# col_drain_collector_flat

col_drain_collector_flat/util_map.png
The die is cut into 13 by 13 equal tiles; black is low, pale yellow is high, 0 to 100% covered.
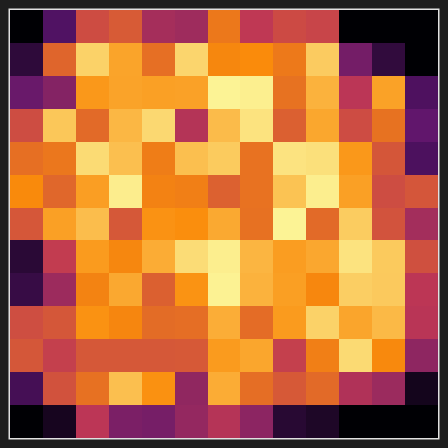
### src/rtl/col_drain_collector_pkg.sv
`default_nettype none
// ============================================================================
// Module      : col_drain_collector_pkg
// Description : Shared constants for the column drain collector: operating
//               mode codes, FSM state encodings and default data widths.
// Revision    : 1.0 - initial release
// ============================================================================
package col_drain_collector_pkg;

  // Operating mode codes carried on the 'state' input
  localparam logic [1:0] MODE_GEMM = 2'b00;
  localparam logic [1:0] MODE_CNN  = 2'b01;
  localparam logic [1:0] MODE_DNN  = 2'b10;

  // Collector FSM encodings
  localparam logic [1:0] S_IDLE  = 2'b00;
  localparam logic [1:0] S_FILL  = 2'b01;
  localparam logic [1:0] S_DRAIN = 2'b10;

  // Default datapath widths
  localparam int DEF_IN_W  = 20;
  localparam int DEF_OUT_W = 8;

endpackage
`default_nettype wire

### src/rtl/col_drain_collector_if.sv
`default_nettype none
// ============================================================================
// Module      : col_drain_collector_if
// Description : Capture and replay handshake bundle of the column drain
//               collector.
//               in_valid/in_data   : drained partial sums from the last PE
//               out_valid/out_ready: replay handshake to the writeback stage
//               out_data/out_idx   : quantized result and its buffer index
//               Modport 'slave' is the collector, 'master' its environment.
// Revision    : 1.0 - initial release
// ============================================================================
interface col_drain_collector_if #(
  parameter int IN_W  = 20,
  parameter int OUT_W = 8,
  parameter int IDX_W = 4
);
  logic             in_valid;
  logic [IN_W-1:0]  in_data;
  logic             out_valid;
  logic             out_ready;
  logic [OUT_W-1:0] out_data;
  logic [IDX_W-1:0] out_idx;

  modport master (
    output in_valid, in_data, out_ready,
    input  out_valid, out_data, out_idx
  );

  modport slave (
    input  in_valid, in_data, out_ready,
    output out_valid, out_data, out_idx
  );
endinterface
`default_nettype wire

### src/rtl/col_drain_collector_quantize.sv
`default_nettype none
// ============================================================================
// Module      : col_quantize
// Description : Combinational quantizer: arithmetic right shift by SHIFT then
//               signed saturation to OUT_W bits. With COL_DRAIN_RELU_EN
//               defined, negative inputs are clamped to zero first.
//               x : signed IN_W-bit input
//               y : signed OUT_W-bit quantized output
// Revision    : 1.0 - initial release
// ============================================================================
module col_quantize #(
  parameter int IN_W  = 20,
  parameter int OUT_W = 8,
  parameter int SHIFT = 8
) (
  input  logic [IN_W-1:0]  x,
  output logic [OUT_W-1:0] y
);

  // Saturation bounds expressed at input width so the compare is exact
  localparam logic signed [IN_W-1:0] C_MAX = IN_W'((1 << (OUT_W - 1)) - 1);
  localparam logic signed [IN_W-1:0] C_MIN = ~C_MAX;

  logic signed [IN_W-1:0] w_x;
  logic signed [IN_W-1:0] w_sh;

`ifdef COL_DRAIN_RELU_EN
  assign w_x = x[IN_W-1] ? '0 : $signed(x);
`else
  assign w_x = $signed(x);
`endif

  assign w_sh = w_x >>> SHIFT;

  always_comb begin
    y = w_sh[OUT_W-1:0];
    if (w_sh > C_MAX) begin
      y = C_MAX[OUT_W-1:0];
    end else if (w_sh < C_MIN) begin
      y = C_MIN[OUT_W-1:0];
    end
  end

endmodule
`default_nettype wire

### src/rtl/col_drain_collector.sv
`default_nettype none
// ============================================================================
// Module      : col_drain_collector
// Description : Captures a burst of up to DEPTH drained partial sums from one
//               systolic column and replays them, quantized, over a
//               valid/ready handshake.
//               clk, rst (async, active high), sync_reset (sync clear)
//               state    : mode, captures accepted only in GEMM (2'b00)
//               bus      : capture and replay handshake (slave modport)
//               busy     : FSM in FILL or DRAIN
//               overflow : sticky, a sample arrived during DRAIN
//               Optional macro COL_DRAIN_RELU_EN enables ReLU in quantize.
// Revision    : 1.0 - initial release
// ============================================================================
module col_drain_collector
  import col_drain_collector_pkg::*;
#(
  parameter int IN_W  = DEF_IN_W,
  parameter int DEPTH = 16,
  parameter int OUT_W = DEF_OUT_W,
  parameter int SHIFT = 8
) (
  input  logic                 clk,
  input  logic                 rst,
  input  logic                 sync_reset,
  input  logic [1:0]           state,
  col_drain_collector_if.slave bus,
  output logic                 busy,
  output logic                 overflow
);

  localparam int IDX_W = $clog2(DEPTH);

  logic [1:0]       r_fsm;
  logic [IDX_W-1:0] r_wr_ptr;
  logic [IDX_W-1:0] r_rd_ptr;
  logic [IDX_W:0]   r_count;
  logic             r_overflow;
  logic [IN_W-1:0]  r_buf [DEPTH];

  logic w_gemm;
  logic w_capture;
  logic w_accept;
  logic w_last;

  assign w_gemm    = (state == MODE_GEMM);
  // In IDLE the write pointer is always 0, so one write port covers both states
  assign w_capture = bus.in_valid && !sync_reset &&
                     (((r_fsm == S_IDLE) && w_gemm) || (r_fsm == S_FILL));
  assign w_accept  = (r_fsm == S_DRAIN) && bus.out_ready;
  assign w_last    = ({1'b0, r_rd_ptr} == (r_count - (IDX_W+1)'(1)));

  always_ff @(posedge clk or posedge rst) begin
    if (rst) begin
      r_fsm      <= S_IDLE;
      r_wr_ptr   <= '0;
      r_rd_ptr   <= '0;
      r_count    <= '0;
      r_overflow <= 1'b0;
    end else if (sync_reset) begin
      r_fsm      <= S_IDLE;
      r_wr_ptr   <= '0;
      r_rd_ptr   <= '0;
      r_count    <= '0;
      r_overflow <= 1'b0;
    end else begin
      case (r_fsm)
        S_IDLE: begin
          if (bus.in_valid && w_gemm) begin
            r_wr_ptr <= IDX_W'(1);
            r_fsm    <= S_FILL;
          end
        end
        S_FILL: begin
          if (bus.in_valid) begin
            r_wr_ptr <= r_wr_ptr + IDX_W'(1);
            if (r_wr_ptr == IDX_W'(DEPTH - 1)) begin
              r_count <= (IDX_W+1)'(DEPTH);
              r_fsm   <= S_DRAIN;
            end
          end else begin
            // Early-terminated burst: everything written so far is replayed
            r_count <= {1'b0, r_wr_ptr};
            r_fsm   <= S_DRAIN;
          end
        end
        S_DRAIN: begin
          if (bus.in_valid) begin
            r_overflow <= 1'b1;
          end
          if (w_accept) begin
            if (w_last) begin
              r_rd_ptr <= '0;
              r_wr_ptr <= '0;
              r_fsm    <= S_IDLE;
            end else begin
              r_rd_ptr <= r_rd_ptr + IDX_W'(1);
            end
          end
        end
        default: r_fsm <= S_IDLE;
      endcase
    end
  end

  // Buffer contents survive reset; only the pointers are cleared
  always_ff @(posedge clk) begin
    if (w_capture) begin
      r_buf[r_wr_ptr] <= bus.in_data;
    end
  end

  col_quantize #(
    .IN_W  (IN_W),
    .OUT_W (OUT_W),
    .SHIFT (SHIFT)
  ) u_quantize (
    .x (r_buf[r_rd_ptr]),
    .y (bus.out_data)
  );

  assign bus.out_valid = (r_fsm == S_DRAIN);
  assign bus.out_idx   = r_rd_ptr;
  assign busy          = (r_fsm != S_IDLE);
  assign overflow      = r_overflow;

endmodule
`default_nettype wire

### src/flat_wrapper.sv
// flat-port wrapper written by rule: the top's interface ports become plain ports
module col_drain_collector_flat import col_drain_collector_pkg::*;
#(
  parameter int IN_W  = DEF_IN_W,
  parameter int DEPTH = 16,
  parameter int OUT_W = DEF_OUT_W,
  parameter int SHIFT = 8
)
  (clk, rst, sync_reset, state, busy, overflow, bus_in_valid, bus_in_data, bus_out_ready, bus_out_valid, bus_out_data, bus_out_idx);
  col_drain_collector_if #(.IN_W(IN_W), .OUT_W(OUT_W), .IDX_W(4)) bus_i ();
  input  logic clk;
  input  logic rst;
  input  logic sync_reset;
  input  logic [1:0] state;
  output logic busy;
  output logic overflow;
  input wire logic [$bits(bus_i.in_valid)-1:0] bus_in_valid;
  input wire logic [$bits(bus_i.in_data)-1:0] bus_in_data;
  input wire logic [$bits(bus_i.out_ready)-1:0] bus_out_ready;
  output wire logic [$bits(bus_i.out_valid)-1:0] bus_out_valid;
  output wire logic [$bits(bus_i.out_data)-1:0] bus_out_data;
  output wire logic [$bits(bus_i.out_idx)-1:0] bus_out_idx;
  assign bus_i.in_valid = bus_in_valid;
  assign bus_i.in_data = bus_in_data;
  assign bus_i.out_ready = bus_out_ready;
  assign bus_out_valid = bus_i.out_valid;
  assign bus_out_data = bus_i.out_data;
  assign bus_out_idx = bus_i.out_idx;
  col_drain_collector #(.IN_W(IN_W), .DEPTH(DEPTH), .OUT_W(OUT_W), .SHIFT(SHIFT)) u_core (.clk(clk), .rst(rst), .sync_reset(sync_reset), .state(state), .bus(bus_i), .busy(busy), .overflow(overflow));
endmodule
### config.mk
export PLATFORM = sky130hd
export DESIGN_NAME = col_drain_collector_flat
export DESIGN_NICKNAME = d
export VERILOG_FILES = /design/src/rtl/col_drain_collector_pkg.sv /design/src/rtl/col_drain_collector_if.sv /design/src/rtl/col_drain_collector_quantize.sv /design/src/rtl/col_drain_collector.sv /design/src/flat_wrapper.sv
export SDC_FILE = /design/constraint.sdc
export NUM_CORES = 1
export LEC_CHECK = 0
export ABC_CLOCK_PERIOD_IN_PS = 2800
export CAP_MARGIN = 20
export CORE_MARGIN = 1
export CORE_UTILIZATION = 54
export CTS_CLUSTER_SIZE = 40
export DETAILED_ROUTE_END_ITERATION = 10
export PLACE_DENSITY_LB_ADDON = 0.2
export SLEW_MARGIN = 40
export SYNTH_ARGS = -nofsm -noshare
export SYNTH_HDL_FRONTEND = slang
export SYNTH_SLANG_ARGS = --single-unit
### constraint.sdc
create_clock -name clk -period 2.8 [get_ports clk]
set_input_delay 0.42 -clock clk [delete_from_list [all_inputs] [get_ports clk]]
set_output_delay 0.42 -clock clk [all_outputs]
set_load 0.01 [all_outputs]
==> Changelog: implementation <==
## Flow update

* Cell Pwr Density at 670 nW/um2
* Cell Type Count at 44
* Pint at 5.52 mW
* WL final at 18000 um
* FF-to-FF End: u_core.r_wr_ptr[3]
* Top-count cell post-synth: edfxtp_1
* Post-synth area from yosys stat at 8590 um2
* Placed instance area at 9490 um2
* Detailed-route via count at 4649
* Clock slew at the register clock pins of the worst setup and hold paths at 60 ps
* Antenna violations before repair at 1
* Combinational Power at 714 uW
* Clock Power Share at 40.3%
* Clock group at 2.82 mW
* TAP cells at 211
* Max IR drop VDD at 624 uV
* Clk latency late pin at 490 ps
* Htree depth at 1
* Io pins at 42
* Final period util at 122%
* Largest registers: u_core.r_buf (192), u_core.r_count (5)
* Die ar. at 16400 um2
* Max reg flops at 192
* Multi-input gate area at 2340 um2
* Final non-clock buffer share at 8.66%
* Sw Share at 21.1%
* Worst Setup Start Kind: flip-flop
* Post-CTS sizing at 51
* Port bufs at 33
* Seq pwr share at 49.5%
* GR Layer Usage met2 at 38.7%
* Final hold vios at 0
* Max-Cap Viols at 0
* # hold bufs at CTS at 0
* M1 GR Usage at 33.0%
* Floorplan core density at 55.9%
* Cell Chain, Critical Path: buf_12 > buf_4 > mux4_2 > mux4_2 > o41ai_4 > buf_6 > buf_6 > buf_6 > o21a_1 > buf_2
* Core area at 15400 um2
* Failing checks: setup timing
* RSZ-0062 raised after global routing: true
* Nonclk inv count at 13
* Status: finished with violations
* Final Worst Setup Slack at -616 ps
* Mi-comb count at 211
* Starting DRT DRC Count at 444
* Synth mux share at 15.3%
* Number of OpenROAD warnings at 42
* Design Power at 7.00 mW
* Slowest CP cell: mux4_2
* Setup-failing EPs final at 8
* Placed cells at 723
* Routability cong. at 0.793
About col_drain_collector_flat/util_map.png:
The densest ninth of the die: middle. 5.3% of the tiles are nearly empty. 39% of the tiles are over 75% full.


# pipe_stage_chain_flat

pipe_stage_chain_flat/sizing.png
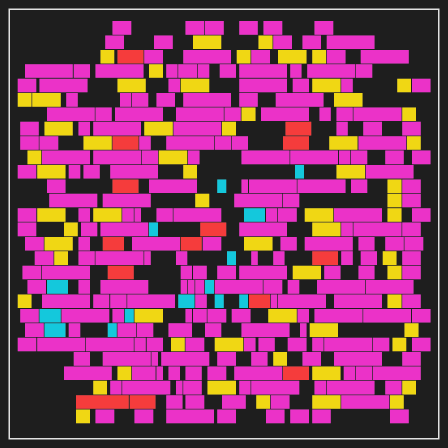
pipe_stage_chain_flat/class_map.png
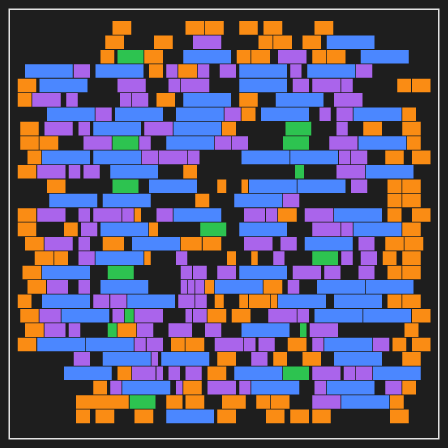
===== config.mk =====
export PLATFORM = sky130hd
export DESIGN_NAME = pipe_stage_chain_flat
export DESIGN_NICKNAME = d
export VERILOG_FILES = /design/src/rtl/pipe_stage_chain_if.sv /design/src/rtl/pipe_stage_chain.sv /design/src/flat_wrapper.sv
export SDC_FILE = /design/constraint.sdc
export NUM_CORES = 1
export LEC_CHECK = 0
export CORE_UTILIZATION = 50
export CTS_CLUSTER_SIZE = 20
export DETAILED_ROUTE_END_ITERATION = 6
export GPL_TIMING_DRIVEN = 0
export PLACE_DENSITY = 0.8
export SETUP_SLACK_MARGIN = 0.4
export SLEW_MARGIN = 20
export SYNTH_ARGS = -nofsm -noshare
export SYNTH_HDL_FRONTEND = slang
export SYNTH_SLANG_ARGS = --single-unit

===== constraint.sdc =====
create_clock -name clk -period 3.2 [get_ports clk]
set_input_delay 0.64 -clock clk [delete_from_list [all_inputs] [get_ports clk]]
set_output_delay 0.64 -clock clk [all_outputs]
set_load 0.03 [all_outputs]

===== src/rtl/pipe_stage_chain_if.sv =====
// pipe_stage_chain_if: valid/ready stream carrying a DATA_W-bit bundle.
interface pipe_stage_chain_if #(
  parameter int DATA_W = 32
);
  logic              valid;
  logic [DATA_W-1:0] data;
  logic              ready;
  modport master (output valid, output data, input ready);
  modport slave  (input valid, input data, output ready);
endinterface


===== src/rtl/pipe_stage_chain.sv =====
// pipe_stage_chain: elastic chain of STAGES registered slots with flush and occupancy.
module pipe_stage_chain #(
  parameter int DATA_W = 32,
  parameter int STAGES = 2,
  parameter bit FLUSH_CLEARS_DATA = 1'b1,
  localparam int CNT_W = $clog2(STAGES + 1)
) (
  input  logic                clk,
  input  logic                rst_n,
  input  logic                flush,
  pipe_stage_chain_if.slave   up,
  pipe_stage_chain_if.master  dn,
  output logic [CNT_W-1:0]    occupancy
);
  logic [STAGES-1:0] v;
  logic [STAGES-1:0] r;
  logic [DATA_W-1:0] d [STAGES];
  logic              in_fire;
  logic              out_fire;
  // A slot can advance if it is empty or every slot ahead of it up to the output is moving.
  for (genvar g = 0; g < STAGES; g++) begin : g_ready
    assign r[g] = ~(&v[STAGES-1:g]) | dn.ready;
  end
  assign up.ready  = r[0] & ~flush & rst_n;
  assign dn.valid  = v[STAGES-1] & ~flush;
  assign dn.data   = d[STAGES-1];
  assign in_fire   = up.valid & up.ready;
  assign out_fire  = dn.valid & dn.ready;
  always_ff @(posedge clk or negedge rst_n) begin
    if (!rst_n) begin
      v         <= '0;
      occupancy <= '0;
      for (int i = 0; i < STAGES; i++) d[i] <= '0;
    end else if (flush) begin
      v         <= '0;
      occupancy <= '0;
      if (FLUSH_CLEARS_DATA) for (int i = 0; i < STAGES; i++) d[i] <= '0;
    end else begin
      if (r[0]) begin
        v[0] <= in_fire;
        if (in_fire) d[0] <= up.data;
      end
      for (int i = 1; i < STAGES; i++) begin
        if (r[i]) begin
          v[i] <= v[i-1];
          if (v[i-1]) d[i] <= d[i-1];
        end
      end
      occupancy <= occupancy + CNT_W'(in_fire) - CNT_W'(out_fire);
    end
  end
endmodule


===== src/flat_wrapper.sv =====
// flat-port wrapper written by rule: the top's interface ports become plain ports
module pipe_stage_chain_flat 
#(
  parameter int DATA_W = 32,
  parameter int STAGES = 2,
  parameter bit FLUSH_CLEARS_DATA = 1'b1,
  localparam int CNT_W = $clog2(STAGES + 1)
)
  (clk, rst_n, flush, occupancy, up_valid, up_data, up_ready, dn_valid, dn_data, dn_ready);
  pipe_stage_chain_if #(.DATA_W(DATA_W)) up_i ();
  pipe_stage_chain_if #(.DATA_W(DATA_W)) dn_i ();
  input  logic clk;
  input  logic rst_n;
  input  logic flush;
  output logic [CNT_W-1:0] occupancy;
  input wire logic [$bits(up_i.valid)-1:0] up_valid;
  input wire logic [$bits(up_i.data)-1:0] up_data;
  output wire logic [$bits(up_i.ready)-1:0] up_ready;
  output wire logic [$bits(dn_i.valid)-1:0] dn_valid;
  output wire logic [$bits(dn_i.data)-1:0] dn_data;
  input wire logic [$bits(dn_i.ready)-1:0] dn_ready;
  assign up_i.valid = up_valid;
  assign up_i.data = up_data;
  assign up_ready = up_i.ready;
  assign dn_valid = dn_i.valid;
  assign dn_data = dn_i.data;
  assign dn_i.ready = dn_ready;
  pipe_stage_chain #(.DATA_W(DATA_W), .STAGES(STAGES), .FLUSH_CLEARS_DATA(FLUSH_CLEARS_DATA)) u_core (.clk(clk), .rst_n(rst_n), .flush(flush), .up(up_i), .dn(dn_i), .occupancy(occupancy));
endmodule

==> Changelog: implementation <==
## Flow update

* Switching power total at 407 uW
* Multi-input logic portion of the cell area at 26.2%
* Final #Nets at 354
* DP HPWL at 4050 um
* Clock Power Share at 34.9%
* Status: completed
* Sequential cell area share at 41.4%
* WP data required at 2560 ps
* Num rows at 28
* Seq pwr share at 53.2%
* Io pins at 73
* Worst hold margin at 162 ps
* Placed cells at 379
* Drt wl/cell at 15.1 um
* Biggest area cells: dfrtp_1 (55%), mux2_4 (14%), a22o_1 (9.0%)
* Complex Gates by Area at 9.45%
* Top cell area share at 54.7%
* Layout cells sized above 1 at 28.0%
* Cell type with the largest total area: dfrtp_1
* Max FO, Critical Path at 10
* Class of the worst hold path: in2async
* M1 GR Usage at 28.0%
* Final Non-Filler Cells at 393
* CP bufs+invs at 3
* Mapped Area at 3110 um2
* Final antenna-violating net count at 0
* Met3 Track Usage GR at 5.06%
* TAP cells at 75
* Nonclk inv count at 3
* Max-Cap Viols at 0
* Cell count in the Yosys report at 231
* CTS buffer count at 9
* Crit Path Category: in2out
## Picture notes: pipe_stage_chain_flat/sizing.png
Key: magenta = x1 and smaller [cells 229, share 72%, most used clkdlybuf4s50_1]; cyan = x2 [cells 14, share 4.4%, most used buf_2]; red = x6 and larger [cells 14, share 4.4%, most used clkbuf_8]; yellow = x3 and x4 [cells 61, share 19%, most used buf_4]

## Picture notes: pipe_stage_chain_flat/class_map.png
Key: purple = remaining logic cells [cells 117, share of their area 27%]; blue = registers [cells 68, share of their area 42%]; orange = remaining buffers and delay cells [cells 119, share of their area 27%]; green = clock drivers and dummy loads [cells 14, share of their area 3.9%]


# mult_div_seq

mult_div_seq/util_map.png
The die is cut into 22 by 22 equal tiles; black is low, pale yellow is high, 0 to 100% covered.
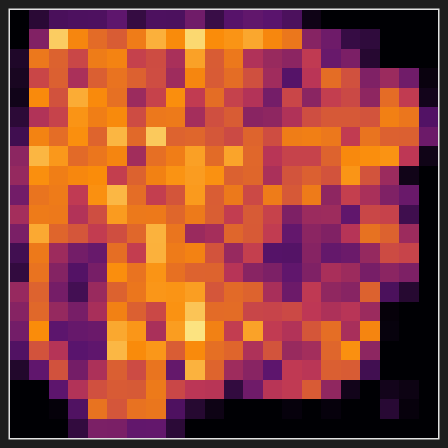
mult_div_seq/congestion_map.png
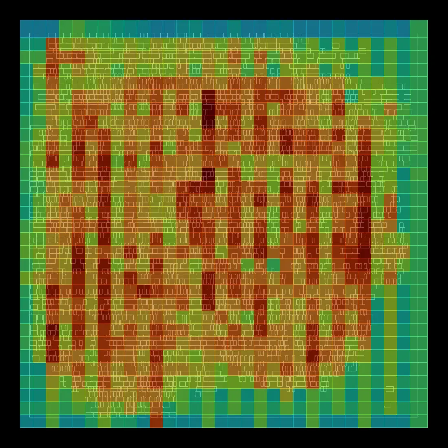
===== config.mk =====
export PLATFORM = sky130hd
export DESIGN_NAME = mult_div_seq
export DESIGN_NICKNAME = d
export VERILOG_FILES = /design/src/rtl/mult_div_pkg.sv /design/src/rtl/md_sign_fix.sv /design/src/rtl/mult_div_seq.sv
export SDC_FILE = /design/constraint.sdc
export NUM_CORES = 1
export LEC_CHECK = 0
export ABC_AREA = 1
export CAP_MARGIN = 0
export CORE_MARGIN = 5
export CORE_UTILIZATION = 45
export CTS_BUF_LIST = sky130_fd_sc_hd__clkbuf_4
export CTS_CLUSTER_DIAMETER = 60
export DETAILED_ROUTE_END_ITERATION = 12
export PLACE_DENSITY = 0.75
export REMOVE_ABC_BUFFERS = 1
export SYNTH_ARGS = -nofsm -noshare
export SYNTH_HDL_FRONTEND = slang
export SYNTH_SLANG_ARGS = --single-unit

===== constraint.sdc =====
create_clock -name clk -period 10.07 [get_ports clk]
set_input_delay 3.021 -clock clk [delete_from_list [all_inputs] [get_ports clk]]
set_output_delay 3.021 -clock clk [all_outputs]
set_load 0.03 [all_outputs]

===== src/rtl/mult_div_pkg.sv =====
// Shared encodings for the iterative multiply/divide unit and the control unit
// that drives its op input.
package mult_div_pkg;

  typedef enum logic [1:0] {
    OP_MULT  = 2'b00,
    OP_MULTU = 2'b01,
    OP_DIV   = 2'b10,
    OP_DIVU  = 2'b11
  } op_t;

  typedef enum logic [1:0] {
    ST_IDLE = 2'd0,
    ST_CALC = 2'd1,
    ST_FIX  = 2'd2
  } state_t;

  function automatic logic is_div(input op_t o);
    return (o == OP_DIV) || (o == OP_DIVU);
  endfunction

  function automatic logic is_signed(input op_t o);
    return (o == OP_MULT) || (o == OP_DIV);
  endfunction

endpackage


===== src/rtl/md_sign_fix.sv =====
// Final sign correction: turns the magnitude product or quotient/remainder
// held in the accumulator into the architectural hi/lo values.
module md_sign_fix
  import mult_div_pkg::*;
#(
  parameter int WIDTH = 32
) (
  input  logic [2*WIDTH-1:0] acc,
  input  logic               neg_q,
  input  logic               neg_r,
  input  logic [1:0]         op,
  output logic [WIDTH-1:0]   hi,
  output logic [WIDTH-1:0]   lo
);

  logic [2*WIDTH-1:0] prod;
  logic [WIDTH-1:0]   quo;
  logic [WIDTH-1:0]   rem;
  logic               sgn;
  logic               div;

  always_comb begin
    sgn  = is_signed(op_t'(op));
    div  = is_div(op_t'(op));
    prod = (sgn && neg_q) ? -acc : acc;
    quo  = acc[WIDTH-1:0];
    rem  = acc[2*WIDTH-1:WIDTH];
    hi   = prod[2*WIDTH-1:WIDTH];
    lo   = prod[WIDTH-1:0];
    if (div) begin
      // Remainder follows the dividend's sign: truncation toward zero.
      lo = (sgn && neg_q) ? -quo : quo;
      hi = (sgn && neg_r) ? -rem : rem;
    end
  end

endmodule


===== src/rtl/mult_div_seq.sv =====
// Iterative radix-2 multiply/divide unit with integrated HI/LO registers and a
// start/busy/done handshake.
module mult_div_seq
  import mult_div_pkg::*;
#(
  parameter int WIDTH = 32
) (
  input  logic             clk,
  input  logic             reset,
  input  logic             start,
  input  logic [1:0]       op,
  input  logic [WIDTH-1:0] a,
  input  logic [WIDTH-1:0] b,
  output logic             busy,
  output logic             done,
  output logic             div_zero,
  output logic [WIDTH-1:0] hi,
  output logic [WIDTH-1:0] lo
);

  localparam int CW = $clog2(WIDTH + 1);

  state_t             state;
  op_t                op_q;
  logic [WIDTH:0]     mag_a;
  logic [WIDTH:0]     mag_b;
  logic               neg_q;
  logic               neg_r;
  logic [CW-1:0]      count;
  logic [2*WIDTH-1:0] acc;

  op_t                op_in;
  logic               sgn_in;
  logic               a_neg;
  logic               b_neg;
  logic [WIDTH:0]     a_abs;
  logic [WIDTH:0]     b_abs;
  logic [WIDTH:0]     mul_sum;
  logic [2*WIDTH-1:0] mul_next;
  logic [WIDTH:0]     trial;
  logic               ge;
  logic [WIDTH-1:0]   diff;
  logic [2*WIDTH-1:0] div_next;
  logic [WIDTH-1:0]   fix_hi;
  logic [WIDTH-1:0]   fix_lo;

  // Magnitudes are WIDTH+1 bits so that |MIN| = 2^(WIDTH-1) stays positive.
  always_comb begin
    op_in  = op_t'(op);
    sgn_in = is_signed(op_in);
    a_neg  = sgn_in & a[WIDTH-1];
    b_neg  = sgn_in & b[WIDTH-1];
    a_abs  = a_neg ? -{a_neg, a} : {1'b0, a};
    b_abs  = b_neg ? -{b_neg, b} : {1'b0, b};
  end

  // Multiply: lo half holds the multiplier, shifted right one bit per step.
  always_comb begin
    mul_sum  = {1'b0, acc[2*WIDTH-1:WIDTH]} + (acc[0] ? mag_a : '0);
    mul_next = {mul_sum, acc[WIDTH-1:1]};
  end

  // Divide: hi half is the partial remainder, lo half shifts dividend out and
  // quotient bits in. A successful trial always leaves a WIDTH-bit remainder.
  always_comb begin
    trial    = {acc[2*WIDTH-1:WIDTH], acc[WIDTH-1]};
    ge       = (trial >= mag_b);
    diff     = trial[WIDTH-1:0] - mag_b[WIDTH-1:0];
    div_next = {(ge ? diff : trial[WIDTH-1:0]), acc[WIDTH-2:0], ge};
  end

  md_sign_fix #(
    .WIDTH (WIDTH)
  ) u_sign_fix (
    .acc   (acc),
    .neg_q (neg_q),
    .neg_r (neg_r),
    .op    (op_q),
    .hi    (fix_hi),
    .lo    (fix_lo)
  );

  always_ff @(posedge clk or posedge reset) begin
    if (reset) begin
      state    <= ST_IDLE;
      op_q     <= OP_MULT;
      mag_a    <= '0;
      mag_b    <= '0;
      neg_q    <= 1'b0;
      neg_r    <= 1'b0;
      count    <= '0;
      acc      <= '0;
      busy     <= 1'b0;
      done     <= 1'b0;
      div_zero <= 1'b0;
      hi       <= '0;
      lo       <= '0;
    end else begin
      done     <= 1'b0;
      div_zero <= 1'b0;
      case (state)
        ST_IDLE: begin
          if (start) begin
            if (is_div(op_in) && (b == '0)) begin
              done     <= 1'b1;
              div_zero <= 1'b1;
            end else begin
              op_q  <= op_in;
              mag_a <= a_abs;
              mag_b <= b_abs;
              neg_q <= a_neg ^ b_neg;
              neg_r <= a_neg;
              count <= CW'(WIDTH);
              acc   <= is_div(op_in) ? {{WIDTH{1'b0}}, a_abs[WIDTH-1:0]}
                                     : {{WIDTH{1'b0}}, b_abs[WIDTH-1:0]};
              busy  <= 1'b1;
              state <= ST_CALC;
            end
          end
        end
        ST_CALC: begin
          acc   <= is_div(op_q) ? div_next : mul_next;
          count <= count - CW'(1);
          if (count == CW'(1)) begin
            state <= ST_FIX;
          end
        end
        ST_FIX: begin
          hi    <= fix_hi;
          lo    <= fix_lo;
          done  <= 1'b1;
          busy  <= 1'b0;
          state <= ST_IDLE;
        end
        default: begin
          state <= ST_IDLE;
        end
      endcase
    end
  end

endmodule


==> Changelog: implementation <==
## Flow update

* CTS Buffer Depth at 3
* Design Power at 4.57 mW
* Max FO, Critical Path at 51
* Post-CTS setup buffers at 0
* Placed instance area at 20900 um2
* Fillers at 4478
* Final #Nets at 3487
* Yosys warnings at 0
* Max IR drop VDD at 81.9 uV
* Number of OpenROAD warnings at 26
* Status: completed
* # hold bufs at CTS at 0
* Largest net degree at the start of global routing at 96
* Crit path arrival time at 6480 ps
* Cell Pwr Density at 212 nW/um2
* Final instance area at 21500 um2
* Most flops, register: acc
* Mean post-synth cell area at 5.92 um2
* Hold Path Origin: mag_a[32]
* Area-dominant class: logic gates
* Hold Crit Depth at 2
* Seq power at 1.23 mW
* Clock group at 715 uW
* Max reg flops at 64
* Worst setup path start: b[0]
* Via density at 5.41
* Num rows at 75
* Complex Gates by Area at 10.1%
* Top delay family on crit path: buffers and inverters
* Wire length on met2 at 31300 um
About mult_div_seq/util_map.png:
9.7% of the tiles are over 75% full. The emptiest ninth of the die: bottom right. The fullest tile reaches 94%.
floorplan core density: 45.5%
core area: 42000 um2

About mult_div_seq/congestion_map.png:
GRT busiest layer: met2
M1 GR Usage: 40.6%
met3 Track Usage GR: 5.33%
drt wl/cell: 18.2 um
GR Layer Usage met2: 46.0%


# booth_seq_ctrl

## config.mk

```make
export PLATFORM = sky130hd
export DESIGN_NAME = booth_seq_ctrl
export DESIGN_NICKNAME = d
export VERILOG_FILES = /design/src/rtl/booth_pkg.sv /design/src/rtl/booth_pp_sel.sv /design/src/rtl/booth_seq_ctrl.sv
export SDC_FILE = /design/constraint.sdc
export NUM_CORES = 1
export LEC_CHECK = 0
export CAP_MARGIN = 20
export CORE_MARGIN = 3
export CORE_UTILIZATION = 40
export CTS_BUF_LIST = sky130_fd_sc_hd__clkbuf_16
export DETAILED_ROUTE_END_ITERATION = 7
export GPL_ROUTABILITY_DRIVEN = 0
export GPL_TIMING_DRIVEN = 0
export REMOVE_ABC_BUFFERS = 1
export SETUP_SLACK_MARGIN = 0.1
export SLEW_MARGIN = 20
export SYNTH_ARGS = -nofsm -noshare
export SYNTH_HDL_FRONTEND = slang
export SYNTH_HIERARCHICAL = 1
export SYNTH_SLANG_ARGS = --single-unit
```

## constraint.sdc

```tcl
create_clock -name clk -period 4.93 [get_ports clk]
set_input_delay 0.986 -clock clk [delete_from_list [all_inputs] [get_ports clk]]
set_output_delay 0.986 -clock clk [all_outputs]
set_load 0.02 [all_outputs]
```

## src/rtl/booth_pkg.sv

```systemverilog
// ---------------------------------------------------------------------------
// booth_pkg
// Shared definitions for the radix-4 Booth sequential multiplier.
//   W      : default operand width (even), product width is 2*W
//   NDIG   : number of radix-4 Booth digits for the default width (W/2)
//   state_t: controller states (IDLE / RUN / DONE)
//   digit_t: recoded Booth digit in {-2,-1,0,+1,+2}
//   booth_digit(): maps a 3-bit Booth triplet {y[2i+1],y[2i],y[2i-1]} to a digit
// ---------------------------------------------------------------------------
package booth_pkg;

    localparam int W    = 12;
    localparam int NDIG = W / 2;

    typedef enum logic [1:0] {
        ST_IDLE = 2'd0,
        ST_RUN  = 2'd1,
        ST_DONE = 2'd2
    } state_t;

    typedef enum logic [2:0] {
        DIG_ZERO = 3'd0,
        DIG_P1   = 3'd1,
        DIG_P2   = 3'd2,
        DIG_M1   = 3'd3,
        DIG_M2   = 3'd4
    } digit_t;

    function automatic digit_t booth_digit(input logic [2:0] triplet);
        digit_t d;
        case (triplet)
            3'b001, 3'b010: d = DIG_P1;
            3'b011:         d = DIG_P2;
            3'b100:         d = DIG_M2;
            3'b101, 3'b110: d = DIG_M1;
            default:        d = DIG_ZERO;   // 000 and 111
        endcase
        return d;
    endfunction

endpackage

```

## src/rtl/booth_pp_sel.sv

```systemverilog
// ---------------------------------------------------------------------------
// booth_pp_sel
// Combinational Booth partial-product selector.
// Ports:
//   triplet : {y[2i+1], y[2i], y[2i-1]} Booth triplet of the current digit
//   x       : signed multiplicand, W bits
//   pp      : signed partial product d*x, W+2 bits (wide enough for +/-2*x)
// ---------------------------------------------------------------------------
module booth_pp_sel
    import booth_pkg::*;
#(
    parameter int W = booth_pkg::W
) (
    input  logic [2:0]          triplet,
    input  logic [W-1:0]        x,
    output logic signed [W+1:0] pp
);

    logic signed [W+1:0] x_ext;
    digit_t              digit;

    assign x_ext = {{2{x[W-1]}}, x};
    assign digit = booth_digit(triplet);

    always_comb begin
        pp = '0;
        case (digit)
            DIG_P1:  pp = x_ext;
            DIG_P2:  pp = x_ext <<< 1;
            DIG_M1:  pp = -x_ext;
            DIG_M2:  pp = -(x_ext <<< 1);
            default: pp = '0;
        endcase
    end

endmodule

```

## src/rtl/booth_seq_ctrl.sv

```systemverilog
// ---------------------------------------------------------------------------
// booth_seq_ctrl
// Sequential radix-4 Booth multiplier controller: one Booth digit per cycle.
// Ports:
//   clk, rst   : clock, asynchronous active-high reset
//   in_valid   : operand pair x/y offered
//   in_ready   : controller accepts operands (IDLE and not in reset)
//   x, y       : signed W-bit multiplicand / multiplier
//   out_valid  : product holds a valid result (DONE state)
//   out_ready  : consumer takes the product
//   product    : signed 2*W-bit x*y, straight from the accumulator register
//   busy       : high whenever the controller is not IDLE
// Optional build macro:
//   BOOTH_EARLY_DONE_EN : finish as soon as every remaining Booth triplet is
//                         000 or 111 (latency i+1, minimum 1). Without it the
//                         latency is a fixed W/2 cycles. Product is identical.
// ---------------------------------------------------------------------------
module booth_seq_ctrl
    import booth_pkg::*;
#(
    parameter int W = booth_pkg::W
) (
    input  logic             clk,
    input  logic             rst,
    input  logic             in_valid,
    output logic             in_ready,
    input  logic [W-1:0]     x,
    input  logic [W-1:0]     y,
    output logic             out_valid,
    input  logic             out_ready,
    output logic [2*W-1:0]   product,
    output logic             busy
);

    // Digit count follows the instance width; booth_pkg::NDIG is the default.
    localparam int ND = W / 2;
    localparam int IW = (ND > 1) ? $clog2(ND) : 1;

    state_t              state_reg, state_next;
    logic [IW-1:0]       idx_reg, idx_next;
    logic [W-1:0]        x_reg, y_reg;
    logic [2*W-1:0]      acc_reg, acc_next;
    logic                load;

    logic [W:0]          y_ext;
    logic [2:0]          triplet;
    logic signed [W+1:0] pp;
    logic [2*W-1:0]      pp_ext;
    logic [2*W-1:0]      pp_shifted;
    logic                last_digit;

    // y[-1] = 0 is appended below the LSB, so triplet i sits at y_ext[2i+2:2i].
    assign y_ext   = {y_reg, 1'b0};
    assign triplet = y_ext[{idx_reg, 1'b0} +: 3];

    booth_pp_sel #(.W(W)) u_pp_sel (
        .triplet (triplet),
        .x       (x_reg),
        .pp      (pp)
    );

    // Size cast of a signed value sign-extends to the product width.
    assign pp_ext     = (2*W)'(pp);
    assign pp_shifted = pp_ext << {idx_reg, 1'b0};

`ifdef BOOTH_EARLY_DONE_EN
    // tail_uniform[gi]: all triplets above digit gi are 000/111, which holds
    // exactly when y[W-1:2*gi+1] is all zeros or all ones.
    logic [ND-1:0] tail_uniform;

    for (genvar gi = 0; gi < ND; gi++) begin : g_tail
        localparam int LO = 2*gi + 1;
        assign tail_uniform[gi] = (&y_reg[W-1:LO]) | ~(|y_reg[W-1:LO]);
    end

    assign last_digit = tail_uniform[idx_reg];
`else
    assign last_digit = (idx_reg == IW'(ND - 1));
`endif

    assign in_ready  = (state_reg == ST_IDLE) && !rst;
    assign out_valid = (state_reg == ST_DONE);
    assign busy      = (state_reg != ST_IDLE);
    assign product   = acc_reg;

    always_comb begin
        state_next = state_reg;
        idx_next   = idx_reg;
        acc_next   = acc_reg;
        load       = 1'b0;
        case (state_reg)
            ST_IDLE: begin
                if (in_valid && in_ready) begin
                    load       = 1'b1;
                    acc_next   = '0;
                    idx_next   = '0;
                    state_next = ST_RUN;
                end
            end
            ST_RUN: begin
                acc_next = acc_reg + pp_shifted;
                if (last_digit) begin
                    idx_next   = '0;
                    state_next = ST_DONE;
                end else begin
                    idx_next = idx_reg + IW'(1);
                end
            end
            ST_DONE: begin
                // Return to IDLE only; new operands are taken on a later edge.
                if (out_ready) begin
                    state_next = ST_IDLE;
                end
            end
            default: begin
                state_next = ST_IDLE;
                idx_next   = '0;
            end
        endcase
    end

    always_ff @(posedge clk or posedge rst) begin
        if (rst) begin
            state_reg <= ST_IDLE;
            idx_reg   <= '0;
            acc_reg   <= '0;
            x_reg     <= '0;
            y_reg     <= '0;
        end else begin
            state_reg <= state_next;
            idx_reg   <= idx_next;
            acc_reg   <= acc_next;
            if (load) begin
                x_reg <= x;
                y_reg <= y;
            end
        end
    end

endmodule

```

booth_seq_ctrl/ff_map.png
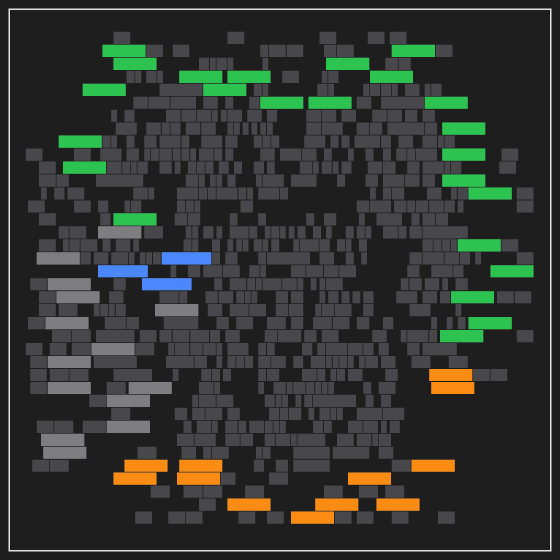
Key: green = `product` [placed flops 24]; blue = `idx_reg` [placed flops 3]; orange = `x_reg` [placed flops 12]

==> Changelog: implementation <==
## Flow update

* Status: completed
* Skew final at 6.30 ps
* Num rows at 38
* Final #Nets at 658
* Max reg flops at 24
* Sequential cell area share at 23.2%
* Worst Setup Start Kind: flip-flop
* Adder-cell share of the synthesized area at 6.95%
* First-pass GRT wire length at 19600 um
* RSZ-0062 raised after global routing: true
* Max FO, Critical Path at 8
* Final instance area at 5760 um2
* Final antenna-violating net count at 0
* Htree depth at 2
* Crit-path max cell delay at 500 ps
* WL final at 12200 um
* Crit path depth at 20
* DRT Pass-1 Iters at 6
* FF-to-FF End: product[20]
* Hold Path Origin: product[23]
* Yosys warnings at 6
* Worst hold margin at 504 ps
* Area-dominant class: logic gates
* Multi-input gate area at 3240 um2
* Chip height at 113 um
* GR Layer Usage met2 at 29.3%
* WP data required at 5080 ps
* Yosys reg bits at 53
* Commonest non-fill, non-tap cells in the layout: nand2_1 (65), clkdlybuf4s50_1 (54), dfrtp_1 (50)
booth_seq_ctrl/util_map.png
The die is cut into 11 by 11 equal tiles; black is low, pale yellow is high, 0 to 100% covered.
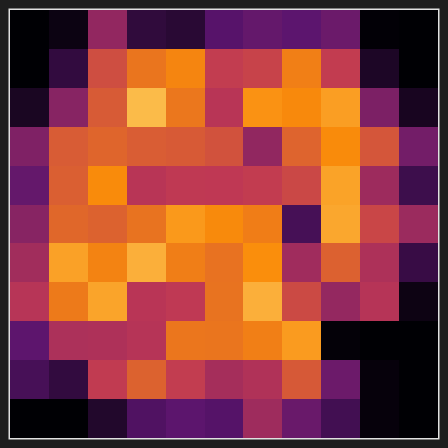
9.9% of the tiles are over 75% full. The fullest tile reaches 85%. The emptiest ninth of the die: bottom right.
Post-Route Utilization: 52.2%
floorplan core density: 41.8%


# port_pkt_collector

[src/rtl/port_pkt_collector.sv]
// ---------------------------------------------------------------------------
// port_pkt_collector
//
// Sits behind the 16-port arbitrator. When a grant arrives (i_en, i_sel) the
// granted port index is latched and that port's beat stream is forwarded onto
// a single registered cache write bus. Written beats are counted. At packet
// end a one-cycle o_eop releases the grant, together with o_pkt_done and the
// final length. Packets longer than MAX_BEATS are cut: the MAX_BEATS-th beat
// is flagged as last, the rest of the packet is drained (acked, not written)
// and o_err_len is reported. Losing the grant mid-packet raises o_wr_abort.
//
// Optional feature, selected with the macro PKT_TIMEOUT_EN:
//   defined   - an idle counter in RECV/DROP aborts the packet and releases
//               the grant after TIMEOUT_CYC cycles without an accepted beat.
//   undefined - RECV/DROP wait for beats indefinitely.
//
// Ports
//   i_clk, i_rst   clock, synchronous active-high reset
//   i_en, i_sel    grant and granted port index from the arbitrator
//   i_data         all ports' beats, port p at [p*DATA_W +: DATA_W]
//   i_vld, i_last  per-port beat valid / last-beat flag
//   o_ack          per-port beat accept (only the latched port can be acked)
//   i_wr_ready     cache write side can take a beat
//   o_wr_en/_data/_sop/_last/_abort   registered cache write bus
//   o_eop          one-cycle grant release towards the arbitrator
//   o_pkt_len, o_pkt_done, o_err_len  packet completion report
// ---------------------------------------------------------------------------
module port_pkt_collector #(
    parameter int PORTNUM     = 16,
    parameter int DATA_W      = 32,
    parameter int LEN_W       = 10,
    parameter int MAX_BEATS   = 512,
    parameter int TIMEOUT_CYC = 255,
    localparam int SEL_W      = (PORTNUM > 1) ? $clog2(PORTNUM) : 1
) (
    input  logic                      i_clk,
    input  logic                      i_rst,
    input  logic                      i_en,
    input  logic [SEL_W-1:0]          i_sel,
    input  logic [PORTNUM*DATA_W-1:0] i_data,
    input  logic [PORTNUM-1:0]        i_vld,
    input  logic [PORTNUM-1:0]        i_last,
    output logic [PORTNUM-1:0]        o_ack,
    input  logic                      i_wr_ready,
    output logic                      o_wr_en,
    output logic [DATA_W-1:0]         o_wr_data,
    output logic                      o_wr_sop,
    output logic                      o_wr_last,
    output logic                      o_wr_abort,
    output logic                      o_eop,
    output logic [LEN_W-1:0]          o_pkt_len,
    output logic                      o_pkt_done,
    output logic                      o_err_len
);

    typedef enum logic [2:0] {
        S_IDLE,
        S_RECV,
        S_DROP,
        S_EOP,
        S_WAIT
    } state_t;

    localparam logic [LEN_W-1:0] LAST_IDX = LEN_W'(MAX_BEATS - 1);

    state_t             state;
    logic [SEL_W-1:0]   sel_q;
    logic [LEN_W-1:0]   beat_cnt;
    logic               err_q;

    logic               sel_ack;
    logic               sel_vld;
    logic               sel_last;
    logic [DATA_W-1:0]  sel_data;
    logic               accept;
    logic               timeout_hit;

    // Beat handshake on the latched port. In DROP the tail is discarded, so
    // it is acked regardless of the write side's readiness.
    // NOTE: every signal driven here gets a default first so no latch is inferred.
    always_comb begin
        o_ack    = '0;
        sel_ack  = ((state == S_RECV) && i_wr_ready) || (state == S_DROP);
        sel_vld  = i_vld[sel_q];
        sel_last = i_last[sel_q];
        sel_data = i_data[int'(sel_q) * DATA_W +: DATA_W];
        o_ack[sel_q] = sel_ack;
        accept   = sel_ack && sel_vld;
    end

`ifdef PKT_TIMEOUT_EN
    localparam int TO_W = $clog2(TIMEOUT_CYC + 1);

    logic [TO_W-1:0] idle_cnt;

    // Counts consecutive cycles without an accepted beat while a packet is
    // open; any accept restarts the count. The counter cannot wrap because
    // hitting the limit leaves RECV/DROP.
    always_ff @(posedge i_clk) begin
        if (i_rst || accept || !((state == S_RECV) || (state == S_DROP))) begin
            idle_cnt <= '0;
        end else begin
            idle_cnt <= idle_cnt + TO_W'(1);
        end
    end

    assign timeout_hit = ((state == S_RECV) || (state == S_DROP)) && !accept &&
                         (idle_cnt == TO_W'(TIMEOUT_CYC - 1));
`else
    logic [31:0] unused_timeout_cyc;

    assign unused_timeout_cyc = 32'(TIMEOUT_CYC);
    assign timeout_hit        = 1'b0;
`endif

    // NOTE: all state and registered outputs use non-blocking assignments so
    // every branch sees the pre-edge values.
    always_ff @(posedge i_clk) begin
        if (i_rst) begin
            state      <= S_IDLE;
            sel_q      <= '0;
            beat_cnt   <= '0;
            err_q      <= 1'b0;
            o_wr_en    <= 1'b0;
            o_wr_data  <= '0;
            o_wr_sop   <= 1'b0;
            o_wr_last  <= 1'b0;
            o_wr_abort <= 1'b0;
            o_eop      <= 1'b0;
            o_pkt_len  <= '0;
            o_pkt_done <= 1'b0;
            o_err_len  <= 1'b0;
        end else begin
            // Pulse outputs default low; they are raised for exactly one cycle.
            o_wr_en    <= 1'b0;
            o_wr_sop   <= 1'b0;
            o_wr_last  <= 1'b0;
            o_wr_abort <= 1'b0;
            o_eop      <= 1'b0;
            o_pkt_done <= 1'b0;

            // Write path: only beats accepted in RECV are written. The
            // MAX_BEATS-th beat is marked last even when the source is not
            // done, so the cache sees a closed (truncated) packet.
            if (accept && (state == S_RECV)) begin
                o_wr_en   <= 1'b1;
                o_wr_data <= sel_data;
                o_wr_sop  <= (beat_cnt == '0);
                o_wr_last <= sel_last || (beat_cnt == LAST_IDX);
                beat_cnt  <= beat_cnt + LEN_W'(1);
            end

            unique case (state)
                S_IDLE: begin
                    if (i_en) begin
                        state    <= S_RECV;
                        sel_q    <= i_sel;
                        beat_cnt <= '0;
                        err_q    <= 1'b0;
                    end
                end

                // A last beat accepted in the same cycle the grant drops still
                // completes the packet, so EOP is checked before grant loss.
                S_RECV: begin
                    if (accept && sel_last) begin
                        state <= S_EOP;
                    end else if (!i_en) begin
                        o_wr_abort <= 1'b1;
                        state      <= S_IDLE;
                    end else if (accept && (beat_cnt == LAST_IDX)) begin
                        err_q <= 1'b1;
                        state <= S_DROP;
                    end else if (timeout_hit) begin
                        o_wr_abort <= 1'b1;
                        o_eop      <= 1'b1;
                        state      <= S_WAIT;
                    end
                end

                S_DROP: begin
                    if (accept && sel_last) begin
                        state <= S_EOP;
                    end else if (!i_en) begin
                        o_wr_abort <= 1'b1;
                        state      <= S_IDLE;
                    end else if (timeout_hit) begin
                        o_wr_abort <= 1'b1;
                        o_eop      <= 1'b1;
                        state      <= S_WAIT;
                    end
                end

                S_EOP: begin
                    o_eop      <= 1'b1;
                    o_pkt_done <= 1'b1;
                    o_pkt_len  <= beat_cnt;
                    o_err_len  <= err_q;
                    state      <= S_WAIT;
                end

                // The arbitrator drops i_en one cycle after o_eop; holding
                // here stops the still-asserted grant from opening a new packet.
                S_WAIT: begin
                    if (!i_en) begin
                        state <= S_IDLE;
                    end
                end

                default: state <= S_IDLE;
            endcase
        end
    end

endmodule

[config.mk]
export PLATFORM = sky130hd
export DESIGN_NAME = port_pkt_collector
export DESIGN_NICKNAME = d
export VERILOG_FILES = /design/src/rtl/port_pkt_collector.sv
export SDC_FILE = /design/constraint.sdc
export NUM_CORES = 1
export LEC_CHECK = 0
export ABC_AREA = 0
export CAP_MARGIN = 10
export CORE_AREA = 2 2 239 241
export DETAILED_ROUTE_END_ITERATION = 10
export DIE_AREA = 0 0 241 243
export GPL_ROUTABILITY_DRIVEN = 1
export HOLD_SLACK_MARGIN = 0.15
export PLACE_DENSITY_LB_ADDON = 0.1
export REMOVE_ABC_BUFFERS = 1
export SLEW_MARGIN = 20
export SYNTH_ARGS = -nofsm -noshare
export SYNTH_HDL_FRONTEND = slang
export SYNTH_SLANG_ARGS = --single-unit
[constraint.sdc]
create_clock -name i_clk -period 2.2 [get_ports i_clk]
set_input_delay 0.44 -clock i_clk [delete_from_list [all_inputs] [get_ports i_clk]]
set_output_delay 0.44 -clock i_clk [all_outputs]
set_load 0.02 [all_outputs]
port_pkt_collector/congestion_map.png
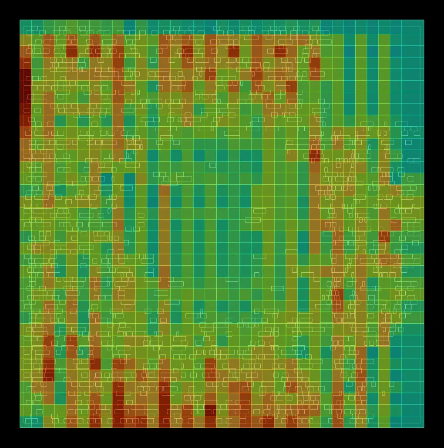
drt wl/cell: 24.0 um
Post-Route Utilization: 27.3%

port_pkt_collector/sizing.png
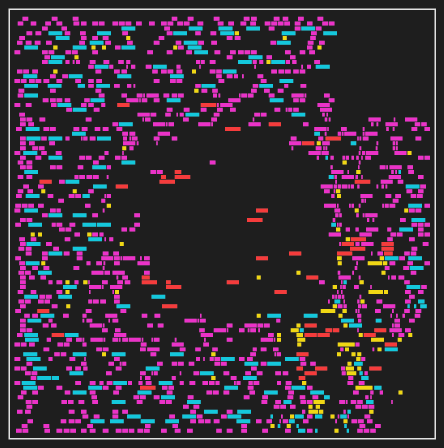
Key: yellow = x3 and x4 [cells 96, share 7.5%, most used buf_4]; cyan = x2 [cells 171, share 13%, most used mux4_2]; red = x6 and larger [cells 49, share 3.8%, most used buf_12]; magenta = x1 and smaller [cells 970, share 75%, most used clkdlybuf4s50_1]
Final Worst Setup Slack: 61.4 ps
non-clock buffer count: 728
final instance area: 15200 um2
Area Growth Syn to Fin: 123%

port_pkt_collector/util_map.png
The die is cut into 24 by 24 equal tiles; black is low, pale yellow is high, 0 to 100% covered.
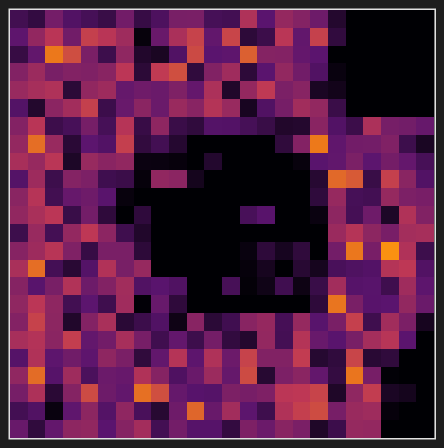
The emptiest ninth of the die: middle. The fullest tile reaches 76%. The mean over all tiles is 24%. 20% of the tiles are nearly empty. 0.20% of the tiles are over 75% full.
core area: 56000 um2
floorplan core density: 12.2%

==> Changelog: implementation <==
## Flow update

* FF-to-FF path depth at 10
* Mi-comb count at 469
* GR Layer Usage met2 at 29.8%
* Worst Hold Path EP: o_pkt_len[3]
* RSZ-0062 raised after global routing: true
* Final #Nets at 1835
* Clkbuf count at 11
* Leak pwr at 5.28 nW
* Yosys warnings at 0
* Largest net degree at the start of global routing at 41
* Max reg flops at 32
* Setup tns final at 0 ps
* All-Layer GR Usage at 15.9%
* Mean post-synth cell area at 11.2 um2
* Most common logic cell in the routed design: clkdlybuf4s50_1
* Post-CTS sizing at 81
* Number of OpenROAD warnings at 28
* Final antenna-violating net count at 0
* Complex Gates by Area at 10.3%
* Port bufs at 616
* CP bufs+invs at 2
* Max-Cap Viols at 0
* FF-to-FF End: o_wr_data[29]
* Synth mux share at 51.0%
* Final hold vios at 0
* Crit Path Category: reg2out
* Status: completed
* Combinational Power at 2.92 mW
* Async S/R FF share, synth at 0%
* Register-to-register setup slack at 110 ps
* Top-count cell post-synth: mux4_2
* Worst hold margin at 392 ps
* Post-Syn Instances at 608
* Nonclk inv count at 7
* Antenna violations before repair at 18
* Met3 Track Usage GR at 4.49%
* TAP cells at 756
* Hold Crit Depth at 2
* Chip Width at 241 um
* Clk latency late pin at 350 ps
* WL met3 at 3260 um
* # hold bufs at CTS at 0
* Crit path arrival time at 1700 ps
* Worst slew margin at 73.0%
* Top cells by count: mux4_2 (132), nand2_1 (71), dfxtp_1 (66), a22oi_1 (64), nor2_1 (58)
* XOR Share, Synth at 0.256%
* Wire length on met2 at 26600 um
* Multi-input logic portion of the cell area at 34.4%
* Via density at 4.00
* CTS buffer count at 9
* Comb pwr share at 51.2%
* Final max-slew violation count at 0
* DP HPWL at 41600 um

# hps_adapter_util_sc_fifo

$ cat src/rtl/hps_adapter_util_pkg.sv
// Shared constants and helpers for the HPS adapter utility blocks.
package hps_adapter_util_pkg;

  localparam string FAMILY_AGILEX = "Agilex";
  localparam string FAMILY_S10    = "S10";
  localparam string FAMILY_OTHER  = "Other";

  // Memory depth for a given address width, without relying on $clog2.
  function automatic int unsigned depth_of(input int unsigned aw);
    return 32'd1 << aw;
  endfunction

endpackage

$ cat src/rtl/hps_adapter_util_generic_mlab_sc.sv
// Single-clock simple dual-port memory with a registered read port.
module hps_adapter_util_generic_mlab_sc
  import hps_adapter_util_pkg::*;
#(
  parameter int unsigned WIDTH      = 8,
  parameter int unsigned ADDR_WIDTH = 5,
  parameter string       FAMILY     = "Other"
) (
  input  logic                  clk,
  input  logic                  aclr_n,
  input  logic                  we_i,
  input  logic [ADDR_WIDTH-1:0] waddr_i,
  input  logic [WIDTH-1:0]      wdata_i,
  input  logic                  re_i,
  input  logic [ADDR_WIDTH-1:0] raddr_i,
  output logic [WIDTH-1:0]      rdata_o
);

  localparam int unsigned DEPTH   = depth_of(ADDR_WIDTH);
  localparam bit          IS_HARD = (FAMILY == FAMILY_AGILEX) || (FAMILY == FAMILY_S10);

  logic [WIDTH-1:0] mem_q [DEPTH];
  logic [WIDTH-1:0] rdata_q;

  // Storage array; contents are never reset.
  always_ff @(posedge clk) begin
    if (we_i) begin
      mem_q[waddr_i] <= wdata_i;
    end
  end

  generate
    if (IS_HARD) begin : g_hard_rd
      // Hard MLAB output register has no clear.
      always_ff @(posedge clk) begin
        if (re_i) begin
          rdata_q <= mem_q[raddr_i];
        end
      end
    end else begin : g_soft_rd
      // Generic output register, cleared with the rest of the block.
      always_ff @(posedge clk or negedge aclr_n) begin
        if (!aclr_n) begin
          rdata_q <= '0;
        end else if (re_i) begin
          rdata_q <= mem_q[raddr_i];
        end
      end
    end
  endgenerate

  assign rdata_o = rdata_q;

endmodule

$ cat src/rtl/hps_adapter_util_ostage2.sv
// Two-entry register FIFO that holds the show-ahead output stage.
module hps_adapter_util_ostage2
  import hps_adapter_util_pkg::*;
#(
  parameter int unsigned WIDTH = 8
) (
  input  logic             clk,
  input  logic             aclr_n,
  input  logic             load_i,
  input  logic [WIDTH-1:0] data_i,
  input  logic             pop_i,
  output logic [WIDTH-1:0] data_o,
  output logic             valid_o,
  output logic [1:0]       cnt_o
);

  logic [WIDTH-1:0] head_q, head_d;
  logic [WIDTH-1:0] tail_q, tail_d;
  logic [1:0]       cnt_q, cnt_d;
  logic             valid_q, valid_d;

  // Next-state: the caller never loads a full stage without popping it.
  always_comb begin
    head_d  = head_q;
    tail_d  = tail_q;
    cnt_d   = cnt_q;
    if (load_i && pop_i) begin
      if (cnt_q == 2'd2) begin
        head_d = tail_q;
        tail_d = data_i;
      end else begin
        head_d = data_i;
      end
    end else if (load_i) begin
      if (cnt_q == 2'd0) begin
        head_d = data_i;
      end else begin
        tail_d = data_i;
      end
      cnt_d = cnt_q + 2'd1;
    end else if (pop_i) begin
      head_d = tail_q;
      cnt_d  = cnt_q - 2'd1;
    end
    valid_d = (cnt_d != 2'd0);
  end

  // Stage registers.
  always_ff @(posedge clk or negedge aclr_n) begin
    if (!aclr_n) begin
      head_q  <= '0;
      tail_q  <= '0;
      cnt_q   <= '0;
      valid_q <= 1'b0;
    end else begin
      head_q  <= head_d;
      tail_q  <= tail_d;
      cnt_q   <= cnt_d;
      valid_q <= valid_d;
    end
  end

  assign data_o  = head_q;
  assign valid_o = valid_q;
  assign cnt_o   = cnt_q;

endmodule

$ cat src/rtl/hps_adapter_util_sc_fifo.sv
// Single-clock show-ahead FIFO: MLAB storage plus a 2-entry output stage.
module hps_adapter_util_sc_fifo
  import hps_adapter_util_pkg::*;
#(
  parameter int unsigned WIDTH      = 8,
  parameter int unsigned ADDR_WIDTH = 5,
  parameter string       FAMILY     = "Other"
) (
  input  logic                  clk,
  input  logic                  aclr_n,
  input  logic [WIDTH-1:0]      in_data,
  input  logic                  in_valid,
  output logic                  in_ready,
  output logic [WIDTH-1:0]      out_data,
  output logic                  out_valid,
  input  logic                  out_ready,
  output logic [ADDR_WIDTH+1:0] used_words
);

  localparam int unsigned DEPTH = depth_of(ADDR_WIDTH);
  localparam int unsigned PW    = ADDR_WIDTH + 1;
  localparam int unsigned UW    = ADDR_WIDTH + 2;

  logic [PW-1:0]    wptr_q, wptr_d;
  logic [PW-1:0]    rptr_q, rptr_d;
  logic             inflight_q, inflight_d;
  logic [UW-1:0]    used_q, used_d;
  logic             in_ready_q, in_ready_d;

  logic             push_c;
  logic             pop_c;
  logic             re_c;
  logic [PW-1:0]    occ_c;
  logic [PW-1:0]    occ_next_c;
  logic [1:0]       ostage_cnt;
  logic [WIDTH-1:0] mem_rdata;

  // Handshakes, read issue and pointer/count next-state.
  always_comb begin
    push_c     = in_valid & in_ready_q;
    pop_c      = out_valid & out_ready;
    occ_c      = wptr_q - rptr_q;
    re_c       = (occ_c != '0) &&
                 (({1'b0, ostage_cnt} + {2'b00, inflight_q}) < (3'd2 + {2'b00, pop_c}));
    wptr_d     = wptr_q + PW'(push_c);
    rptr_d     = rptr_q + PW'(re_c);
    inflight_d = re_c;
    used_d     = used_q + UW'(push_c) - UW'(pop_c);
    occ_next_c = wptr_d - rptr_d;
    in_ready_d = (occ_next_c != PW'(DEPTH));
  end

  // Pointer, in-flight, occupancy and ready registers.
  always_ff @(posedge clk or negedge aclr_n) begin
    if (!aclr_n) begin
      wptr_q     <= '0;
      rptr_q     <= '0;
      inflight_q <= 1'b0;
      used_q     <= '0;
      in_ready_q <= 1'b0;
    end else begin
      wptr_q     <= wptr_d;
      rptr_q     <= rptr_d;
      inflight_q <= inflight_d;
      used_q     <= used_d;
      in_ready_q <= in_ready_d;
    end
  end

  hps_adapter_util_generic_mlab_sc #(
    .WIDTH      (WIDTH),
    .ADDR_WIDTH (ADDR_WIDTH),
    .FAMILY     (FAMILY)
  ) u_mlab (
    .clk     (clk),
    .aclr_n  (aclr_n),
    .we_i    (push_c),
    .waddr_i (wptr_q[ADDR_WIDTH-1:0]),
    .wdata_i (in_data),
    .re_i    (re_c),
    .raddr_i (rptr_q[ADDR_WIDTH-1:0]),
    .rdata_o (mem_rdata)
  );

  hps_adapter_util_ostage2 #(
    .WIDTH (WIDTH)
  ) u_ostage (
    .clk     (clk),
    .aclr_n  (aclr_n),
    .load_i  (inflight_q),
    .data_i  (mem_rdata),
    .pop_i   (pop_c),
    .data_o  (out_data),
    .valid_o (out_valid),
    .cnt_o   (ostage_cnt)
  );

  assign in_ready   = in_ready_q;
  assign used_words = used_q;

endmodule

$ cat config.mk
export PLATFORM = sky130hd
export DESIGN_NAME = hps_adapter_util_sc_fifo
export DESIGN_NICKNAME = d
export VERILOG_FILES = /design/src/rtl/hps_adapter_util_pkg.sv /design/src/rtl/hps_adapter_util_generic_mlab_sc.sv /design/src/rtl/hps_adapter_util_ostage2.sv /design/src/rtl/hps_adapter_util_sc_fifo.sv
export SDC_FILE = /design/constraint.sdc
export NUM_CORES = 1
export LEC_CHECK = 0
export CORE_MARGIN = 4
export CORE_UTILIZATION = 45
export CTS_BUF_LIST = sky130_fd_sc_hd__clkbuf_4
export DETAILED_ROUTE_END_ITERATION = 8
export PLACE_DENSITY_LB_ADDON = 0.2
export SETUP_SLACK_MARGIN = 0.15
export SLEW_MARGIN = 20
export SYNTH_ARGS = -nofsm -noshare
export SYNTH_HDL_FRONTEND = slang
export SYNTH_SLANG_ARGS = --single-unit
$ cat constraint.sdc
create_clock -name clk -period 4.1 [get_ports clk]
set_input_delay 0.41 -clock clk [delete_from_list [all_inputs] [get_ports clk]]
set_output_delay 0.41 -clock clk [all_outputs]
set_load 0.005 [all_outputs]
hps_adapter_util_sc_fifo/class_map.png
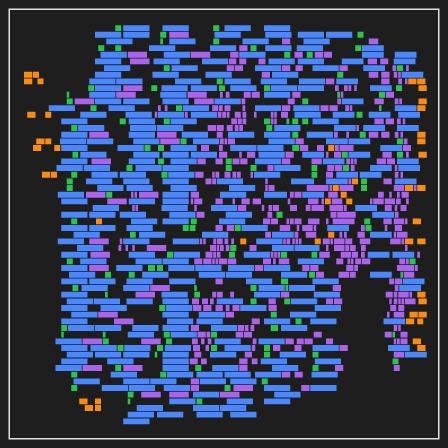
Key: blue = registers [cells 304, share of their area 65%]; purple = remaining logic cells [cells 404, share of their area 25%]; green = clock drivers and dummy loads [cells 125, share of their area 6.5%]; orange = remaining buffers and delay cells [cells 47, share of their area 3.1%]

hps_adapter_util_sc_fifo/util_map.png
The die is cut into 17 by 17 equal tiles; black is low, pale yellow is high, 0 to 100% covered.
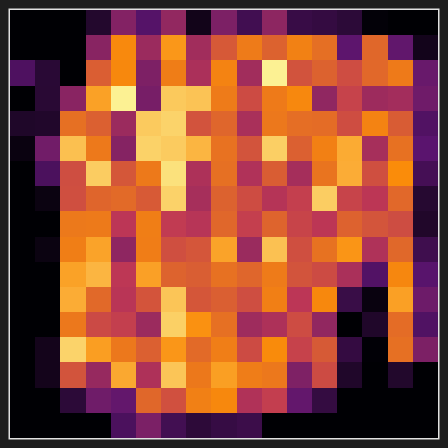
16% of the tiles are nearly empty. 13% of the tiles are over 75% full. The mean over all tiles is 45%.

==> Changelog: implementation <==
## Flow update

* Complex Gates by Area at 5.80%
* Async S/R FF share, synth at 15.8%
* Final instance area at 14200 um2
* Clock net sink count at 304
* Clk latency late pin at 680 ps
* Status: completed
* Clock slew at the register clock pins of the worst setup and hold paths at 60 ps
* Biggest area cells: edfxtp_1 (62%), dfrtp_1 (9.6%), mux2i_1 (5.8%)
* Register area at 8890 um2
* TAP cells at 372
* Floorplan core density at 46.1%
* Starting DRT DRC Count at 640
* Final non-clock buffer share at 2.99%
* FF-to-FF path depth at 15
* Leak pwr at 5.07 nW
* Upper clock frequency limit at 265 MHz
* Most flops, register: u_mlab.mem_q

# manchester_frame_ctrl

manchester_frame_ctrl/sizing.png
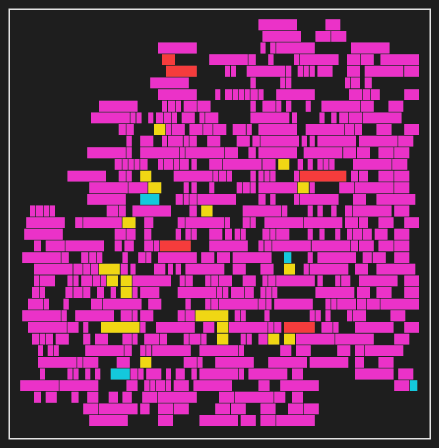
manchester_frame_ctrl/ff_map.png
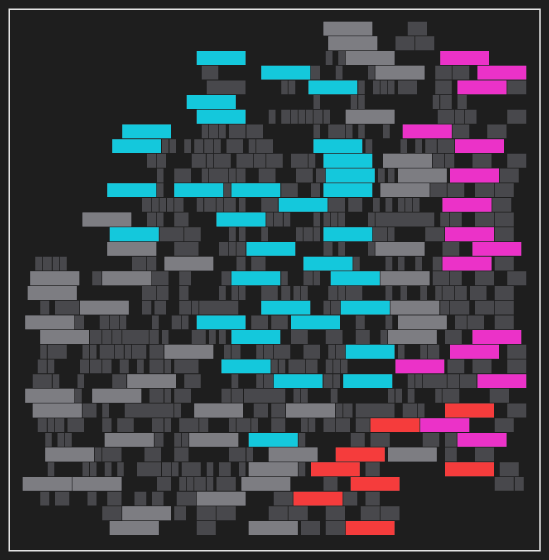
## src/rtl/mfc_pkg.sv

```systemverilog
// Shared types and constants for the Manchester frame receive controller.
// The RX_CRC8_EN build option selects a serial CRC-8 checksum instead of the XOR byte.
package mfc_pkg;

    typedef enum logic [2:0] {
        IDLE  = 3'd0,
        HUNT  = 3'd1,
        RECV  = 3'd2,
        CHECK = 3'd3,
        HOLD  = 3'd4
    } mfc_state_e;

    localparam logic [7:0] BROADCAST_ADDR = 8'hFF;
    localparam logic [7:0] CRC_POLY       = 8'h07;
    localparam int         FRAME_BITS     = 32;

    // One MSB-first step of CRC-8 (feedback taken from the register MSB xor incoming bit).
    function automatic logic [7:0] crc8_step(input logic [7:0] crc, input logic bit_in);
        logic fb;
        fb = crc[7] ^ bit_in;
        return {crc[6:0], 1'b0} ^ (fb ? CRC_POLY : 8'h00);
    endfunction

    // Plain XOR checksum over the three payload bytes.
    function automatic logic [7:0] xor_chk(input logic [7:0] a, input logic [7:0] c, input logic [7:0] d);
        return a ^ c ^ d;
    endfunction

endpackage

```

## src/rtl/mfc_crc8.sv

```systemverilog
// Serial CRC-8 accumulator (poly 0x07, init 0x00), one bit per enabled cycle.
// Only instantiated when RX_CRC8_EN is defined.
module mfc_crc8
    import mfc_pkg::*;
(
    input  logic       clk,
    input  logic       rst,
    input  logic       clr,
    input  logic       en,
    input  logic       bit_in,
    output logic [7:0] crc
);

    logic [7:0] crc_r;

    // Accumulate one message bit per enable; clear has priority so a new frame starts at zero.
    always_ff @(posedge clk or posedge rst) begin
        if (rst) begin
            crc_r <= 8'h00;
        end else if (clr) begin
            crc_r <= 8'h00;
        end else if (en) begin
            crc_r <= crc8_step(crc_r, bit_in);
        end
    end

    assign crc = crc_r;

endmodule

```

## src/rtl/manchester_frame_ctrl.sv

```systemverilog
// Frame-level receive controller for the Manchester decoder: holds the decoder in
// reset while disabled, hunts for the sync byte, collects addr/cmd/data/chk and
// presents accepted commands over a valid/ready handshake.
// Build option: define RX_CRC8_EN to validate frames with CRC-8 instead of XOR.
module manchester_frame_ctrl
    import mfc_pkg::*;
#(
    parameter int         OSC_FRE   = 32,
    parameter int         DATA_RATE = 2,
    parameter logic [7:0] SYNC_BYTE = 8'hA5,
    parameter logic [7:0] MY_ADDR   = 8'h03
) (
    input  logic        osc,
    input  logic        rst,
    input  logic        enable,
    input  logic        recovered_data,
    input  logic        balanced_clk,
    output logic        dec_rst_n,
    output logic        cmd_valid,
    input  logic        cmd_ready,
    output logic [7:0]  cmd_addr,
    output logic [7:0]  cmd_code,
    output logic [7:0]  cmd_data,
    output logic        err_chk,
    output logic        err_timeout,
    output logic [15:0] frame_cnt
);

    localparam int TIMEOUT = 2 * OSC_FRE / DATA_RATE;
    localparam int TMO_W   = $clog2(TIMEOUT + 1);

    mfc_state_e         state_r;
    logic               bclk_prev_r;
    logic [7:0]         sync_win_r;
    logic [FRAME_BITS-1:0] shift_r;
    logic [4:0]         bit_cnt_r;
    logic [TMO_W-1:0]   tmo_cnt_r;
    logic               dec_rst_n_r;
    logic               cmd_valid_r;
    logic [7:0]         cmd_addr_r;
    logic [7:0]         cmd_code_r;
    logic [7:0]         cmd_data_r;
    logic               err_chk_r;
    logic               err_timeout_r;
    logic [15:0]        frame_cnt_r;

    logic               strobe_s;
    logic [7:0]         sync_next_s;
    logic [FRAME_BITS-1:0] shift_next_s;
    logic               tmo_done_s;
    logic [7:0]         chk_ref_s;
    logic               chk_ok_s;
    logic               addr_ok_s;

`ifdef RX_CRC8_EN
    logic               crc_clr_s;
    logic               crc_en_s;
    logic [7:0]         crc_s;

    // CRC restarts whenever no frame is in progress and eats only the first 24 payload bits.
    always_comb begin
        crc_clr_s = (state_r == IDLE) || (state_r == HUNT);
        crc_en_s  = (state_r == RECV) && strobe_s && (bit_cnt_r < 5'd24);
    end

    mfc_crc8 u_crc8 (
        .clk    (osc),
        .rst    (rst),
        .clr    (crc_clr_s),
        .en     (crc_en_s),
        .bit_in (recovered_data),
        .crc    (crc_s)
    );
`endif

    // Bit strobe, shift previews, timeout terminal count and frame validation.
    always_comb begin
        strobe_s     = balanced_clk & ~bclk_prev_r;
        sync_next_s  = {sync_win_r[6:0], recovered_data};
        shift_next_s = {shift_r[FRAME_BITS-2:0], recovered_data};
        tmo_done_s   = (tmo_cnt_r == TMO_W'(TIMEOUT - 1));
`ifdef RX_CRC8_EN
        chk_ref_s    = crc_s;
`else
        chk_ref_s    = xor_chk(shift_r[31:24], shift_r[23:16], shift_r[15:8]);
`endif
        chk_ok_s     = (shift_r[7:0] == chk_ref_s);
        addr_ok_s    = (shift_r[31:24] == MY_ADDR) || (shift_r[31:24] == BROADCAST_ADDR);
    end

    // Frame sequencer with registered outputs; enable low overrides everything.
    always_ff @(posedge osc or posedge rst) begin
        if (rst) begin
            state_r       <= IDLE;
            bclk_prev_r   <= 1'b0;
            sync_win_r    <= 8'h00;
            shift_r       <= '0;
            bit_cnt_r     <= 5'd0;
            tmo_cnt_r     <= '0;
            dec_rst_n_r   <= 1'b0;
            cmd_valid_r   <= 1'b0;
            cmd_addr_r    <= 8'h00;
            cmd_code_r    <= 8'h00;
            cmd_data_r    <= 8'h00;
            err_chk_r     <= 1'b0;
            err_timeout_r <= 1'b0;
            frame_cnt_r   <= 16'h0000;
        end else begin
            bclk_prev_r   <= balanced_clk;
            err_chk_r     <= 1'b0;
            err_timeout_r <= 1'b0;
            if (!enable) begin
                state_r     <= IDLE;
                dec_rst_n_r <= 1'b0;
                cmd_valid_r <= 1'b0;
                sync_win_r  <= 8'h00;
                shift_r     <= '0;
                bit_cnt_r   <= 5'd0;
                tmo_cnt_r   <= '0;
            end else begin
                case (state_r)
                    IDLE: begin
                        state_r     <= HUNT;
                        dec_rst_n_r <= 1'b1;
                        sync_win_r  <= 8'h00;
                    end
                    HUNT: begin
                        if (strobe_s) begin
                            if (sync_next_s == SYNC_BYTE) begin
                                state_r    <= RECV;
                                sync_win_r <= 8'h00;
                                shift_r    <= '0;
                                bit_cnt_r  <= 5'd0;
                                tmo_cnt_r  <= '0;
                            end else begin
                                sync_win_r <= sync_next_s;
                            end
                        end
                    end
                    RECV: begin
                        // A strobe coinciding with the terminal count keeps the frame alive.
                        if (strobe_s) begin
                            shift_r   <= shift_next_s;
                            tmo_cnt_r <= '0;
                            bit_cnt_r <= bit_cnt_r + 5'd1;
                            if (bit_cnt_r == 5'd31) begin
                                state_r <= CHECK;
                            end
                        end else if (tmo_done_s) begin
                            err_timeout_r <= 1'b1;
                            tmo_cnt_r     <= '0;
                            state_r       <= HUNT;
                        end else begin
                            tmo_cnt_r <= tmo_cnt_r + TMO_W'(1);
                        end
                    end
                    CHECK: begin
                        if (!chk_ok_s) begin
                            err_chk_r <= 1'b1;
                            state_r   <= HUNT;
                        end else if (!addr_ok_s) begin
                            state_r <= HUNT;
                        end else begin
                            cmd_addr_r  <= shift_r[31:24];
                            cmd_code_r  <= shift_r[23:16];
                            cmd_data_r  <= shift_r[15:8];
                            frame_cnt_r <= frame_cnt_r + 16'd1;
                            cmd_valid_r <= 1'b1;
                            state_r     <= HOLD;
                        end
                    end
                    HOLD: begin
                        // Line strobes are ignored here; only the handshake moves on.
                        if (cmd_valid_r && cmd_ready) begin
                            cmd_valid_r <= 1'b0;
                            sync_win_r  <= 8'h00;
                            state_r     <= HUNT;
                        end
                    end
                    default: begin
                        state_r     <= IDLE;
                        dec_rst_n_r <= 1'b0;
                        cmd_valid_r <= 1'b0;
                    end
                endcase
            end
        end
    end

    assign dec_rst_n   = dec_rst_n_r;
    assign cmd_valid   = cmd_valid_r;
    assign cmd_addr    = cmd_addr_r;
    assign cmd_code    = cmd_code_r;
    assign cmd_data    = cmd_data_r;
    assign err_chk     = err_chk_r;
    assign err_timeout = err_timeout_r;
    assign frame_cnt   = frame_cnt_r;

endmodule

```

## config.mk

```make
export PLATFORM = sky130hd
export DESIGN_NAME = manchester_frame_ctrl
export DESIGN_NICKNAME = d
export VERILOG_FILES = /design/src/rtl/mfc_pkg.sv /design/src/rtl/mfc_crc8.sv /design/src/rtl/manchester_frame_ctrl.sv
export SDC_FILE = /design/constraint.sdc
export NUM_CORES = 1
export LEC_CHECK = 0
export CAP_MARGIN = 40
export CORE_AREA = 2 2 96 98
export CTS_BUF_LIST = sky130_fd_sc_hd__clkbuf_4
export DETAILED_ROUTE_END_ITERATION = 10
export DIE_AREA = 0 0 98 100
export GPL_ROUTABILITY_DRIVEN = 0
export PLACE_DENSITY = 0.76
export SYNTH_ARGS = -nofsm -noshare
export SYNTH_HDL_FRONTEND = slang
export SYNTH_SLANG_ARGS = --single-unit
```

## constraint.sdc

```tcl
create_clock -name osc -period 3.4 [get_ports osc]
set_input_delay 0.68 -clock osc [delete_from_list [all_inputs] [get_ports osc]]
set_output_delay 0.68 -clock osc [all_outputs]
set_load 0.02 [all_outputs]
```

==> Changelog: implementation <==
## Flow update

* Comb pwr share at 21.5%
* Mapped Area at 4420 um2
* # hold bufs at CTS at 0
* Largest net degree at the start of global routing at 53
* Commonest non-fill, non-tap cells in the layout: nand2_1 (146), dfrtp_1 (98), clkdlybuf4s50_1 (49)
* Final Worst Setup Slack at 1030 ps
* Final antenna-violating net count at 0
* DRC viols at 0
* Fillers at 757
* DRT Pass-1 Iters at 4
* Status: completed
* Crit path depth at 7
* TAP cells at 111
* Worst setup path start: enable
* Top-count cell post-synth: nand2_1
## Picture notes: manchester_frame_ctrl/sizing.png
Key: magenta = x1 and smaller [cells 479, share 94%, most used nand2_1]; yellow = x3 and x4 [cells 19, share 3.7%, most used clkbuf_4]; cyan = x2 [cells 4, share 0.79%, most used clkinv_2]; red = x6 and larger [cells 5, share 0.99%, most used buf_12]
Area Growth Syn to Fin: 17.3%
non-clock buffer count: 57

## Picture notes: manchester_frame_ctrl/ff_map.png
Key: cyan = `shift_r` [placed flops 32]; magenta = `frame_cnt` [placed flops 16]; red = `cmd_addr` [placed flops 8]
Post-Route Utilization: 58.2%
register area: 2450 um2
sequential cell area share: 47.4%


# vga_scanout

<file path="config.mk">
export PLATFORM = sky130hd
export DESIGN_NAME = vga_scanout
export DESIGN_NICKNAME = d
export VERILOG_FILES = /design/src/rtl/vga_scanout.sv
export SDC_FILE = /design/constraint.sdc
export NUM_CORES = 1
export LEC_CHECK = 0
export ABC_CLOCK_PERIOD_IN_PS = 3260
export CORE_MARGIN = 1.5
export CORE_UTILIZATION = 50
export CTS_BUF_LIST = sky130_fd_sc_hd__clkbuf_4 sky130_fd_sc_hd__clkbuf_8
export DETAILED_ROUTE_END_ITERATION = 12
export HOLD_SLACK_MARGIN = 0.05
export PLACE_DENSITY = 0.87
export SKIP_CTS_REPAIR_TIMING = 1
export SLEW_MARGIN = 10
export SYNTH_ARGS = -nofsm -noshare
export SYNTH_HDL_FRONTEND = slang
export SYNTH_SLANG_ARGS = --single-unit
</file>
<file path="constraint.sdc">
create_clock -name clk -period 3.26 [get_ports clk]
set_input_delay 0.652 -clock clk [delete_from_list [all_inputs] [get_ports clk]]
set_output_delay 0.652 -clock clk [all_outputs]
set_load 0.01 [all_outputs]
</file>
<file path="src/rtl/vga_scanout.sv">
// 640x480@60 scanout for the 160x120x3 framebuffer: pixel timing from a 50 MHz clock,
// 4x upscaled fetch through a one-cycle synchronous read port, and a once-per-frame tick.
module vga_scanout #(
  parameter int H_ACTIVE = 640,
  parameter int H_FP     = 16,
  parameter int H_SYNC   = 96,
  parameter int H_BP     = 48,
  parameter int V_ACTIVE = 480,
  parameter int V_FP     = 10,
  parameter int V_SYNC   = 2,
  parameter int V_BP     = 33
) (
  input  logic        clk,
  input  logic        rst,
  output logic [14:0] rd_addr,
  input  logic [2:0]  rd_data,
  output logic        VGA_CLK,
  output logic        VGA_HS,
  output logic        VGA_VS,
  output logic        VGA_BLANK_N,
  output logic        VGA_SYNC_N,
  output logic [9:0]  VGA_R,
  output logic [9:0]  VGA_G,
  output logic [9:0]  VGA_B,
  output logic        frame_start
);

  localparam logic [9:0] H_VIS    = 10'(H_ACTIVE);
  localparam logic [9:0] H_LAST   = 10'(H_ACTIVE + H_FP + H_SYNC + H_BP - 1);
  localparam logic [9:0] HS_FIRST = 10'(H_ACTIVE + H_FP);
  localparam logic [9:0] HS_LAST  = 10'(H_ACTIVE + H_FP + H_SYNC - 1);
  localparam logic [9:0] V_VIS    = 10'(V_ACTIVE);
  localparam logic [9:0] V_LAST   = 10'(V_ACTIVE + V_FP + V_SYNC + V_BP - 1);
  localparam logic [9:0] VS_FIRST = 10'(V_ACTIVE + V_FP);
  localparam logic [9:0] VS_LAST  = 10'(V_ACTIVE + V_FP + V_SYNC - 1);

  logic [9:0]  hcount;
  logic [9:0]  vcount;
  logic        pix_en;
  logic        active;
  logic        hs_n;
  logic        vs_n;
  logic [7:0]  x;
  logic [6:0]  y;
  logic [14:0] y_w;

  assign VGA_SYNC_N = 1'b1;
  assign pix_en     = VGA_CLK;

  // NOTE: registers use non-blocking assignment so every flop samples pre-edge values.
  always_ff @(posedge clk or negedge rst) begin
    if (!rst) VGA_CLK <= 1'b0;
    else      VGA_CLK <= ~VGA_CLK;
  end

  always_ff @(posedge clk or negedge rst) begin
    if (!rst) begin
      hcount <= '0;
      vcount <= '0;
    end else if (pix_en) begin
      if (hcount == H_LAST) begin
        hcount <= '0;
        vcount <= (vcount == V_LAST) ? '0 : vcount + 10'd1;
      end else begin
        hcount <= hcount + 10'd1;
      end
    end
  end

  // NOTE: every always_comb output is given a default first so no latch can be inferred.
  always_comb begin
    x       = hcount[9:2];
    y       = vcount[8:2];
    y_w     = {8'b0, y};
    active  = (hcount < H_VIS) && (vcount < V_VIS);
    hs_n    = !((hcount >= HS_FIRST) && (hcount <= HS_LAST));
    vs_n    = !((vcount >= VS_FIRST) && (vcount <= VS_LAST));
    rd_addr = '0;
    if (active) rd_addr = (y_w << 7) + (y_w << 5) + {7'b0, x};
  end

  // rd_data was fetched on the intervening pix_en=0 edge for the current counter position,
  // so colour, syncs and blank all describe the same pixel one pixel period late.
  always_ff @(posedge clk or negedge rst) begin
    if (!rst) begin
      VGA_HS      <= 1'b1;
      VGA_VS      <= 1'b1;
      VGA_BLANK_N <= 1'b0;
      VGA_R       <= '0;
      VGA_G       <= '0;
      VGA_B       <= '0;
    end else if (pix_en) begin
      VGA_HS      <= hs_n;
      VGA_VS      <= vs_n;
      VGA_BLANK_N <= active;
      VGA_R       <= {10{rd_data[2] & active}};
      VGA_G       <= {10{rd_data[1] & active}};
      VGA_B       <= {10{rd_data[0] & active}};
    end
  end

  // Counters sit at (0, V_ACTIVE) for two clocks; pulsing on the pix_en=0 half gives one clk.
  always_ff @(posedge clk or negedge rst) begin
    if (!rst) frame_start <= 1'b0;
    else      frame_start <= !pix_en && (hcount == '0) && (vcount == V_VIS);
  end

endmodule

</file>
vga_scanout/class_map.png
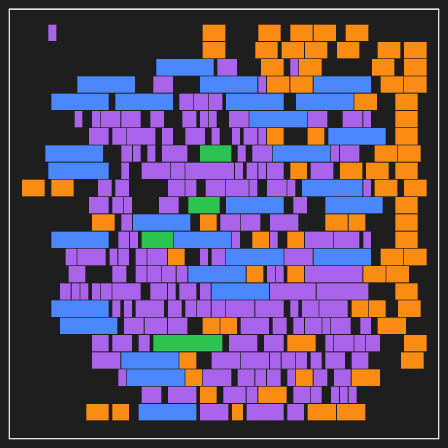
Key: orange = remaining buffers and delay cells [cells 73, share of their area 26%]; blue = registers [cells 28, share of their area 27%]; green = clock drivers and dummy loads [cells 4, share of their area 2.7%]; purple = remaining logic cells [cells 162, share of their area 44%]
sequential cell area share: 26.0%
core area: 4000 um2

==> Changelog: implementation <==
## Flow update

* Critical Path Sink: rd_addr[12]
* Htree depth at 1
* Worst Setup Start Kind: flip-flop
* Worst hold margin at 519 ps
* Comb pwr share at 8.9%
* Crit Path Category: reg2out
* CTS Buffer Depth at 2
* Seq power at 354 uW
* Final Worst Setup Slack at -42.0 ps
* Starting DRT DRC Count at 96
* Final Non-Filler Cells at 317
* Clock slew at the register clock pins of the worst setup and hold paths at 90 ps
* Failing checks: setup timing
* Number of enable flip-flop cells at 0
* Die ar. at 4560 um2
* Final max-slew violation count at 0
* Top delay family on crit path: adder cells
* Root Buffer: clkbuf_8
* Num rows at 23
* Clkbuf count at 3
* Setup-failing EPs final at 1
* Register-to-register setup slack at 1080 ps
* Sw Share at 20.0%
* Largest registers: hcount (10), vcount (10)
* Status: finished with violations
* CP dominant cell by count: nor3_1
* Final non-clock buffer share at 25.7%
* Class of the worst hold path: reg2reg
* Worst slew margin at 46.4%

# rx_buffer_reader

rx_buffer_reader/congestion_map.png
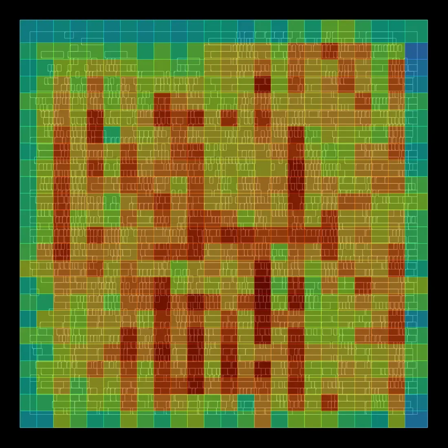
$ cat src/rtl/rx_buffer_reader.sv
// Rx packet buffer reader: streams committed packets out of the buffer RAM and returns freed space to the writer.
// Define RX_READER_LEN_CHECK_EN to drop headers whose length is zero or above MAX_LEN.
module rx_buffer_reader #(
    parameter int BF      = 9,
    parameter int MAX_LEN = 9600
) (
    input  logic          clk,
    input  logic          reset,
    input  logic [BF+1:0] commited_wr_address,
    output logic [BF:0]   rd_addr,
    output logic          rd_en,
    input  logic [63:0]   rd_data,
    output logic [BF+1:0] rd_addr_extended,
    output logic          rd_addr_change,
    output logic [63:0]   m_tdata,
    output logic [7:0]    m_tkeep,
    output logic          m_tlast,
    output logic          m_tvalid,
    input  logic          m_tready
);
    localparam int PW = BF + 2;
    localparam int AW = BF + 1;

    typedef enum logic [1:0] {IDLE, HDR, DATA, RELEASE} state_t;

    state_t        state, state_next;
    logic [PW-1:0] sync_s0, sync_s1, commit_sync;
    logic [PW-1:0] rd_ptr, next_ptr;
    logic [AW-1:0] addr_ptr;
    logic [29:0]   issue_left, out_left;
    logic [2:0]    len_tail;
    logic          data_pending;
    logic [63:0]   fifo_mem [2];
    logic          fifo_wr_idx, fifo_rd_idx;
    logic [1:0]    fifo_count;
    logic [2:0]    ret_cnt;

    logic [31:0]   hdr_len;
    logic [29:0]   hdr_words;
    logic          hdr_bad, empty, pop, data_rd, can_issue;

`ifdef RX_READER_LEN_CHECK_EN
    (* keep *) logic [31:0] bad_len_counter;
    assign hdr_bad = (hdr_len == 32'd0) || (hdr_len > 32'(MAX_LEN));
`else
    assign hdr_bad = 1'b0;
`endif

    assign hdr_len   = rd_data[63:32];
    assign hdr_words = 30'((33'(hdr_len) + 33'd7) >> 3);
    assign empty     = (rd_ptr == commit_sync);
    assign pop       = m_tvalid && m_tready;
    // Words held plus the one in flight must leave room for the word requested now.
    assign can_issue = ({1'b0, fifo_count} + {2'b0, data_pending}) < (3'd2 + {2'b0, pop});

    // NOTE: every signal driven here gets a default first, so no path can infer a latch.
    always_comb begin
        state_next = state;
        rd_en      = 1'b0;
        rd_addr    = rd_ptr[BF:0];
        data_rd    = 1'b0;
        case (state)
            IDLE: begin
                if (!empty) begin
                    rd_en      = 1'b1;
                    state_next = HDR;
                end
            end
            HDR: begin
                if (hdr_bad) begin
                    state_next = IDLE;
                end else if (hdr_words == 30'd0) begin
                    state_next = RELEASE;
                end else begin
                    rd_en      = 1'b1;
                    data_rd    = 1'b1;
                    rd_addr    = rd_ptr[BF:0] + AW'(1);
                    state_next = DATA;
                end
            end
            DATA: begin
                if (issue_left != 30'd0 && can_issue) begin
                    rd_en   = 1'b1;
                    data_rd = 1'b1;
                    rd_addr = addr_ptr;
                end
                if (pop && out_left == 30'd1) state_next = RELEASE;
            end
            RELEASE: state_next = IDLE;
            default: state_next = IDLE;
        endcase
    end

    // NOTE: sequential state uses non-blocking assignments so every flop samples pre-edge values.
    always_ff @(posedge clk or posedge reset) begin
        if (reset) begin
            state        <= IDLE;
            sync_s0      <= '0;
            sync_s1      <= '0;
            commit_sync  <= '0;
            rd_ptr       <= '0;
            next_ptr     <= '0;
            addr_ptr     <= '0;
            issue_left   <= '0;
            out_left     <= '0;
            len_tail     <= '0;
            data_pending <= 1'b0;
`ifdef RX_READER_LEN_CHECK_EN
            bad_len_counter <= '0;
`endif
        end else begin
            state        <= state_next;
            sync_s0      <= commited_wr_address;
            sync_s1      <= sync_s0;
            if (sync_s1 == sync_s0) commit_sync <= sync_s1;
            data_pending <= data_rd;
            if (state == HDR) begin
                len_tail   <= hdr_len[2:0];
                out_left   <= hdr_words;
                issue_left <= hdr_words - 30'd1;
                addr_ptr   <= rd_ptr[BF:0] + AW'(2);
                next_ptr   <= rd_ptr + PW'(hdr_words) + PW'(1);
            end else begin
                if (data_rd) begin
                    issue_left <= issue_left - 30'd1;
                    addr_ptr   <= addr_ptr + AW'(1);
                end
                if (pop) out_left <= out_left - 30'd1;
            end
            if (state == RELEASE) rd_ptr <= next_ptr;
`ifdef RX_READER_LEN_CHECK_EN
            if (state == HDR && hdr_bad) begin
                rd_ptr          <= commit_sync;
                bad_len_counter <= bad_len_counter + 32'd1;
            end
`endif
        end
    end

    // NOTE: prefetch storage has no reset; it is only visible while fifo_count says it holds data.
    always_ff @(posedge clk) begin
        if (data_pending) fifo_mem[fifo_wr_idx] <= rd_data;
    end

    always_ff @(posedge clk or posedge reset) begin
        if (reset) begin
            fifo_wr_idx <= 1'b0;
            fifo_rd_idx <= 1'b0;
            fifo_count  <= '0;
        end else begin
            if (data_pending) fifo_wr_idx <= ~fifo_wr_idx;
            if (pop)          fifo_rd_idx <= ~fifo_rd_idx;
            case ({data_pending, pop})
                2'b10:   fifo_count <= fifo_count + 2'd1;
                2'b01:   fifo_count <= fifo_count - 2'd1;
                default: fifo_count <= fifo_count;
            endcase
        end
    end

    assign m_tvalid = (state == DATA) && (fifo_count != 2'd0);
    assign m_tlast  = m_tvalid && (out_left == 30'd1);
    assign m_tdata  = m_tvalid ? fifo_mem[fifo_rd_idx] : 64'd0;

    always_comb begin
        m_tkeep = 8'h00;
        if (m_tvalid) begin
            if (m_tlast && len_tail != 3'd0) m_tkeep = (8'd1 << len_tail) - 8'd1;
            else                             m_tkeep = 8'hFF;
        end
    end

    // Return window: load, strobe high for 3 cycles, then at least 3 quiet cycles before the next load.
    always_ff @(posedge clk or posedge reset) begin
        if (reset) begin
            ret_cnt          <= '0;
            rd_addr_extended <= '0;
            rd_addr_change   <= 1'b0;
        end else begin
            if (ret_cnt == 3'd0) begin
                if (rd_ptr != rd_addr_extended) begin
                    rd_addr_extended <= rd_ptr;
                    ret_cnt          <= 3'd1;
                end
            end else begin
                ret_cnt <= ret_cnt + 3'd1;
            end
            rd_addr_change <= (ret_cnt >= 3'd1) && (ret_cnt <= 3'd3);
        end
    end

endmodule

$ cat config.mk
export PLATFORM = sky130hd
export DESIGN_NAME = rx_buffer_reader
export DESIGN_NICKNAME = d
export VERILOG_FILES = /design/src/rtl/rx_buffer_reader.sv
export SDC_FILE = /design/constraint.sdc
export NUM_CORES = 1
export LEC_CHECK = 0
export ABC_AREA = 1
export CAP_MARGIN = 20
export CORE_MARGIN = 4
export CORE_UTILIZATION = 62
export CTS_CLUSTER_SIZE = 30
export DETAILED_ROUTE_END_ITERATION = 6
export HOLD_SLACK_MARGIN = 0.1
export PLACE_DENSITY = 0.92
export SLEW_MARGIN = 20
export SYNTH_ARGS = -nofsm -noshare
export SYNTH_HDL_FRONTEND = slang
export SYNTH_SLANG_ARGS = --single-unit
$ cat constraint.sdc
create_clock -name clk -period 13.7 [get_ports clk]
set_input_delay 2.74 -clock clk [delete_from_list [all_inputs] [get_ports clk]]
set_output_delay 2.74 -clock clk [all_outputs]
set_load 0.005 [all_outputs]
==> Changelog: implementation <==
## Flow update

* GR Layer Usage met2 at 50.4%
* Leak pwr at 8.92 nW
* Worst Hold Path EP: sync_s1[3]
* Register-to-register setup slack at 9750 ps
* Max-Cap Viols at 0
* Commonest non-fill, non-tap cells in the layout: nand2_1 (748), inv_1 (230), nor2_1 (200)
* Most flops, register: fifo_mem
* Mean post-synth cell area at 7.73 um2
* Cell Type Count at 52
* XOR Share, Synth at 4.14%
* Hold Crit Depth at 0
* Htree depth at 1
* CP dominant cell by count: nand2_1
* Tightest Pin Transition at 894 ps
* Combinational Power at 1.98 mW
* FF-to-FF End: issue_left[22]
* Wire length on met2 at 20800 um
* Comb pwr share at 48.1%
* Worst Setup Start Kind: primary input
* Multi-input gate area at 7080 um2
* Crit Path Category: in2out
* Status: completed
* Critical Path Sink: rd_addr[5]
* Largest net degree at the start of global routing at 88
* CP bufs+invs at 2
* Cell Pwr Density at 219 nW/um2
* Crit-path max cell delay at 590 ps
* Main synth FF type: dfrtp_1
Notes on rx_buffer_reader/congestion_map.png above:
GRT busiest layer: met2
M1 GR Usage: 42.2%
drt wl/cell: 17.3 um


# fba_accum

fba_accum/class_map.png
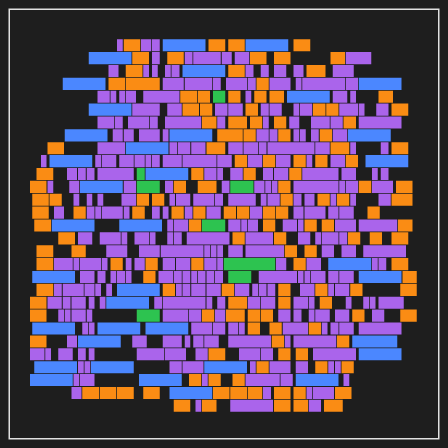
fba_accum/sizing.png
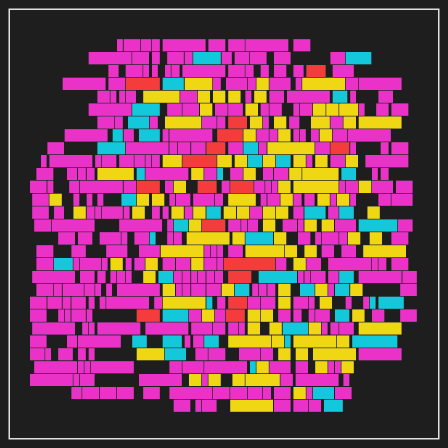
fba_accum/util_map.png
The die is cut into 9 by 9 equal tiles; black is low, pale yellow is high, 0 to 100% covered.
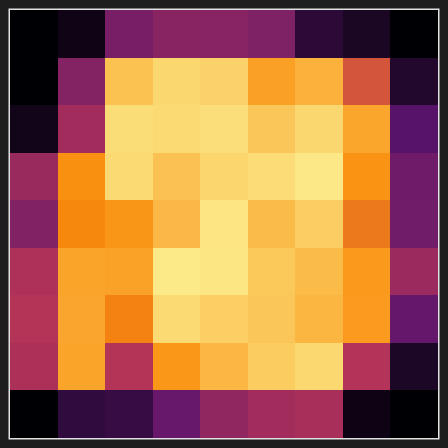
==> src/rtl/fba_accum.sv <==
// rtl/fba_accum.sv - handshaked packet accumulator on a fixed-bounding approximate adder
// Low APPROX_W bits use the bounding rule in approximate mode; upper bits always add exactly.
module fba_accum #(
   parameter int DATA_W   = 16,
   parameter int ACC_W    = 24,
   parameter int APPROX_W = 8,
   parameter bit SATURATE = 1'b1,
   parameter int CNT_W    = 8
) (
   input  logic              clk,
   input  logic              rst,
   input  logic              in_valid,
   output logic              in_ready,
   input  logic [DATA_W-1:0] in_data,
   input  logic              in_last,
   input  logic              mode,
   output logic              out_valid,
   input  logic              out_ready,
   output logic [ACC_W-1:0]  out_data,
   output logic              out_ovf,
   output logic [CNT_W-1:0]  out_count
);

   localparam logic [1:0] IDLE = 2'd0;
   localparam logic [1:0] ACC  = 2'd1;
   localparam logic [1:0] HOLD = 2'd2;

   logic [1:0]       state;
   logic [ACC_W-1:0] acc;
   logic [CNT_W-1:0] count;
   logic             ovf;
   logic             mode_q;

   logic [ACC_W-1:0] opnd;
   logic [ACC_W:0]   exact_sum;
   logic [ACC_W-1:0] add_sum;
   logic             add_c;
   logic [ACC_W-1:0] next_acc;

   assign opnd      = ACC_W'(in_data);
   assign exact_sum = {1'b0, acc} + {1'b0, opnd};

   generate
      if (APPROX_W == 0) begin : g_exact
         assign add_sum = exact_sum[ACC_W-1:0];
         assign add_c   = exact_sum[ACC_W];
      end else begin : g_approx
         logic [ACC_W-APPROX_W:0] hi_sum;
         logic [APPROX_W-1:0]     lo_sum;
         logic                    found;

         assign hi_sum = {1'b0, acc[ACC_W-1:APPROX_W]} + {1'b0, opnd[ACC_W-1:APPROX_W]};

         // Scan down from the top of the low part; the first common set bit
         // (bit 0 excluded) forces itself and everything below it to ones.
         always_comb begin
            found  = 1'b0;
            lo_sum = '0;
            for (int i = APPROX_W - 1; i >= 0; i--) begin
               if (found) begin
                  lo_sum[i] = 1'b1;
               end else if (i > 0 && acc[i] && opnd[i]) begin
                  found     = 1'b1;
                  lo_sum[i] = 1'b1;
               end else if (i == 0) begin
                  lo_sum[i] = acc[0] | opnd[0];
               end else begin
                  lo_sum[i] = acc[i] ^ opnd[i];
               end
            end
         end

         assign add_sum = mode_q ? {hi_sum[ACC_W-APPROX_W-1:0], lo_sum} : exact_sum[ACC_W-1:0];
         assign add_c   = mode_q ? hi_sum[ACC_W-APPROX_W] : exact_sum[ACC_W];
      end
   endgenerate

   assign next_acc = (add_c && SATURATE) ? {ACC_W{1'b1}} : add_sum;

   always_ff @(posedge clk or posedge rst) begin
      if (rst) begin
         state  <= IDLE;
         acc    <= '0;
         count  <= '0;
         ovf    <= 1'b0;
         mode_q <= 1'b0;
      end else begin
         case (state)
            IDLE: begin
               if (in_valid) begin
                  acc    <= opnd;
                  mode_q <= mode;
                  count  <= CNT_W'(1);
                  ovf    <= 1'b0;
                  state  <= in_last ? HOLD : ACC;
               end
            end
            ACC: begin
               if (in_valid) begin
                  acc <= next_acc;
                  if (add_c) begin
                     ovf <= 1'b1;
                  end
                  if (!(&count)) begin
                     count <= count + CNT_W'(1);
                  end
                  if (in_last) begin
                     state <= HOLD;
                  end
               end
            end
            HOLD: begin
               if (out_ready) begin
                  state <= IDLE;
                  acc   <= '0;
               end
            end
            default: state <= IDLE;
         endcase
      end
   end

   assign in_ready  = !rst && (state != HOLD);
   assign out_valid = (state == HOLD);
   assign out_data  = acc;
   assign out_ovf   = ovf;
   assign out_count = count;

endmodule

==> config.mk <==
export PLATFORM = sky130hd
export DESIGN_NAME = fba_accum
export DESIGN_NICKNAME = d
export VERILOG_FILES = /design/src/rtl/fba_accum.sv
export SDC_FILE = /design/constraint.sdc
export NUM_CORES = 1
export LEC_CHECK = 0
export CORE_MARGIN = 4
export CORE_UTILIZATION = 45
export CTS_CLUSTER_DIAMETER = 40
export DETAILED_ROUTE_END_ITERATION = 16
export GPL_ROUTABILITY_DRIVEN = 0
export PLACE_DENSITY = 0.76
export SYNTH_ARGS = -nofsm -noshare
export SYNTH_HDL_FRONTEND = slang
export SYNTH_SLANG_ARGS = --single-unit
==> constraint.sdc <==
create_clock -name clk -period 2.4 [get_ports clk]
set_clock_uncertainty 0.1 [all_clocks]
set_input_delay 0.48 -clock clk [delete_from_list [all_inputs] [get_ports clk]]
set_output_delay 0.48 -clock clk [all_outputs]
set_load 0.005 [all_outputs]
==> Changelog: implementation <==
## Flow update

* Worst slew margin at 61.9%
* Final non-clock buffer share at 26.0%
* Chip height at 90.4 um
* Biggest area cells: dfrtp_1 (29%), ha_1 (12%), a21oi_1 (4.6%)
* Final hold vios at 0
* Status: finished with violations
* Clock Power Share at 9.7%
* Crit path depth at 12
* Yosys warnings at 0
* Worst setup path start: in_data[4]
* Comb pwr share at 72.9%
* Max reg flops at 24
* Failing checks: setup timing
* Design Power at 5.79 mW
* Cell Pwr Density at 1190 nW/um2
* Syn nets at 416
* Chip Width at 90.4 um
* TAP cells at 77
* Final Worst Setup Slack at -174 ps
* Simple-gate share of the synthesized area at 17.4%
* Reg-to-Reg Start: out_data[4]
* Setup-failing EPs final at 23
* First-pass GRT wire length at 16400 um
Notes on fba_accum/class_map.png above:
Key: blue = registers [cells 36, share of their area 19%]; green = clock drivers and dummy loads [cells 8, share of their area 2.3%]; purple = remaining logic cells [cells 312, share of their area 52%]; orange = remaining buffers and delay cells [cells 145, share of their area 27%]

Notes on fba_accum/sizing.png above:
Key: cyan = x2 [cells 45, share 9.0%, most used o21ai_2]; magenta = x1 and smaller [cells 333, share 66%, most used clkdlybuf4s50_1]; yellow = x3 and x4 [cells 107, share 21%, most used buf_4]; red = x6 and larger [cells 16, share 3.2%, most used buf_6]

Notes on fba_accum/util_map.png above:
The emptiest ninth of the die: top left. The fullest tile reaches 95%. 6.2% of the tiles are nearly empty. 51% of the tiles are over 75% full.


# gpio_ctrl

gpio_ctrl/sizing.png
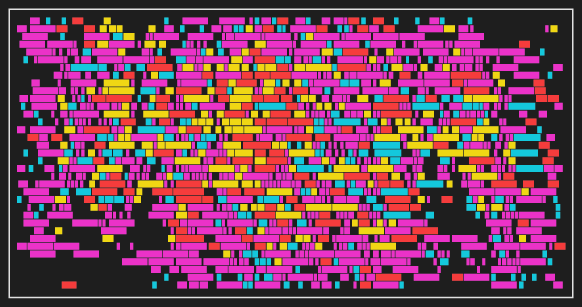
gpio_ctrl/congestion_map.png
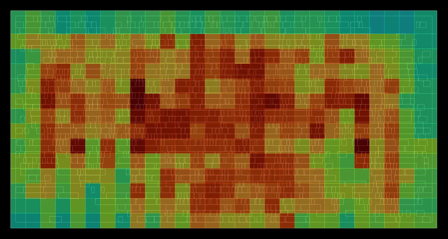
gpio_ctrl/port_trees.png
The bar under the picture is 50 um long.
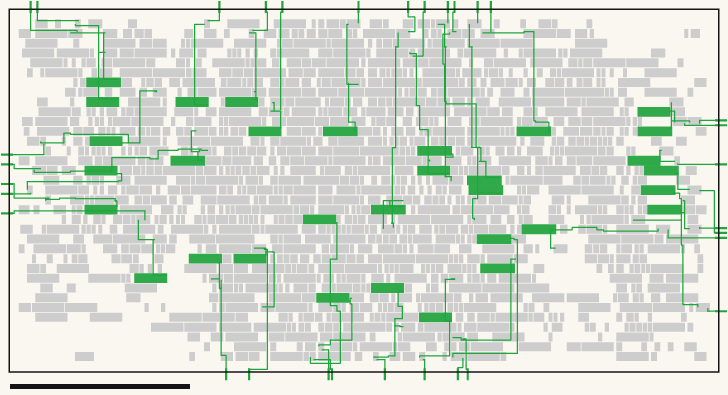
$ cat config.mk
export PLATFORM = sky130hd
export DESIGN_NAME = gpio_ctrl
export DESIGN_NICKNAME = d
export VERILOG_FILES = /design/src/rtl/gpio_ctrl_pkg.sv /design/src/rtl/gpio_sync.sv /design/src/rtl/gpio_ctrl.sv
export SDC_FILE = /design/constraint.sdc
export NUM_CORES = 1
export LEC_CHECK = 0
export ABC_AREA = 1
export CAP_MARGIN = 0
export CORE_ASPECT_RATIO = 0.5
export CORE_MARGIN = 2
export CORE_UTILIZATION = 44
export DETAILED_ROUTE_END_ITERATION = 7
export GPL_TIMING_DRIVEN = 0
export PLACE_DENSITY_LB_ADDON = 0.3
export SETUP_SLACK_MARGIN = 0.3
export SLEW_MARGIN = 20
export SYNTH_ARGS = -nofsm -noshare
export SYNTH_HDL_FRONTEND = slang
export SYNTH_SLANG_ARGS = --single-unit
$ cat constraint.sdc
create_clock -name clk_i -period 1.5 [get_ports clk_i]
set_input_delay 0.375 -clock clk_i [delete_from_list [all_inputs] [get_ports clk_i]]
set_output_delay 0.375 -clock clk_i [all_outputs]
set_load 0.01 [all_outputs]
$ cat src/rtl/gpio_ctrl_pkg.sv
// gpio_ctrl_pkg: shared constants for the GPIO controller.
//   - Bus width constants for the peripheral register window.
//   - Byte offsets of every register in the GPIO register map.
// Optional feature macro used by the controller: GPIO_IRQ_EN.
package gpio_ctrl_pkg;

  localparam int GPIO_BUS_DW = 32;  // data width of the register bus
  localparam int GPIO_ADDR_W = 8;   // default byte-address width
  localparam int GPIO_MAX_W  = 32;  // widest supported pin bank

  localparam logic [7:0] GPIO_OFF_OUT      = 8'h00;
  localparam logic [7:0] GPIO_OFF_OE       = 8'h04;
  localparam logic [7:0] GPIO_OFF_IN       = 8'h08;
  localparam logic [7:0] GPIO_OFF_SET      = 8'h0C;
  localparam logic [7:0] GPIO_OFF_CLR      = 8'h10;
  localparam logic [7:0] GPIO_OFF_TGL      = 8'h14;
  localparam logic [7:0] GPIO_OFF_IRQ_EN   = 8'h18;
  localparam logic [7:0] GPIO_OFF_IRQ_RISE = 8'h1C;
  localparam logic [7:0] GPIO_OFF_IRQ_FALL = 8'h20;
  localparam logic [7:0] GPIO_OFF_IRQ_STAT = 8'h24;

endpackage

$ cat src/rtl/gpio_sync.sv
// gpio_sync: parameterized-width two-flop synchronizer.
// Ports:
//   clk_i  - destination clock
//   rstn_i - asynchronous active-low reset, flops clear to 0
//   d_i    - asynchronous input bus
//   q_o    - synchronized output (second flop)
module gpio_sync #(
  parameter int W = 32
) (
  input  logic         clk_i,
  input  logic         rstn_i,
  input  logic [W-1:0] d_i,
  output logic [W-1:0] q_o
);

  logic [W-1:0] sync1_q;
  logic [W-1:0] sync2_q;

  always_ff @(posedge clk_i or negedge rstn_i) begin
    if (!rstn_i) begin
      sync1_q <= '0;
      sync2_q <= '0;
    end else begin
      sync1_q <= d_i;
      sync2_q <= sync1_q;
    end
  end

  assign q_o = sync2_q;

endmodule

$ cat src/rtl/gpio_ctrl.sv
// gpio_ctrl: register-mapped controller for a bidirectional GPIO bank.
// Ports:
//   clk_i, rstn_i     - clock, asynchronous active-low reset
//   req_i, we_i       - access strobe (one access per high cycle), 1 = write
//   addr_i, wdata_i   - byte address (bits [1:0] ignored), write data
//   rdata_o, ready_o  - read data and completion, one cycle after req_i
//   gpio_i            - asynchronous pad input
//   gpio_o, gpio_oe   - pad output value and output enable (1 = drive)
//   irq_o             - registered level interrupt, OR of IRQ_STAT
// Bus handshake: no backpressure. Every cycle with req_i = 1 is accepted and
// answered by exactly one ready_o = 1 cycle on the following cycle; rdata_o
// carries read data only in that cycle and is 0 whenever ready_o = 0.
// Macro GPIO_IRQ_EN: when defined, the edge detector, IRQ_EN/RISE/FALL/STAT
// registers and irq_o are built; otherwise those offsets read 0, ignore
// writes, and irq_o is tied low.
module gpio_ctrl
  import gpio_ctrl_pkg::*;
#(
  parameter int GPIO_W = 32,
  parameter int ADDR_W = 8
) (
  input  logic                   clk_i,
  input  logic                   rstn_i,
  input  logic                   req_i,
  input  logic                   we_i,
  input  logic [ADDR_W-1:0]      addr_i,
  input  logic [GPIO_BUS_DW-1:0] wdata_i,
  output logic [GPIO_BUS_DW-1:0] rdata_o,
  output logic                   ready_o,
  input  logic [GPIO_W-1:0]      gpio_i,
  output logic [GPIO_W-1:0]      gpio_o,
  output logic [GPIO_W-1:0]      gpio_oe,
  output logic                   irq_o
);

  logic [ADDR_W-1:0]      byte_addr;
  logic [GPIO_W-1:0]      wdat;
  logic                   wr;
  logic                   unused_addr;

  logic [GPIO_W-1:0]      out_q, out_d;
  logic [GPIO_W-1:0]      oe_q, oe_d;
  logic [GPIO_W-1:0]      in_sync;
  logic [GPIO_BUS_DW-1:0] rdata_q, rdata_d;
  logic                   ready_q;

  assign byte_addr   = {addr_i[ADDR_W-1:2], 2'b00};
  assign unused_addr = ^addr_i[1:0];
  assign wdat        = wdata_i[GPIO_W-1:0];
  assign wr          = req_i & we_i;

  gpio_sync #(.W(GPIO_W)) u_sync (
    .clk_i  (clk_i),
    .rstn_i (rstn_i),
    .d_i    (gpio_i),
    .q_o    (in_sync)
  );

`ifdef GPIO_IRQ_EN
  logic [GPIO_W-1:0] prev_q;
  logic [GPIO_W-1:0] irq_en_q, irq_en_d;
  logic [GPIO_W-1:0] irq_rise_q, irq_rise_d;
  logic [GPIO_W-1:0] irq_fall_q, irq_fall_d;
  logic [GPIO_W-1:0] irq_stat_q, irq_stat_d;
  logic [GPIO_W-1:0] rise, fall, event_set, stat_clr;
  logic              irq_q;

  assign rise      = in_sync & ~prev_q;
  assign fall      = ~in_sync & prev_q;
  assign event_set = irq_en_q & ((rise & irq_rise_q) | (fall & irq_fall_q));
  assign stat_clr  = (wr && byte_addr == ADDR_W'(GPIO_OFF_IRQ_STAT)) ? wdat : '0;
  // Set has priority: a new edge in the same cycle as its W1C keeps the bit.
  assign irq_stat_d = (irq_stat_q & ~stat_clr) | event_set;
`endif

  // Register write decode and SET/CLR/TGL merge.
  always_comb begin
    out_d = out_q;
    oe_d  = oe_q;
`ifdef GPIO_IRQ_EN
    irq_en_d   = irq_en_q;
    irq_rise_d = irq_rise_q;
    irq_fall_d = irq_fall_q;
`endif
    if (wr) begin
      case (byte_addr)
        ADDR_W'(GPIO_OFF_OUT):      out_d = wdat;
        ADDR_W'(GPIO_OFF_OE):       oe_d  = wdat;
        ADDR_W'(GPIO_OFF_SET):      out_d = out_q | wdat;
        ADDR_W'(GPIO_OFF_CLR):      out_d = out_q & ~wdat;
        ADDR_W'(GPIO_OFF_TGL):      out_d = out_q ^ wdat;
`ifdef GPIO_IRQ_EN
        ADDR_W'(GPIO_OFF_IRQ_EN):   irq_en_d   = wdat;
        ADDR_W'(GPIO_OFF_IRQ_RISE): irq_rise_d = wdat;
        ADDR_W'(GPIO_OFF_IRQ_FALL): irq_fall_d = wdat;
`endif
        default: ;
      endcase
    end
  end

  // Read mux; write-only, read-only-on-write and unmapped offsets give 0.
  always_comb begin
    rdata_d = '0;
    if (req_i && !we_i) begin
      case (byte_addr)
        ADDR_W'(GPIO_OFF_OUT):      rdata_d = GPIO_BUS_DW'(out_q);
        ADDR_W'(GPIO_OFF_OE):       rdata_d = GPIO_BUS_DW'(oe_q);
        ADDR_W'(GPIO_OFF_IN):       rdata_d = GPIO_BUS_DW'(in_sync);
`ifdef GPIO_IRQ_EN
        ADDR_W'(GPIO_OFF_IRQ_EN):   rdata_d = GPIO_BUS_DW'(irq_en_q);
        ADDR_W'(GPIO_OFF_IRQ_RISE): rdata_d = GPIO_BUS_DW'(irq_rise_q);
        ADDR_W'(GPIO_OFF_IRQ_FALL): rdata_d = GPIO_BUS_DW'(irq_fall_q);
        ADDR_W'(GPIO_OFF_IRQ_STAT): rdata_d = GPIO_BUS_DW'(irq_stat_q);
`endif
        default: rdata_d = '0;
      endcase
    end
  end

  always_ff @(posedge clk_i or negedge rstn_i) begin
    if (!rstn_i) begin
      out_q   <= '0;
      oe_q    <= '0;
      rdata_q <= '0;
      ready_q <= 1'b0;
    end else begin
      out_q   <= out_d;
      oe_q    <= oe_d;
      rdata_q <= rdata_d;
      ready_q <= req_i;
    end
  end

`ifdef GPIO_IRQ_EN
  always_ff @(posedge clk_i or negedge rstn_i) begin
    if (!rstn_i) begin
      prev_q     <= '0;
      irq_en_q   <= '0;
      irq_rise_q <= '0;
      irq_fall_q <= '0;
      irq_stat_q <= '0;
      irq_q      <= 1'b0;
    end else begin
      prev_q     <= in_sync;
      irq_en_q   <= irq_en_d;
      irq_rise_q <= irq_rise_d;
      irq_fall_q <= irq_fall_d;
      irq_stat_q <= irq_stat_d;
      irq_q      <= |irq_stat_q;
    end
  end

  assign irq_o = irq_q;
`else
  assign irq_o = 1'b0;
`endif

  assign gpio_o  = out_q;
  assign gpio_oe = oe_q;
  assign rdata_o = rdata_q;
  assign ready_o = ready_q;

endmodule
==> Changelog: implementation <==
## Flow update

* Sequential cell area share at 30.5%
* Commonest non-fill, non-tap cells in the layout: nand2_1 (208), dfrtp_1 (146), inv_1 (104)
* Seq/Total Area, Yosys at 49.3%
* Crit path arrival time at 1090 ps
* Clock group at 4.67 mW
* Number of enable flip-flop cells at 0
* Upper clock frequency limit at 682 MHz
* XOR Share, Synth at 0%
* Antenna violations before repair at 0
* Clk tree area frac at 4.68%
* FF-to-FF path depth at 9
* Via density at 5.48
* Skew final at 10.9 ps
* Class of the worst hold path: in2async
* Placed instance area at 10300 um2
* Setup-failing EPs final at 0
* Slowest CP cell: dfrtp_2
* Cell Type Count at 26
* Clock net sink count at 161
* Detailed-route via count at 8472
* Final max-slew violation count at 0
* Post-layout min period at 1470 ps
* Final #Nets at 1433
* Top-count cell post-synth: nand2_1
* WL final at 30600 um
* DRC viols at 0
* Final non-clock buffer share at 25.4%
* Final hold vios at 65
* Final antenna-violating net count at 0
* Mi-comb count at 602
* Tightest Pin Transition at 515 ps
* Root Buffer: clkbuf_16
* Vias in the first global route at 8226
* Clock Power Share at 33.6%
* Comb area leader: simple AND/OR/NAND/NOR gates
* CP dominant cell by count: buf_6
* Top cell area share at 49.3%
* Post-CTS setup buffers at 94
* Failing checks: hold timing
* CTS Buffer Depth at 2
* Worst hold margin at -105 ps
* RSZ-0062 raised after global routing: true
* CTS tree: built
* Nonclk inv count at 154
* Multi-input gate area at 4290 um2
* Combinational Power at 4.14 mW
* Main synth FF type: dfrtp_1
* Post-Syn Instances at 972
* CTS buffer count at 17
* Crit-path max cell delay at 420 ps
* Met1 WL at 12400 um
* Status: finished with violations
* Design Power at 13.9 mW
* FF-to-FF End: gpio_o[21]
* Syn nets at 1112
* Worst setup path start: gpio_o[24]
* Reg-to-Reg Start: gpio_o[21]
* Top delay family on crit path: flip-flops
* Biggest area cells: dfrtp_1 (49%), nand2_1 (11%), ha_1 (9.8%)
* Pwr top: registers
* Critical Path Sink: gpio_o[24]
* Complex Gates by Area at 5.54%
* Cell type with the largest total area: dfrtp_1
## Picture notes: gpio_ctrl/sizing.png
Key: cyan = x2 [cells 218, share 17%, most used buf_2]; red = x6 and larger [cells 145, share 11%, most used buf_6]; magenta = x1 and smaller [cells 750, share 57%, most used nand2_1]; yellow = x3 and x4 [cells 192, share 15%, most used buf_4]
final instance area: 13300 um2
Area Growth Syn to Fin: 62.6%
Final Worst Setup Slack: 33.1 ps

## Picture notes: gpio_ctrl/congestion_map.png
M1 GR Usage: 37.2%
GRT busiest layer: met2

## Picture notes: gpio_ctrl/port_trees.png
Key: green = `gpio_o` [bits 32, direction output, edge 12 top, 8 bottom, 7 right, 5 left, end cells 32, buffers 35, wire 1490 um]


# uart_tx

**src/rtl/uart_pkg.sv**
```systemverilog
// Shared UART definitions: FSM state encoding and oversampling constants.
// uart_tx and uart_rx both import this package and use the same encoding.
package uart_pkg;

    localparam int unsigned OVERSAMPLE = 16;

    typedef enum logic [2:0] {
        IDLE   = 3'd0,
        START  = 3'd1,
        DATA   = 3'd2,
        PARITY = 3'd3,
        STOP   = 3'd4
    } uart_state_e;

    // Stop time can exceed one bit (1.5 or 2 stop bits), which needs a wider tick counter.
    function automatic int unsigned tick_cnt_width(input int unsigned sb_tick);
        return (sb_tick > OVERSAMPLE) ? 5 : 4;
    endfunction

endpackage

```
**src/rtl/uart_tx.sv**
```systemverilog
// UART transmitter: start bit, DBIT data bits LSB first, optional parity, stop time.
// Bit timing comes from the shared 16x oversample tick s_tick.
module uart_tx
    import uart_pkg::*;
#(
    parameter int unsigned DBIT       = 8,
    parameter int unsigned SB_TICK    = 16,
    parameter int unsigned PARITY_EN  = 0,
    parameter int unsigned PARITY_ODD = 0
) (
    input  logic            clk,
    input  logic            reset,
    input  logic            tx_start,
    input  logic            s_tick,
    input  logic [DBIT-1:0] din,
    output logic            tx_busy,
    output logic            tx_done_tick,
    output logic            tx
);

    localparam int unsigned SW = tick_cnt_width(SB_TICK);
    localparam int unsigned NW = (DBIT > 1) ? $clog2(DBIT) : 1;

    localparam logic [SW-1:0] S_LAST = SW'(OVERSAMPLE - 1);
    localparam logic [SW-1:0] S_STOP = SW'(SB_TICK - 1);
    localparam logic [NW-1:0] N_LAST = NW'(DBIT - 1);
    localparam logic          P_INIT = (PARITY_ODD != 0);
    localparam logic          HAS_P  = (PARITY_EN != 0);

    uart_state_e     state_q, state_d;
    logic [SW-1:0]   s_q, s_d;
    logic [NW-1:0]   n_q, n_d;
    logic [DBIT-1:0] b_q, b_d;
    logic            p_q, p_d;
    logic            tx_q, tx_d;
    logic            busy_q, busy_d;
    logic            done_d;

    always_comb begin
        state_d = state_q;
        s_d     = s_q;
        n_d     = n_q;
        b_d     = b_q;
        p_d     = p_q;
        done_d  = 1'b0;

        case (state_q)
            IDLE: begin
                if (tx_start) begin
                    state_d = START;
                    b_d     = din;
                    s_d     = '0;
                    p_d     = P_INIT;
                end
            end
            START: begin
                if (s_tick) begin
                    if (s_q == S_LAST) begin
                        s_d     = '0;
                        n_d     = '0;
                        state_d = DATA;
                    end else begin
                        s_d = s_q + 1'b1;
                    end
                end
            end
            DATA: begin
                if (s_tick) begin
                    if (s_q == S_LAST) begin
                        b_d = b_q >> 1;
                        p_d = p_q ^ b_q[0];
                        s_d = '0;
                        if (n_q == N_LAST) begin
                            state_d = HAS_P ? PARITY : STOP;
                        end else begin
                            n_d = n_q + 1'b1;
                        end
                    end else begin
                        s_d = s_q + 1'b1;
                    end
                end
            end
            PARITY: begin
                if (s_tick) begin
                    if (s_q == S_LAST) begin
                        s_d     = '0;
                        state_d = STOP;
                    end else begin
                        s_d = s_q + 1'b1;
                    end
                end
            end
            STOP: begin
                if (s_tick) begin
                    if (s_q == S_STOP) begin
                        s_d     = '0;
                        done_d  = 1'b1;
                        state_d = IDLE;
                    end else begin
                        s_d = s_q + 1'b1;
                    end
                end
            end
            default: state_d = IDLE;
        endcase

        // Line level follows the next state so tx changes on the same edge as the state.
        case (state_d)
            START:   tx_d = 1'b0;
            DATA:    tx_d = b_d[0];
            PARITY:  tx_d = p_d;
            default: tx_d = 1'b1;
        endcase

        busy_d = (state_d != IDLE);
    end

    always_ff @(posedge clk) begin
        if (reset) begin
            state_q <= IDLE;
            s_q     <= '0;
            n_q     <= '0;
            b_q     <= '0;
            p_q     <= 1'b0;
            tx_q    <= 1'b1;
            busy_q  <= 1'b0;
        end else begin
            state_q <= state_d;
            s_q     <= s_d;
            n_q     <= n_d;
            b_q     <= b_d;
            p_q     <= p_d;
            tx_q    <= tx_d;
            busy_q  <= busy_d;
        end
    end

    // Done marks the clock whose tick ends the stop time, so a start on that clock is still ignored.
    assign tx_done_tick = done_d & ~reset;
    assign tx_busy      = busy_q;
    assign tx           = tx_q;

endmodule

```
**config.mk**
```make
export PLATFORM = sky130hd
export DESIGN_NAME = uart_tx
export DESIGN_NICKNAME = d
export VERILOG_FILES = /design/src/rtl/uart_pkg.sv /design/src/rtl/uart_tx.sv
export SDC_FILE = /design/constraint.sdc
export NUM_CORES = 1
export LEC_CHECK = 0
export ABC_AREA = 0
export CAP_MARGIN = 20
export CORE_UTILIZATION = 33
export CTS_CLUSTER_DIAMETER = 150
export DETAILED_ROUTE_END_ITERATION = 12
export SYNTH_ARGS = -nofsm -noshare
export SYNTH_HDL_FRONTEND = slang
export SYNTH_SLANG_ARGS = --single-unit
```
**constraint.sdc**
```tcl
create_clock -name clk -period 4.4 [get_ports clk]
set_input_delay 1.1 -clock clk [delete_from_list [all_inputs] [get_ports clk]]
set_output_delay 1.1 -clock clk [all_outputs]
set_load 0.01 [all_outputs]
```
==> Changelog: implementation <==
## Flow update

* First-pass GRT wire length at 3750 um
* All-Layer GR Usage at 14.4%
* Final Worst Setup Slack at 606 ps
* Routability cong. at 0.749
* Crit Path Category: in2out
* Layout cells sized above 1 at 11.1%
* CP bufs+invs at 2
* Mean post-synth cell area at 9.04 um2
* Yosys reg bits at 21
* Vias in the first global route at 851
* Post-layout min period at 3790 ps
* Post-Syn Instances at 121
* Number of OpenROAD warnings at 26
* Core area at 3100 um2
* Most flops, register: b_q
* FF-to-FF path depth at 4
* Yosys warnings at 0
* Crit path depth at 5
* Final max-slew violation count at 0
* Num rows at 20
* Number of enable flip-flop cells at 0
* Worst hold margin at 487 ps
* Multi-input logic portion of the cell area at 48.6%
* Status: completed
* Leak pwr at 0.458 nW
* Complex Gates by Area at 24.4%
* Synth mux share at 5.03%
* Cell Type Count at 40
* Adder-cell share of the synthesized area at 3.43%
* Crit path arrival time at 2690 ps
* Sequential cell count at 21
* Worst Setup Start Kind: primary input
* Uppermost layer routed: met4
* Cell count in the Yosys report at 121
* Final non-clock buffer share at 11.9%
* Switching power total at 92.1 uW
* Largest net degree at the start of global routing at 22
* Top-count cell post-synth: dfxtp_1
* Final instance area at 1300 um2
* XOR Share, Synth at 0%
* FF-to-FF End: s_q[3]
* Hold Crit Depth at 2
* GRT busiest layer: met2
* WL met3 at 91 um
* Commonest non-fill, non-tap cells in the layout: dfxtp_1 (21), clkdlybuf4s50_1 (14), a21oi_1 (13)
* Skew final at 3.90 ps
* DP HPWL at 1660 um
* Comb area leader: simple AND/OR/NAND/NOR gates
* Non-clock buffer count at 16
* Biggest area cells: dfxtp_1 (38%), a21oi_1 (5.9%), a22oi_1 (4.1%)
* Tightest Pin Transition at 667 ps
* CP dominant cell by count: clkdlybuf4s50_1
* Seq pwr share at 58.2%
* Max-Cap Viols at 0
* Clk latency late pin at 310 ps
* Clock group at 95.8 uW
* Nonclk inv count at 3
* RSZ-0062 raised after global routing: false
* Top delay family on crit path: buffers and inverters
uart_tx/congestion_map.png
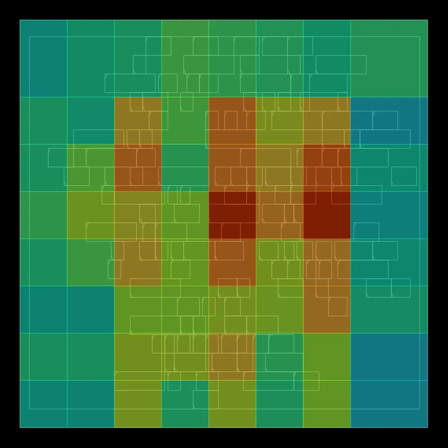
GR Layer Usage met2: 22.8%
drt wl/cell: 12.9 um

uart_tx/ff_map.png
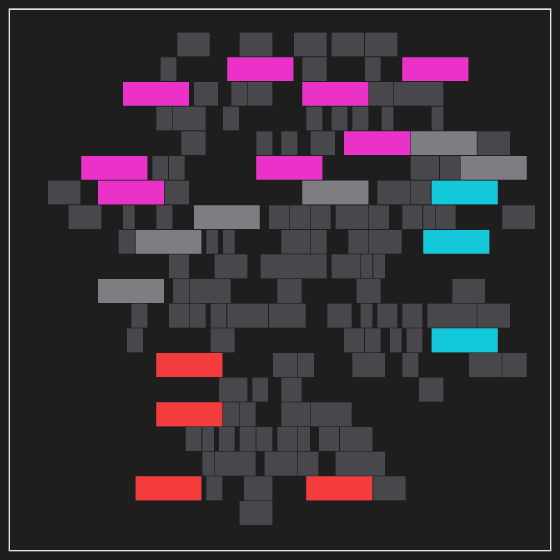
Key: magenta = `b_q` [placed flops 8]; cyan = `state_q` [placed flops 3]; red = `s_q` [placed flops 4]
Another 6 sequential cells are not colored.
Post-Route Utilization: 41.9%
sequential cell area share: 32.3%
register area: 420 um2


# mem_access_ctrl_flat

mem_access_ctrl_flat/sizing.png
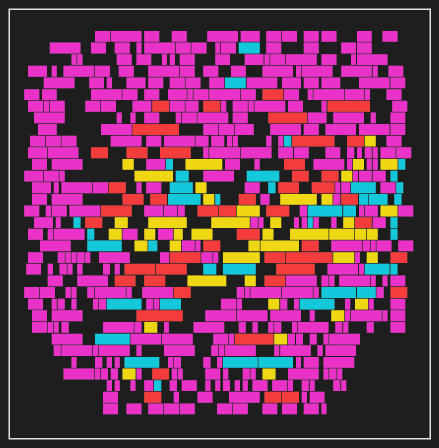
mem_access_ctrl_flat/util_map.png
The die is cut into 10 by 10 equal tiles; black is low, pale yellow is high, 0 to 100% covered.
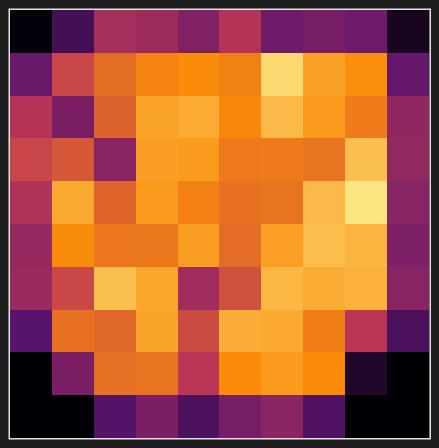
==> src/rtl/mem_access_if.sv <==
// Bus bundle between the datapath, mem_access_ctrl and the byte-wide data memory.
// Datapath side: req, wr, addr, wdata in; busy, done, rdata back.
// Memory side : mem_addr, mem_data_in, mem_wen out; mem_data_out
//               (32-bit little-endian word starting at mem_addr) back.
// slave modport = the controller, master modport = everything around it.
interface mem_access_if;
   logic        req;
   logic        wr;
   logic [7:0]  addr;
   logic [31:0] wdata;
   logic        busy;
   logic        done;
   logic [31:0] rdata;
   logic [7:0]  mem_data_in;
   logic [7:0]  mem_addr;
   logic        mem_wen;
   logic [31:0] mem_data_out;

   modport slave (
      input  req, wr, addr, wdata, mem_data_out,
      output busy, done, rdata, mem_data_in, mem_addr, mem_wen
   );

   modport master (
      output req, wr, addr, wdata, mem_data_out,
      input  busy, done, rdata, mem_data_in, mem_addr, mem_wen
   );
endinterface

==> src/rtl/mem_access_ctrl.sv <==
// Word load/store sequencer in front of a byte-wide data memory.
// A store is written as four byte writes (little-endian, base+0..base+3).
// A load is a single cycle, because the memory returns the whole word
// combinationally.
// Ports: clk, rst (synchronous, active high), bus (mem_access_if.slave).
//
// state | meaning
// IDLE  | waiting for req; the base address and store word are latched on req
// WRITE | one byte written per cycle, cnt selects the byte, 4 cycles total
// READ  | memory word presented at base; rdata captured on the next edge
// DONE  | one-cycle done pulse, then back to IDLE
module mem_access_ctrl (
   input  logic         clk,
   input  logic         rst,
   mem_access_if.slave  bus
);

   typedef enum logic [1:0] {IDLE, WRITE, READ, DONE} state_t;

   state_t      state_q, state_d;
   logic [1:0]  cnt_q;
   logic [7:0]  base_q;
   logic [31:0] word_q;
   logic [31:0] rdata_q;

   always_ff @(posedge clk) begin
      if (rst) begin
         state_q <= IDLE;
         cnt_q   <= 2'd0;
         base_q  <= 8'd0;
         word_q  <= 32'd0;
         rdata_q <= 32'd0;
      end else begin
         state_q <= state_d;
         case (state_q)
            IDLE: begin
               if (bus.req) begin
                  base_q <= bus.addr;
                  word_q <= bus.wdata;
                  cnt_q  <= 2'd0;
               end
            end
            WRITE:   cnt_q   <= cnt_q + 2'd1;
            READ:    rdata_q <= bus.mem_data_out;
            default: ;
         endcase
      end
   end

   always_comb begin
      state_d         = state_q;
      bus.busy        = 1'b0;
      bus.done        = 1'b0;
      bus.mem_wen     = 1'b0;
      bus.mem_addr    = base_q;
      bus.mem_data_in = 8'd0;
      case (state_q)
         IDLE: begin
            if (bus.req) state_d = bus.wr ? WRITE : READ;
         end
         WRITE: begin
            bus.busy        = 1'b1;
            // A reset arriving mid-store must not let the byte currently on the
            // bus land at the reset edge, so the write strobe is held off by rst.
            bus.mem_wen     = ~rst;
            bus.mem_addr    = base_q + {6'd0, cnt_q};
            bus.mem_data_in = word_q[{cnt_q, 3'b000} +: 8];
            if (cnt_q == 2'd3) state_d = DONE;
         end
         READ: begin
            bus.busy = 1'b1;
            state_d  = DONE;
         end
         DONE: begin
            bus.done = 1'b1;
            state_d  = IDLE;
         end
         default: state_d = IDLE;
      endcase
   end

   assign bus.rdata = rdata_q;

endmodule

==> src/flat_wrapper.sv <==
// flat-port wrapper written by rule: the top's interface ports become plain ports
module mem_access_ctrl_flat 
  (clk, rst, bus_req, bus_wr, bus_addr, bus_wdata, bus_mem_data_out, bus_busy, bus_done, bus_rdata, bus_mem_data_in, bus_mem_addr, bus_mem_wen);
  mem_access_if bus_i ();
  input  logic clk;
  input  logic rst;
  input wire logic [$bits(bus_i.req)-1:0] bus_req;
  input wire logic [$bits(bus_i.wr)-1:0] bus_wr;
  input wire logic [$bits(bus_i.addr)-1:0] bus_addr;
  input wire logic [$bits(bus_i.wdata)-1:0] bus_wdata;
  input wire logic [$bits(bus_i.mem_data_out)-1:0] bus_mem_data_out;
  output wire logic [$bits(bus_i.busy)-1:0] bus_busy;
  output wire logic [$bits(bus_i.done)-1:0] bus_done;
  output wire logic [$bits(bus_i.rdata)-1:0] bus_rdata;
  output wire logic [$bits(bus_i.mem_data_in)-1:0] bus_mem_data_in;
  output wire logic [$bits(bus_i.mem_addr)-1:0] bus_mem_addr;
  output wire logic [$bits(bus_i.mem_wen)-1:0] bus_mem_wen;
  assign bus_i.req = bus_req;
  assign bus_i.wr = bus_wr;
  assign bus_i.addr = bus_addr;
  assign bus_i.wdata = bus_wdata;
  assign bus_i.mem_data_out = bus_mem_data_out;
  assign bus_busy = bus_i.busy;
  assign bus_done = bus_i.done;
  assign bus_rdata = bus_i.rdata;
  assign bus_mem_data_in = bus_i.mem_data_in;
  assign bus_mem_addr = bus_i.mem_addr;
  assign bus_mem_wen = bus_i.mem_wen;
  mem_access_ctrl u_core (.clk(clk), .rst(rst), .bus(bus_i));
endmodule
==> config.mk <==
export PLATFORM = sky130hd
export DESIGN_NAME = mem_access_ctrl_flat
export DESIGN_NICKNAME = d
export VERILOG_FILES = /design/src/rtl/mem_access_if.sv /design/src/rtl/mem_access_ctrl.sv /design/src/flat_wrapper.sv
export SDC_FILE = /design/constraint.sdc
export NUM_CORES = 1
export LEC_CHECK = 0
export CAP_MARGIN = 10
export CORE_AREA = 3 3 95 97
export DETAILED_ROUTE_END_ITERATION = 6
export DIE_AREA = 0 0 98 100
export PLACE_DENSITY = 0.75
export SYNTH_ARGS = -nofsm -noshare
export SYNTH_HDL_FRONTEND = slang
export SYNTH_SLANG_ARGS = --single-unit
==> constraint.sdc <==
create_clock -name clk -period 1.4 [get_ports clk]
set_input_delay 0.14 -clock clk [delete_from_list [all_inputs] [get_ports clk]]
set_output_delay 0.14 -clock clk [all_outputs]
set_load 0.01 [all_outputs]
==> Changelog: implementation <==
## Flow update

* Status: finished with violations
* Failing checks: setup timing
* Seq pwr share at 32.7%
* Routability cong. at 0.787
* Die ar. at 9800 um2
* Worst Hold Path EP: u_core.bus.rdata[0]
* Clock slew at the register clock pins of the worst setup and hold paths at 80 ps
* Final max-slew violation count at 0
* Congestion Overflow GR at 0
* Sequential cell count at 76
* Seq power at 2.90 mW
* Critical Path End Type: output port
* Reg-to-Reg Start: u_core.state_q[1]
* Hold Path Origin: rst
* Post-CTS sizing at 124
* Cell Pwr Density at 1620 nW/um2
* Drt wl/cell at 15.3 um
* Num rows at 33
* Chip Width at 98 um
* Register area at 1540 um2
* Worst slew margin at 75.8%
* FF-to-FF path depth at 9
* Final period util at 138%
* Crit path depth at 7
* Setup-failing EPs final at 45
* Final non-clock buffer share at 33.0%
* XOR Share, Synth at 1.64%
* Final Worst Setup Slack at -534 ps
* M1 GR Usage at 22.1%
* Yosys reg bits at 76
* Leak pwr at 2.43 nW
* Top cell area share at 47.4%
* Pre-CTS setup slack at -554 ps
* All-Layer GR Usage at 18.2%
* Area-dominant class: buffers
* DP HPWL at 6120 um
* Largest net degree at the start of global routing at 77
* Complex Gates by Area at 7.84%
* Crit Path Category: reg2out
* Cell Type Count at 25
* Uppermost layer routed: met4
* Main synth FF type: dfxtp_1
* Met3 Track Usage GR at 3.75%
* Cell count in the Yosys report at 353
* Met1 WL at 3900 um
* Nonclk inv count at 6
* Top-count cell post-synth: nand2_1
* Top cells by count: nand2_1 (84), dfxtp_1 (76), a21oi_1 (45), nor2_1 (37), mux2i_1 (35)
* Design Power at 8.87 mW
* Htree depth at 3
* WL final at 9460 um
About mem_access_ctrl_flat/sizing.png:
Key: cyan = x2 [cells 40, share 7.8%, most used buf_2]; red = x6 and larger [cells 48, share 9.4%, most used buf_6]; yellow = x3 and x4 [cells 43, share 8.4%, most used buf_4]; magenta = x1 and smaller [cells 382, share 74%, most used clkdlybuf4s50_1]

About mem_access_ctrl_flat/util_map.png:
The fullest tile reaches 94%. 29% of the tiles are over 75% full. 7.0% of the tiles are nearly empty.
floorplan core density: 39.1%
Post-Route Utilization: 66.7%


# div_edge_counter_flat

`config.mk`:
```
export PLATFORM = sky130hd
export DESIGN_NAME = div_edge_counter_flat
export DESIGN_NICKNAME = d
export VERILOG_FILES = /design/src/rtl/div_edge_counter_if.sv /design/src/rtl/div_edge_counter.sv /design/src/flat_wrapper.sv
export SDC_FILE = /design/constraint.sdc
export NUM_CORES = 1
export LEC_CHECK = 0
export CAP_MARGIN = 20
export CELL_PAD_IN_SITES_DETAIL_PLACEMENT = 0
export CELL_PAD_IN_SITES_GLOBAL_PLACEMENT = 2
export CORE_MARGIN = 5
export CORE_UTILIZATION = 24
export CTS_CLUSTER_SIZE = 30
export DETAILED_ROUTE_END_ITERATION = 6
export GPL_TIMING_DRIVEN = 1
export PLACE_DENSITY_LB_ADDON = 0.15
export SYNTH_ARGS = -nofsm -noshare
export SYNTH_HDL_FRONTEND = slang
export SYNTH_SLANG_ARGS = --single-unit
```
`constraint.sdc`:
```
create_clock -name clk -period 1.3 [get_ports clk]
set_clock_uncertainty 0.05 [all_clocks]
set_input_delay 0.26 -clock clk [delete_from_list [all_inputs] [get_ports clk]]
set_output_delay 0.26 -clock clk [all_outputs]
set_load 0.1 [all_outputs]
```
`src/rtl/div_edge_counter_if.sv`:
```
// div_edge_counter_if
//   Bundles the run-control commands, the sampled divided clock and the
//   count/status outputs of div_edge_counter.
//   master : drives div_clk_in, start, stop and clear; observes count,
//            tick, wrap and running.
//   slave  : the counter side (the opposite directions).
//   WIDTH must match the WIDTH of the attached div_edge_counter.
interface div_edge_counter_if #(
   parameter int WIDTH = 4
);
   logic             div_clk_in;
   logic             start;
   logic             stop;
   logic             clear;
   logic [WIDTH-1:0] count;
   logic             tick;
   logic             wrap;
   logic             running;

   modport master (
      output div_clk_in, start, stop, clear,
      input  count, tick, wrap, running
   );

   modport slave (
      input  div_clk_in, start, stop, clear,
      output count, tick, wrap, running
   );
endinterface

```
`src/rtl/div_edge_counter.sv`:
```
// div_edge_counter
//   Treats the clock-divider output as data: it synchronises div_clk_in into
//   clk, detects its edges and counts them under an IDLE/RUN/PAUSE
//   run-control FSM. The count wraps to 0 after MAX_COUNT.
//
//   Ports:
//     clk          system clock, the only clock of this block
//     rst          synchronous, active-high reset
//     bus (slave)  div_clk_in - divided clock, asynchronous, sampled only
//                  start/stop/clear - one-cycle commands
//                  count   - registered edge count
//                  tick    - one-cycle pulse per counted edge
//                  wrap    - one-cycle pulse on MAX_COUNT -> 0
//                  running - high while the FSM is in RUN
//
//   Build option:
//     DIV_EDGE_BOTH_EN  when defined, both rising and falling edges of
//                       div_clk_in are counted; otherwise rising only.
//
//   A div_clk_in edge first captured by s1 at clk edge N appears on
//   count/tick/wrap at edge N+2. div_clk_in high and low phases must each
//   last at least 2 clk cycles.
module div_edge_counter #(
   parameter int WIDTH     = 4,
   parameter int MAX_COUNT = 9
) (
   input  logic               clk,
   input  logic               rst,
   div_edge_counter_if.slave  bus
);

   generate
      if (MAX_COUNT <= 0 || MAX_COUNT >= (2 ** WIDTH)) begin : g_bad_max_count
         $error("div_edge_counter: MAX_COUNT must satisfy 0 < MAX_COUNT < 2**WIDTH");
      end
   endgenerate

   localparam logic [1:0] ST_IDLE  = 2'd0;
   localparam logic [1:0] ST_RUN   = 2'd1;
   localparam logic [1:0] ST_PAUSE = 2'd2;

   localparam logic [WIDTH-1:0] MAX_VAL = WIDTH'(MAX_COUNT);
   localparam logic [WIDTH-1:0] ONE     = WIDTH'(1);

   logic             s1_reg;
   logic             s2_reg;
   logic             prev_reg;
   logic [1:0]       state_reg;
   logic [1:0]       state_next;
   logic [WIDTH-1:0] count_reg;
   logic [WIDTH-1:0] count_next;
   logic             tick_reg;
   logic             tick_next;
   logic             wrap_reg;
   logic             wrap_next;
   logic             running_reg;
   logic             rise;

   // The edge detector runs in every state so prev_reg always tracks s2_reg;
   // entering RUN with div_clk_in already high therefore yields no edge.
`ifdef DIV_EDGE_BOTH_EN
   assign rise = s2_reg ^ prev_reg;
`else
   assign rise = s2_reg & ~prev_reg;
`endif

   // Run-control FSM: clear beats stop beats start.
   always_comb begin
      state_next = state_reg;
      if (bus.clear) begin
         state_next = ST_IDLE;
      end else begin
         case (state_reg)
            ST_IDLE:  if (bus.start) state_next = ST_RUN;
            ST_RUN:   if (bus.stop)  state_next = ST_PAUSE;
            ST_PAUSE: if (bus.start && !bus.stop) state_next = ST_RUN;
            default:  state_next = ST_IDLE;
         endcase
      end
   end

   // Counting keys off the registered state, so an edge arriving in the
   // same cycle that stop is sampled is still counted.
   always_comb begin
      count_next = count_reg;
      tick_next  = 1'b0;
      wrap_next  = 1'b0;
      if (bus.clear) begin
         count_next = '0;
      end else if (state_reg == ST_RUN && rise) begin
         tick_next = 1'b1;
         if (count_reg == MAX_VAL) begin
            count_next = '0;
            wrap_next  = 1'b1;
         end else begin
            count_next = count_reg + ONE;
         end
      end
   end

   always_ff @(posedge clk) begin
      if (rst) begin
         s1_reg      <= 1'b0;
         s2_reg      <= 1'b0;
         prev_reg    <= 1'b0;
         state_reg   <= ST_IDLE;
         count_reg   <= '0;
         tick_reg    <= 1'b0;
         wrap_reg    <= 1'b0;
         running_reg <= 1'b0;
      end else begin
         s1_reg      <= bus.div_clk_in;
         s2_reg      <= s1_reg;
         prev_reg    <= s2_reg;
         state_reg   <= state_next;
         count_reg   <= count_next;
         tick_reg    <= tick_next;
         wrap_reg    <= wrap_next;
         // Registered from the next state so it rises with entry into RUN.
         running_reg <= (state_next == ST_RUN);
      end
   end

   assign bus.count   = count_reg;
   assign bus.tick    = tick_reg;
   assign bus.wrap    = wrap_reg;
   assign bus.running = running_reg;

endmodule

```
`src/flat_wrapper.sv`:
```
// flat-port wrapper written by rule: the top's interface ports become plain ports
module div_edge_counter_flat 
#(
   parameter int WIDTH     = 4,
   parameter int MAX_COUNT = 9
)
  (clk, rst, bus_div_clk_in, bus_start, bus_stop, bus_clear, bus_count, bus_tick, bus_wrap, bus_running);
  div_edge_counter_if #(.WIDTH(WIDTH)) bus_i ();
  input  logic clk;
  input  logic rst;
  input wire logic [$bits(bus_i.div_clk_in)-1:0] bus_div_clk_in;
  input wire logic [$bits(bus_i.start)-1:0] bus_start;
  input wire logic [$bits(bus_i.stop)-1:0] bus_stop;
  input wire logic [$bits(bus_i.clear)-1:0] bus_clear;
  output wire logic [$bits(bus_i.count)-1:0] bus_count;
  output wire logic [$bits(bus_i.tick)-1:0] bus_tick;
  output wire logic [$bits(bus_i.wrap)-1:0] bus_wrap;
  output wire logic [$bits(bus_i.running)-1:0] bus_running;
  assign bus_i.div_clk_in = bus_div_clk_in;
  assign bus_i.start = bus_start;
  assign bus_i.stop = bus_stop;
  assign bus_i.clear = bus_clear;
  assign bus_count = bus_i.count;
  assign bus_tick = bus_i.tick;
  assign bus_wrap = bus_i.wrap;
  assign bus_running = bus_i.running;
  div_edge_counter #(.WIDTH(WIDTH), .MAX_COUNT(MAX_COUNT)) u_core (.clk(clk), .rst(rst), .bus(bus_i));
endmodule
```
==> Changelog: implementation <==
## Flow update

* Crit-path max cell delay at 400 ps
* Sequential cell count at 12
* Leak pwr at 0.273 nW
* Worst setup path start: u_core.prev_reg
* Top-count cell post-synth: dfxtp_1
* Nonclk inv count at 2
* Fillers at 211
* Multi-input gate area at 236 um2
* WL met3 at 73 um
* GR Layer Usage met2 at 12.8%
* GRT busiest layer: met2
* Uppermost layer routed: met3
* XOR Share, Synth at 0%
* Layout cells sized above 1 at 38.0%
* Post-CTS sizing at 0
* Met1 WL at 442 um
* Clock net sink count at 12
* DRT Pass-1 Iters at 4
* Congestion Overflow GR at 0
* Simple-gate share of the synthesized area at 35.1%
* Worst Setup Start Kind: flip-flop
* Hold Crit Depth at 1
* Chip height at 55.1 um
* Comb area leader: simple AND/OR/NAND/NOR gates
* Setup-failing EPs final at 0
* Clk latency late pin at 260 ps
* Crit path depth at 3
* Post-layout min period at 1220 ps
* Max-Cap Viols at 0
* Routability cong. at 0.701
* Max reg flops at 4
* Wire length on met2 at 441 um
* Multi-input logic portion of the cell area at 29.8%
* Commonest non-fill, non-tap cells in the layout: buf_12 (7), dfxtp_1 (7), a21oi_1 (6), buf_4 (6), clkdlybuf4s50_1 (5)
* Status: completed
* Placed cells at 94
* Max IR drop VDD at 492 uV
* Cell type with the largest total area: dfxtp_1
* Port bufs at 12
* Met3 Track Usage GR at 4.29%
* Biggest area cells: dfxtp_1 (49%), a21oi_1 (6.2%), nand4bb_4 (5.6%)
* Main synth FF type: dfxtp_1
* Yosys reg bits at 12
* Mi-comb count at 35
* Switching power total at 153 uW
* Reg-to-Reg Start: u_core.prev_reg
* Final hold vios at 0
* Cell Pwr Density at 862 nW/um2
* FF-to-FF path depth at 3
* Mean post-synth cell area at 9.76 um2
* Synth mux share at 0%
* Detailed-route via count at 419
* Seq/Total Area, Yosys at 49.2%
* Largest net degree at the start of global routing at 10
* RSZ-0062 raised after global routing: false
* Post-CTS setup buffers at 0
* Top delay family on crit path: simple AND/OR/NAND/NOR gates
* Complex Gates by Area at 13.3%
* Drt wl/cell at 9.77 um
* Register-to-register setup slack at 80 ps
div_edge_counter_flat/ff_map.png
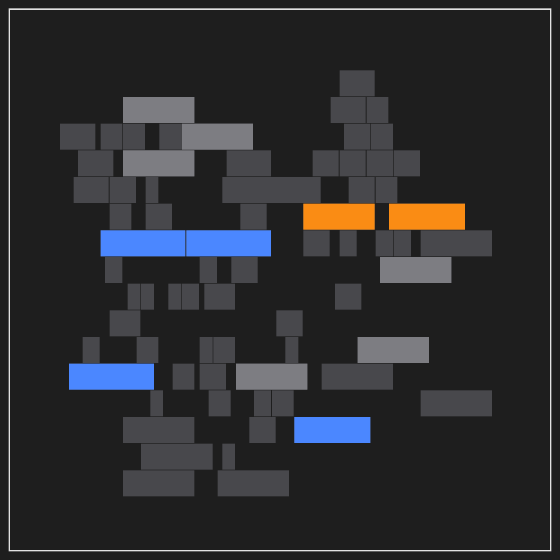
Key: blue = `u_core.bus.count` [placed flops 4]; orange = `u_core.state_reg` [placed flops 2]
Another 6 sequential cells are not colored.
Post-Route Utilization: 40.9%
sequential cell area share: 32.0%
Seq power: 376 uW
register area: 254 um2

div_edge_counter_flat/sizing.png
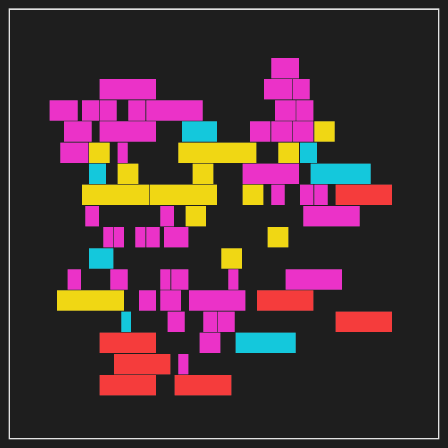
Key: magenta = x1 and smaller [cells 44, share 62%, most used dfxtp_1]; red = x6 and larger [cells 7, share 9.9%, most used buf_12]; cyan = x2 [cells 7, share 9.9%]; yellow = x3 and x4 [cells 13, share 18%, most used buf_4]

div_edge_counter_flat/class_map.png
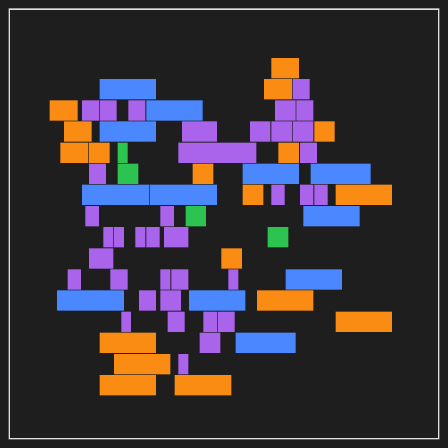
Key: blue = registers [cells 12, share of their area 33%]; green = clock drivers and dummy loads [cells 4, share of their area 3.5%]; purple = remaining logic cells [cells 37, share of their area 32%]; orange = remaining buffers and delay cells [cells 18, share of their area 31%]
final instance area: 793 um2
core area: 1940 um2
num rows: 16


# flipflop_en

[src/rtl/flipflop_en_pkg.sv]
// flipflop_en_pkg
//   Shared constants and helpers for the flipflop_en register family.
//   FF_DEFAULT_WIDTH : default register width
//   FF_MAX_WIDTH     : widest supported register
//   FF_DEFAULT_RESET : default reset value (sized to FF_MAX_WIDTH)
//   ff_width_ok()    : legality check for the WIDTH parameter
package flipflop_en_pkg;

   localparam int unsigned FF_DEFAULT_WIDTH = 32'd8;
   localparam int unsigned FF_MAX_WIDTH     = 32'd64;
   localparam logic [FF_MAX_WIDTH-1:0] FF_DEFAULT_RESET = 64'd0;

   // True when w is a supported register width.
   function automatic bit ff_width_ok(input int unsigned w);
      return (w >= 32'd1) && (w <= FF_MAX_WIDTH);
   endfunction

endpackage

[src/rtl/flipflop_en_parity.sv]
// flipflop_en_parity
//   Combinational even-parity generator (XOR-reduce) of a WIDTH-bit vector.
//   Only instantiated when FLIPFLOP_EN_PARITY_EN is defined.
//   Ports:
//     vec    in  WIDTH  vector to reduce
//     parity out 1      XOR of all bits of vec
module flipflop_en_parity
   import flipflop_en_pkg::*;
#(
   parameter int unsigned WIDTH = FF_DEFAULT_WIDTH
) (
   input  logic [WIDTH-1:0] vec,
   output logic             parity
);

   // Even-parity bit of an arbitrary WIDTH vector.
   function automatic logic xor_reduce(input logic [WIDTH-1:0] v);
      return ^v;
   endfunction

   // Pure reduction; no state.
   always_comb begin
      parity = xor_reduce(vec);
   end

endmodule

[src/rtl/flipflop_en.sv]
// flipflop_en
//   WIDTH-bit register with synchronous load enable and synchronous
//   active-low reset. Priority per rising edge: reset, then en, then hold.
//   q comes straight from flops; there is no path from d/en to q.
//   Optional feature macro: FLIPFLOP_EN_PARITY_EN
//     Adds a stored parity bit for q and a registered parity_err output
//     that flags a q/parity disagreement one cycle after it appears.
//   Ports:
//     clk        in  1      rising-edge clock
//     reset      in  1      synchronous reset, 0 = asserted
//     en         in  1      load enable, active-high
//     d          in  WIDTH  data to capture
//     q          out WIDTH  registered state
//     parity_err out 1      (FLIPFLOP_EN_PARITY_EN only) parity mismatch flag
module flipflop_en
   import flipflop_en_pkg::*;
#(
   parameter int unsigned               WIDTH       = FF_DEFAULT_WIDTH,
   parameter logic [FF_MAX_WIDTH-1:0]   RESET_VALUE = FF_DEFAULT_RESET
) (
   input  logic             clk,
   input  logic             reset,
   input  logic             en,
   input  logic [WIDTH-1:0] d,
   output logic [WIDTH-1:0] q
`ifdef FLIPFLOP_EN_PARITY_EN
   ,
   output logic             parity_err
`endif
);

   // Reject unsupported widths while elaborating.
   if (!ff_width_ok(WIDTH)) begin : g_width_check
      $error("flipflop_en: WIDTH must be within 1..64");
   end

   localparam logic [WIDTH-1:0] RST_VAL = RESET_VALUE[WIDTH-1:0];

   logic [WIDTH-1:0] q_r;

   // Main state register. The ternary (rather than if/else on en) lets an
   // unknown en propagate X into q in simulation instead of silently holding.
   always_ff @(posedge clk) begin
      if (!reset) begin
         q_r <= RST_VAL;
      end else begin
         q_r <= en ? d : q_r;
      end
   end

   assign q = q_r;

`ifdef FLIPFLOP_EN_PARITY_EN
   localparam logic RST_PAR = ^RST_VAL;

   logic par_d_s;
   logic par_q_s;
   logic p_r;
   logic parity_err_r;

   flipflop_en_parity #(.WIDTH(WIDTH)) u_par_d (
      .vec    (d),
      .parity (par_d_s)
   );

   flipflop_en_parity #(.WIDTH(WIDTH)) u_par_q (
      .vec    (q_r),
      .parity (par_q_s)
   );

   // Stored parity tracks exactly the loads of q_r.
   always_ff @(posedge clk) begin
      if (!reset) begin
         p_r <= RST_PAR;
      end else begin
         p_r <= en ? par_d_s : p_r;
      end
   end

   // Registered mismatch flag: reports the disagreement seen on the
   // previous cycle, so it never glitches on q changes.
   always_ff @(posedge clk) begin
      if (!reset) begin
         parity_err_r <= 1'b0;
      end else begin
         parity_err_r <= (par_q_s != p_r);
      end
   end

   assign parity_err = parity_err_r;
`endif

endmodule

[config.mk]
export PLATFORM = sky130hd
export DESIGN_NAME = flipflop_en
export DESIGN_NICKNAME = d
export VERILOG_FILES = /design/src/rtl/flipflop_en_pkg.sv /design/src/rtl/flipflop_en_parity.sv /design/src/rtl/flipflop_en.sv
export SDC_FILE = /design/constraint.sdc
export NUM_CORES = 1
export LEC_CHECK = 0
export ABC_AREA = 1
export CORE_AREA = 2 2 39 41
export DETAILED_ROUTE_END_ITERATION = 7
export DIE_AREA = 0 0 41 43
export SKIP_LAST_GASP = 1
export SYNTH_ARGS = -nofsm -noshare
export SYNTH_HDL_FRONTEND = slang
export SYNTH_SLANG_ARGS = --single-unit
[constraint.sdc]
create_clock -name clk -period 1.9 [get_ports clk]
set_clock_uncertainty 0.2 [all_clocks]
set_input_delay 0.285 -clock clk [delete_from_list [all_inputs] [get_ports clk]]
set_output_delay 0.285 -clock clk [all_outputs]
set_load 0.05 [all_outputs]
flipflop_en/congestion_map.png
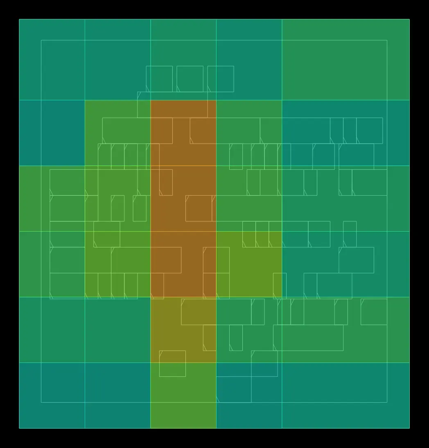
met3 Track Usage GR: 3.14%
drt wl/cell: 7.47 um
Post-Route Utilization: 38.0%
All-Layer GR Usage: 7.85%

==> Changelog: implementation <==
## Flow update

* Nonclk inv count at 8
* Crit path depth at 1
* Critical Path End Type: output port
* Sequential cell count at 8
* Max reg flops at 8
* Cell type with the largest total area: dfxtp_1
* Sw Share at 29.5%
* Final Worst Setup Slack at 640 ps
* Mapped Area at 357 um2
* Mean post-synth cell area at 6.99 um2
* FF-to-FF End: q[5]
* Upper clock frequency limit at 794 MHz
* Comb pwr share at 26.2%
* DRT Pass-1 Iters at 1
* Register-to-register setup slack at 1150 ps
* Post-Syn Instances at 51
* Multi-input gate area at 125 um2
* Complex Gates by Area at 0%
* Design Power at 419 uW
* # hold bufs at CTS at 0
* Setup tns final at 0 ps
* WL met3 at 82 um
* M1 GR Usage at 9.39%
* Final max-slew violation count at 0
* Chip Width at 41 um
* Seq power at 185 uW
* Clk latency late pin at 240 ps
* Status: completed
* CTS buffer count at 3
* Num rows at 14
* GR Layer Usage met2 at 9.69%
* Yosys warnings at 0
* Detailed-route via count at 320
* Pre-CTS setup slack at 468 ps
* Final period util at 66.3%
* Class of the worst hold path: reg2reg
* Max IR drop VDD at 264 uV
* Register area at 160 um2
* Post-CTS sizing at 0
* Post-CTS setup buffers at 0
* Adder-cell share of the synthesized area at 0%
* Fillers at 159
* FF-to-FF path depth at 2
* Clkbuf count at 3
* Vias in the first global route at 252
* Cell Pwr Density at 798 nW/um2
* GRT busiest layer: met2
* Antenna violations before repair at 0
* Seq/Total Area, Yosys at 44.9%
* Critical Path Sink: q[2]
* Most common logic cell in the routed design: nor2_1
* Starting DRT DRC Count at 0
* RSZ-0062 raised after global routing: false
* Worst slew margin at 81.6%
* Final Non-Filler Cells at 86
flipflop_en/sizing.png
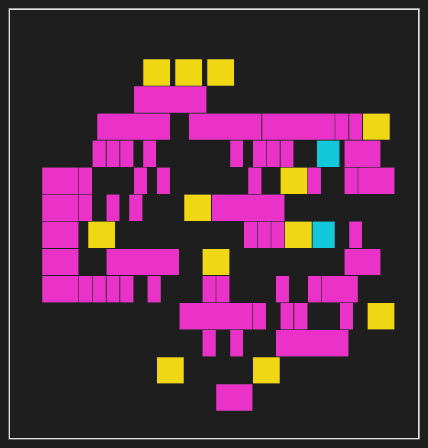
Key: magenta = x1 and smaller [cells 56, share 80%, most used nor2_1]; yellow = x3 and x4 [cells 12, share 17%, most used buf_4]; cyan = x2 [cells 2, share 2.9%, most used nand2_2]


# shift_reg_arbiter

**src/rtl/shift_reg_arbiter.sv**
```systemverilog
// Round-robin arbiter that shares one external SIPO shift register between two requesters.
// Each granted word is shifted in MSB-first, then read back and compared with the word sent.
module shift_reg_arbiter #(
   parameter int unsigned WIDTH = 4
) (
   input  logic             clk,
   input  logic             reset,
   input  logic             req0_valid,
   input  logic [WIDTH-1:0] req0_data,
   output logic             req0_ready,
   input  logic             req1_valid,
   input  logic [WIDTH-1:0] req1_data,
   output logic             req1_ready,
   output logic             sr_d_in,
   output logic             sr_en,
   input  logic [WIDTH-1:0] sr_q,
   output logic             done,
   output logic             done_id,
   output logic [WIDTH-1:0] result,
   output logic             match
);

   localparam int unsigned CntW = (WIDTH > 1) ? $clog2(WIDTH) : 1;

   typedef enum logic [1:0] {StIdle, StShift, StCapture, StDone} state_e;

   state_e            state_q;
   logic [WIDTH-1:0]  hold_q;
   logic [WIDTH-1:0]  result_q;
   logic [CntW-1:0]   cnt_q;
   logic              grant_q;
   logic              last_q;
   logic              match_q;
   logic              done_q;
   logic              done_id_q;

   logic              sel;
   logic              accept;
   logic [CntW-1:0]   bit_idx;

   // On a tie the requester that was not served last wins.
   always_comb begin
      sel        = (req0_valid && req1_valid) ? ~last_q : req1_valid;
      req0_ready = (state_q == StIdle) && !sel && req0_valid;
      req1_ready = (state_q == StIdle) && sel && req1_valid;
      accept     = req0_ready | req1_ready;
      bit_idx    = CntW'(WIDTH - 1) - cnt_q;
      sr_en      = (state_q == StShift);
      sr_d_in    = sr_en & hold_q[bit_idx];
   end

   assign done    = done_q;
   assign done_id = done_id_q;
   assign result  = result_q;
   assign match   = match_q;

   always_ff @(posedge clk) begin
      if (reset) begin
         state_q   <= StIdle;
         hold_q    <= '0;
         result_q  <= '0;
         cnt_q     <= '0;
         grant_q   <= 1'b0;
         last_q    <= 1'b1;
         match_q   <= 1'b0;
         done_q    <= 1'b0;
         done_id_q <= 1'b0;
      end else begin
         unique case (state_q)
            StIdle: begin
               if (accept) begin
                  hold_q  <= sel ? req1_data : req0_data;
                  grant_q <= sel;
                  cnt_q   <= '0;
                  state_q <= StShift;
               end
            end
            StShift: begin
               if (cnt_q == CntW'(WIDTH - 1)) begin
                  cnt_q   <= '0;
                  state_q <= StCapture;
               end else begin
                  cnt_q <= cnt_q + CntW'(1);
               end
            end
            StCapture: begin
               result_q  <= sr_q;
               match_q   <= (sr_q == hold_q);
               done_q    <= 1'b1;
               done_id_q <= grant_q;
               state_q   <= StDone;
            end
            StDone: begin
               done_q  <= 1'b0;
               last_q  <= grant_q;
               state_q <= StIdle;
            end
            default: state_q <= StIdle;
         endcase
      end
   end

endmodule

```
**config.mk**
```make
export PLATFORM = sky130hd
export DESIGN_NAME = shift_reg_arbiter
export DESIGN_NICKNAME = d
export VERILOG_FILES = /design/src/rtl/shift_reg_arbiter.sv
export SDC_FILE = /design/constraint.sdc
export NUM_CORES = 1
export LEC_CHECK = 0
export ABC_CLOCK_PERIOD_IN_PS = 1800
export CAP_MARGIN = 25
export CORE_MARGIN = 4
export CORE_UTILIZATION = 25
export CTS_CLUSTER_DIAMETER = 100
export CTS_CLUSTER_SIZE = 25
export DETAILED_ROUTE_END_ITERATION = 12
export PLACE_DENSITY = 0.5
export SLEW_MARGIN = 10
export SYNTH_ARGS = -nofsm -noshare
export SYNTH_HDL_FRONTEND = slang
export SYNTH_SLANG_ARGS = --single-unit
export TNS_END_PERCENT = 10
```
**constraint.sdc**
```tcl
create_clock -name clk -period 1.8 [get_ports clk]
set_input_delay 0.36 -clock clk [delete_from_list [all_inputs] [get_ports clk]]
set_output_delay 0.36 -clock clk [all_outputs]
set_load 0.05 [all_outputs]
```
==> Changelog: implementation <==
## Flow update

* Status: completed
* Number of OpenROAD warnings at 32
* Detailed-route via count at 741
* Sw Share at 41.7%
* Number of enable flip-flop cells at 0
* Via density at 4.55
* First-pass GRT wire length at 3120 um
* Largest net degree at the start of global routing at 12
* Area-dominant class: logic gates
* GR Layer Usage met2 at 16.4%
* Final max-slew violation count at 0
* Leak pwr at 0.472 nW
* Io pins at 27
* Register-to-register setup slack at 300 ps
* Pre-CTS setup slack at 50.1 ps
* XOR Share, Synth at 4.13%
* Yosys warnings at 0
* CP bufs+invs at 1
* Crit-path max cell delay at 490 ps
* WL final at 2090 um
* Reg-to-Reg Start: state_q[1]
* Sequential cell area share at 27.7%
* Setup-failing EPs final at 0
* Pwr top: combinational logic
* Main synth FF type: dfxtp_1
* Final antenna-violating net count at 0
* Core area at 3150 um2
* DRT Pass-1 Iters at 2
* Cell count in the Yosys report at 89
* Class of the worst hold path: reg2reg
* Placed cells at 158
* Non-clock buffer count at 30
* Vias in the first global route at 663
* Post-Syn Instances at 89
* Async S/R FF share, synth at 0%
* Cell Type Count at 28
* Hold Crit Depth at 2
* WL met3 at 141 um
* Clock slew at the register clock pins of the worst setup and hold paths at 100 ps
* FF-to-FF path depth at 5
* Final Non-Filler Cells at 163
* Seq pwr share at 33.8%
* Critical Path Sink: sr_d_in
* Commonest non-fill, non-tap cells in the layout: dfxtp_1 (15), clkdlybuf4s50_1 (15), nor2_1 (14)
* Final period util at 99.2%
* Post-layout min period at 1790 ps
* Final Worst Setup Slack at 14.5 ps
* Clock net sink count at 17
* Root Buffer: clkbuf_4
* Seq/Total Area, Yosys at 40.1%
* Comb pwr share at 53.5%
* Combinational Power at 865 uW
* Yosys reg bits at 17
* CTS tree: built
* Synth mux share at 13.3%
* Biggest area cells: dfxtp_1 (40%), mux2i_1 (11%), ha_1 (8.8%)
* Pint at 943 uW
* Clock group at 206 uW
* Upper clock frequency limit at 560 MHz
* Sequential cell count at 17
* Post-CTS sizing at 4
* Top cells by count: dfxtp_1 (17), nor2_1 (14), mux2i_1 (9), ha_1 (6), nand3_1 (5)
shift_reg_arbiter/congestion_map.png
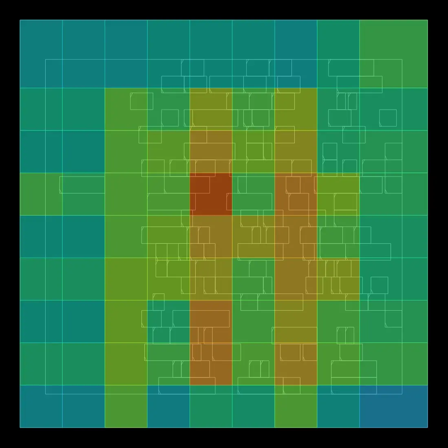
GRT busiest layer: met2
met3 Track Usage GR: 2.21%
Post-Route Utilization: 39.3%
M1 GR Usage: 10.8%
drt wl/cell: 12.8 um


# audio_pwm_out

**config.mk**
```make
export PLATFORM = sky130hd
export DESIGN_NAME = audio_pwm_out
export DESIGN_NICKNAME = d
export VERILOG_FILES = /design/src/rtl/audio_pwm_out.sv
export SDC_FILE = /design/constraint.sdc
export NUM_CORES = 1
export LEC_CHECK = 0
export ABC_AREA = 0
export ABC_CLOCK_PERIOD_IN_PS = 4230
export CAP_MARGIN = 20
export CORE_MARGIN = 2
export CORE_UTILIZATION = 40
export CTS_BUF_LIST = sky130_fd_sc_hd__clkbuf_4 sky130_fd_sc_hd__clkbuf_8
export DETAILED_ROUTE_END_ITERATION = 7
export MAX_ROUTING_LAYER = met4
export SYNTH_ARGS = -nofsm -noshare
export SYNTH_HDL_FRONTEND = slang
export SYNTH_SLANG_ARGS = --single-unit
export TNS_END_PERCENT = 1
```
**constraint.sdc**
```tcl
create_clock -name clk -period 4.23 [get_ports clk]
set_clock_uncertainty 0.1 [all_clocks]
set_input_delay 1.269 -clock clk [delete_from_list [all_inputs] [get_ports clk]]
set_output_delay 1.269 -clock clk [all_outputs]
set_load 0.05 [all_outputs]
```
**src/rtl/audio_pwm_out.sv**
```systemverilog
// -----------------------------------------------------------------------------
// audio_pwm_out
//
// Reading end of the sample address/data interface. Once per sample period it
// pulses sample_req to advance the ROM address and capture the returned byte.
// It scales the byte by a two-digit BCD volume and plays it out as an 8-bit,
// 256-clock PWM on a single audio pin.
//
// Optional feature: define SOFT_RAMP_EN to enable a soft volume ramp. With the
// ramp enabled, the gain moves one step per sample toward its target, and mute
// fades the output to midscale instead of cutting it.
//
// Ports
//   clk         in   1  system clock
//   reset       in   1  asynchronous, active-low reset
//   play        in   1  1 = playing, 0 = paused (output held at midscale)
//   mute        in   1  1 = silent midscale output, sample requests continue
//   volume1     in   4  volume tens digit, BCD (digits >9 read as 9)
//   volume0     in   4  volume units digit, BCD (digits >9 read as 9)
//   data        in   8  unsigned ROM sample, 128 = silence; valid 1 clk after sample_req
//   sample_req  out  1  one-clock pulse: address advance / sample consumed
//   duty        out  8  PWM compare value currently applied
//   pwm_out     out  1  PWM audio output
// -----------------------------------------------------------------------------
module audio_pwm_out #(
    parameter int PERIODS_PER_SAMPLE = 4    // PWM periods per sample, 1..16
) (
    input  logic       clk,
    input  logic       reset,
    input  logic       play,
    input  logic       mute,
    input  logic [3:0] volume1,
    input  logic [3:0] volume0,
    input  logic [7:0] data,
    output logic       sample_req,
    output logic [7:0] duty,
    output logic       pwm_out
);

    typedef enum logic [1:0] {IDLE, CAPTURE, SCALE, HOLD} state_t;

    localparam logic [3:0] PER_LAST = 4'(PERIODS_PER_SAMPLE - 1);
    localparam logic [7:0] MIDSCALE = 8'd128;

    state_t             state_q, state_d;
    logic [7:0]         pwm_cnt_q, pwm_cnt_d;
    logic [3:0]         per_cnt_q, per_cnt_d;
    logic               sample_req_q, sample_req_d;
    logic signed [8:0]  s_q, s_d;
    logic signed [15:0] p_q, p_d;
    logic [7:0]         pending_q, pending_d;
    logic [7:0]         duty_q, duty_d;
    logic               pwm_out_q, pwm_out_d;
`ifdef SOFT_RAMP_EN
    logic [6:0]         gain_eff_q, gain_eff_d;
    logic [6:0]         gain_tgt;
`endif

    logic [3:0]         vol_tens, vol_units;
    logic [6:0]         vol;
    logic [6:0]         gain;
    logic [6:0]         gain_use;
    logic signed [15:0] level;

    always_comb begin
        // NOTE: every signal assigned in this block gets a default first so
        // that no path through the case statement can infer a latch.
        pwm_cnt_d    = pwm_cnt_q + 8'd1;
        per_cnt_d    = per_cnt_q;
        state_d      = state_q;
        s_d          = s_q;
        p_d          = p_q;
        pending_d    = pending_q;
        duty_d       = duty_q;
        pwm_out_d    = (pwm_cnt_q < duty_q);
        sample_req_d = 1'b0;
        level        = '0;

        // BCD digits above 9 saturate to 9; gain = (vol*165)>>7 maps 0..99 onto 0..127.
        vol_tens  = (volume1 > 4'd9) ? 4'd9 : volume1;
        vol_units = (volume0 > 4'd9) ? 4'd9 : volume0;
        vol       = 7'(vol_tens) * 7'd10 + 7'(vol_units);
        gain      = 7'((14'(vol) * 14'd165) >> 7);
`ifdef SOFT_RAMP_EN
        gain_eff_d = gain_eff_q;
        gain_tgt   = mute ? 7'd0 : gain;
        gain_use   = gain_eff_q;
`else
        gain_use   = gain;
`endif

        if (pwm_cnt_q == 8'hFF) begin
            per_cnt_d = (per_cnt_q == PER_LAST) ? 4'd0 : per_cnt_q + 4'd1;
            duty_d    = pending_q;     // duty only changes on the period wrap
        end

        case (state_q)
            IDLE: begin
                if (sample_req_q) state_d = CAPTURE;
            end
            CAPTURE: begin
                s_d     = $signed({1'b0, data}) - 9'sd128;
                state_d = SCALE;
            end
            SCALE: begin
                p_d     = 16'(s_q) * 16'($signed({1'b0, gain_use}));
                state_d = HOLD;
            end
            HOLD: begin
                level = (p_q >>> 7) + 16'sd128;
                if (level < 16'sd0)        pending_d = 8'd0;
                else if (level > 16'sd255) pending_d = 8'd255;
                else                       pending_d = level[7:0];
`ifdef SOFT_RAMP_EN
                if (gain_eff_q < gain_tgt)      gain_eff_d = gain_eff_q + 7'd1;
                else if (gain_eff_q > gain_tgt) gain_eff_d = gain_eff_q - 7'd1;
`else
                if (mute) pending_d = MIDSCALE;
`endif
                state_d = IDLE;
            end
            default: state_d = IDLE;
        endcase

        // Pause discards any sample in flight and parks the output at midscale.
        if (!play) begin
            state_d   = IDLE;
            pending_d = MIDSCALE;
        end

        // The request is registered, so it is decided one clock early: it is
        // high exactly in the cycle where pwm_cnt==0 and per_cnt==0.
        sample_req_d = play && (state_d == IDLE) && (pwm_cnt_q == 8'hFF)
                       && (per_cnt_q == PER_LAST);
    end

    // NOTE: state registers use non-blocking assignments so all flops sample
    // the same pre-edge values regardless of statement order.
    always_ff @(posedge clk or negedge reset) begin
        if (!reset) begin
            state_q      <= IDLE;
            pwm_cnt_q    <= '0;
            per_cnt_q    <= '0;
            sample_req_q <= 1'b0;
            s_q          <= '0;
            p_q          <= '0;
            pending_q    <= MIDSCALE;
            duty_q       <= MIDSCALE;
            pwm_out_q    <= 1'b0;
`ifdef SOFT_RAMP_EN
            gain_eff_q   <= '0;
`endif
        end else begin
            state_q      <= state_d;
            pwm_cnt_q    <= pwm_cnt_d;
            per_cnt_q    <= per_cnt_d;
            sample_req_q <= sample_req_d;
            s_q          <= s_d;
            p_q          <= p_d;
            pending_q    <= pending_d;
            duty_q       <= duty_d;
            pwm_out_q    <= pwm_out_d;
`ifdef SOFT_RAMP_EN
            gain_eff_q   <= gain_eff_d;
`endif
        end
    end

    assign sample_req = sample_req_q;
    assign duty       = duty_q;
    assign pwm_out    = pwm_out_q;

endmodule

```
audio_pwm_out/sizing.png
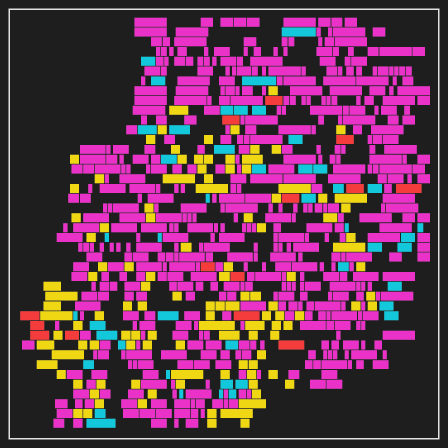
Key: cyan = x2 [cells 45, share 6.7%, most used mux2_2]; red = x6 and larger [cells 14, share 2.1%, most used clkbuf_8]; yellow = x3 and x4 [cells 116, share 17%, most used buf_4]; magenta = x1 and smaller [cells 495, share 74%, most used inv_1]
Area Growth Syn to Fin: 30.5%
final instance area: 6900 um2
Final Worst Setup Slack: -5180 ps
non-clock buffer count: 123

audio_pwm_out/congestion_map.png
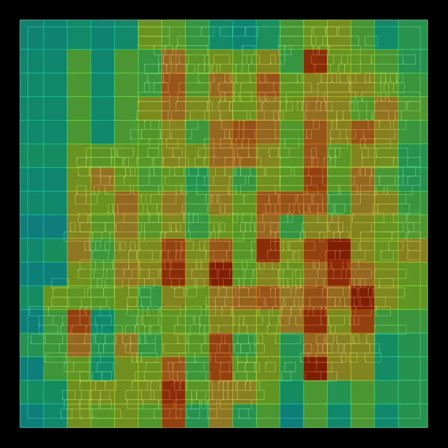
drt wl/cell: 12.6 um
GR Layer Usage met2: 30.6%
M1 GR Usage: 20.4%

==> Changelog: implementation <==
## Flow update

* Setup-failing EPs final at 9
* Top cells by count: inv_1 (109), ha_1 (75), fa_1 (51), dfrtp_1 (47), nand2_1 (44)
* Layout cells sized above 1 at 26.1%
* Top delay family on crit path: adder cells
* Num rows at 42
* Most common logic cell in the routed design: inv_1
* CP dominant cell by count: fa_1
* Failing checks: setup timing
* Class of the worst hold path: reg2reg
* Die ar. at 14200 um2
* Hold Crit Depth at 2
* Pre-CTS setup slack at -5980 ps
* Register area at 1230 um2
* RSZ-0062 raised after global routing: true
* WL met3 at 273 um
* Tightest Pin Transition at 640 ps
* Largest net degree at the start of global routing at 50
* Syn nets at 693
* Setup tns final at -45390 ps
* Status: finished with violations
* Final Worst Setup Slack at -5180 ps
* Upper clock frequency limit at 106 MHz
* Mean post-synth cell area at 9.67 um2
* Clk latency late pin at 300 ps
* FF-to-FF path depth at 17
* Antenna violations before repair at 0
* Crit Path Category: in2reg
* Detailed-route via count at 4000
* Clock slew at the register clock pins of the worst setup and hold paths at 80 ps

# saturn_bus_arbiter

File: src/rtl/saturn_bus_arbiter.sv
// Saturn nibble-bus arbiter: 4-phase bus sequencer plus round-robin burst grants
// between M0 (CPU bus controller) and M1 (debug/DMA engine).
// state | meaning
// IDLE  | no owner, bus outputs driven to 0
// OWN0  | M0 owns the current bus cycle
// OWN1  | M1 owns the current bus cycle
module saturn_bus_arbiter #(
  parameter int MAX_BURST = 16,
  parameter int CTR_W     = 32
) (
  input  logic             i_clk,
  input  logic             i_reset_n,
  input  logic             i_clk_en,
  input  logic             i_stall,
  input  logic             i_m0_req,
  input  logic             i_m0_is_data,
  input  logic [3:0]       i_m0_nibble,
  input  logic             i_m0_last,
  input  logic             i_m1_req,
  input  logic             i_m1_is_data,
  input  logic [3:0]       i_m1_nibble,
  input  logic             i_m1_last,
  input  logic [3:0]       i_bus_nibble_in,
  output logic             o_m0_gnt,
  output logic             o_m1_gnt,
  output logic [3:0]       o_rd_nibble,
  output logic             o_m0_rd_valid,
  output logic             o_m1_rd_valid,
  output logic             o_bus_clk_en,
  output logic             o_bus_is_data,
  output logic [3:0]       o_bus_nibble_out,
  output logic [3:0]       o_phases,
  output logic [1:0]       o_phase,
  output logic [CTR_W-1:0] o_cycle_ctr,
  output logic             o_timeout
);

  typedef enum logic [1:0] {IDLE = 2'd0, OWN0 = 2'd1, OWN1 = 2'd2} state_t;

  localparam logic [7:0] BURST_LIM = 8'(MAX_BURST);

  state_t     state;
  state_t     pick;
  logic       rr_m1;
  logic [7:0] burst_cnt;
  logic [7:0] burst_inc;
  logic       advance;
  logic       cycle_end;
  logic       own_req;
  logic       own_last;
  logic       strobe;
  logic       burst_done;
  logic       forced;
  logic       next_ptr_m1;

  always_comb begin
    advance          = i_clk_en && !i_stall;
    cycle_end        = advance && (o_phase == 2'd3);
    own_req          = 1'b0;
    own_last         = 1'b0;
    o_bus_is_data    = 1'b0;
    o_bus_nibble_out = 4'h0;
    case (state)
      OWN0: begin
        own_req          = i_m0_req;
        own_last         = i_m0_last;
        o_bus_is_data    = i_m0_is_data;
        o_bus_nibble_out = i_m0_nibble;
      end
      OWN1: begin
        own_req          = i_m1_req;
        own_last         = i_m1_last;
        o_bus_is_data    = i_m1_is_data;
        o_bus_nibble_out = i_m1_nibble;
      end
      default: ;
    endcase
    strobe     = cycle_end && own_req;
    burst_inc  = (burst_cnt == 8'hFF) ? burst_cnt : burst_cnt + 8'd1;
    // a dropped request releases the bus at the boundary without a strobe
    burst_done = !own_req || own_last || (burst_inc >= BURST_LIM);
    forced     = strobe && !own_last && (burst_inc == BURST_LIM);
    // on release the other master gets priority for the tie-break
    next_ptr_m1 = (state == IDLE) ? rr_m1 : (state == OWN0);
    pick = IDLE;
    if (i_m0_req && i_m1_req) pick = next_ptr_m1 ? OWN1 : OWN0;
    else if (i_m0_req)        pick = OWN0;
    else if (i_m1_req)        pick = OWN1;
  end

  assign o_bus_clk_en = strobe;
  assign o_m0_gnt     = (state == OWN0);
  assign o_m1_gnt     = (state == OWN1);

  always_ff @(posedge i_clk or negedge i_reset_n) begin
    if (!i_reset_n) begin
      state         <= IDLE;
      rr_m1         <= 1'b0;
      burst_cnt     <= 8'd0;
      o_phases      <= 4'b0001;
      o_phase       <= 2'd0;
      o_cycle_ctr   <= '0;
      o_rd_nibble   <= 4'h0;
      o_m0_rd_valid <= 1'b0;
      o_m1_rd_valid <= 1'b0;
      o_timeout     <= 1'b0;
    end else begin
      o_m0_rd_valid <= strobe && (state == OWN0);
      o_m1_rd_valid <= strobe && (state == OWN1);
      o_timeout     <= forced;
      if (strobe) o_rd_nibble <= i_bus_nibble_in;
      if (advance) begin
        o_phases <= {o_phases[2:0], o_phases[3]};
        o_phase  <= o_phase + 2'd1;
      end
      if (cycle_end) begin
        o_cycle_ctr <= o_cycle_ctr + CTR_W'(1);
        if (state == IDLE) begin
          state <= pick;
        end else if (burst_done) begin
          state     <= pick;
          rr_m1     <= next_ptr_m1;
          burst_cnt <= 8'd0;
        end else begin
          burst_cnt <= burst_inc;
        end
      end
    end
  end

endmodule

File: config.mk
export PLATFORM = sky130hd
export DESIGN_NAME = saturn_bus_arbiter
export DESIGN_NICKNAME = d
export VERILOG_FILES = /design/src/rtl/saturn_bus_arbiter.sv
export SDC_FILE = /design/constraint.sdc
export NUM_CORES = 1
export LEC_CHECK = 0
export ABC_AREA = 0
export CAP_MARGIN = 20
export CORE_MARGIN = 1
export CORE_UTILIZATION = 45
export DETAILED_ROUTE_END_ITERATION = 10
export GPL_TIMING_DRIVEN = 0
export PLACE_DENSITY_LB_ADDON = 0.15
export SLEW_MARGIN = 20
export SYNTH_ARGS = -nofsm -noshare
export SYNTH_HDL_FRONTEND = slang
export SYNTH_SLANG_ARGS = --single-unit
File: constraint.sdc
create_clock -name i_clk -period 2.7 [get_ports i_clk]
set_input_delay 0.54 -clock i_clk [delete_from_list [all_inputs] [get_ports i_clk]]
set_output_delay 0.54 -clock i_clk [all_outputs]
set_load 0.01 [all_outputs]
saturn_bus_arbiter/congestion_map.png
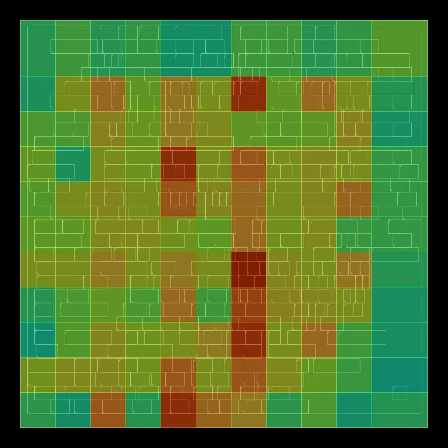
All-Layer GR Usage: 19.4%
M1 GR Usage: 26.2%

saturn_bus_arbiter/sizing.png
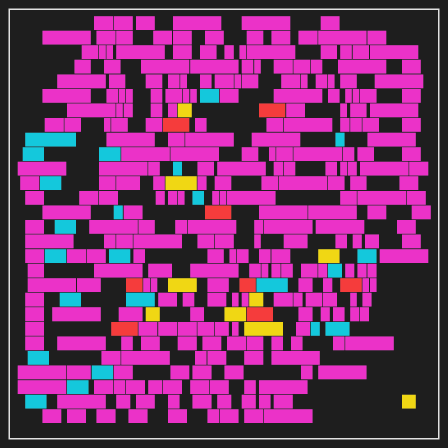
Key: cyan = x2 [cells 23, share 7.1%, most used mux2_2]; magenta = x1 and smaller [cells 283, share 88%, most used clkdlybuf4s50_1]; yellow = x3 and x4 [cells 9, share 2.8%, most used buf_4]; red = x6 and larger [cells 8, share 2.5%, most used clkbuf_8]

==> Changelog: implementation <==
## Flow update

* Tightest Pin Transition at 700 ps
* Comb area leader: simple AND/OR/NAND/NOR gates
* Class of the worst hold path: in2async
* Reg-to-Reg Start: burst_cnt[0]
* Register area at 1400 um2
* Placed instance area at 3570 um2
* Async S/R FF share, synth at 100%
* Pwr top: registers
* Core area at 5890 um2
* Mean post-synth cell area at 11.3 um2
* Non-clock buffer count at 82
* Design Power at 2.29 mW
* Wire length on met2 at 2740 um
* Status: completed
* Number of OpenROAD warnings at 28
* Ant diodes at 0
* Drt wl/cell at 14.7 um
* Post-Route Utilization at 62.5%
* Final hold vios at 0
* Multi-input logic portion of the cell area at 34.7%
* Top cell area share at 50.3%
* Seq power at 1.02 mW
* Htree depth at 2

# clk_en_recover

clk_en_recover/class_map.png
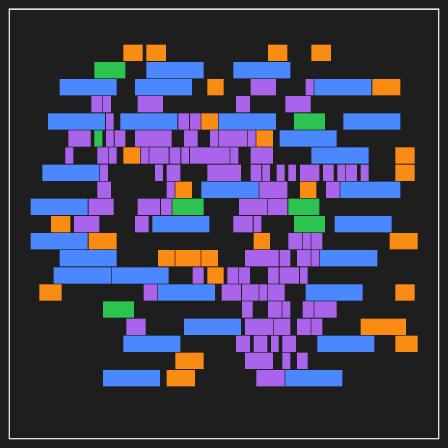
clk_en_recover/congestion_map.png
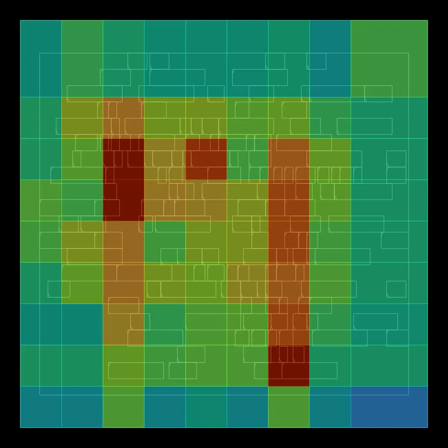
clk_en_recover/util_map.png
The die is cut into 7 by 7 equal tiles; black is low, pale yellow is high, 0 to 100% covered.
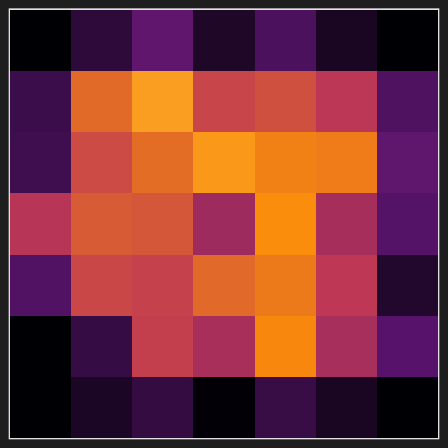
`src/rtl/clk_pkg.sv`:
```
// rtl/clk_pkg.sv - shared lock-state type and divided-clock constants
package clk_pkg;

    typedef enum logic [1:0] {
        UNLOCKED = 2'd0,
        ACQUIRE  = 2'd1,
        LOCKED   = 2'd2
    } lock_state_t;

    localparam int NOM_PERIOD_16M_TO_1M6 = 10;

endpackage

```
`src/rtl/sync_edge_det.sv`:
```
// rtl/sync_edge_det.sv - multi-flop synchroniser with registered rise/fall strobes
module sync_edge_det #(
    parameter int SYNC_STAGES = 2
) (
    input  logic clk_16_384m,
    input  logic rst_n,
    input  logic din,
    output logic rise_nxt,
    output logic rise_en,
    output logic fall_en
);

    logic [SYNC_STAGES-1:0] sync_q;
    logic                   hist;
    logic                   sync_bit;
    logic                   fall_nxt;

    assign sync_bit = sync_q[SYNC_STAGES-1];
    // rise_nxt leads rise_en by one cycle so the owner can update state in step with the strobe
    assign rise_nxt = sync_bit & ~hist;
    assign fall_nxt = ~sync_bit & hist;

    always_ff @(posedge clk_16_384m or negedge rst_n) begin
        if (!rst_n) begin
            sync_q  <= '0;
            hist    <= 1'b0;
            rise_en <= 1'b0;
            fall_en <= 1'b0;
        end else begin
            sync_q  <= {sync_q[SYNC_STAGES-2:0], din};
            hist    <= sync_bit;
            rise_en <= rise_nxt;
            fall_en <= fall_nxt;
        end
    end

endmodule

```
`src/rtl/clk_en_recover.sv`:
```
// rtl/clk_en_recover.sv - divided-clock to enable-strobe recovery with period lock; CLK_EN_RECOVER_DUTY_EN adds duty measurement
module clk_en_recover
    import clk_pkg::*;
#(
    parameter int SYNC_STAGES = 2,
    parameter int CNT_W       = 8,
    parameter int NOM_PERIOD  = NOM_PERIOD_16M_TO_1M6,
    parameter int TOL         = 1,
    parameter int LOCK_CNT    = 4
) (
    input  logic             clk_16_384m,
    input  logic             rst_n,
    input  logic             clk_in,
    output logic             rise_en,
    output logic             fall_en,
    output logic [CNT_W-1:0] period,
    output logic             period_vld,
    output logic             locked,
    output logic             lost
`ifdef CLK_EN_RECOVER_DUTY_EN
    ,
    output logic [CNT_W-1:0] high_time,
    output logic             duty_err
`endif
);

    localparam int GC_W = $clog2(LOCK_CNT + 1);
    localparam logic [CNT_W-1:0] GOOD_LO  = CNT_W'(NOM_PERIOD - TOL);
    localparam logic [CNT_W-1:0] GOOD_HI  = CNT_W'(NOM_PERIOD + TOL);
    localparam logic [CNT_W-1:0] TIMEOUT  = CNT_W'(2 * NOM_PERIOD);
    localparam logic [GC_W-1:0]  GC_LAST  = GC_W'(LOCK_CNT - 1);

    logic             rise_nxt;
    logic             gap_good;
    logic [CNT_W-1:0] gap_cnt;
    logic [GC_W-1:0]  good_cnt;
    lock_state_t      state;

    sync_edge_det #(
        .SYNC_STAGES (SYNC_STAGES)
    ) u_sync_edge_det (
        .clk_16_384m (clk_16_384m),
        .rst_n       (rst_n),
        .din         (clk_in),
        .rise_nxt    (rise_nxt),
        .rise_en     (rise_en),
        .fall_en     (fall_en)
    );

    assign gap_good = (gap_cnt >= GOOD_LO) && (gap_cnt <= GOOD_HI);

    always_ff @(posedge clk_16_384m or negedge rst_n) begin
        if (!rst_n) begin
            state      <= UNLOCKED;
            gap_cnt    <= '0;
            good_cnt   <= '0;
            period     <= '0;
            period_vld <= 1'b0;
            locked     <= 1'b0;
            lost       <= 1'b0;
        end else begin
            period_vld <= 1'b0;
            locked     <= (state == LOCKED);
            if (gap_cnt != '1)
                gap_cnt <= gap_cnt + 1'b1;

            if (rise_nxt) begin
                gap_cnt <= CNT_W'(1);
                lost    <= 1'b0;
                if (state == UNLOCKED) begin
                    // first edge after reset or loss has no valid reference
                    state    <= ACQUIRE;
                    good_cnt <= '0;
                end else begin
                    period     <= gap_cnt;
                    period_vld <= 1'b1;
                    if (!gap_good) begin
                        state    <= ACQUIRE;
                        good_cnt <= '0;
                    end else if (state == ACQUIRE) begin
                        good_cnt <= good_cnt + 1'b1;
                        if (good_cnt == GC_LAST)
                            state <= LOCKED;
                    end
                end
            end else if (state != UNLOCKED && gap_cnt > TIMEOUT) begin
                // loss only counts once an edge has been seen
                state    <= UNLOCKED;
                good_cnt <= '0;
                lost     <= 1'b1;
                locked   <= 1'b0;
            end
        end
    end

`ifdef CLK_EN_RECOVER_DUTY_EN
    localparam logic [CNT_W-1:0] DUTY_LO = CNT_W'(NOM_PERIOD / 2 - TOL);
    localparam logic [CNT_W-1:0] DUTY_HI = CNT_W'(NOM_PERIOD / 2 + TOL);

    logic [CNT_W-1:0] high_meas;

    // gap_cnt is one ahead of the rise-to-fall distance when fall_en is high
    assign high_meas = gap_cnt - 1'b1;

    always_ff @(posedge clk_16_384m or negedge rst_n) begin
        if (!rst_n) begin
            high_time <= '0;
            duty_err  <= 1'b0;
        end else if (fall_en) begin
            high_time <= high_meas;
            duty_err  <= (high_meas < DUTY_LO) || (high_meas > DUTY_HI);
        end
    end
`endif

endmodule
```
`config.mk`:
```
export PLATFORM = sky130hd
export DESIGN_NAME = clk_en_recover
export DESIGN_NICKNAME = d
export VERILOG_FILES = /design/src/rtl/clk_pkg.sv /design/src/rtl/sync_edge_det.sv /design/src/rtl/clk_en_recover.sv
export SDC_FILE = /design/constraint.sdc
export NUM_CORES = 1
export LEC_CHECK = 0
export CAP_MARGIN = 10
export CORE_MARGIN = 3
export CORE_UTILIZATION = 35
export CTS_BUF_LIST = sky130_fd_sc_hd__clkbuf_8
export CTS_CLUSTER_DIAMETER = 80
export DETAILED_ROUTE_END_ITERATION = 6
export HOLD_SLACK_MARGIN = 0.12
export PLACE_DENSITY = 0.59
export SYNTH_ARGS = -nofsm -noshare
export SYNTH_HDL_FRONTEND = slang
export SYNTH_HIERARCHICAL = 1
export SYNTH_SLANG_ARGS = --single-unit
```
`constraint.sdc`:
```
create_clock -name clk_16_384m -period 1.45 [get_ports clk_16_384m]
set_input_delay 0.29 -clock clk_16_384m [delete_from_list [all_inputs] [get_ports clk_16_384m]]
set_output_delay 0.29 -clock clk_16_384m [all_outputs]
set_load 0.01 [all_outputs]
```
==> Changelog: implementation <==
## Flow update

* Status: completed
* Fillers at 330
* Worst hold margin at 354 ps
* Adder-cell share of the synthesized area at 4.65%
* Biggest area cells: dfrtp_1 (54%), ha_1 (4.6%), mux2_2 (4.2%)
* Area Growth Syn to Fin at 29.1%
* Critical Path End Type: flip-flop
* Cell Pwr Density at 1380 nW/um2
* Uppermost layer routed: met4
* Final #Nets at 161
* FF-to-FF path depth at 6
* Post-CTS sizing at 9
* Worst setup path start: gap_cnt[0]
* Final period util at 95.8%
* Multi-input logic portion of the cell area at 33.7%
* Comb area leader: simple AND/OR/NAND/NOR gates
* CP bufs+invs at 2
* Clock net sink count at 29
* First-pass GRT wire length at 4610 um
* Clk tree area frac at 4.97%
* Final Non-Filler Cells at 199
About clk_en_recover/class_map.png:
Key: purple = remaining logic cells [cells 90, share of their area 36%]; blue = registers [cells 29, share of their area 43%]; green = clock drivers and dummy loads [cells 7, share of their area 5.1%]; orange = remaining buffers and delay cells [cells 27, share of their area 15%]
num rows: 21
core area: 3520 um2
Post-Route Utilization: 49.4%

About clk_en_recover/congestion_map.png:
drt wl/cell: 12.9 um
GR Layer Usage met2: 20.5%
met3 Track Usage GR: 4.43%
M1 GR Usage: 17.0%
All-Layer GR Usage: 13.7%

About clk_en_recover/util_map.png:
The densest ninth of the die: middle. 12% of the tiles are nearly empty. The fullest tile reaches 79%.
floorplan core density: 38.2%


# pipeline_hazard_ctrl

<file path="config.mk">
export PLATFORM = sky130hd
export DESIGN_NAME = pipeline_hazard_ctrl
export DESIGN_NICKNAME = d
export VERILOG_FILES = /design/src/rtl/hazard_pkg.sv /design/src/rtl/fwd_select.sv /design/src/rtl/pipeline_hazard_ctrl.sv
export SDC_FILE = /design/constraint.sdc
export NUM_CORES = 1
export LEC_CHECK = 0
export CAP_MARGIN = 0
export CORE_MARGIN = 10
export CORE_UTILIZATION = 53
export DETAILED_ROUTE_END_ITERATION = 7
export PLACE_DENSITY = 0.85
export SYNTH_ARGS = -nofsm -noshare
export SYNTH_HDL_FRONTEND = slang
export SYNTH_SLANG_ARGS = --single-unit
</file>
<file path="constraint.sdc">
create_clock -name clk -period 3.4 [get_ports clk]
set_input_delay 0.51 -clock clk [delete_from_list [all_inputs] [get_ports clk]]
set_output_delay 0.51 -clock clk [all_outputs]
set_load 0.05 [all_outputs]
</file>
<file path="src/rtl/hazard_pkg.sv">
// Shared definitions for the pipeline hazard controller: FSM state codes,
// forwarding select codes and the EX-stage shadow record.
package hazard_pkg;

  typedef enum logic [1:0] {
    ST_RUN    = 2'b00,
    ST_LSTALL = 2'b01,
    ST_MWAIT  = 2'b10
  } state_t;

  localparam logic [1:0] FWD_RF  = 2'b00;
  localparam logic [1:0] FWD_EX  = 2'b01;
  localparam logic [1:0] FWD_MEM = 2'b10;
  localparam logic [1:0] FWD_WB  = 2'b11;

  // Register 15 is the PC and never takes a forwarded value
  localparam logic [3:0] PC_REG = 4'd15;

  // Shadow of the control fields carried alongside the instruction in EX
  typedef struct packed {
    logic [3:0] rd;
    logic       rf_en;
    logic       load;
    logic       mem_en;
  } shadow_t;

  localparam shadow_t SHADOW_BUBBLE = '{rd: 4'd0, rf_en: 1'b0, load: 1'b0, mem_en: 1'b0};

  // True when an ID operand that is actually read names the given register
  function automatic logic src_hit(input logic use_bit, input logic [3:0] src,
                                   input logic [3:0] rd);
    return use_bit && (src == rd);
  endfunction

endpackage

</file>
<file path="src/rtl/fwd_select.sv">
// Forwarding source selection for one ID operand: youngest producer wins.
module fwd_select
  import hazard_pkg::*;
(
  input  logic       i_en,
  input  logic [3:0] i_src,
  input  logic [3:0] i_ex_rd,
  input  logic       i_ex_wr,
  input  logic [3:0] i_mem_rd,
  input  logic       i_mem_wr,
  input  logic [3:0] i_wb_rd,
  input  logic       i_wb_wr,
  output logic [1:0] o_sel
);

  // Priority EX > MEM > WB; the PC and the reset condition always read the RF
  always_comb begin
    o_sel = FWD_RF;
    if (!i_en || (i_src == PC_REG)) begin
      o_sel = FWD_RF;
    end else if (i_ex_wr && (i_ex_rd == i_src)) begin
      o_sel = FWD_EX;
    end else if (i_mem_wr && (i_mem_rd == i_src)) begin
      o_sel = FWD_MEM;
    end else if (i_wb_wr && (i_wb_rd == i_src)) begin
      o_sel = FWD_WB;
    end else begin
      o_sel = FWD_RF;
    end
  end

endmodule

</file>
<file path="src/rtl/pipeline_hazard_ctrl.sv">
// Hazard controller for a 5-stage pipeline: load-use stall, data-memory wait,
// branch flush and operand forwarding, driven from a shadow of EX/MEM/WB.
module pipeline_hazard_ctrl
  import hazard_pkg::*;
(
  input  logic       clk,
  input  logic       R,
  input  logic [3:0] ID_Rn,
  input  logic [3:0] ID_Rm,
  input  logic [3:0] ID_Rd,
  input  logic       ID_use_Rn,
  input  logic       ID_use_Rm,
  input  logic       ID_use_Rd,
  input  logic       ID_RF_enable,
  input  logic       ID_load_instr,
  input  logic       ID_mem_en,
  input  logic       branch_taken,
  input  logic       mem_ready,
  output logic       PC_LE,
  output logic       IFID_LE,
  output logic       pipe_LE,
  output logic       SS,
  output logic       IFID_flush,
  output logic [1:0] fwd_A,
  output logic [1:0] fwd_B,
  output logic [1:0] fwd_C,
  output logic [1:0] state,
  output logic [7:0] stall_count
);

  // EX keeps the full record; past EX only the fields still consulted travel on
  shadow_t    r_ex;
  logic [3:0] r_mem_rd;
  logic       r_mem_wr;
  logic       r_mem_en;
  logic [3:0] r_wb_rd;
  logic       r_wb_wr;
  state_t     r_state;
  logic [7:0] r_stall_count;

  logic       w_mem_wait;
  logic       w_load_use;
  shadow_t    w_id_shadow;

  assign w_id_shadow = '{rd: ID_Rd, rf_en: ID_RF_enable, load: ID_load_instr, mem_en: ID_mem_en};

  // MEM wait: the access in MEM has not completed this cycle
  assign w_mem_wait = r_mem_en && !mem_ready;

  // Load-use: the load in EX produces a register that ID reads right now
  assign w_load_use = r_ex.load && r_ex.rf_en &&
                      (src_hit(ID_use_Rn, ID_Rn, r_ex.rd) ||
                       src_hit(ID_use_Rm, ID_Rm, r_ex.rd) ||
                       src_hit(ID_use_Rd, ID_Rd, r_ex.rd));

  // Pipeline control: reset, then MEM wait over load-use over branch flush
  always_comb begin
    PC_LE      = 1'b0;
    IFID_LE    = 1'b0;
    pipe_LE    = 1'b0;
    SS         = 1'b1;
    IFID_flush = 1'b0;
    if (!R) begin
      PC_LE      = 1'b0;
      IFID_LE    = 1'b0;
      pipe_LE    = 1'b0;
      SS         = 1'b1;
      IFID_flush = 1'b0;
    end else if (w_mem_wait) begin
      PC_LE      = 1'b0;
      IFID_LE    = 1'b0;
      pipe_LE    = 1'b0;
      SS         = 1'b0;
      IFID_flush = 1'b0;
    end else if (w_load_use) begin
      PC_LE      = 1'b0;
      IFID_LE    = 1'b0;
      pipe_LE    = 1'b1;
      SS         = 1'b1;
      IFID_flush = 1'b0;
    end else begin
      PC_LE      = 1'b1;
      IFID_LE    = 1'b1;
      pipe_LE    = 1'b1;
      SS         = 1'b0;
      IFID_flush = branch_taken;
    end
  end

  // Shadow pipeline and FSM: hold on MEM wait, bubble EX on load-use, else shift
  always_ff @(posedge clk) begin
    if (!R) begin
      r_ex     <= SHADOW_BUBBLE;
      r_mem_rd <= 4'd0;
      r_mem_wr <= 1'b0;
      r_mem_en <= 1'b0;
      r_wb_rd  <= 4'd0;
      r_wb_wr  <= 1'b0;
      r_state  <= ST_RUN;
    end else if (w_mem_wait) begin
      r_ex     <= r_ex;
      r_mem_rd <= r_mem_rd;
      r_mem_wr <= r_mem_wr;
      r_mem_en <= r_mem_en;
      r_wb_rd  <= r_wb_rd;
      r_wb_wr  <= r_wb_wr;
      r_state  <= ST_MWAIT;
    end else if (w_load_use) begin
      r_ex     <= SHADOW_BUBBLE;
      r_mem_rd <= r_ex.rd;
      r_mem_wr <= r_ex.rf_en;
      r_mem_en <= r_ex.mem_en;
      r_wb_rd  <= r_mem_rd;
      r_wb_wr  <= r_mem_wr;
      r_state  <= ST_LSTALL;
    end else begin
      r_ex     <= w_id_shadow;
      r_mem_rd <= r_ex.rd;
      r_mem_wr <= r_ex.rf_en;
      r_mem_en <= r_ex.mem_en;
      r_wb_rd  <= r_mem_rd;
      r_wb_wr  <= r_mem_wr;
      r_state  <= ST_RUN;
    end
  end

  // Saturating count of cycles in which the PC was held
  always_ff @(posedge clk) begin
    if (!R) begin
      r_stall_count <= 8'd0;
    end else if (!PC_LE && (r_stall_count != 8'd255)) begin
      r_stall_count <= r_stall_count + 8'd1;
    end else begin
      r_stall_count <= r_stall_count;
    end
  end

  assign state       = r_state;
  assign stall_count = r_stall_count;

  fwd_select u_fwd_a (
    .i_en     (R),
    .i_src    (ID_Rn),
    .i_ex_rd  (r_ex.rd),
    .i_ex_wr  (r_ex.rf_en),
    .i_mem_rd (r_mem_rd),
    .i_mem_wr (r_mem_wr),
    .i_wb_rd  (r_wb_rd),
    .i_wb_wr  (r_wb_wr),
    .o_sel    (fwd_A)
  );

  fwd_select u_fwd_b (
    .i_en     (R),
    .i_src    (ID_Rm),
    .i_ex_rd  (r_ex.rd),
    .i_ex_wr  (r_ex.rf_en),
    .i_mem_rd (r_mem_rd),
    .i_mem_wr (r_mem_wr),
    .i_wb_rd  (r_wb_rd),
    .i_wb_wr  (r_wb_wr),
    .o_sel    (fwd_B)
  );

  fwd_select u_fwd_c (
    .i_en     (R),
    .i_src    (ID_Rd),
    .i_ex_rd  (r_ex.rd),
    .i_ex_wr  (r_ex.rf_en),
    .i_mem_rd (r_mem_rd),
    .i_mem_wr (r_mem_wr),
    .i_wb_rd  (r_wb_rd),
    .i_wb_wr  (r_wb_wr),
    .o_sel    (fwd_C)
  );

endmodule

</file>
pipeline_hazard_ctrl/class_map.png
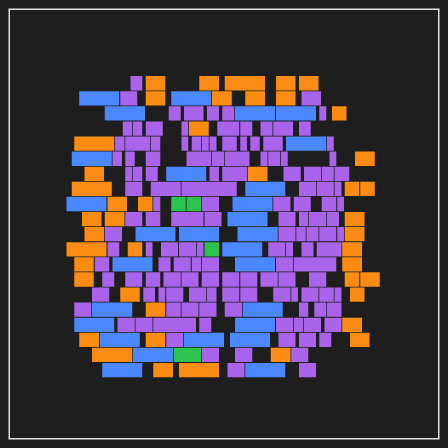
Key: green = clock drivers and dummy loads [cells 4, share of their area 1.7%]; purple = remaining logic cells [cells 139, share of their area 50%]; orange = remaining buffers and delay cells [cells 44, share of their area 22%]; blue = registers [cells 28, share of their area 26%]

pipeline_hazard_ctrl/congestion_map.png
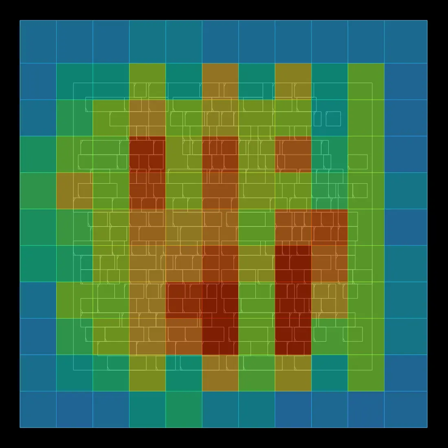
GR Layer Usage met2: 25.1%
drt wl/cell: 17.8 um
met3 Track Usage GR: 3.85%

==> Changelog: implementation <==
## Flow update

* Post-Route Utilization at 71.7%
* Final instance area at 2210 um2
* Worst Hold Path EP: stall_count[7]
* Status: completed
* Detailed-route via count at 1495
* Pwr top: registers
* Final hold vios at 0
* Mi-comb count at 137
* Crit Path Category: in2out
* Slowest CP cell: clkdlybuf4s50_1
* Simple-gate share of the synthesized area at 19.1%
* GRT busiest layer: met2
* Clock group at 160 uW
* Adder-cell share of the synthesized area at 0.724%
* Placed instance area at 2170 um2
* Fillers at 247
* Number of enable flip-flop cells at 0
* Critical Path End Type: output port
* Io pins at 43
* Worst setup path start: ID_Rd[1]
* Met1 WL at 2000 um
* Setup tns final at 0 ps
* Leak pwr at 0.839 nW
* WP data required at 2890 ps
* Port bufs at 42
* DP HPWL at 3630 um
* M1 GR Usage at 18.5%
* Nonclk inv count at 2
* Hold Path Origin: stall_count[7]
* Combinational Power at 173 uW
* Max reg flops at 8
* Final antenna-violating net count at 0
* Area-dominant class: logic gates
* Clock net sink count at 28
* Max IR drop VDD at 229 uV
* Final period util at 89.0%
* Final Non-Filler Cells at 259
* Seq pwr share at 52.3%
* Routability cong. at 0.923
* Critical Path Sink: SS
* # hold bufs at CTS at 0
* First-pass GRT wire length at 7650 um
* Ant diodes at 0
* Cell Type Count at 42
* Pre-CTS setup slack at 406 ps
* Register-to-register setup slack at 1310 ps
* Crit path arrival time at 2520 ps

# multicycle_control

multicycle_control/sizing.png
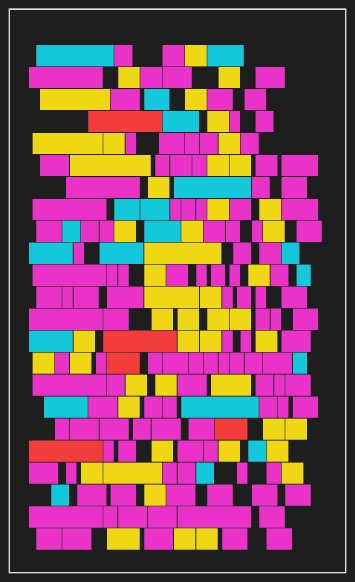
multicycle_control/congestion_map.png
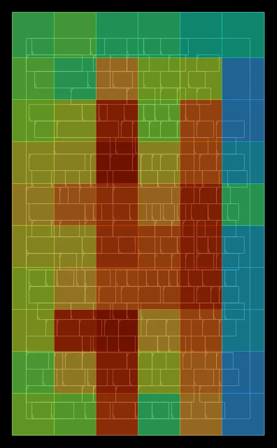
[config.mk]
export PLATFORM = sky130hd
export DESIGN_NAME = multicycle_control
export DESIGN_NICKNAME = d
export VERILOG_FILES = /design/src/rtl/cpu_ctrl_pkg.sv /design/src/rtl/op_dispatch.sv /design/src/rtl/multicycle_control.sv
export SDC_FILE = /design/constraint.sdc
export NUM_CORES = 1
export LEC_CHECK = 0
export CORE_ASPECT_RATIO = 1.75
export CORE_MARGIN = 2
export CORE_UTILIZATION = 41
export CTS_BUF_LIST = sky130_fd_sc_hd__clkbuf_16
export DETAILED_ROUTE_END_ITERATION = 16
export PLACE_DENSITY = 0.75
export SYNTH_ARGS = -nofsm -noshare
export SYNTH_HDL_FRONTEND = slang
export SYNTH_SLANG_ARGS = --single-unit
[constraint.sdc]
create_clock -name clk_i -period 2 [get_ports clk_i]
set_input_delay 0.3 -clock clk_i [delete_from_list [all_inputs] [get_ports clk_i]]
set_output_delay 0.3 -clock clk_i [all_outputs]
set_load 0.02 [all_outputs]
[src/rtl/cpu_ctrl_pkg.sv]
// Shared encodings for the multicycle CPU controller: opcodes, mux selects,
// ALU operations and the FSM state enumeration.
package cpu_ctrl_pkg;

    // Opcodes (instruction bits [31:26])
    localparam logic [5:0] OP_RTYPE = 6'b000000;
    localparam logic [5:0] OP_ADDI  = 6'b001000;
    localparam logic [5:0] OP_LW    = 6'b100011;
    localparam logic [5:0] OP_SW    = 6'b101011;
    localparam logic [5:0] OP_BEQ   = 6'b000100;
    localparam logic [5:0] OP_J     = 6'b000010;

    // ALU operation selects
    localparam logic [1:0] ALUOP_ADD   = 2'b00;
    localparam logic [1:0] ALUOP_SUB   = 2'b01;
    localparam logic [1:0] ALUOP_FUNCT = 2'b10;

    // PC source selects
    localparam logic [1:0] PCSRC_ALU    = 2'b00;
    localparam logic [1:0] PCSRC_ALUOUT = 2'b01;
    localparam logic [1:0] PCSRC_JUMP   = 2'b10;

    // ALU B-operand selects
    localparam logic [1:0] SRCB_REG   = 2'b00;
    localparam logic [1:0] SRCB_FOUR  = 2'b01;
    localparam logic [1:0] SRCB_IMM   = 2'b10;
    localparam logic [1:0] SRCB_IMMSH = 2'b11;

    typedef enum logic [3:0] {
        S_IDLE   = 4'd0,
        S_FETCH  = 4'd1,
        S_DECODE = 4'd2,
        S_MEMADR = 4'd3,
        S_MEMRD  = 4'd4,
        S_MEMWB  = 4'd5,
        S_MEMWR  = 4'd6,
        S_EXEC   = 4'd7,
        S_RWB    = 4'd8,
        S_IEXEC  = 4'd9,
        S_IWB    = 4'd10,
        S_BRANCH = 4'd11,
        S_JUMP   = 4'd12,
        S_ERROR  = 4'd13
    } state_e;

    // States that hold a memory request open and wait for Mem_ack_i
    function automatic logic is_wait_state(input state_e s);
        return (s == S_FETCH) || (s == S_MEMRD) || (s == S_MEMWR);
    endfunction

endpackage

[src/rtl/op_dispatch.sv]
// Combinational opcode decode: picks the state that follows DECODE and tells
// MEMADR whether the memory access is a store.
module op_dispatch
    import cpu_ctrl_pkg::*;
(
    input  logic [5:0] op_i,
    output state_e     decode_nxt_o,
    output logic       illegal_o,
    output logic       store_o
);

    // Opcode to successor-state table; unknown opcodes trap to ERROR
    always_comb begin
        decode_nxt_o = S_ERROR;
        illegal_o    = 1'b0;
        store_o      = (op_i == OP_SW);
        case (op_i)
            OP_RTYPE:      decode_nxt_o = S_EXEC;
            OP_ADDI:       decode_nxt_o = S_IEXEC;
            OP_LW, OP_SW:  decode_nxt_o = S_MEMADR;
            OP_BEQ:        decode_nxt_o = S_BRANCH;
            OP_J:          decode_nxt_o = S_JUMP;
            default: begin
                decode_nxt_o = S_ERROR;
                illegal_o    = 1'b1;
            end
        endcase
    end

endmodule

[src/rtl/multicycle_control.sv]
// Multicycle CPU control FSM with memory-wait timeout and sticky error flags.
module multicycle_control
    import cpu_ctrl_pkg::*;
#(
    parameter int MEM_TIMEOUT = 16
) (
    input  logic       clk_i,
    input  logic       rst_i,
    input  logic [5:0] Op_i,
    input  logic       Mem_ack_i,
    output logic       PCWr_o,
    output logic       PCWrCond_o,
    output logic       IorD_o,
    output logic       MemRd_o,
    output logic       MemWr_o,
    output logic       IRWr_o,
    output logic       MemtoReg_o,
    output logic       RegWr_o,
    output logic       RegDst_o,
    output logic       ALUSrcA_o,
    output logic [1:0] PCSrc_o,
    output logic [1:0] ALUSrcB_o,
    output logic [1:0] ALUOp_o,
    output logic       Retire_o,
    output logic       Illegal_o,
    output logic       Timeout_o,
    output logic [3:0] State_o
);

    // A zero timeout still needs a 1-bit counter so the logic stays legal
    localparam int CW = (MEM_TIMEOUT > 0) ? $clog2(MEM_TIMEOUT + 1) : 1;
    localparam logic [CW-1:0] CNT_MAX  = {CW{1'b1}};
    localparam logic [CW-1:0] TMO_LAST = (MEM_TIMEOUT > 0) ? CW'(MEM_TIMEOUT - 1) : '0;

    state_e        state_q, state_d;
    logic [CW-1:0] cnt_q, cnt_d;
    logic          illegal_q, illegal_d;
    logic          timeout_q, timeout_d;

    state_e        dec_nxt;
    logic          dec_illegal;
    logic          dec_store;
    logic          tmo_hit;
    logic          ack;

    op_dispatch u_dispatch (
        .op_i         (Op_i),
        .decode_nxt_o (dec_nxt),
        .illegal_o    (dec_illegal),
        .store_o      (dec_store)
    );

    // Ack only matters while a memory request is outstanding
    assign ack     = Mem_ack_i && is_wait_state(state_q);
    assign tmo_hit = (MEM_TIMEOUT != 0) && (cnt_q == TMO_LAST) && !ack;
    assign State_o   = state_q;
    assign Illegal_o = illegal_q;
    assign Timeout_o = timeout_q;

    // State, wait counter and sticky flags
    always_ff @(posedge clk_i or posedge rst_i) begin
        if (rst_i) begin
            state_q   <= S_IDLE;
            cnt_q     <= '0;
            illegal_q <= 1'b0;
            timeout_q <= 1'b0;
        end else begin
            state_q   <= state_d;
            cnt_q     <= cnt_d;
            illegal_q <= illegal_d;
            timeout_q <= timeout_d;
        end
    end

    // Counter restarts on every state change, counts unacked wait cycles, saturates
    always_comb begin
        cnt_d = cnt_q;
        if (state_d != state_q)
            cnt_d = '0;
        else if (is_wait_state(state_q) && !ack && (cnt_q != CNT_MAX))
            cnt_d = cnt_q + 1'b1;
    end

    // Next state and Moore outputs (FETCH/MEMWR also qualify a few outputs with ack)
    always_comb begin
        state_d    = state_q;
        illegal_d  = illegal_q;
        timeout_d  = timeout_q;
        PCWr_o     = 1'b0;
        PCWrCond_o = 1'b0;
        IorD_o     = 1'b0;
        MemRd_o    = 1'b0;
        MemWr_o    = 1'b0;
        IRWr_o     = 1'b0;
        MemtoReg_o = 1'b0;
        RegWr_o    = 1'b0;
        RegDst_o   = 1'b0;
        ALUSrcA_o  = 1'b0;
        PCSrc_o    = PCSRC_ALU;
        ALUSrcB_o  = SRCB_REG;
        ALUOp_o    = ALUOP_ADD;
        Retire_o   = 1'b0;
        case (state_q)
            S_IDLE: state_d = S_FETCH;
            S_FETCH: begin
                MemRd_o   = 1'b1;
                ALUSrcB_o = SRCB_FOUR;
                if (ack) begin
                    IRWr_o  = 1'b1;
                    PCWr_o  = 1'b1;
                    state_d = S_DECODE;
                end else if (tmo_hit) begin
                    state_d   = S_ERROR;
                    timeout_d = 1'b1;
                end
            end
            S_DECODE: begin
                ALUSrcB_o = SRCB_IMMSH;
                state_d   = dec_nxt;
                if (dec_illegal) illegal_d = 1'b1;
            end
            S_MEMADR: begin
                ALUSrcA_o = 1'b1;
                ALUSrcB_o = SRCB_IMM;
                state_d   = dec_store ? S_MEMWR : S_MEMRD;
            end
            S_MEMRD: begin
                MemRd_o = 1'b1;
                IorD_o  = 1'b1;
                if (ack) begin
                    state_d = S_MEMWB;
                end else if (tmo_hit) begin
                    state_d   = S_ERROR;
                    timeout_d = 1'b1;
                end
            end
            S_MEMWB: begin
                MemtoReg_o = 1'b1;
                RegWr_o    = 1'b1;
                Retire_o   = 1'b1;
                state_d    = S_FETCH;
            end
            S_MEMWR: begin
                MemWr_o = 1'b1;
                IorD_o  = 1'b1;
                if (ack) begin
                    Retire_o = 1'b1;
                    state_d  = S_FETCH;
                end else if (tmo_hit) begin
                    state_d   = S_ERROR;
                    timeout_d = 1'b1;
                end
            end
            S_EXEC: begin
                ALUSrcA_o = 1'b1;
                ALUOp_o   = ALUOP_FUNCT;
                state_d   = S_RWB;
            end
            S_RWB: begin
                RegDst_o = 1'b1;
                RegWr_o  = 1'b1;
                Retire_o = 1'b1;
                state_d  = S_FETCH;
            end
            S_IEXEC: begin
                ALUSrcA_o = 1'b1;
                ALUSrcB_o = SRCB_IMM;
                state_d   = S_IWB;
            end
            S_IWB: begin
                RegWr_o  = 1'b1;
                Retire_o = 1'b1;
                state_d  = S_FETCH;
            end
            S_BRANCH: begin
                ALUSrcA_o  = 1'b1;
                ALUOp_o    = ALUOP_SUB;
                PCWrCond_o = 1'b1;
                PCSrc_o    = PCSRC_ALUOUT;
                Retire_o   = 1'b1;
                state_d    = S_FETCH;
            end
            S_JUMP: begin
                PCWr_o   = 1'b1;
                PCSrc_o  = PCSRC_JUMP;
                Retire_o = 1'b1;
                state_d  = S_FETCH;
            end
            S_ERROR: state_d = S_ERROR;
            default: state_d = S_ERROR;
        endcase
    end

endmodule

==> Changelog: implementation <==
## Flow update

* Status: finished with violations
* Failing checks: setup timing
* Congestion Overflow GR at 0
* Worst slew margin at 69.4%
* Htree depth at 1
* Pre-CTS setup slack at -298 ps
* Placed instance area at 1580 um2
* Number of OpenROAD warnings at 30
* Detailed-route via count at 1299
* Cell type with the largest total area: dfrtp_1
* RSZ-0062 raised after global routing: true
* DRC viols at 0
* Complex Gates by Area at 17.6%
* Port bufs at 31
* Combinational Power at 1.68 mW
* Critical Path End Type: flip-flop
* Clk latency late pin at 250 ps
* Post-synth area from yosys stat at 1010 um2
* Fillers at 159
* Die ar. at 2880 um2
* Skew final at 3.54 ps
* Worst hold margin at 363 ps
* Mean post-synth cell area at 7.99 um2
* Multi-input gate area at 790 um2
* Final period util at 102%
* DP HPWL at 2550 um
* Mi-comb count at 99
* DRT Pass-1 Iters at 4
* Max-Cap Viols at 0
* Area-dominant class: logic gates
* Antenna violations before repair at 0
* CP dominant cell by count: ha_2
* Tightest Pin Transition at 459 ps
* Critical Path Sink: cnt_q[2]
* Final non-clock buffer share at 34.0%
* All-Layer GR Usage at 26.0%
* Nonclk inv count at 6
* Clock slew at the register clock pins of the worst setup and hold paths at 40 ps
* Sequential cell area share at 15.3%
* Cell count in the Yosys report at 126
* Max FO, Critical Path at 5
* Max reg flops at 5
* Biggest area cells: dfrtp_1 (27%), nor3b_1 (5.2%), ha_1 (3.7%)
* Pint at 1.31 mW
* Largest net degree at the start of global routing at 12
* Comb pwr share at 70.7%
* Setup tns final at -121 ps
* Post-CTS setup buffers at 5
* Routability cong. at 0.899
* Register area at 279 um2
* Setup-failing EPs final at 5
* Final hold vios at 0
* Max IR drop VDD at 1040 uV
* Clock group at 375 uW
* Io pins at 32
* Class of the worst hold path: in2async
* Upper clock frequency limit at 492 MHz
* Multi-input logic portion of the cell area at 43.4%
* Final Worst Setup Slack at -33.1 ps
* Starting DRT DRC Count at 41
* Ant diodes at 0
* Core area at 2300 um2
* WP data required at 2150 ps
* Most flops, register: cnt_q
* Worst setup path start: cnt_q[0]
Notes on multicycle_control/sizing.png above:
Key: red = x6 and larger [cells 5, share 2.6%, most used clkbuf_16]; cyan = x2 [cells 20, share 10%]; yellow = x3 and x4 [cells 49, share 25%, most used buf_4]; magenta = x1 and smaller [cells 120, share 62%, most used clkdlybuf4s50_1]
non-clock buffer count: 74
Area Growth Syn to Fin: 80.7%

Notes on multicycle_control/congestion_map.png above:
M1 GR Usage: 24.5%
GR Layer Usage met2: 50.7%
drt wl/cell: 16.7 um
Post-Route Utilization: 79.1%


# divider_iterative

divider_iterative/sizing.png
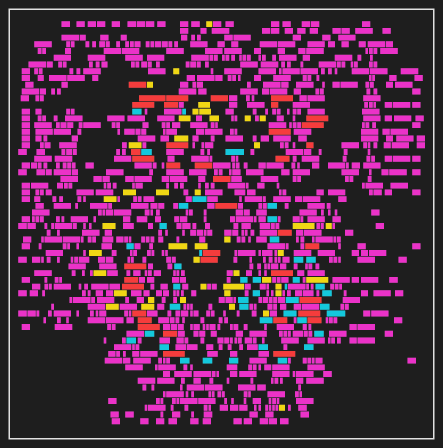
divider_iterative/ff_map.png
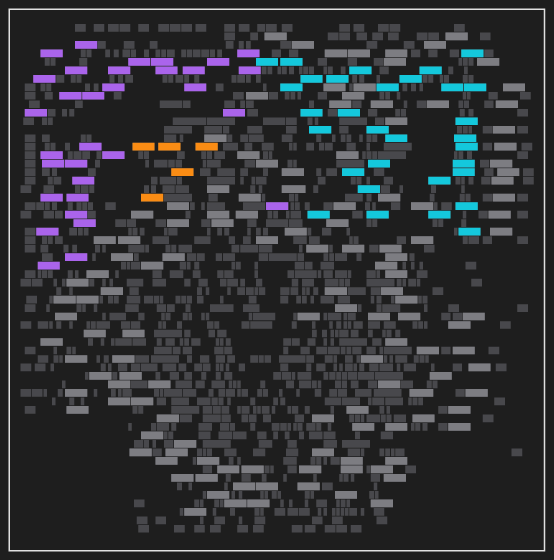
### src/rtl/iterative_pkg.sv
// Shared definitions for the iterative arithmetic blocks (divider, multiplier).
// DefaultWidth : default operand/result width; the iteration count equals the width.
// iter_state_e : common three-state sequencing FSM (idle, iterate, result ready).
package iterative_pkg;

  localparam int unsigned DefaultWidth = 32;

  typedef enum logic [1:0] {
    StIdle = 2'd0,
    StRun  = 2'd1,
    StDone = 2'd2
  } iter_state_e;

endpackage

### src/rtl/divider_step.sv
// One restoring-division iteration, purely combinational.
// Ports:
//   rem_in       : partial remainder before this step (always < divisor, or any value if divisor=0)
//   dividend_bit : next dividend bit, MSB first
//   divisor      : unsigned divisor
//   rem_out      : partial remainder after the conditional subtract
//   q_bit        : quotient bit produced by this step
module divider_step #(
  parameter int unsigned WIDTH = 32
) (
  input  logic [WIDTH-1:0] rem_in,
  input  logic             dividend_bit,
  input  logic [WIDTH-1:0] divisor,
  output logic [WIDTH-1:0] rem_out,
  output logic             q_bit
);

  // The shifted remainder can reach 2^(WIDTH+1)-1, so the compare is done one bit wider.
  logic [WIDTH:0] shifted;

  always_comb begin
    shifted = {rem_in, dividend_bit};
    q_bit   = (shifted >= {1'b0, divisor});
    // When the subtract succeeds the true difference is < 2^WIDTH, so the low bits are exact.
    rem_out = q_bit ? (shifted[WIDTH-1:0] - divisor) : shifted[WIDTH-1:0];
  end

endmodule

### src/rtl/divider_iterative.sv
// Iterative unsigned restoring divider: one quotient bit per clock, WIDTH clocks per divide.
// Ports:
//   clk       : rising-edge clock
//   reset     : synchronous active-high reset
//   valid_in  : start request; a and b are sampled on the same edge (ignored while busy)
//   a, b      : unsigned dividend and divisor
//   valid_out : one-cycle pulse while q/rem hold a fresh result
//   busy      : high while iterating
//   q, rem    : quotient and remainder; held until the next result (b=0 gives q=all-ones, rem=a)
module divider_iterative
  import iterative_pkg::*;
#(
  parameter int unsigned WIDTH = DefaultWidth
) (
  input  logic             clk,
  input  logic             reset,
  input  logic             valid_in,
  input  logic [WIDTH-1:0] a,
  input  logic [WIDTH-1:0] b,
  output logic             valid_out,
  output logic             busy,
  output logic [WIDTH-1:0] q,
  output logic [WIDTH-1:0] rem
);

  localparam int unsigned   CntW    = (WIDTH > 1) ? $clog2(WIDTH) : 1;
  localparam logic [CntW-1:0] LastCnt = CntW'(WIDTH - 1);

  iter_state_e     state_q, state_d;
  logic [CntW-1:0] cnt_q, cnt_d;
  logic [WIDTH-1:0] dividend_q, dividend_d;
  logic [WIDTH-1:0] divisor_q, divisor_d;
  logic [WIDTH-1:0] prem_q, prem_d;
  logic [WIDTH-1:0] quot_q, quot_d;
  logic [WIDTH-1:0] q_d, rem_d;

  logic [WIDTH-1:0] step_rem;
  logic             step_qbit;

  // Dividend register shifts left each step so its MSB is always the next bit to consume.
  divider_step #(
    .WIDTH(WIDTH)
  ) u_step (
    .rem_in      (prem_q),
    .dividend_bit(dividend_q[WIDTH-1]),
    .divisor     (divisor_q),
    .rem_out     (step_rem),
    .q_bit       (step_qbit)
  );

  always_comb begin
    state_d    = state_q;
    cnt_d      = cnt_q;
    dividend_d = dividend_q;
    divisor_d  = divisor_q;
    prem_d     = prem_q;
    quot_d     = quot_q;
    q_d        = q;
    rem_d      = rem;

    unique case (state_q)
      StIdle, StDone: begin
        if (valid_in) begin
          state_d    = StRun;
          cnt_d      = '0;
          dividend_d = a;
          divisor_d  = b;
          prem_d     = '0;
          quot_d     = '0;
        end else begin
          state_d = StIdle;
        end
      end
      StRun: begin
        prem_d     = step_rem;
        quot_d     = {quot_q[WIDTH-2:0], step_qbit};
        dividend_d = {dividend_q[WIDTH-2:0], 1'b0};
        cnt_d      = cnt_q + 1'b1;
        if (cnt_q == LastCnt) begin
          state_d = StDone;
          q_d     = {quot_q[WIDTH-2:0], step_qbit};
          rem_d   = step_rem;
        end
      end
      default: state_d = StIdle;
    endcase
  end

  always_ff @(posedge clk) begin
    if (reset) begin
      state_q    <= StIdle;
      cnt_q      <= '0;
      dividend_q <= '0;
      divisor_q  <= '0;
      prem_q     <= '0;
      quot_q     <= '0;
      q          <= '0;
      rem        <= '0;
    end else begin
      state_q    <= state_d;
      cnt_q      <= cnt_d;
      dividend_q <= dividend_d;
      divisor_q  <= divisor_d;
      prem_q     <= prem_d;
      quot_q     <= quot_d;
      q          <= q_d;
      rem        <= rem_d;
    end
  end

  assign valid_out = (state_q == StDone);
  assign busy      = (state_q == StRun);

endmodule

### config.mk
export PLATFORM = sky130hd
export DESIGN_NAME = divider_iterative
export DESIGN_NICKNAME = d
export VERILOG_FILES = /design/src/rtl/iterative_pkg.sv /design/src/rtl/divider_step.sv /design/src/rtl/divider_iterative.sv
export SDC_FILE = /design/constraint.sdc
export NUM_CORES = 1
export LEC_CHECK = 0
export CORE_AREA = 3 3 168 170
export DETAILED_ROUTE_END_ITERATION = 6
export DIE_AREA = 0 0 171 173
export GPL_ROUTABILITY_DRIVEN = 1
export PLACE_DENSITY = 0.55
export SETUP_SLACK_MARGIN = 0.1
export SYNTH_ARGS = -nofsm -noshare
export SYNTH_HDL_FRONTEND = slang
export SYNTH_HIERARCHICAL = 1
export SYNTH_SLANG_ARGS = --single-unit
### constraint.sdc
create_clock -name clk -period 3.28 [get_ports clk]
set_input_delay 0.656 -clock clk [delete_from_list [all_inputs] [get_ports clk]]
set_output_delay 0.656 -clock clk [all_outputs]
set_load 0.02 [all_outputs]
==> Changelog: implementation <==
## Flow update

* M1 GR Usage at 23.2%
* Placed cells at 1481
* Chip height at 173 um
* Hold Path Origin: divisor_q[31]
* Worst Setup Start Kind: flip-flop
* Nonclk inv count at 42
* Clkbuf count at 17
* Congestion Overflow GR at 0
* Worst slew margin at 22.0%
* Post-CTS setup buffers at 0
* First-pass GRT wire length at 39500 um
* Complex Gates by Area at 22.4%
* Post-CTS sizing at 0
* Status: completed
* CTS tree: built
* Combinational Power at 7.48 mW
* Area-dominant class: logic gates
* DRC viols at 0
* Detailed-route via count at 7841
* Htree depth at 4
* Multi-input logic portion of the cell area at 41.2%
* Setup-failing EPs final at 0
* TAP cells at 341
* Crit-path max cell delay at 400 ps
* Final Non-Filler Cells at 1516
* Upper clock frequency limit at 330 MHz
* Comb area leader: AND-OR/OR-AND gates
* Number of enable flip-flop cells at 0
* Final max-slew violation count at 0
* Leak pwr at 4.37 nW
* GR Layer Usage met2 at 25.2%
* Final #Nets at 1264
* Final period util at 92.4%
* Clock Power Share at 18.2%
* Placed instance area at 10800 um2
* Pint at 7.52 mW
* Met3 Track Usage GR at 2.77%
* Chip Width at 171 um
* Non-clock buffer count at 159
* Multi-input gate area at 4780 um2
* Sw Share at 40.1%
* Slowest CP cell: or3_4
* Main synth FF type: dfxtp_1
* Simple-gate share of the synthesized area at 16.3%
* Number of OpenROAD warnings at 30
* Final non-clock buffer share at 13.8%
* Reg-to-Reg Start: prem_q[10]
* Syn nets at 1170
* Fillers at 2677
* Post-Syn Instances at 1068
* Max IR drop VDD at 1160 uV
* Io pins at 133
* Most common logic cell in the routed design: dfxtp_1
* Root Buffer: clkbuf_16
* GRT busiest layer: met2
* Cell Chain, Critical Path: ha_2 > nand4_1 > a211oi_1 > or3_4 > nor4b_4 > o21ai_2 > a31oi_4 > o21a_4 > inv_2 > buf_12 > mux2_4 > a22o_1
* Top-count cell post-synth: dfxtp_1
* Wire length on met2 at 11000 um
* Top delay family on crit path: simple AND/OR/NAND/NOR gates
* Port bufs at 132
* DP HPWL at 15800 um
* Skew final at 16.9 ps
* Worst Hold Path EP: divisor_q[31]
* Uppermost layer routed: met4
* Seq pwr share at 22.2%
* Mapped Area at 9340 um2
* Max FO, Critical Path at 17
About divider_iterative/sizing.png:
Key: red = x6 and larger [cells 38, share 3.2%, most used clkbuf_16]; magenta = x1 and smaller [cells 1052, share 90%, most used dfxtp_1]; cyan = x2 [cells 42, share 3.6%, most used mux2_2]; yellow = x3 and x4 [cells 43, share 3.7%, most used buf_4]
final instance area: 11600 um2
Area Growth Syn to Fin: 24.1%

About divider_iterative/ff_map.png:
Key: cyan = `quot_q` [placed flops 31]; orange = `cnt_q` [placed flops 5]; purple = `dividend_q` [placed flops 32, where top left]
Another 130 sequential cells are not colored.
Post-Route Utilization: 43.1%
register area: 3970 um2
sequential cell area share: 34.2%


# pc_stack_unit

pc_stack_unit/ff_map.png
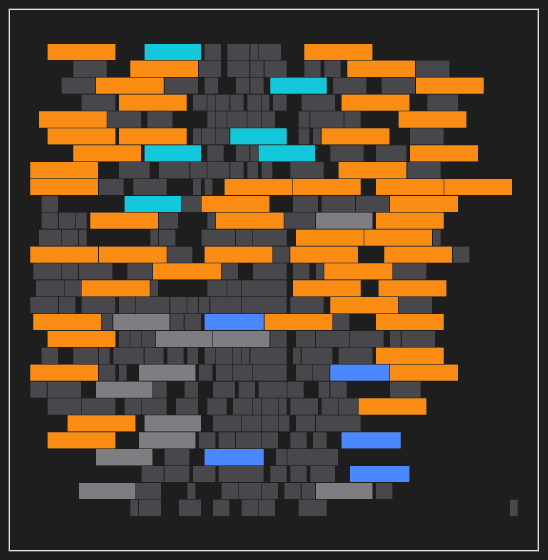
===== config.mk =====
export PLATFORM = sky130hd
export DESIGN_NAME = pc_stack_unit
export DESIGN_NICKNAME = d
export VERILOG_FILES = /design/src/rtl/pcstk_pkg.sv /design/src/rtl/pcstk_lifo.sv /design/src/rtl/pc_stack_unit.sv
export SDC_FILE = /design/constraint.sdc
export NUM_CORES = 1
export LEC_CHECK = 0
export ABC_CLOCK_PERIOD_IN_PS = 2510
export CAP_MARGIN = 20
export CORE_AREA = 3 3 82 84
export DETAILED_ROUTE_END_ITERATION = 10
export DIE_AREA = 0 0 85 87
export PLACE_DENSITY = 0.85
export SLEW_MARGIN = 20
export SYNTH_ARGS = -nofsm -noshare
export SYNTH_HDL_FRONTEND = slang
export SYNTH_SLANG_ARGS = --single-unit

===== constraint.sdc =====
create_clock -name clk -period 2.51 [get_ports clk]
set_clock_uncertainty 0.15 [all_clocks]
set_input_delay 0.502 -clock clk [delete_from_list [all_inputs] [get_ports clk]]
set_output_delay 0.502 -clock clk [all_outputs]
set_load 0.1 [all_outputs]

===== src/rtl/pcstk_pkg.sv =====
// -----------------------------------------------------------------------------
// pcstk_pkg
// Shared definitions for the PC / return-stack unit:
//   - op_t      : operation encoding driven on pc_stack_unit.op
//   - PL_W_MAX  : widest supported polynomial-counted low PC field
//   - lfsr_next : successor function of the low PC field
// -----------------------------------------------------------------------------
package pcstk_pkg;

    typedef enum logic [2:0] {
        NOP  = 3'd0,
        STEP = 3'd1,
        JMP  = 3'd2,
        CALL = 3'd3,
        RET  = 3'd4,
        LDPG = 3'd5
    } op_t;

    localparam int PL_W_MAX = 7;

    // Shift right by one and insert XNOR of the two LSBs at the top bit of a
    // field 'width' bits wide. Starting from 0 this walks 2^width-1 values;
    // the all-ones value maps to itself (lock state). Callers pass the field
    // zero-extended to PL_W_MAX bits and truncate the result back.
    function automatic logic [PL_W_MAX-1:0] lfsr_next(
        input logic [PL_W_MAX-1:0] pl,
        input int                  width
    );
        logic [PL_W_MAX-1:0] r;
        r = pl >> 1;
        r[width-1] = ~(pl[0] ^ pl[1]);
        return r;
    endfunction

endpackage


===== src/rtl/pcstk_lifo.sv =====
// -----------------------------------------------------------------------------
// pcstk_lifo
// Shift-register return stack, DEPTH entries of W bits, top at entry 0.
// A push onto a full stack drops the oldest entry and keeps the count at
// DEPTH; a pop from an empty stack leaves the count at 0. Both faults raise a
// one-cycle pulse in the cycle after the offending request.
//
// Ports:
//   clk, rst    clock, asynchronous active-high reset
//   push, pop   requests (never asserted together by the parent)
//   din         value pushed
//   top         current top entry (undefined content when empty)
//   count       number of valid entries, 0..DEPTH
//   full, empty count==DEPTH / count==0
//   ovf, unf    overflow / underflow pulses
// -----------------------------------------------------------------------------
module pcstk_lifo #(
    parameter int DEPTH = 5,
    parameter int W     = 10
) (
    input  logic         clk,
    input  logic         rst,
    input  logic         push,
    input  logic         pop,
    input  logic [W-1:0] din,
    output logic [W-1:0] top,
    output logic [4:0]   count,
    output logic         full,
    output logic         empty,
    output logic         ovf,
    output logic         unf
);

    // Entry storage has no reset: contents are irrelevant while count is 0.
    logic [W-1:0] mem [DEPTH];
    logic [4:0]   count_reg;
    logic         ovf_reg;
    logic         unf_reg;

    always_ff @(posedge clk) begin
        if (push) begin
            mem[0] <= din;
            for (int i = 1; i < DEPTH; i++) begin
                mem[i] <= mem[i-1];
            end
        end else if (pop) begin
            for (int i = 0; i < DEPTH - 1; i++) begin
                mem[i] <= mem[i+1];
            end
        end
    end

    always_ff @(posedge clk or posedge rst) begin
        if (rst) begin
            count_reg <= '0;
            ovf_reg   <= 1'b0;
            unf_reg   <= 1'b0;
        end else begin
            ovf_reg <= push && full;
            unf_reg <= pop && empty;
            if (push && !full) begin
                count_reg <= count_reg + 5'd1;
            end else if (pop && !empty) begin
                count_reg <= count_reg - 5'd1;
            end
        end
    end

    assign top   = mem[0];
    assign count = count_reg;
    assign full  = (count_reg == 5'(DEPTH));
    assign empty = (count_reg == 5'd0);
    assign ovf   = ovf_reg;
    assign unf   = unf_reg;

endmodule


===== src/rtl/pc_stack_unit.sv =====
// -----------------------------------------------------------------------------
// pc_stack_unit
// Program counter {pu, pl} with an LFSR-stepped low field, a one-shot page
// latch (LDPG) consumed by the next JMP/CALL, and a DEPTH-entry return stack.
// Every op completes in one cycle; results are visible the following cycle.
//
// Parameters: PL_W (6 or 7), PU_W, DEPTH (2..16)
// Ports:
//   clk, rst          clock, asynchronous active-high reset
//   op, tgt, pg       operation, low-field target, page for LDPG
//   pc                current {pu, pl}
//   depth, full, empty return-stack occupancy
//   ovf, unf          one-cycle stack fault pulses
//   err_clr           clears sticky error flags
//   err_ovf, err_unf  sticky error flags
// Build option: define PCSTK_STICKY_ERR_EN to enable the sticky error flags;
// otherwise they are constant 0 and err_clr is ignored.
// -----------------------------------------------------------------------------
module pc_stack_unit
    import pcstk_pkg::*;
#(
    parameter int PL_W  = 6,
    parameter int PU_W  = 4,
    parameter int DEPTH = 5
) (
    input  logic                 clk,
    input  logic                 rst,
    input  logic [2:0]           op,
    input  logic [PL_W-1:0]      tgt,
    input  logic [PU_W-1:0]      pg,
    output logic [PU_W+PL_W-1:0] pc,
    output logic [4:0]           depth,
    output logic                 full,
    output logic                 empty,
    output logic                 ovf,
    output logic                 unf,
    input  logic                 err_clr,
    output logic                 err_ovf,
    output logic                 err_unf
);

    generate
        if (PL_W != 6 && PL_W != 7) begin : g_bad_pl_w
            $error("pc_stack_unit: PL_W must be 6 or 7");
        end
        if (DEPTH < 2 || DEPTH > 16) begin : g_bad_depth
            $error("pc_stack_unit: DEPTH must be in 2..16");
        end
    endgenerate

    localparam int PC_W = PU_W + PL_W;

    logic [PU_W-1:0] pu_reg, pu_next;
    logic [PL_W-1:0] pl_reg, pl_next;
    logic [PU_W-1:0] pend_pg_reg, pend_pg_next;
    logic            pend_v_reg, pend_v_next;

    logic [PL_W-1:0] pl_step;
    logic [PU_W-1:0] dest_pu_jmp;
    logic [PU_W-1:0] dest_pu_call;
    logic            push, pop;
    logic [PC_W-1:0] stack_top;
    logic            stack_full, stack_empty;
    op_t             op_dec;

    assign op_dec       = op_t'(op);
    assign pl_step      = PL_W'(lfsr_next(PL_W_MAX'(pl_reg), PL_W));
    // A pending page overrides the destination page once; otherwise JMP stays
    // on the current page and CALL lands on the top page.
    assign dest_pu_jmp  = pend_v_reg ? pend_pg_reg : pu_reg;
    assign dest_pu_call = pend_v_reg ? pend_pg_reg : {PU_W{1'b1}};

    always_comb begin
        pu_next      = pu_reg;
        pl_next      = pl_reg;
        pend_pg_next = pend_pg_reg;
        pend_v_next  = 1'b0;
        push         = 1'b0;
        pop          = 1'b0;
        case (op_dec)
            STEP: begin
                pl_next = pl_step;
            end
            JMP: begin
                pu_next = dest_pu_jmp;
                pl_next = tgt;
            end
            CALL: begin
                push    = 1'b1;
                pu_next = dest_pu_call;
                pl_next = tgt;
            end
            RET: begin
                pop = 1'b1;
                if (stack_empty) begin
                    {pu_next, pl_next} = '0;
                end else begin
                    {pu_next, pl_next} = stack_top;
                end
            end
            LDPG: begin
                // First LDPG of a run wins; later ones leave the latch alone.
                pend_v_next = 1'b1;
                if (!pend_v_reg) begin
                    pend_pg_next = pg;
                end
            end
            default: begin
            end
        endcase
    end

    always_ff @(posedge clk or posedge rst) begin
        if (rst) begin
            pu_reg      <= '0;
            pl_reg      <= '0;
            pend_pg_reg <= '0;
            pend_v_reg  <= 1'b0;
        end else begin
            pu_reg      <= pu_next;
            pl_reg      <= pl_next;
            pend_pg_reg <= pend_pg_next;
            pend_v_reg  <= pend_v_next;
        end
    end

    pcstk_lifo #(
        .DEPTH (DEPTH),
        .W     (PC_W)
    ) u_lifo (
        .clk   (clk),
        .rst   (rst),
        .push  (push),
        .pop   (pop),
        .din   ({pu_reg, pl_step}),
        .top   (stack_top),
        .count (depth),
        .full  (stack_full),
        .empty (stack_empty),
        .ovf   (ovf),
        .unf   (unf)
    );

    assign pc    = {pu_reg, pl_reg};
    assign full  = stack_full;
    assign empty = stack_empty;

`ifdef PCSTK_STICKY_ERR_EN
    logic err_ovf_reg;
    logic err_unf_reg;
    logic ovf_set;
    logic unf_set;

    // Set on the same edge that raises the pulse; a coincident clear loses.
    assign ovf_set = push && stack_full;
    assign unf_set = pop && stack_empty;

    always_ff @(posedge clk or posedge rst) begin
        if (rst) begin
            err_ovf_reg <= 1'b0;
            err_unf_reg <= 1'b0;
        end else begin
            err_ovf_reg <= ovf_set | (err_ovf_reg & ~err_clr);
            err_unf_reg <= unf_set | (err_unf_reg & ~err_clr);
        end
    end

    assign err_ovf = err_ovf_reg;
    assign err_unf = err_unf_reg;
`else
    logic unused_err_clr;
    assign unused_err_clr = err_clr;
    assign err_ovf        = 1'b0;
    assign err_unf        = 1'b0;
`endif

endmodule


==> Changelog: implementation <==
## Flow update

* Status: completed
* Number of OpenROAD warnings at 28
* Mi-comb count at 130
* Chip Width at 85 um
* XOR Share, Synth at 1.30%
* Area Growth Syn to Fin at 21.6%
* Yosys reg bits at 72
* Max reg flops at 50
* Post-Syn Instances at 219
* Congestion Overflow GR at 0
* Sw Share at 39.4%
* Critical Path Sink: empty
* Num rows at 28
* Critical Path End Type: output port
* Number of enable flip-flop cells at 50
* Sequential cell count at 72
* Clk latency late pin at 350 ps
* Layout cells sized above 1 at 41.7%
* Clock Power Share at 21.0%
* Pwr top: registers
* Design Power at 3.74 mW
* Top delay family on crit path: buffers and inverters
* FF-to-FF End: u_lifo.count[3]
* Wire length on met2 at 3130 um
* Cell Type Count at 41
* Synth mux share at 19.5%
* Setup-failing EPs final at 0
* Max FO, Critical Path at 7
* # hold bufs at CTS at 0
* Cell Chain, Critical Path: nor3_2 > buf_4 > nand2_1 > inv_2 > buf_12
* Final antenna-violating net count at 0
* Post-layout min period at 2420 ps
* Most common logic cell in the routed design: edfxtp_1
* Multi-input logic portion of the cell area at 29.7%
* WP data required at 1860 ps
* CP bufs+invs at 3
* Crit Path Category: reg2out
* Pre-CTS setup slack at -440 ps
* Antenna violations before repair at 0
* GRT busiest layer: met2
* Main synth FF type: edfxtp_1
* Crit path depth at 5
* Worst slew margin at 64.0%
* Final period util at 96.3%
* Cell Pwr Density at 916 nW/um2
* Area-dominant class: flip-flops and latches
* Worst hold margin at 302 ps
* DP HPWL at 4330 um
* Placed cells at 336
* Final #Nets at 298
## Picture notes: pc_stack_unit/ff_map.png
Key: blue = `u_lifo.count` [placed flops 5]; orange = `u_lifo.mem` [placed flops 50]; cyan = `pl_reg` [placed flops 6, where top middle]
Another 11 sequential cells are not colored.
sequential cell area share: 50.4%
Seq power: 1.59 mW


# program_loader_flat

program_loader_flat/sizing.png
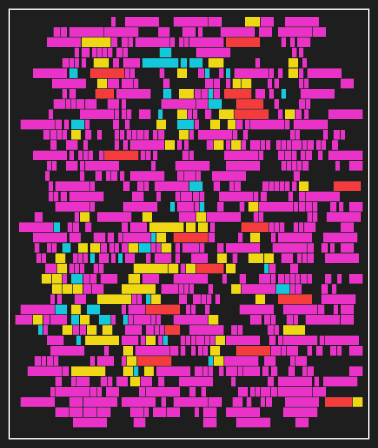
program_loader_flat/class_map.png
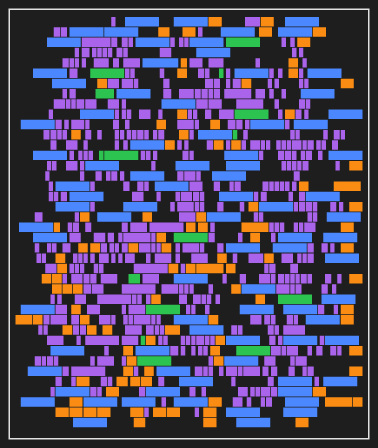
File: src/rtl/loader_pkg.sv
// Shared types and constants for the instruction-memory program loader.
package loader_pkg;

  typedef enum logic [2:0] {
    ST_IDLE,
    ST_ADDR_HI,
    ST_ADDR_LO,
    ST_COUNT,
    ST_PAYLOAD,
    ST_CHECK,
    ST_DONE,
    ST_ERROR
  } loader_state_e;

  localparam logic [7:0] SYNC_DEFAULT = 8'hA5;

  // 3 * 255 payload bytes needs 10 bits (last index 764)
  localparam int CNT_W = 10;

endpackage

File: src/rtl/program_loader_if.sv
// Byte-stream receive handshake plus instruction-memory byte write port.
interface program_loader_if #(
  parameter int ADDR_W = 16
);
  logic [7:0]        rx_data;
  logic              rx_valid;
  logic              rx_ready;
  logic              im_we;
  logic [ADDR_W-1:0] im_addr;
  logic [7:0]        im_wdata;

  // master: the loader; slave: host link source and memory sink
  modport master (
    input  rx_data, rx_valid,
    output rx_ready, im_we, im_addr, im_wdata
  );

  modport slave (
    output rx_data, rx_valid,
    input  rx_ready, im_we, im_addr, im_wdata
  );
endinterface

File: src/rtl/program_loader.sv
// Parses SYNC/BASE/N/payload/CHK frames, writes payload bytes to instruction
// memory and holds the CPU until a frame with a good checksum has landed.
//
// state      | meaning
// -----------+--------------------------------------------------------
// ST_IDLE    | drop bytes until SYNC
// ST_ADDR_HI | capture BASE[15:8]
// ST_ADDR_LO | capture BASE[7:0]
// ST_COUNT   | capture word count N (N = 0 is an error)
// ST_PAYLOAD | write each byte to BASE+k, fold into XOR checksum
// ST_CHECK   | compare received CHK against accumulated XOR
// ST_DONE    | one stall cycle after a good frame
// ST_ERROR   | one stall cycle after a rejected frame
module program_loader
  import loader_pkg::*;
#(
  parameter int         ADDR_W = 16,
  parameter logic [7:0] SYNC   = SYNC_DEFAULT
) (
  input  logic                    Clock,
  input  logic                    Reset_n,
  program_loader_if.master        bus,
  output logic                    cpu_hold,
  output logic                    load_done,
  output logic                    load_err
);

  loader_state_e     state_q, state_d;
  logic              rx_ready_q;
  logic              im_we_q;
  logic [ADDR_W-1:0] im_addr_q;
  logic [7:0]        im_wdata_q;
  logic [ADDR_W-1:0] addr_q;
  logic [7:0]        base_hi_q;
  logic [CNT_W-1:0]  cnt_q;
  logic [CNT_W-1:0]  last_q;
  logic [7:0]        chk_q;

  logic accept;
  logic sync_acc;
  logic pay_acc;
  logic enter_done;
  logic enter_err;

  assign accept = bus.rx_valid & rx_ready_q;

  always_comb begin
    state_d    = state_q;
    sync_acc   = 1'b0;
    pay_acc    = 1'b0;
    case (state_q)
      ST_IDLE: begin
        if (accept && bus.rx_data == SYNC) begin
          state_d  = ST_ADDR_HI;
          sync_acc = 1'b1;
        end
      end
      ST_ADDR_HI: if (accept) state_d = ST_ADDR_LO;
      ST_ADDR_LO: if (accept) state_d = ST_COUNT;
      ST_COUNT: begin
        if (accept) state_d = (bus.rx_data == 8'd0) ? ST_ERROR : ST_PAYLOAD;
      end
      ST_PAYLOAD: begin
        if (accept) begin
          pay_acc = 1'b1;
          if (cnt_q == last_q) state_d = ST_CHECK;
        end
      end
      ST_CHECK: begin
        if (accept) state_d = (bus.rx_data == chk_q) ? ST_DONE : ST_ERROR;
      end
      ST_DONE:  state_d = ST_IDLE;
      ST_ERROR: state_d = ST_IDLE;
      default:  state_d = ST_IDLE;
    endcase
  end

  assign enter_done = (state_q == ST_CHECK) && (state_d == ST_DONE);
  assign enter_err  = (state_q != ST_ERROR) && (state_d == ST_ERROR);

  always_ff @(posedge Clock or negedge Reset_n) begin
    if (!Reset_n) begin
      state_q    <= ST_IDLE;
      rx_ready_q <= 1'b0;
    end else begin
      state_q    <= state_d;
      // registered so the single stall lands in the DONE/ERROR cycle itself
      rx_ready_q <= !(state_d inside {ST_DONE, ST_ERROR});
    end
  end

  always_ff @(posedge Clock or negedge Reset_n) begin
    if (!Reset_n) begin
      im_we_q    <= 1'b0;
      im_addr_q  <= '0;
      im_wdata_q <= '0;
      addr_q     <= '0;
      base_hi_q  <= '0;
      cnt_q      <= '0;
      last_q     <= '0;
      chk_q      <= '0;
    end else begin
      im_we_q <= pay_acc;
      if (sync_acc) begin
        chk_q <= '0;
        cnt_q <= '0;
      end
      if (state_q == ST_ADDR_HI && accept) base_hi_q <= bus.rx_data;
      if (state_q == ST_ADDR_LO && accept) addr_q <= ADDR_W'({base_hi_q, bus.rx_data});
      if (state_q == ST_COUNT && accept) begin
        last_q <= ({2'b00, bus.rx_data} << 1) + {2'b00, bus.rx_data} - CNT_W'(1);
      end
      if (pay_acc) begin
        im_addr_q  <= addr_q;
        im_wdata_q <= bus.rx_data;
        addr_q     <= addr_q + 1'b1;
        cnt_q      <= cnt_q + 1'b1;
        chk_q      <= chk_q ^ bus.rx_data;
      end
    end
  end

  // Status: a failed frame keeps the CPU held since memory may be half written
  always_ff @(posedge Clock or negedge Reset_n) begin
    if (!Reset_n) begin
      cpu_hold  <= 1'b1;
      load_done <= 1'b0;
      load_err  <= 1'b0;
    end else begin
      if (sync_acc) begin
        cpu_hold  <= 1'b1;
        load_done <= 1'b0;
        load_err  <= 1'b0;
      end
      if (enter_done) begin
        cpu_hold  <= 1'b0;
        load_done <= 1'b1;
      end
      if (enter_err) load_err <= 1'b1;
    end
  end

  assign bus.rx_ready = rx_ready_q;
  assign bus.im_we    = im_we_q;
  assign bus.im_addr  = im_addr_q;
  assign bus.im_wdata = im_wdata_q;

endmodule

File: src/flat_wrapper.sv
// flat-port wrapper written by rule: the top's interface ports become plain ports
module program_loader_flat import loader_pkg::*;
#(
  parameter int         ADDR_W = 16,
  parameter logic [7:0] SYNC   = SYNC_DEFAULT
)
  (Clock, Reset_n, cpu_hold, load_done, load_err, bus_rx_data, bus_rx_valid, bus_rx_ready, bus_im_we, bus_im_addr, bus_im_wdata);
  program_loader_if #(.ADDR_W(ADDR_W)) bus_i ();
  input  logic Clock;
  input  logic Reset_n;
  output logic cpu_hold;
  output logic load_done;
  output logic load_err;
  input wire logic [$bits(bus_i.rx_data)-1:0] bus_rx_data;
  input wire logic [$bits(bus_i.rx_valid)-1:0] bus_rx_valid;
  output wire logic [$bits(bus_i.rx_ready)-1:0] bus_rx_ready;
  output wire logic [$bits(bus_i.im_we)-1:0] bus_im_we;
  output wire logic [$bits(bus_i.im_addr)-1:0] bus_im_addr;
  output wire logic [$bits(bus_i.im_wdata)-1:0] bus_im_wdata;
  assign bus_i.rx_data = bus_rx_data;
  assign bus_i.rx_valid = bus_rx_valid;
  assign bus_rx_ready = bus_i.rx_ready;
  assign bus_im_we = bus_i.im_we;
  assign bus_im_addr = bus_i.im_addr;
  assign bus_im_wdata = bus_i.im_wdata;
  program_loader #(.ADDR_W(ADDR_W), .SYNC(SYNC)) u_core (.Clock(Clock), .Reset_n(Reset_n), .bus(bus_i), .cpu_hold(cpu_hold), .load_done(load_done), .load_err(load_err));
endmodule
File: config.mk
export PLATFORM = sky130hd
export DESIGN_NAME = program_loader_flat
export DESIGN_NICKNAME = d
export VERILOG_FILES = /design/src/rtl/loader_pkg.sv /design/src/rtl/program_loader_if.sv /design/src/rtl/program_loader.sv /design/src/flat_wrapper.sv
export SDC_FILE = /design/constraint.sdc
export NUM_CORES = 1
export LEC_CHECK = 0
export ABC_AREA = 1
export CAP_MARGIN = 20
export CORE_ASPECT_RATIO = 1.2
export CORE_UTILIZATION = 45
export DETAILED_ROUTE_END_ITERATION = 12
export SYNTH_ARGS = -nofsm -noshare
export SYNTH_HDL_FRONTEND = slang
export SYNTH_SLANG_ARGS = --single-unit
export TNS_END_PERCENT = 5
File: constraint.sdc
create_clock -name Clock -period 2.3 [get_ports Clock]
set_clock_uncertainty 0.15 [all_clocks]
set_input_delay 0.69 -clock Clock [delete_from_list [all_inputs] [get_ports Clock]]
set_output_delay 0.69 -clock Clock [all_outputs]
set_load 0.03 [all_outputs]
==> Changelog: implementation <==
## Flow update

* Status: completed
* Worst slew margin at 67.9%
* XOR Share, Synth at 3.21%
* Critical Path End Type: flip-flop
* Sequential cell count at 84
* CTS tree: built
* Register area at 2100 um2
* WL final at 11400 um
* FF-to-FF End: u_core.addr_q[10]
* Syn nets at 601
* Switching power total at 2.61 mW
* Nonclk inv count at 70
* Post-synth area from yosys stat at 4640 um2
* Leak pwr at 2.91 nW
* WP data required at 2430 ps
* Pint at 3.97 mW
* Uppermost layer routed: met4
* Pwr top: combinational logic
* Congestion Overflow GR at 0
* Main synth FF type: dfrtp_1
* Post-Syn Instances at 565
* Wire length on met2 at 5920 um
* Simple-gate share of the synthesized area at 24.4%
* Register-to-register setup slack at 460 ps
* CP dominant cell by count: nand2_1
* M1 GR Usage at 28.3%
* Max FO, Critical Path at 4
About program_loader_flat/sizing.png:
Key: cyan = x2 [cells 37, share 5.5%, most used inv_2]; red = x6 and larger [cells 17, share 2.5%, most used clkbuf_16]; magenta = x1 and smaller [cells 538, share 81%, most used nand2_1]; yellow = x3 and x4 [cells 76, share 11%, most used buf_4]

About program_loader_flat/class_map.png:
Key: green = clock drivers and dummy loads [cells 15, share of their area 4.5%]; blue = registers [cells 84, share of their area 36%]; orange = remaining buffers and delay cells [cells 102, share of their area 15%]; purple = remaining logic cells [cells 467, share of their area 44%]


# spi_reg_slave

spi_reg_slave/class_map.png
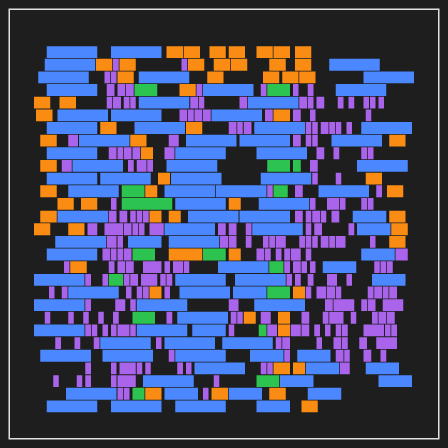
spi_reg_slave/sizing.png
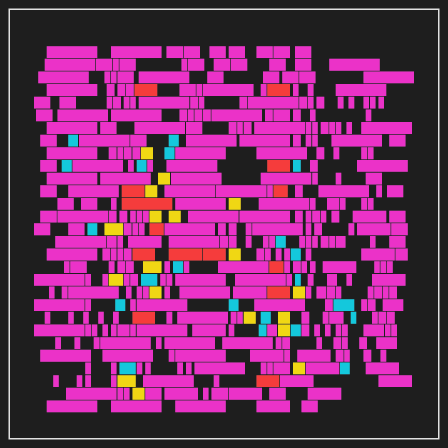
==> src/rtl/spi_reg_slave.sv <==
// SPI mode-0 register slave sampled entirely in the clk domain: pin synchronizers,
// 16-bit R/W frame decode, five control registers committed atomically at frame end.
module spi_reg_slave #(
  parameter int SYNC_STAGES = 2,
  parameter int MAX_ADDR    = 4
) (
  input  logic       clk,
  input  logic       rst,
  input  logic       sclk,
  input  logic       copi,
  input  logic       ncs,
  output logic       cipo,
  output logic [7:0] en_reg_out_7_0,
  output logic [7:0] en_reg_out_15_8,
  output logic [7:0] en_reg_pwm_7_0,
  output logic [7:0] en_reg_pwm_15_8,
  output logic [7:0] pwm_duty_cycle,
  output logic       wr_strobe,
  output logic       frame_err
);

  typedef enum logic {IDLE, SHIFT} state_t;

  // Synchronizer chains are deliberately not reset: after a mid-frame reset they keep
  // tracking the real pins, so a still-low ncs produces no spurious falling edge.
  logic [SYNC_STAGES-1:0] sclk_sync_q, copi_sync_q, ncs_sync_q;
  logic                   sclk_prev_q, ncs_prev_q;

  always_ff @(posedge clk) begin
    sclk_sync_q <= {sclk_sync_q[SYNC_STAGES-2:0], sclk};
    copi_sync_q <= {copi_sync_q[SYNC_STAGES-2:0], copi};
    ncs_sync_q  <= {ncs_sync_q[SYNC_STAGES-2:0], ncs};
    sclk_prev_q <= sclk_sync_q[SYNC_STAGES-1];
    ncs_prev_q  <= ncs_sync_q[SYNC_STAGES-1];
  end

  logic sclk_s, copi_s, ncs_s;
  logic sclk_rise, sclk_fall, ncs_rise, ncs_fall;

  always_comb begin
    sclk_s    = sclk_sync_q[SYNC_STAGES-1];
    copi_s    = copi_sync_q[SYNC_STAGES-1];
    ncs_s     = ncs_sync_q[SYNC_STAGES-1];
    sclk_rise = sclk_s & ~sclk_prev_q;
    sclk_fall = ~sclk_s & sclk_prev_q;
    ncs_rise  = ncs_s & ~ncs_prev_q;
    ncs_fall  = ~ncs_s & ncs_prev_q;
  end

  state_t      state_q;
  logic [4:0]  bit_cnt_q;
  logic [15:0] shift_q;
  logic [7:0]  hdr_q;
  logic [7:0]  tx_q;
  logic        rd_loaded_q;
  logic        cipo_q, wr_strobe_q, frame_err_q;
  logic [7:0]  regs_q [5];

  function automatic logic addr_ok(input logic [6:0] a);
    return 32'(a) <= MAX_ADDR;
  endfunction

  function automatic logic [7:0] read_reg(input logic [6:0] a);
    logic [7:0] v;
    v = 8'h00;
    if (addr_ok(a)) begin
      case (a)
        7'd0:    v = regs_q[0];
        7'd1:    v = regs_q[1];
        7'd2:    v = regs_q[2];
        7'd3:    v = regs_q[3];
        7'd4:    v = regs_q[4];
        default: v = 8'h00;
      endcase
    end
    return v;
  endfunction

  always_ff @(posedge clk) begin
    if (rst) begin
      state_q     <= IDLE;
      bit_cnt_q   <= 5'd0;
      rd_loaded_q <= 1'b0;
      cipo_q      <= 1'b0;
      wr_strobe_q <= 1'b0;
      frame_err_q <= 1'b0;
      for (int i = 0; i < 5; i++) regs_q[i] <= 8'h00;
    end else begin
      wr_strobe_q <= 1'b0;
      frame_err_q <= 1'b0;
      case (state_q)
        IDLE: begin
          cipo_q <= 1'b0;
          if (ncs_fall) begin
            state_q     <= SHIFT;
            bit_cnt_q   <= 5'd0;
            shift_q     <= 16'h0000;
            rd_loaded_q <= 1'b0;
          end
        end
        SHIFT: begin
          // ncs rise takes priority; a coincident sclk edge is dropped
          if (ncs_rise) begin
            state_q <= IDLE;
            cipo_q  <= 1'b0;
            if (bit_cnt_q == 5'd16) begin
              if (shift_q[15] && addr_ok(shift_q[14:8])) begin
                case (shift_q[14:8])
                  7'd0:    regs_q[0] <= shift_q[7:0];
                  7'd1:    regs_q[1] <= shift_q[7:0];
                  7'd2:    regs_q[2] <= shift_q[7:0];
                  7'd3:    regs_q[3] <= shift_q[7:0];
                  7'd4:    regs_q[4] <= shift_q[7:0];
                  default: ;
                endcase
                wr_strobe_q <= 1'b1;
              end
            end else begin
              frame_err_q <= 1'b1;
            end
          end else begin
            if (sclk_rise) begin
              shift_q <= {shift_q[14:0], copi_s};
              if (bit_cnt_q == 5'd7) hdr_q <= {shift_q[6:0], copi_s};
              if (bit_cnt_q != 5'd17) bit_cnt_q <= bit_cnt_q + 5'd1;
            end
            if (sclk_fall && bit_cnt_q >= 5'd8 && !hdr_q[7]) begin
              if (!rd_loaded_q) begin
                tx_q        <= read_reg(hdr_q[6:0]);
                cipo_q      <= read_reg(hdr_q[6:0]) >> 7 != 8'h00;
                rd_loaded_q <= 1'b1;
              end else begin
                tx_q   <= {tx_q[6:0], 1'b0};
                cipo_q <= tx_q[6];
              end
            end
          end
        end
        default: state_q <= IDLE;
      endcase
    end
  end

  assign cipo            = cipo_q;
  assign wr_strobe       = wr_strobe_q;
  assign frame_err       = frame_err_q;
  assign en_reg_out_7_0  = regs_q[0];
  assign en_reg_out_15_8 = regs_q[1];
  assign en_reg_pwm_7_0  = regs_q[2];
  assign en_reg_pwm_15_8 = regs_q[3];
  assign pwm_duty_cycle  = regs_q[4];

endmodule

==> config.mk <==
export PLATFORM = sky130hd
export DESIGN_NAME = spi_reg_slave
export DESIGN_NICKNAME = d
export VERILOG_FILES = /design/src/rtl/spi_reg_slave.sv
export SDC_FILE = /design/constraint.sdc
export NUM_CORES = 1
export LEC_CHECK = 0
export ABC_AREA = 1
export CORE_MARGIN = 5
export CORE_UTILIZATION = 54
export CTS_BUF_LIST = sky130_fd_sc_hd__clkbuf_4 sky130_fd_sc_hd__clkbuf_8 sky130_fd_sc_hd__clkbuf_16
export CTS_CLUSTER_DIAMETER = 50
export DETAILED_ROUTE_END_ITERATION = 6
export GPL_ROUTABILITY_DRIVEN = 1
export PLACE_DENSITY_LB_ADDON = 0.1
export SLEW_MARGIN = 40
export SYNTH_ARGS = -nofsm -noshare
export SYNTH_HDL_FRONTEND = slang
export SYNTH_SLANG_ARGS = --single-unit
export TNS_END_PERCENT = 20
==> constraint.sdc <==
create_clock -name clk -period 2.4 [get_ports clk]
set_input_delay 0.72 -clock clk [delete_from_list [all_inputs] [get_ports clk]]
set_output_delay 0.72 -clock clk [all_outputs]
set_load 0.05 [all_outputs]
==> Changelog: implementation <==
## Flow update

* Post-Syn Instances at 335
* Worst hold margin at 331 ps
* Tightest Pin Transition at 532 ps
* Hold Path Origin: sclk_sync_q[0]
* Routability cong. at 0.818
* Congestion Overflow GR at 0
* GRT busiest layer: met2
* Seq/Total Area, Yosys at 68.6%
* # hold bufs at CTS at 0
* Max reg flops at 40
* Design Power at 2.98 mW
* Post-Route Utilization at 69.4%
* Pint at 2.27 mW
* Number of OpenROAD warnings at 28
* Worst Setup Start Kind: flip-flop
* Adder-cell share of the synthesized area at 1.03%
* Post-layout min period at 2300 ps
* Clk tree area frac at 4.41%
* Status: completed
* Cell type with the largest total area: edfxtp_1
* RSZ-0062 raised after global routing: false
* Leak pwr at 1.87 nW
* Final Non-Filler Cells at 483
* Starting DRT DRC Count at 187
* Slowest CP cell: clkdlybuf4s50_1
* Chip height at 92 um
* Yosys reg bits at 89
* Post-CTS setup buffers at 0
* Detailed-route via count at 2523
* WP data required at 1680 ps
* Post-CTS sizing at 0
* Synth mux share at 0%
* Hold Crit Depth at 0
* Clock net sink count at 89
* Mean post-synth cell area at 10.8 um2
* Final non-clock buffer share at 13.1%
* Skew final at 9.34 ps
* Drt wl/cell at 16.6 um
* Fillers at 503
* Switching power total at 711 uW
* Simple-gate share of the synthesized area at 20.5%
* Most flops, register: regs_q
* Top delay family on crit path: buffers and inverters
* TAP cells at 77
* Nonclk inv count at 54
* Largest net degree at the start of global routing at 19
* Die ar. at 8460 um2
* GR Layer Usage met2 at 30.7%
* First-pass GRT wire length at 12900 um
* Crit path arrival time at 1580 ps
* M1 GR Usage at 27.5%
* Top-count cell post-synth: nand2_1
* Clock slew at the register clock pins of the worst setup and hold paths at 90 ps
* Mi-comb count at 186
* Setup-failing EPs final at 0
* Syn nets at 343
* Cell Chain, Critical Path: clkdlybuf4s50_1
* Floorplan core density at 56.2%
* Class of the worst hold path: reg2reg
* Final period util at 95.9%
* Mapped Area at 3630 um2
* Met3 Track Usage GR at 4.91%
* WL met3 at 500 um
* Cell Pwr Density at 665 nW/um2
* Num rows at 29
* Combinational Power at 223 uW
* Crit path depth at 1
About spi_reg_slave/class_map.png:
Key: purple = remaining logic cells [cells 240, share of their area 25%]; orange = remaining buffers and delay cells [cells 61, share of their area 13%]; green = clock drivers and dummy loads [cells 16, share of their area 4.5%]; blue = registers [cells 89, share of their area 57%]

About spi_reg_slave/sizing.png:
Key: yellow = x3 and x4 [cells 18, share 4.4%, most used buf_4]; cyan = x2 [cells 21, share 5.2%, most used nor2_2]; magenta = x1 and smaller [cells 353, share 87%, most used nand2_1]; red = x6 and larger [cells 14, share 3.4%, most used clkbuf_8]
final instance area: 4480 um2
Final Worst Setup Slack: 99.4 ps
Area Growth Syn to Fin: 23.5%


# serial_dp_sched

[config.mk]
export PLATFORM = sky130hd
export DESIGN_NAME = serial_dp_sched
export DESIGN_NICKNAME = d
export VERILOG_FILES = /design/src/rtl/serial_dp_sched.sv
export SDC_FILE = /design/constraint.sdc
export NUM_CORES = 1
export LEC_CHECK = 0
export ABC_AREA = 1
export CAP_MARGIN = 20
export CORE_ASPECT_RATIO = 0.5
export CORE_MARGIN = 2
export CORE_UTILIZATION = 49
export CTS_BUF_LIST = sky130_fd_sc_hd__clkbuf_8
export DETAILED_ROUTE_END_ITERATION = 10
export PLACE_DENSITY = 0.79
export SYNTH_ARGS = -nofsm -noshare
export SYNTH_HDL_FRONTEND = slang
export SYNTH_SLANG_ARGS = --single-unit
[constraint.sdc]
create_clock -name clk -period 3.21 [get_ports clk]
set_clock_uncertainty 0.15 [all_clocks]
set_input_delay 0.642 -clock clk [delete_from_list [all_inputs] [get_ports clk]]
set_output_delay 0.642 -clock clk [all_outputs]
set_load 0.01 [all_outputs]
[src/rtl/serial_dp_sched.sv]
// Round-robin scheduler sharing one bit-serial datapath among NREQ requesters.
// Per grant: latch the word, clear the datapath, shift it out LSB-first, collect WIDTH result bits.
module serial_dp_sched #(
    parameter  int unsigned NREQ  = 4,
    parameter  int unsigned WIDTH = 8,
    parameter  int unsigned LAT   = 1,
    localparam int unsigned IDW   = $clog2(NREQ),
    localparam int unsigned CW    = $clog2(WIDTH + LAT + 1)
) (
    input  logic                  clk,
    input  logic                  rst,
    input  logic [NREQ-1:0]       req,
    input  logic [NREQ*WIDTH-1:0] wdata,
    output logic [NREQ-1:0]       gnt,
    output logic                  busy,
    output logic                  done,
    output logic [IDW-1:0]        done_id,
    output logic [WIDTH-1:0]      rdata,
    output logic                  dp_a,
    output logic                  dp_clr,
    input  logic                  dp_w
);

    typedef enum logic [1:0] {
        IDLE,
        CLR,
        RUN,
        DONE
    } state_e;

    state_e           state_q, state_d;
    logic [IDW-1:0]   rr_q, rr_d;
    logic [IDW-1:0]   id_q, id_d;
    logic [CW-1:0]    cnt_q, cnt_d;
    logic [WIDTH-1:0] sh_q, sh_d;
    logic [WIDTH-1:0] rdata_q, rdata_d;
    logic             dp_a_q, dp_a_d;

    logic             any_req;
    logic [IDW-1:0]   win;
    logic [NREQ-1:0]  win_oh;
    logic [WIDTH-1:0] win_word;

    // First requesting index at or above the pointer, wrapping modulo NREQ.
    always_comb begin
        any_req = 1'b0;
        win     = '0;
        for (int unsigned k = 0; k < NREQ; k++) begin
            if (!any_req && req[IDW'((32'(rr_q) + k) % NREQ)]) begin
                any_req = 1'b1;
                win     = IDW'((32'(rr_q) + k) % NREQ);
            end
        end
    end

    always_comb begin
        win_oh      = '0;
        win_oh[win] = 1'b1;
        win_word    = '0;
        for (int unsigned i = 0; i < NREQ; i++) begin
            if (win == IDW'(i)) begin
                win_word = wdata[i*WIDTH +: WIDTH];
            end
        end
    end

    always_comb begin
        state_d = state_q;
        rr_d    = rr_q;
        id_d    = id_q;
        cnt_d   = cnt_q;
        sh_d    = sh_q;
        rdata_d = rdata_q;
        dp_a_d  = 1'b0;
        case (state_q)
            IDLE: begin
                if (any_req) begin
                    sh_d    = win_word;
                    id_d    = win;
                    rr_d    = IDW'((32'(win) + 1) % NREQ);
                    state_d = CLR;
                end
            end
            CLR: begin
                cnt_d   = '0;
                dp_a_d  = sh_q[0];
                sh_d    = sh_q >> 1;
                state_d = RUN;
            end
            RUN: begin
                // Shifting in zeros keeps dp_a low once the word is exhausted.
                dp_a_d = sh_q[0];
                sh_d   = sh_q >> 1;
                for (int unsigned i = 0; i < WIDTH; i++) begin
                    if (cnt_q == CW'(i + LAT)) begin
                        rdata_d[i] = dp_w;
                    end
                end
                if (cnt_q == CW'(WIDTH + LAT - 1)) begin
                    state_d = DONE;
                end else begin
                    cnt_d = cnt_q + 1'b1;
                end
            end
            DONE: begin
                state_d = IDLE;
            end
            default: begin
                state_d = IDLE;
            end
        endcase
    end

    always_ff @(posedge clk or negedge rst) begin
        if (!rst) begin
            state_q <= IDLE;
            rr_q    <= '0;
            id_q    <= '0;
            cnt_q   <= '0;
            sh_q    <= '0;
            rdata_q <= '0;
            dp_a_q  <= 1'b0;
        end else begin
            state_q <= state_d;
            rr_q    <= rr_d;
            id_q    <= id_d;
            cnt_q   <= cnt_d;
            sh_q    <= sh_d;
            rdata_q <= rdata_d;
            dp_a_q  <= dp_a_d;
        end
    end

    // Grant is gated by rst so a held request cannot leak out during reset.
    assign gnt     = (rst && (state_q == IDLE) && any_req) ? win_oh : '0;
    assign busy    = (state_q != IDLE);
    assign done    = (state_q == DONE);
    assign dp_clr  = (state_q == CLR);
    assign dp_a    = dp_a_q;
    assign done_id = id_q;
    assign rdata   = rdata_q;

endmodule

serial_dp_sched/congestion_map.png
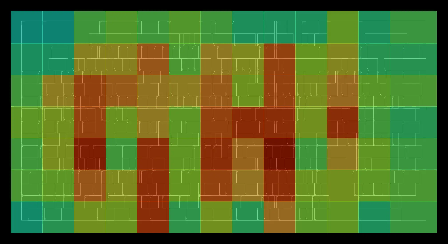
All-Layer GR Usage: 22.0%
met3 Track Usage GR: 4.83%
GR Layer Usage met2: 38.5%
M1 GR Usage: 28.4%

==> Changelog: implementation <==
## Flow update

* Drt wl/cell at 12.6 um
* Sequential cell count at 27
* Clock slew at the register clock pins of the worst setup and hold paths at 90 ps
* Area-dominant class: logic gates
* Pre-CTS setup slack at -416 ps
* Adder-cell share of the synthesized area at 8.39%
* Design Power at 3.47 mW
* Area Growth Syn to Fin at 44.0%
* Seq pwr share at 18.2%
* Upper clock frequency limit at 322 MHz
* Clk latency late pin at 270 ps
* Chip Width at 92.9 um
* Biggest area cells: dfrtp_1 (35%), nand2_1 (15%), nand3_1 (11%)
* Syn nets at 325
* Worst Setup Start Kind: flip-flop
* Register area at 676 um2
* Status: completed
* Crit path arrival time at 2310 ps
* Cell count in the Yosys report at 273
* Cell Pwr Density at 1240 nW/um2
* Worst setup path start: rr_q[0]
* Largest net degree at the start of global routing at 28
* Io pins at 57
* Main synth FF type: dfrtp_1
* Layout cells sized above 1 at 20.5%
* Final period util at 96.7%
* Post-synth area from yosys stat at 1940 um2
* Worst Hold Path EP: dp_a
* Top-count cell post-synth: nand2_1
* FF-to-FF path depth at 19
* CTS tree: built
* Synth mux share at 0%
* Number of enable flip-flop cells at 0
* Yosys warnings at 0
* Via density at 5.20
* DRC viols at 0
* WL met3 at 252 um
* Clock Power Share at 5.6%
* Hold Crit Depth at 2
* Uppermost layer routed: met4
* Floorplan core density at 50.4%
* First-pass GRT wire length at 8110 um
* TAP cells at 54
* Htree depth at 1
* Final antenna-violating net count at 0
* Hold Path Origin: sh_q[0]
* Critical Path End Type: output port
* Setup tns final at 0 ps
* Ant diodes at 0
* Final non-clock buffer share at 24.6%
* Sw Share at 50.5%
* Max-Cap Viols at 0
* Clk tree area frac at 1.61%
* Non-clock buffer count at 74
* Root Buffer: clkbuf_8
* Commonest non-fill, non-tap cells in the layout: nand2_1 (74), clkdlybuf4s50_1 (48), nand3_1 (35)
* Mi-comb count at 207
* Slowest CP cell: dfrtp_1
* Yosys reg bits at 27
* CTS buffer count at 3
* # hold bufs at CTS at 0
* Sequential cell area share at 24.2%
* Final hold vios at 0
* Tightest Pin Transition at 503 ps
serial_dp_sched/ff_map.png
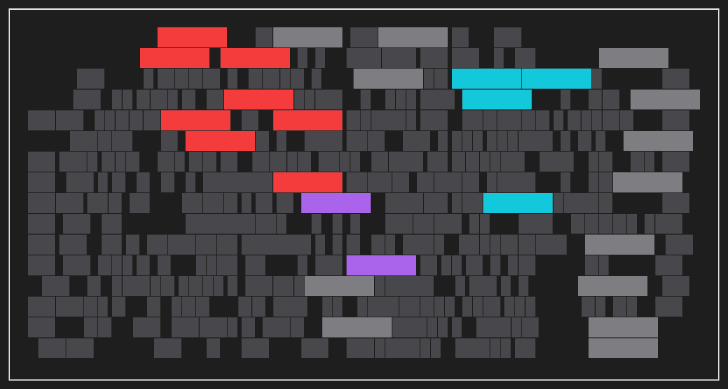
Key: red = `sh_q` [placed flops 8]; cyan = `cnt_q` [placed flops 4]; purple = `rr_q` [placed flops 2]



## Gallery

Placed cells, one color a class.
(a)
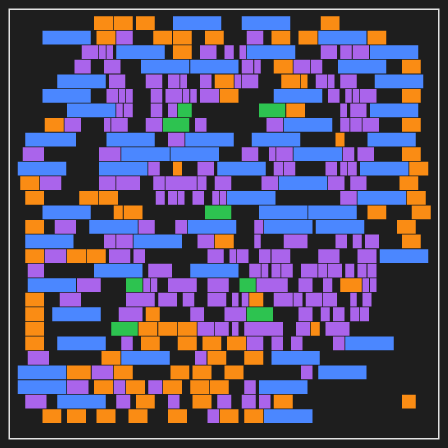
(b)
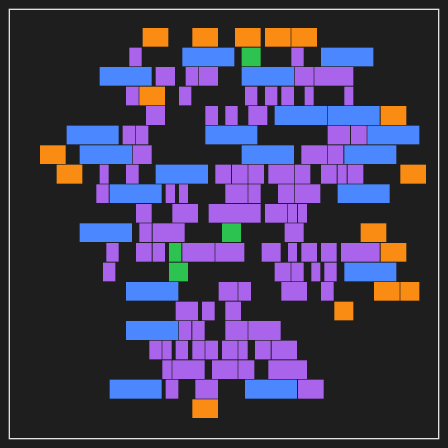
(c)
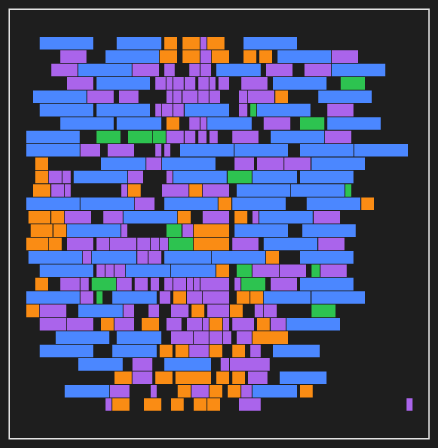
(d)
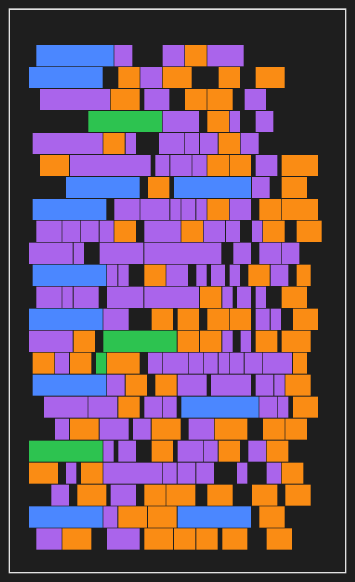
(e)
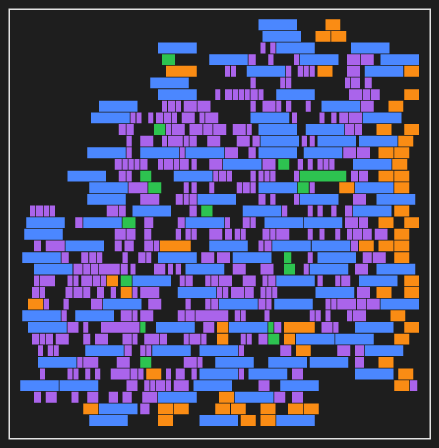
(f)
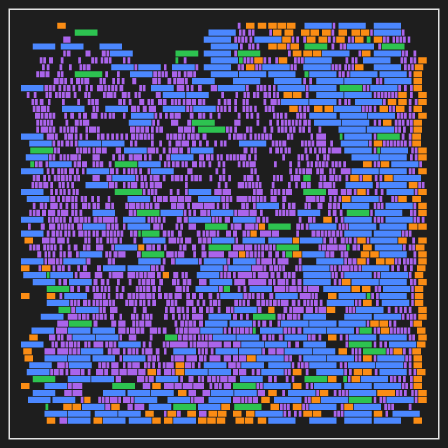
(e) is manchester_frame_ctrl.
(f) is rx_buffer_reader.
(b) is uart_tx.
(a) is saturn_bus_arbiter.
(c) is pc_stack_unit.
(d) is multicycle_control.
- fewest sequential cells: (d)
- most cells: (f)

Key to (c):
Key: blue = registers [cells 72, share of their area 52%]; purple = remaining logic cells [cells 136, share of their area 31%]; orange = remaining buffers and delay cells [cells 59, share of their area 13%]; green = clock drivers and dummy loads [cells 16, share of their area 4.1%]


==> notes/layouts.md <==
Pictures saved along the way, in no particular order.

Track usage over the die.
panel A
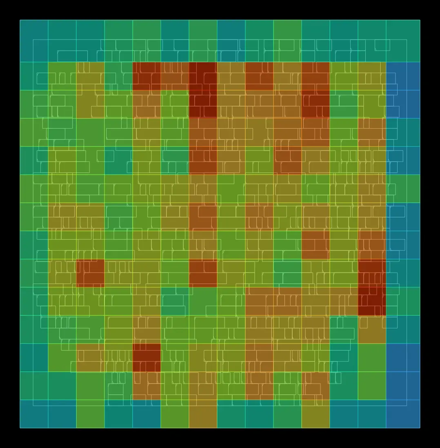
panel B
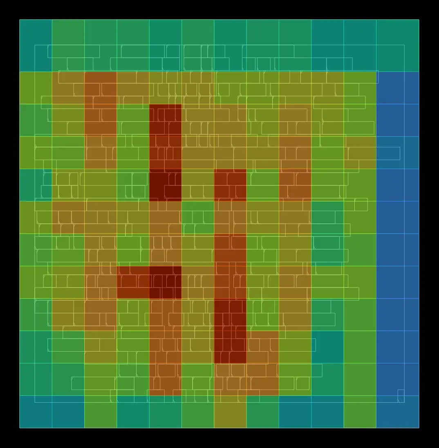
panel C
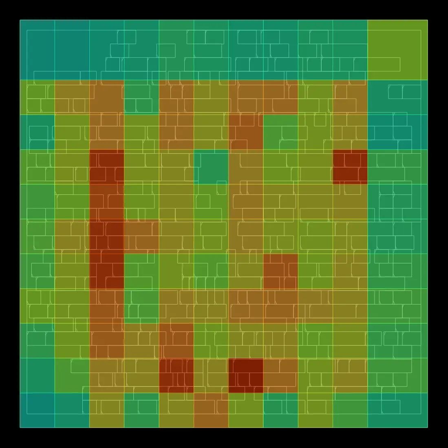
panel D
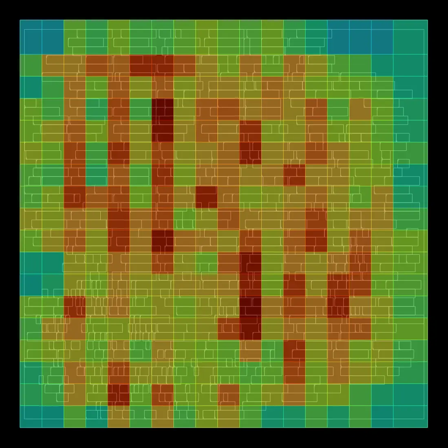
panel E
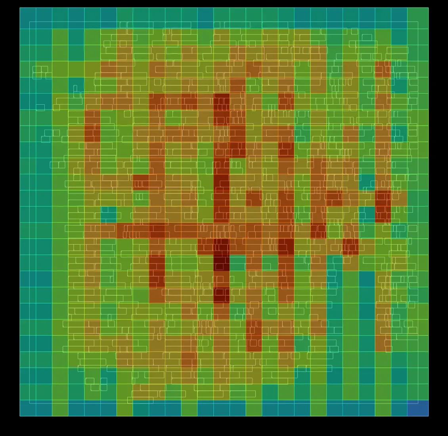
panel F
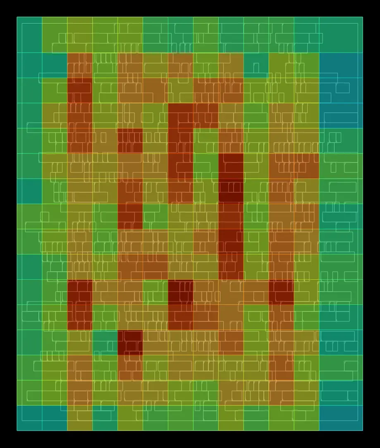
- pc_stack_unit = panel B
- hps_adapter_util_sc_fifo = panel E
- mem_access_ctrl_flat = panel A
- pipe_stage_chain_flat = panel C
- col_drain_collector_flat = panel D
- program_loader_flat = panel F

Power is estimated from default activity; no workload was simulated.
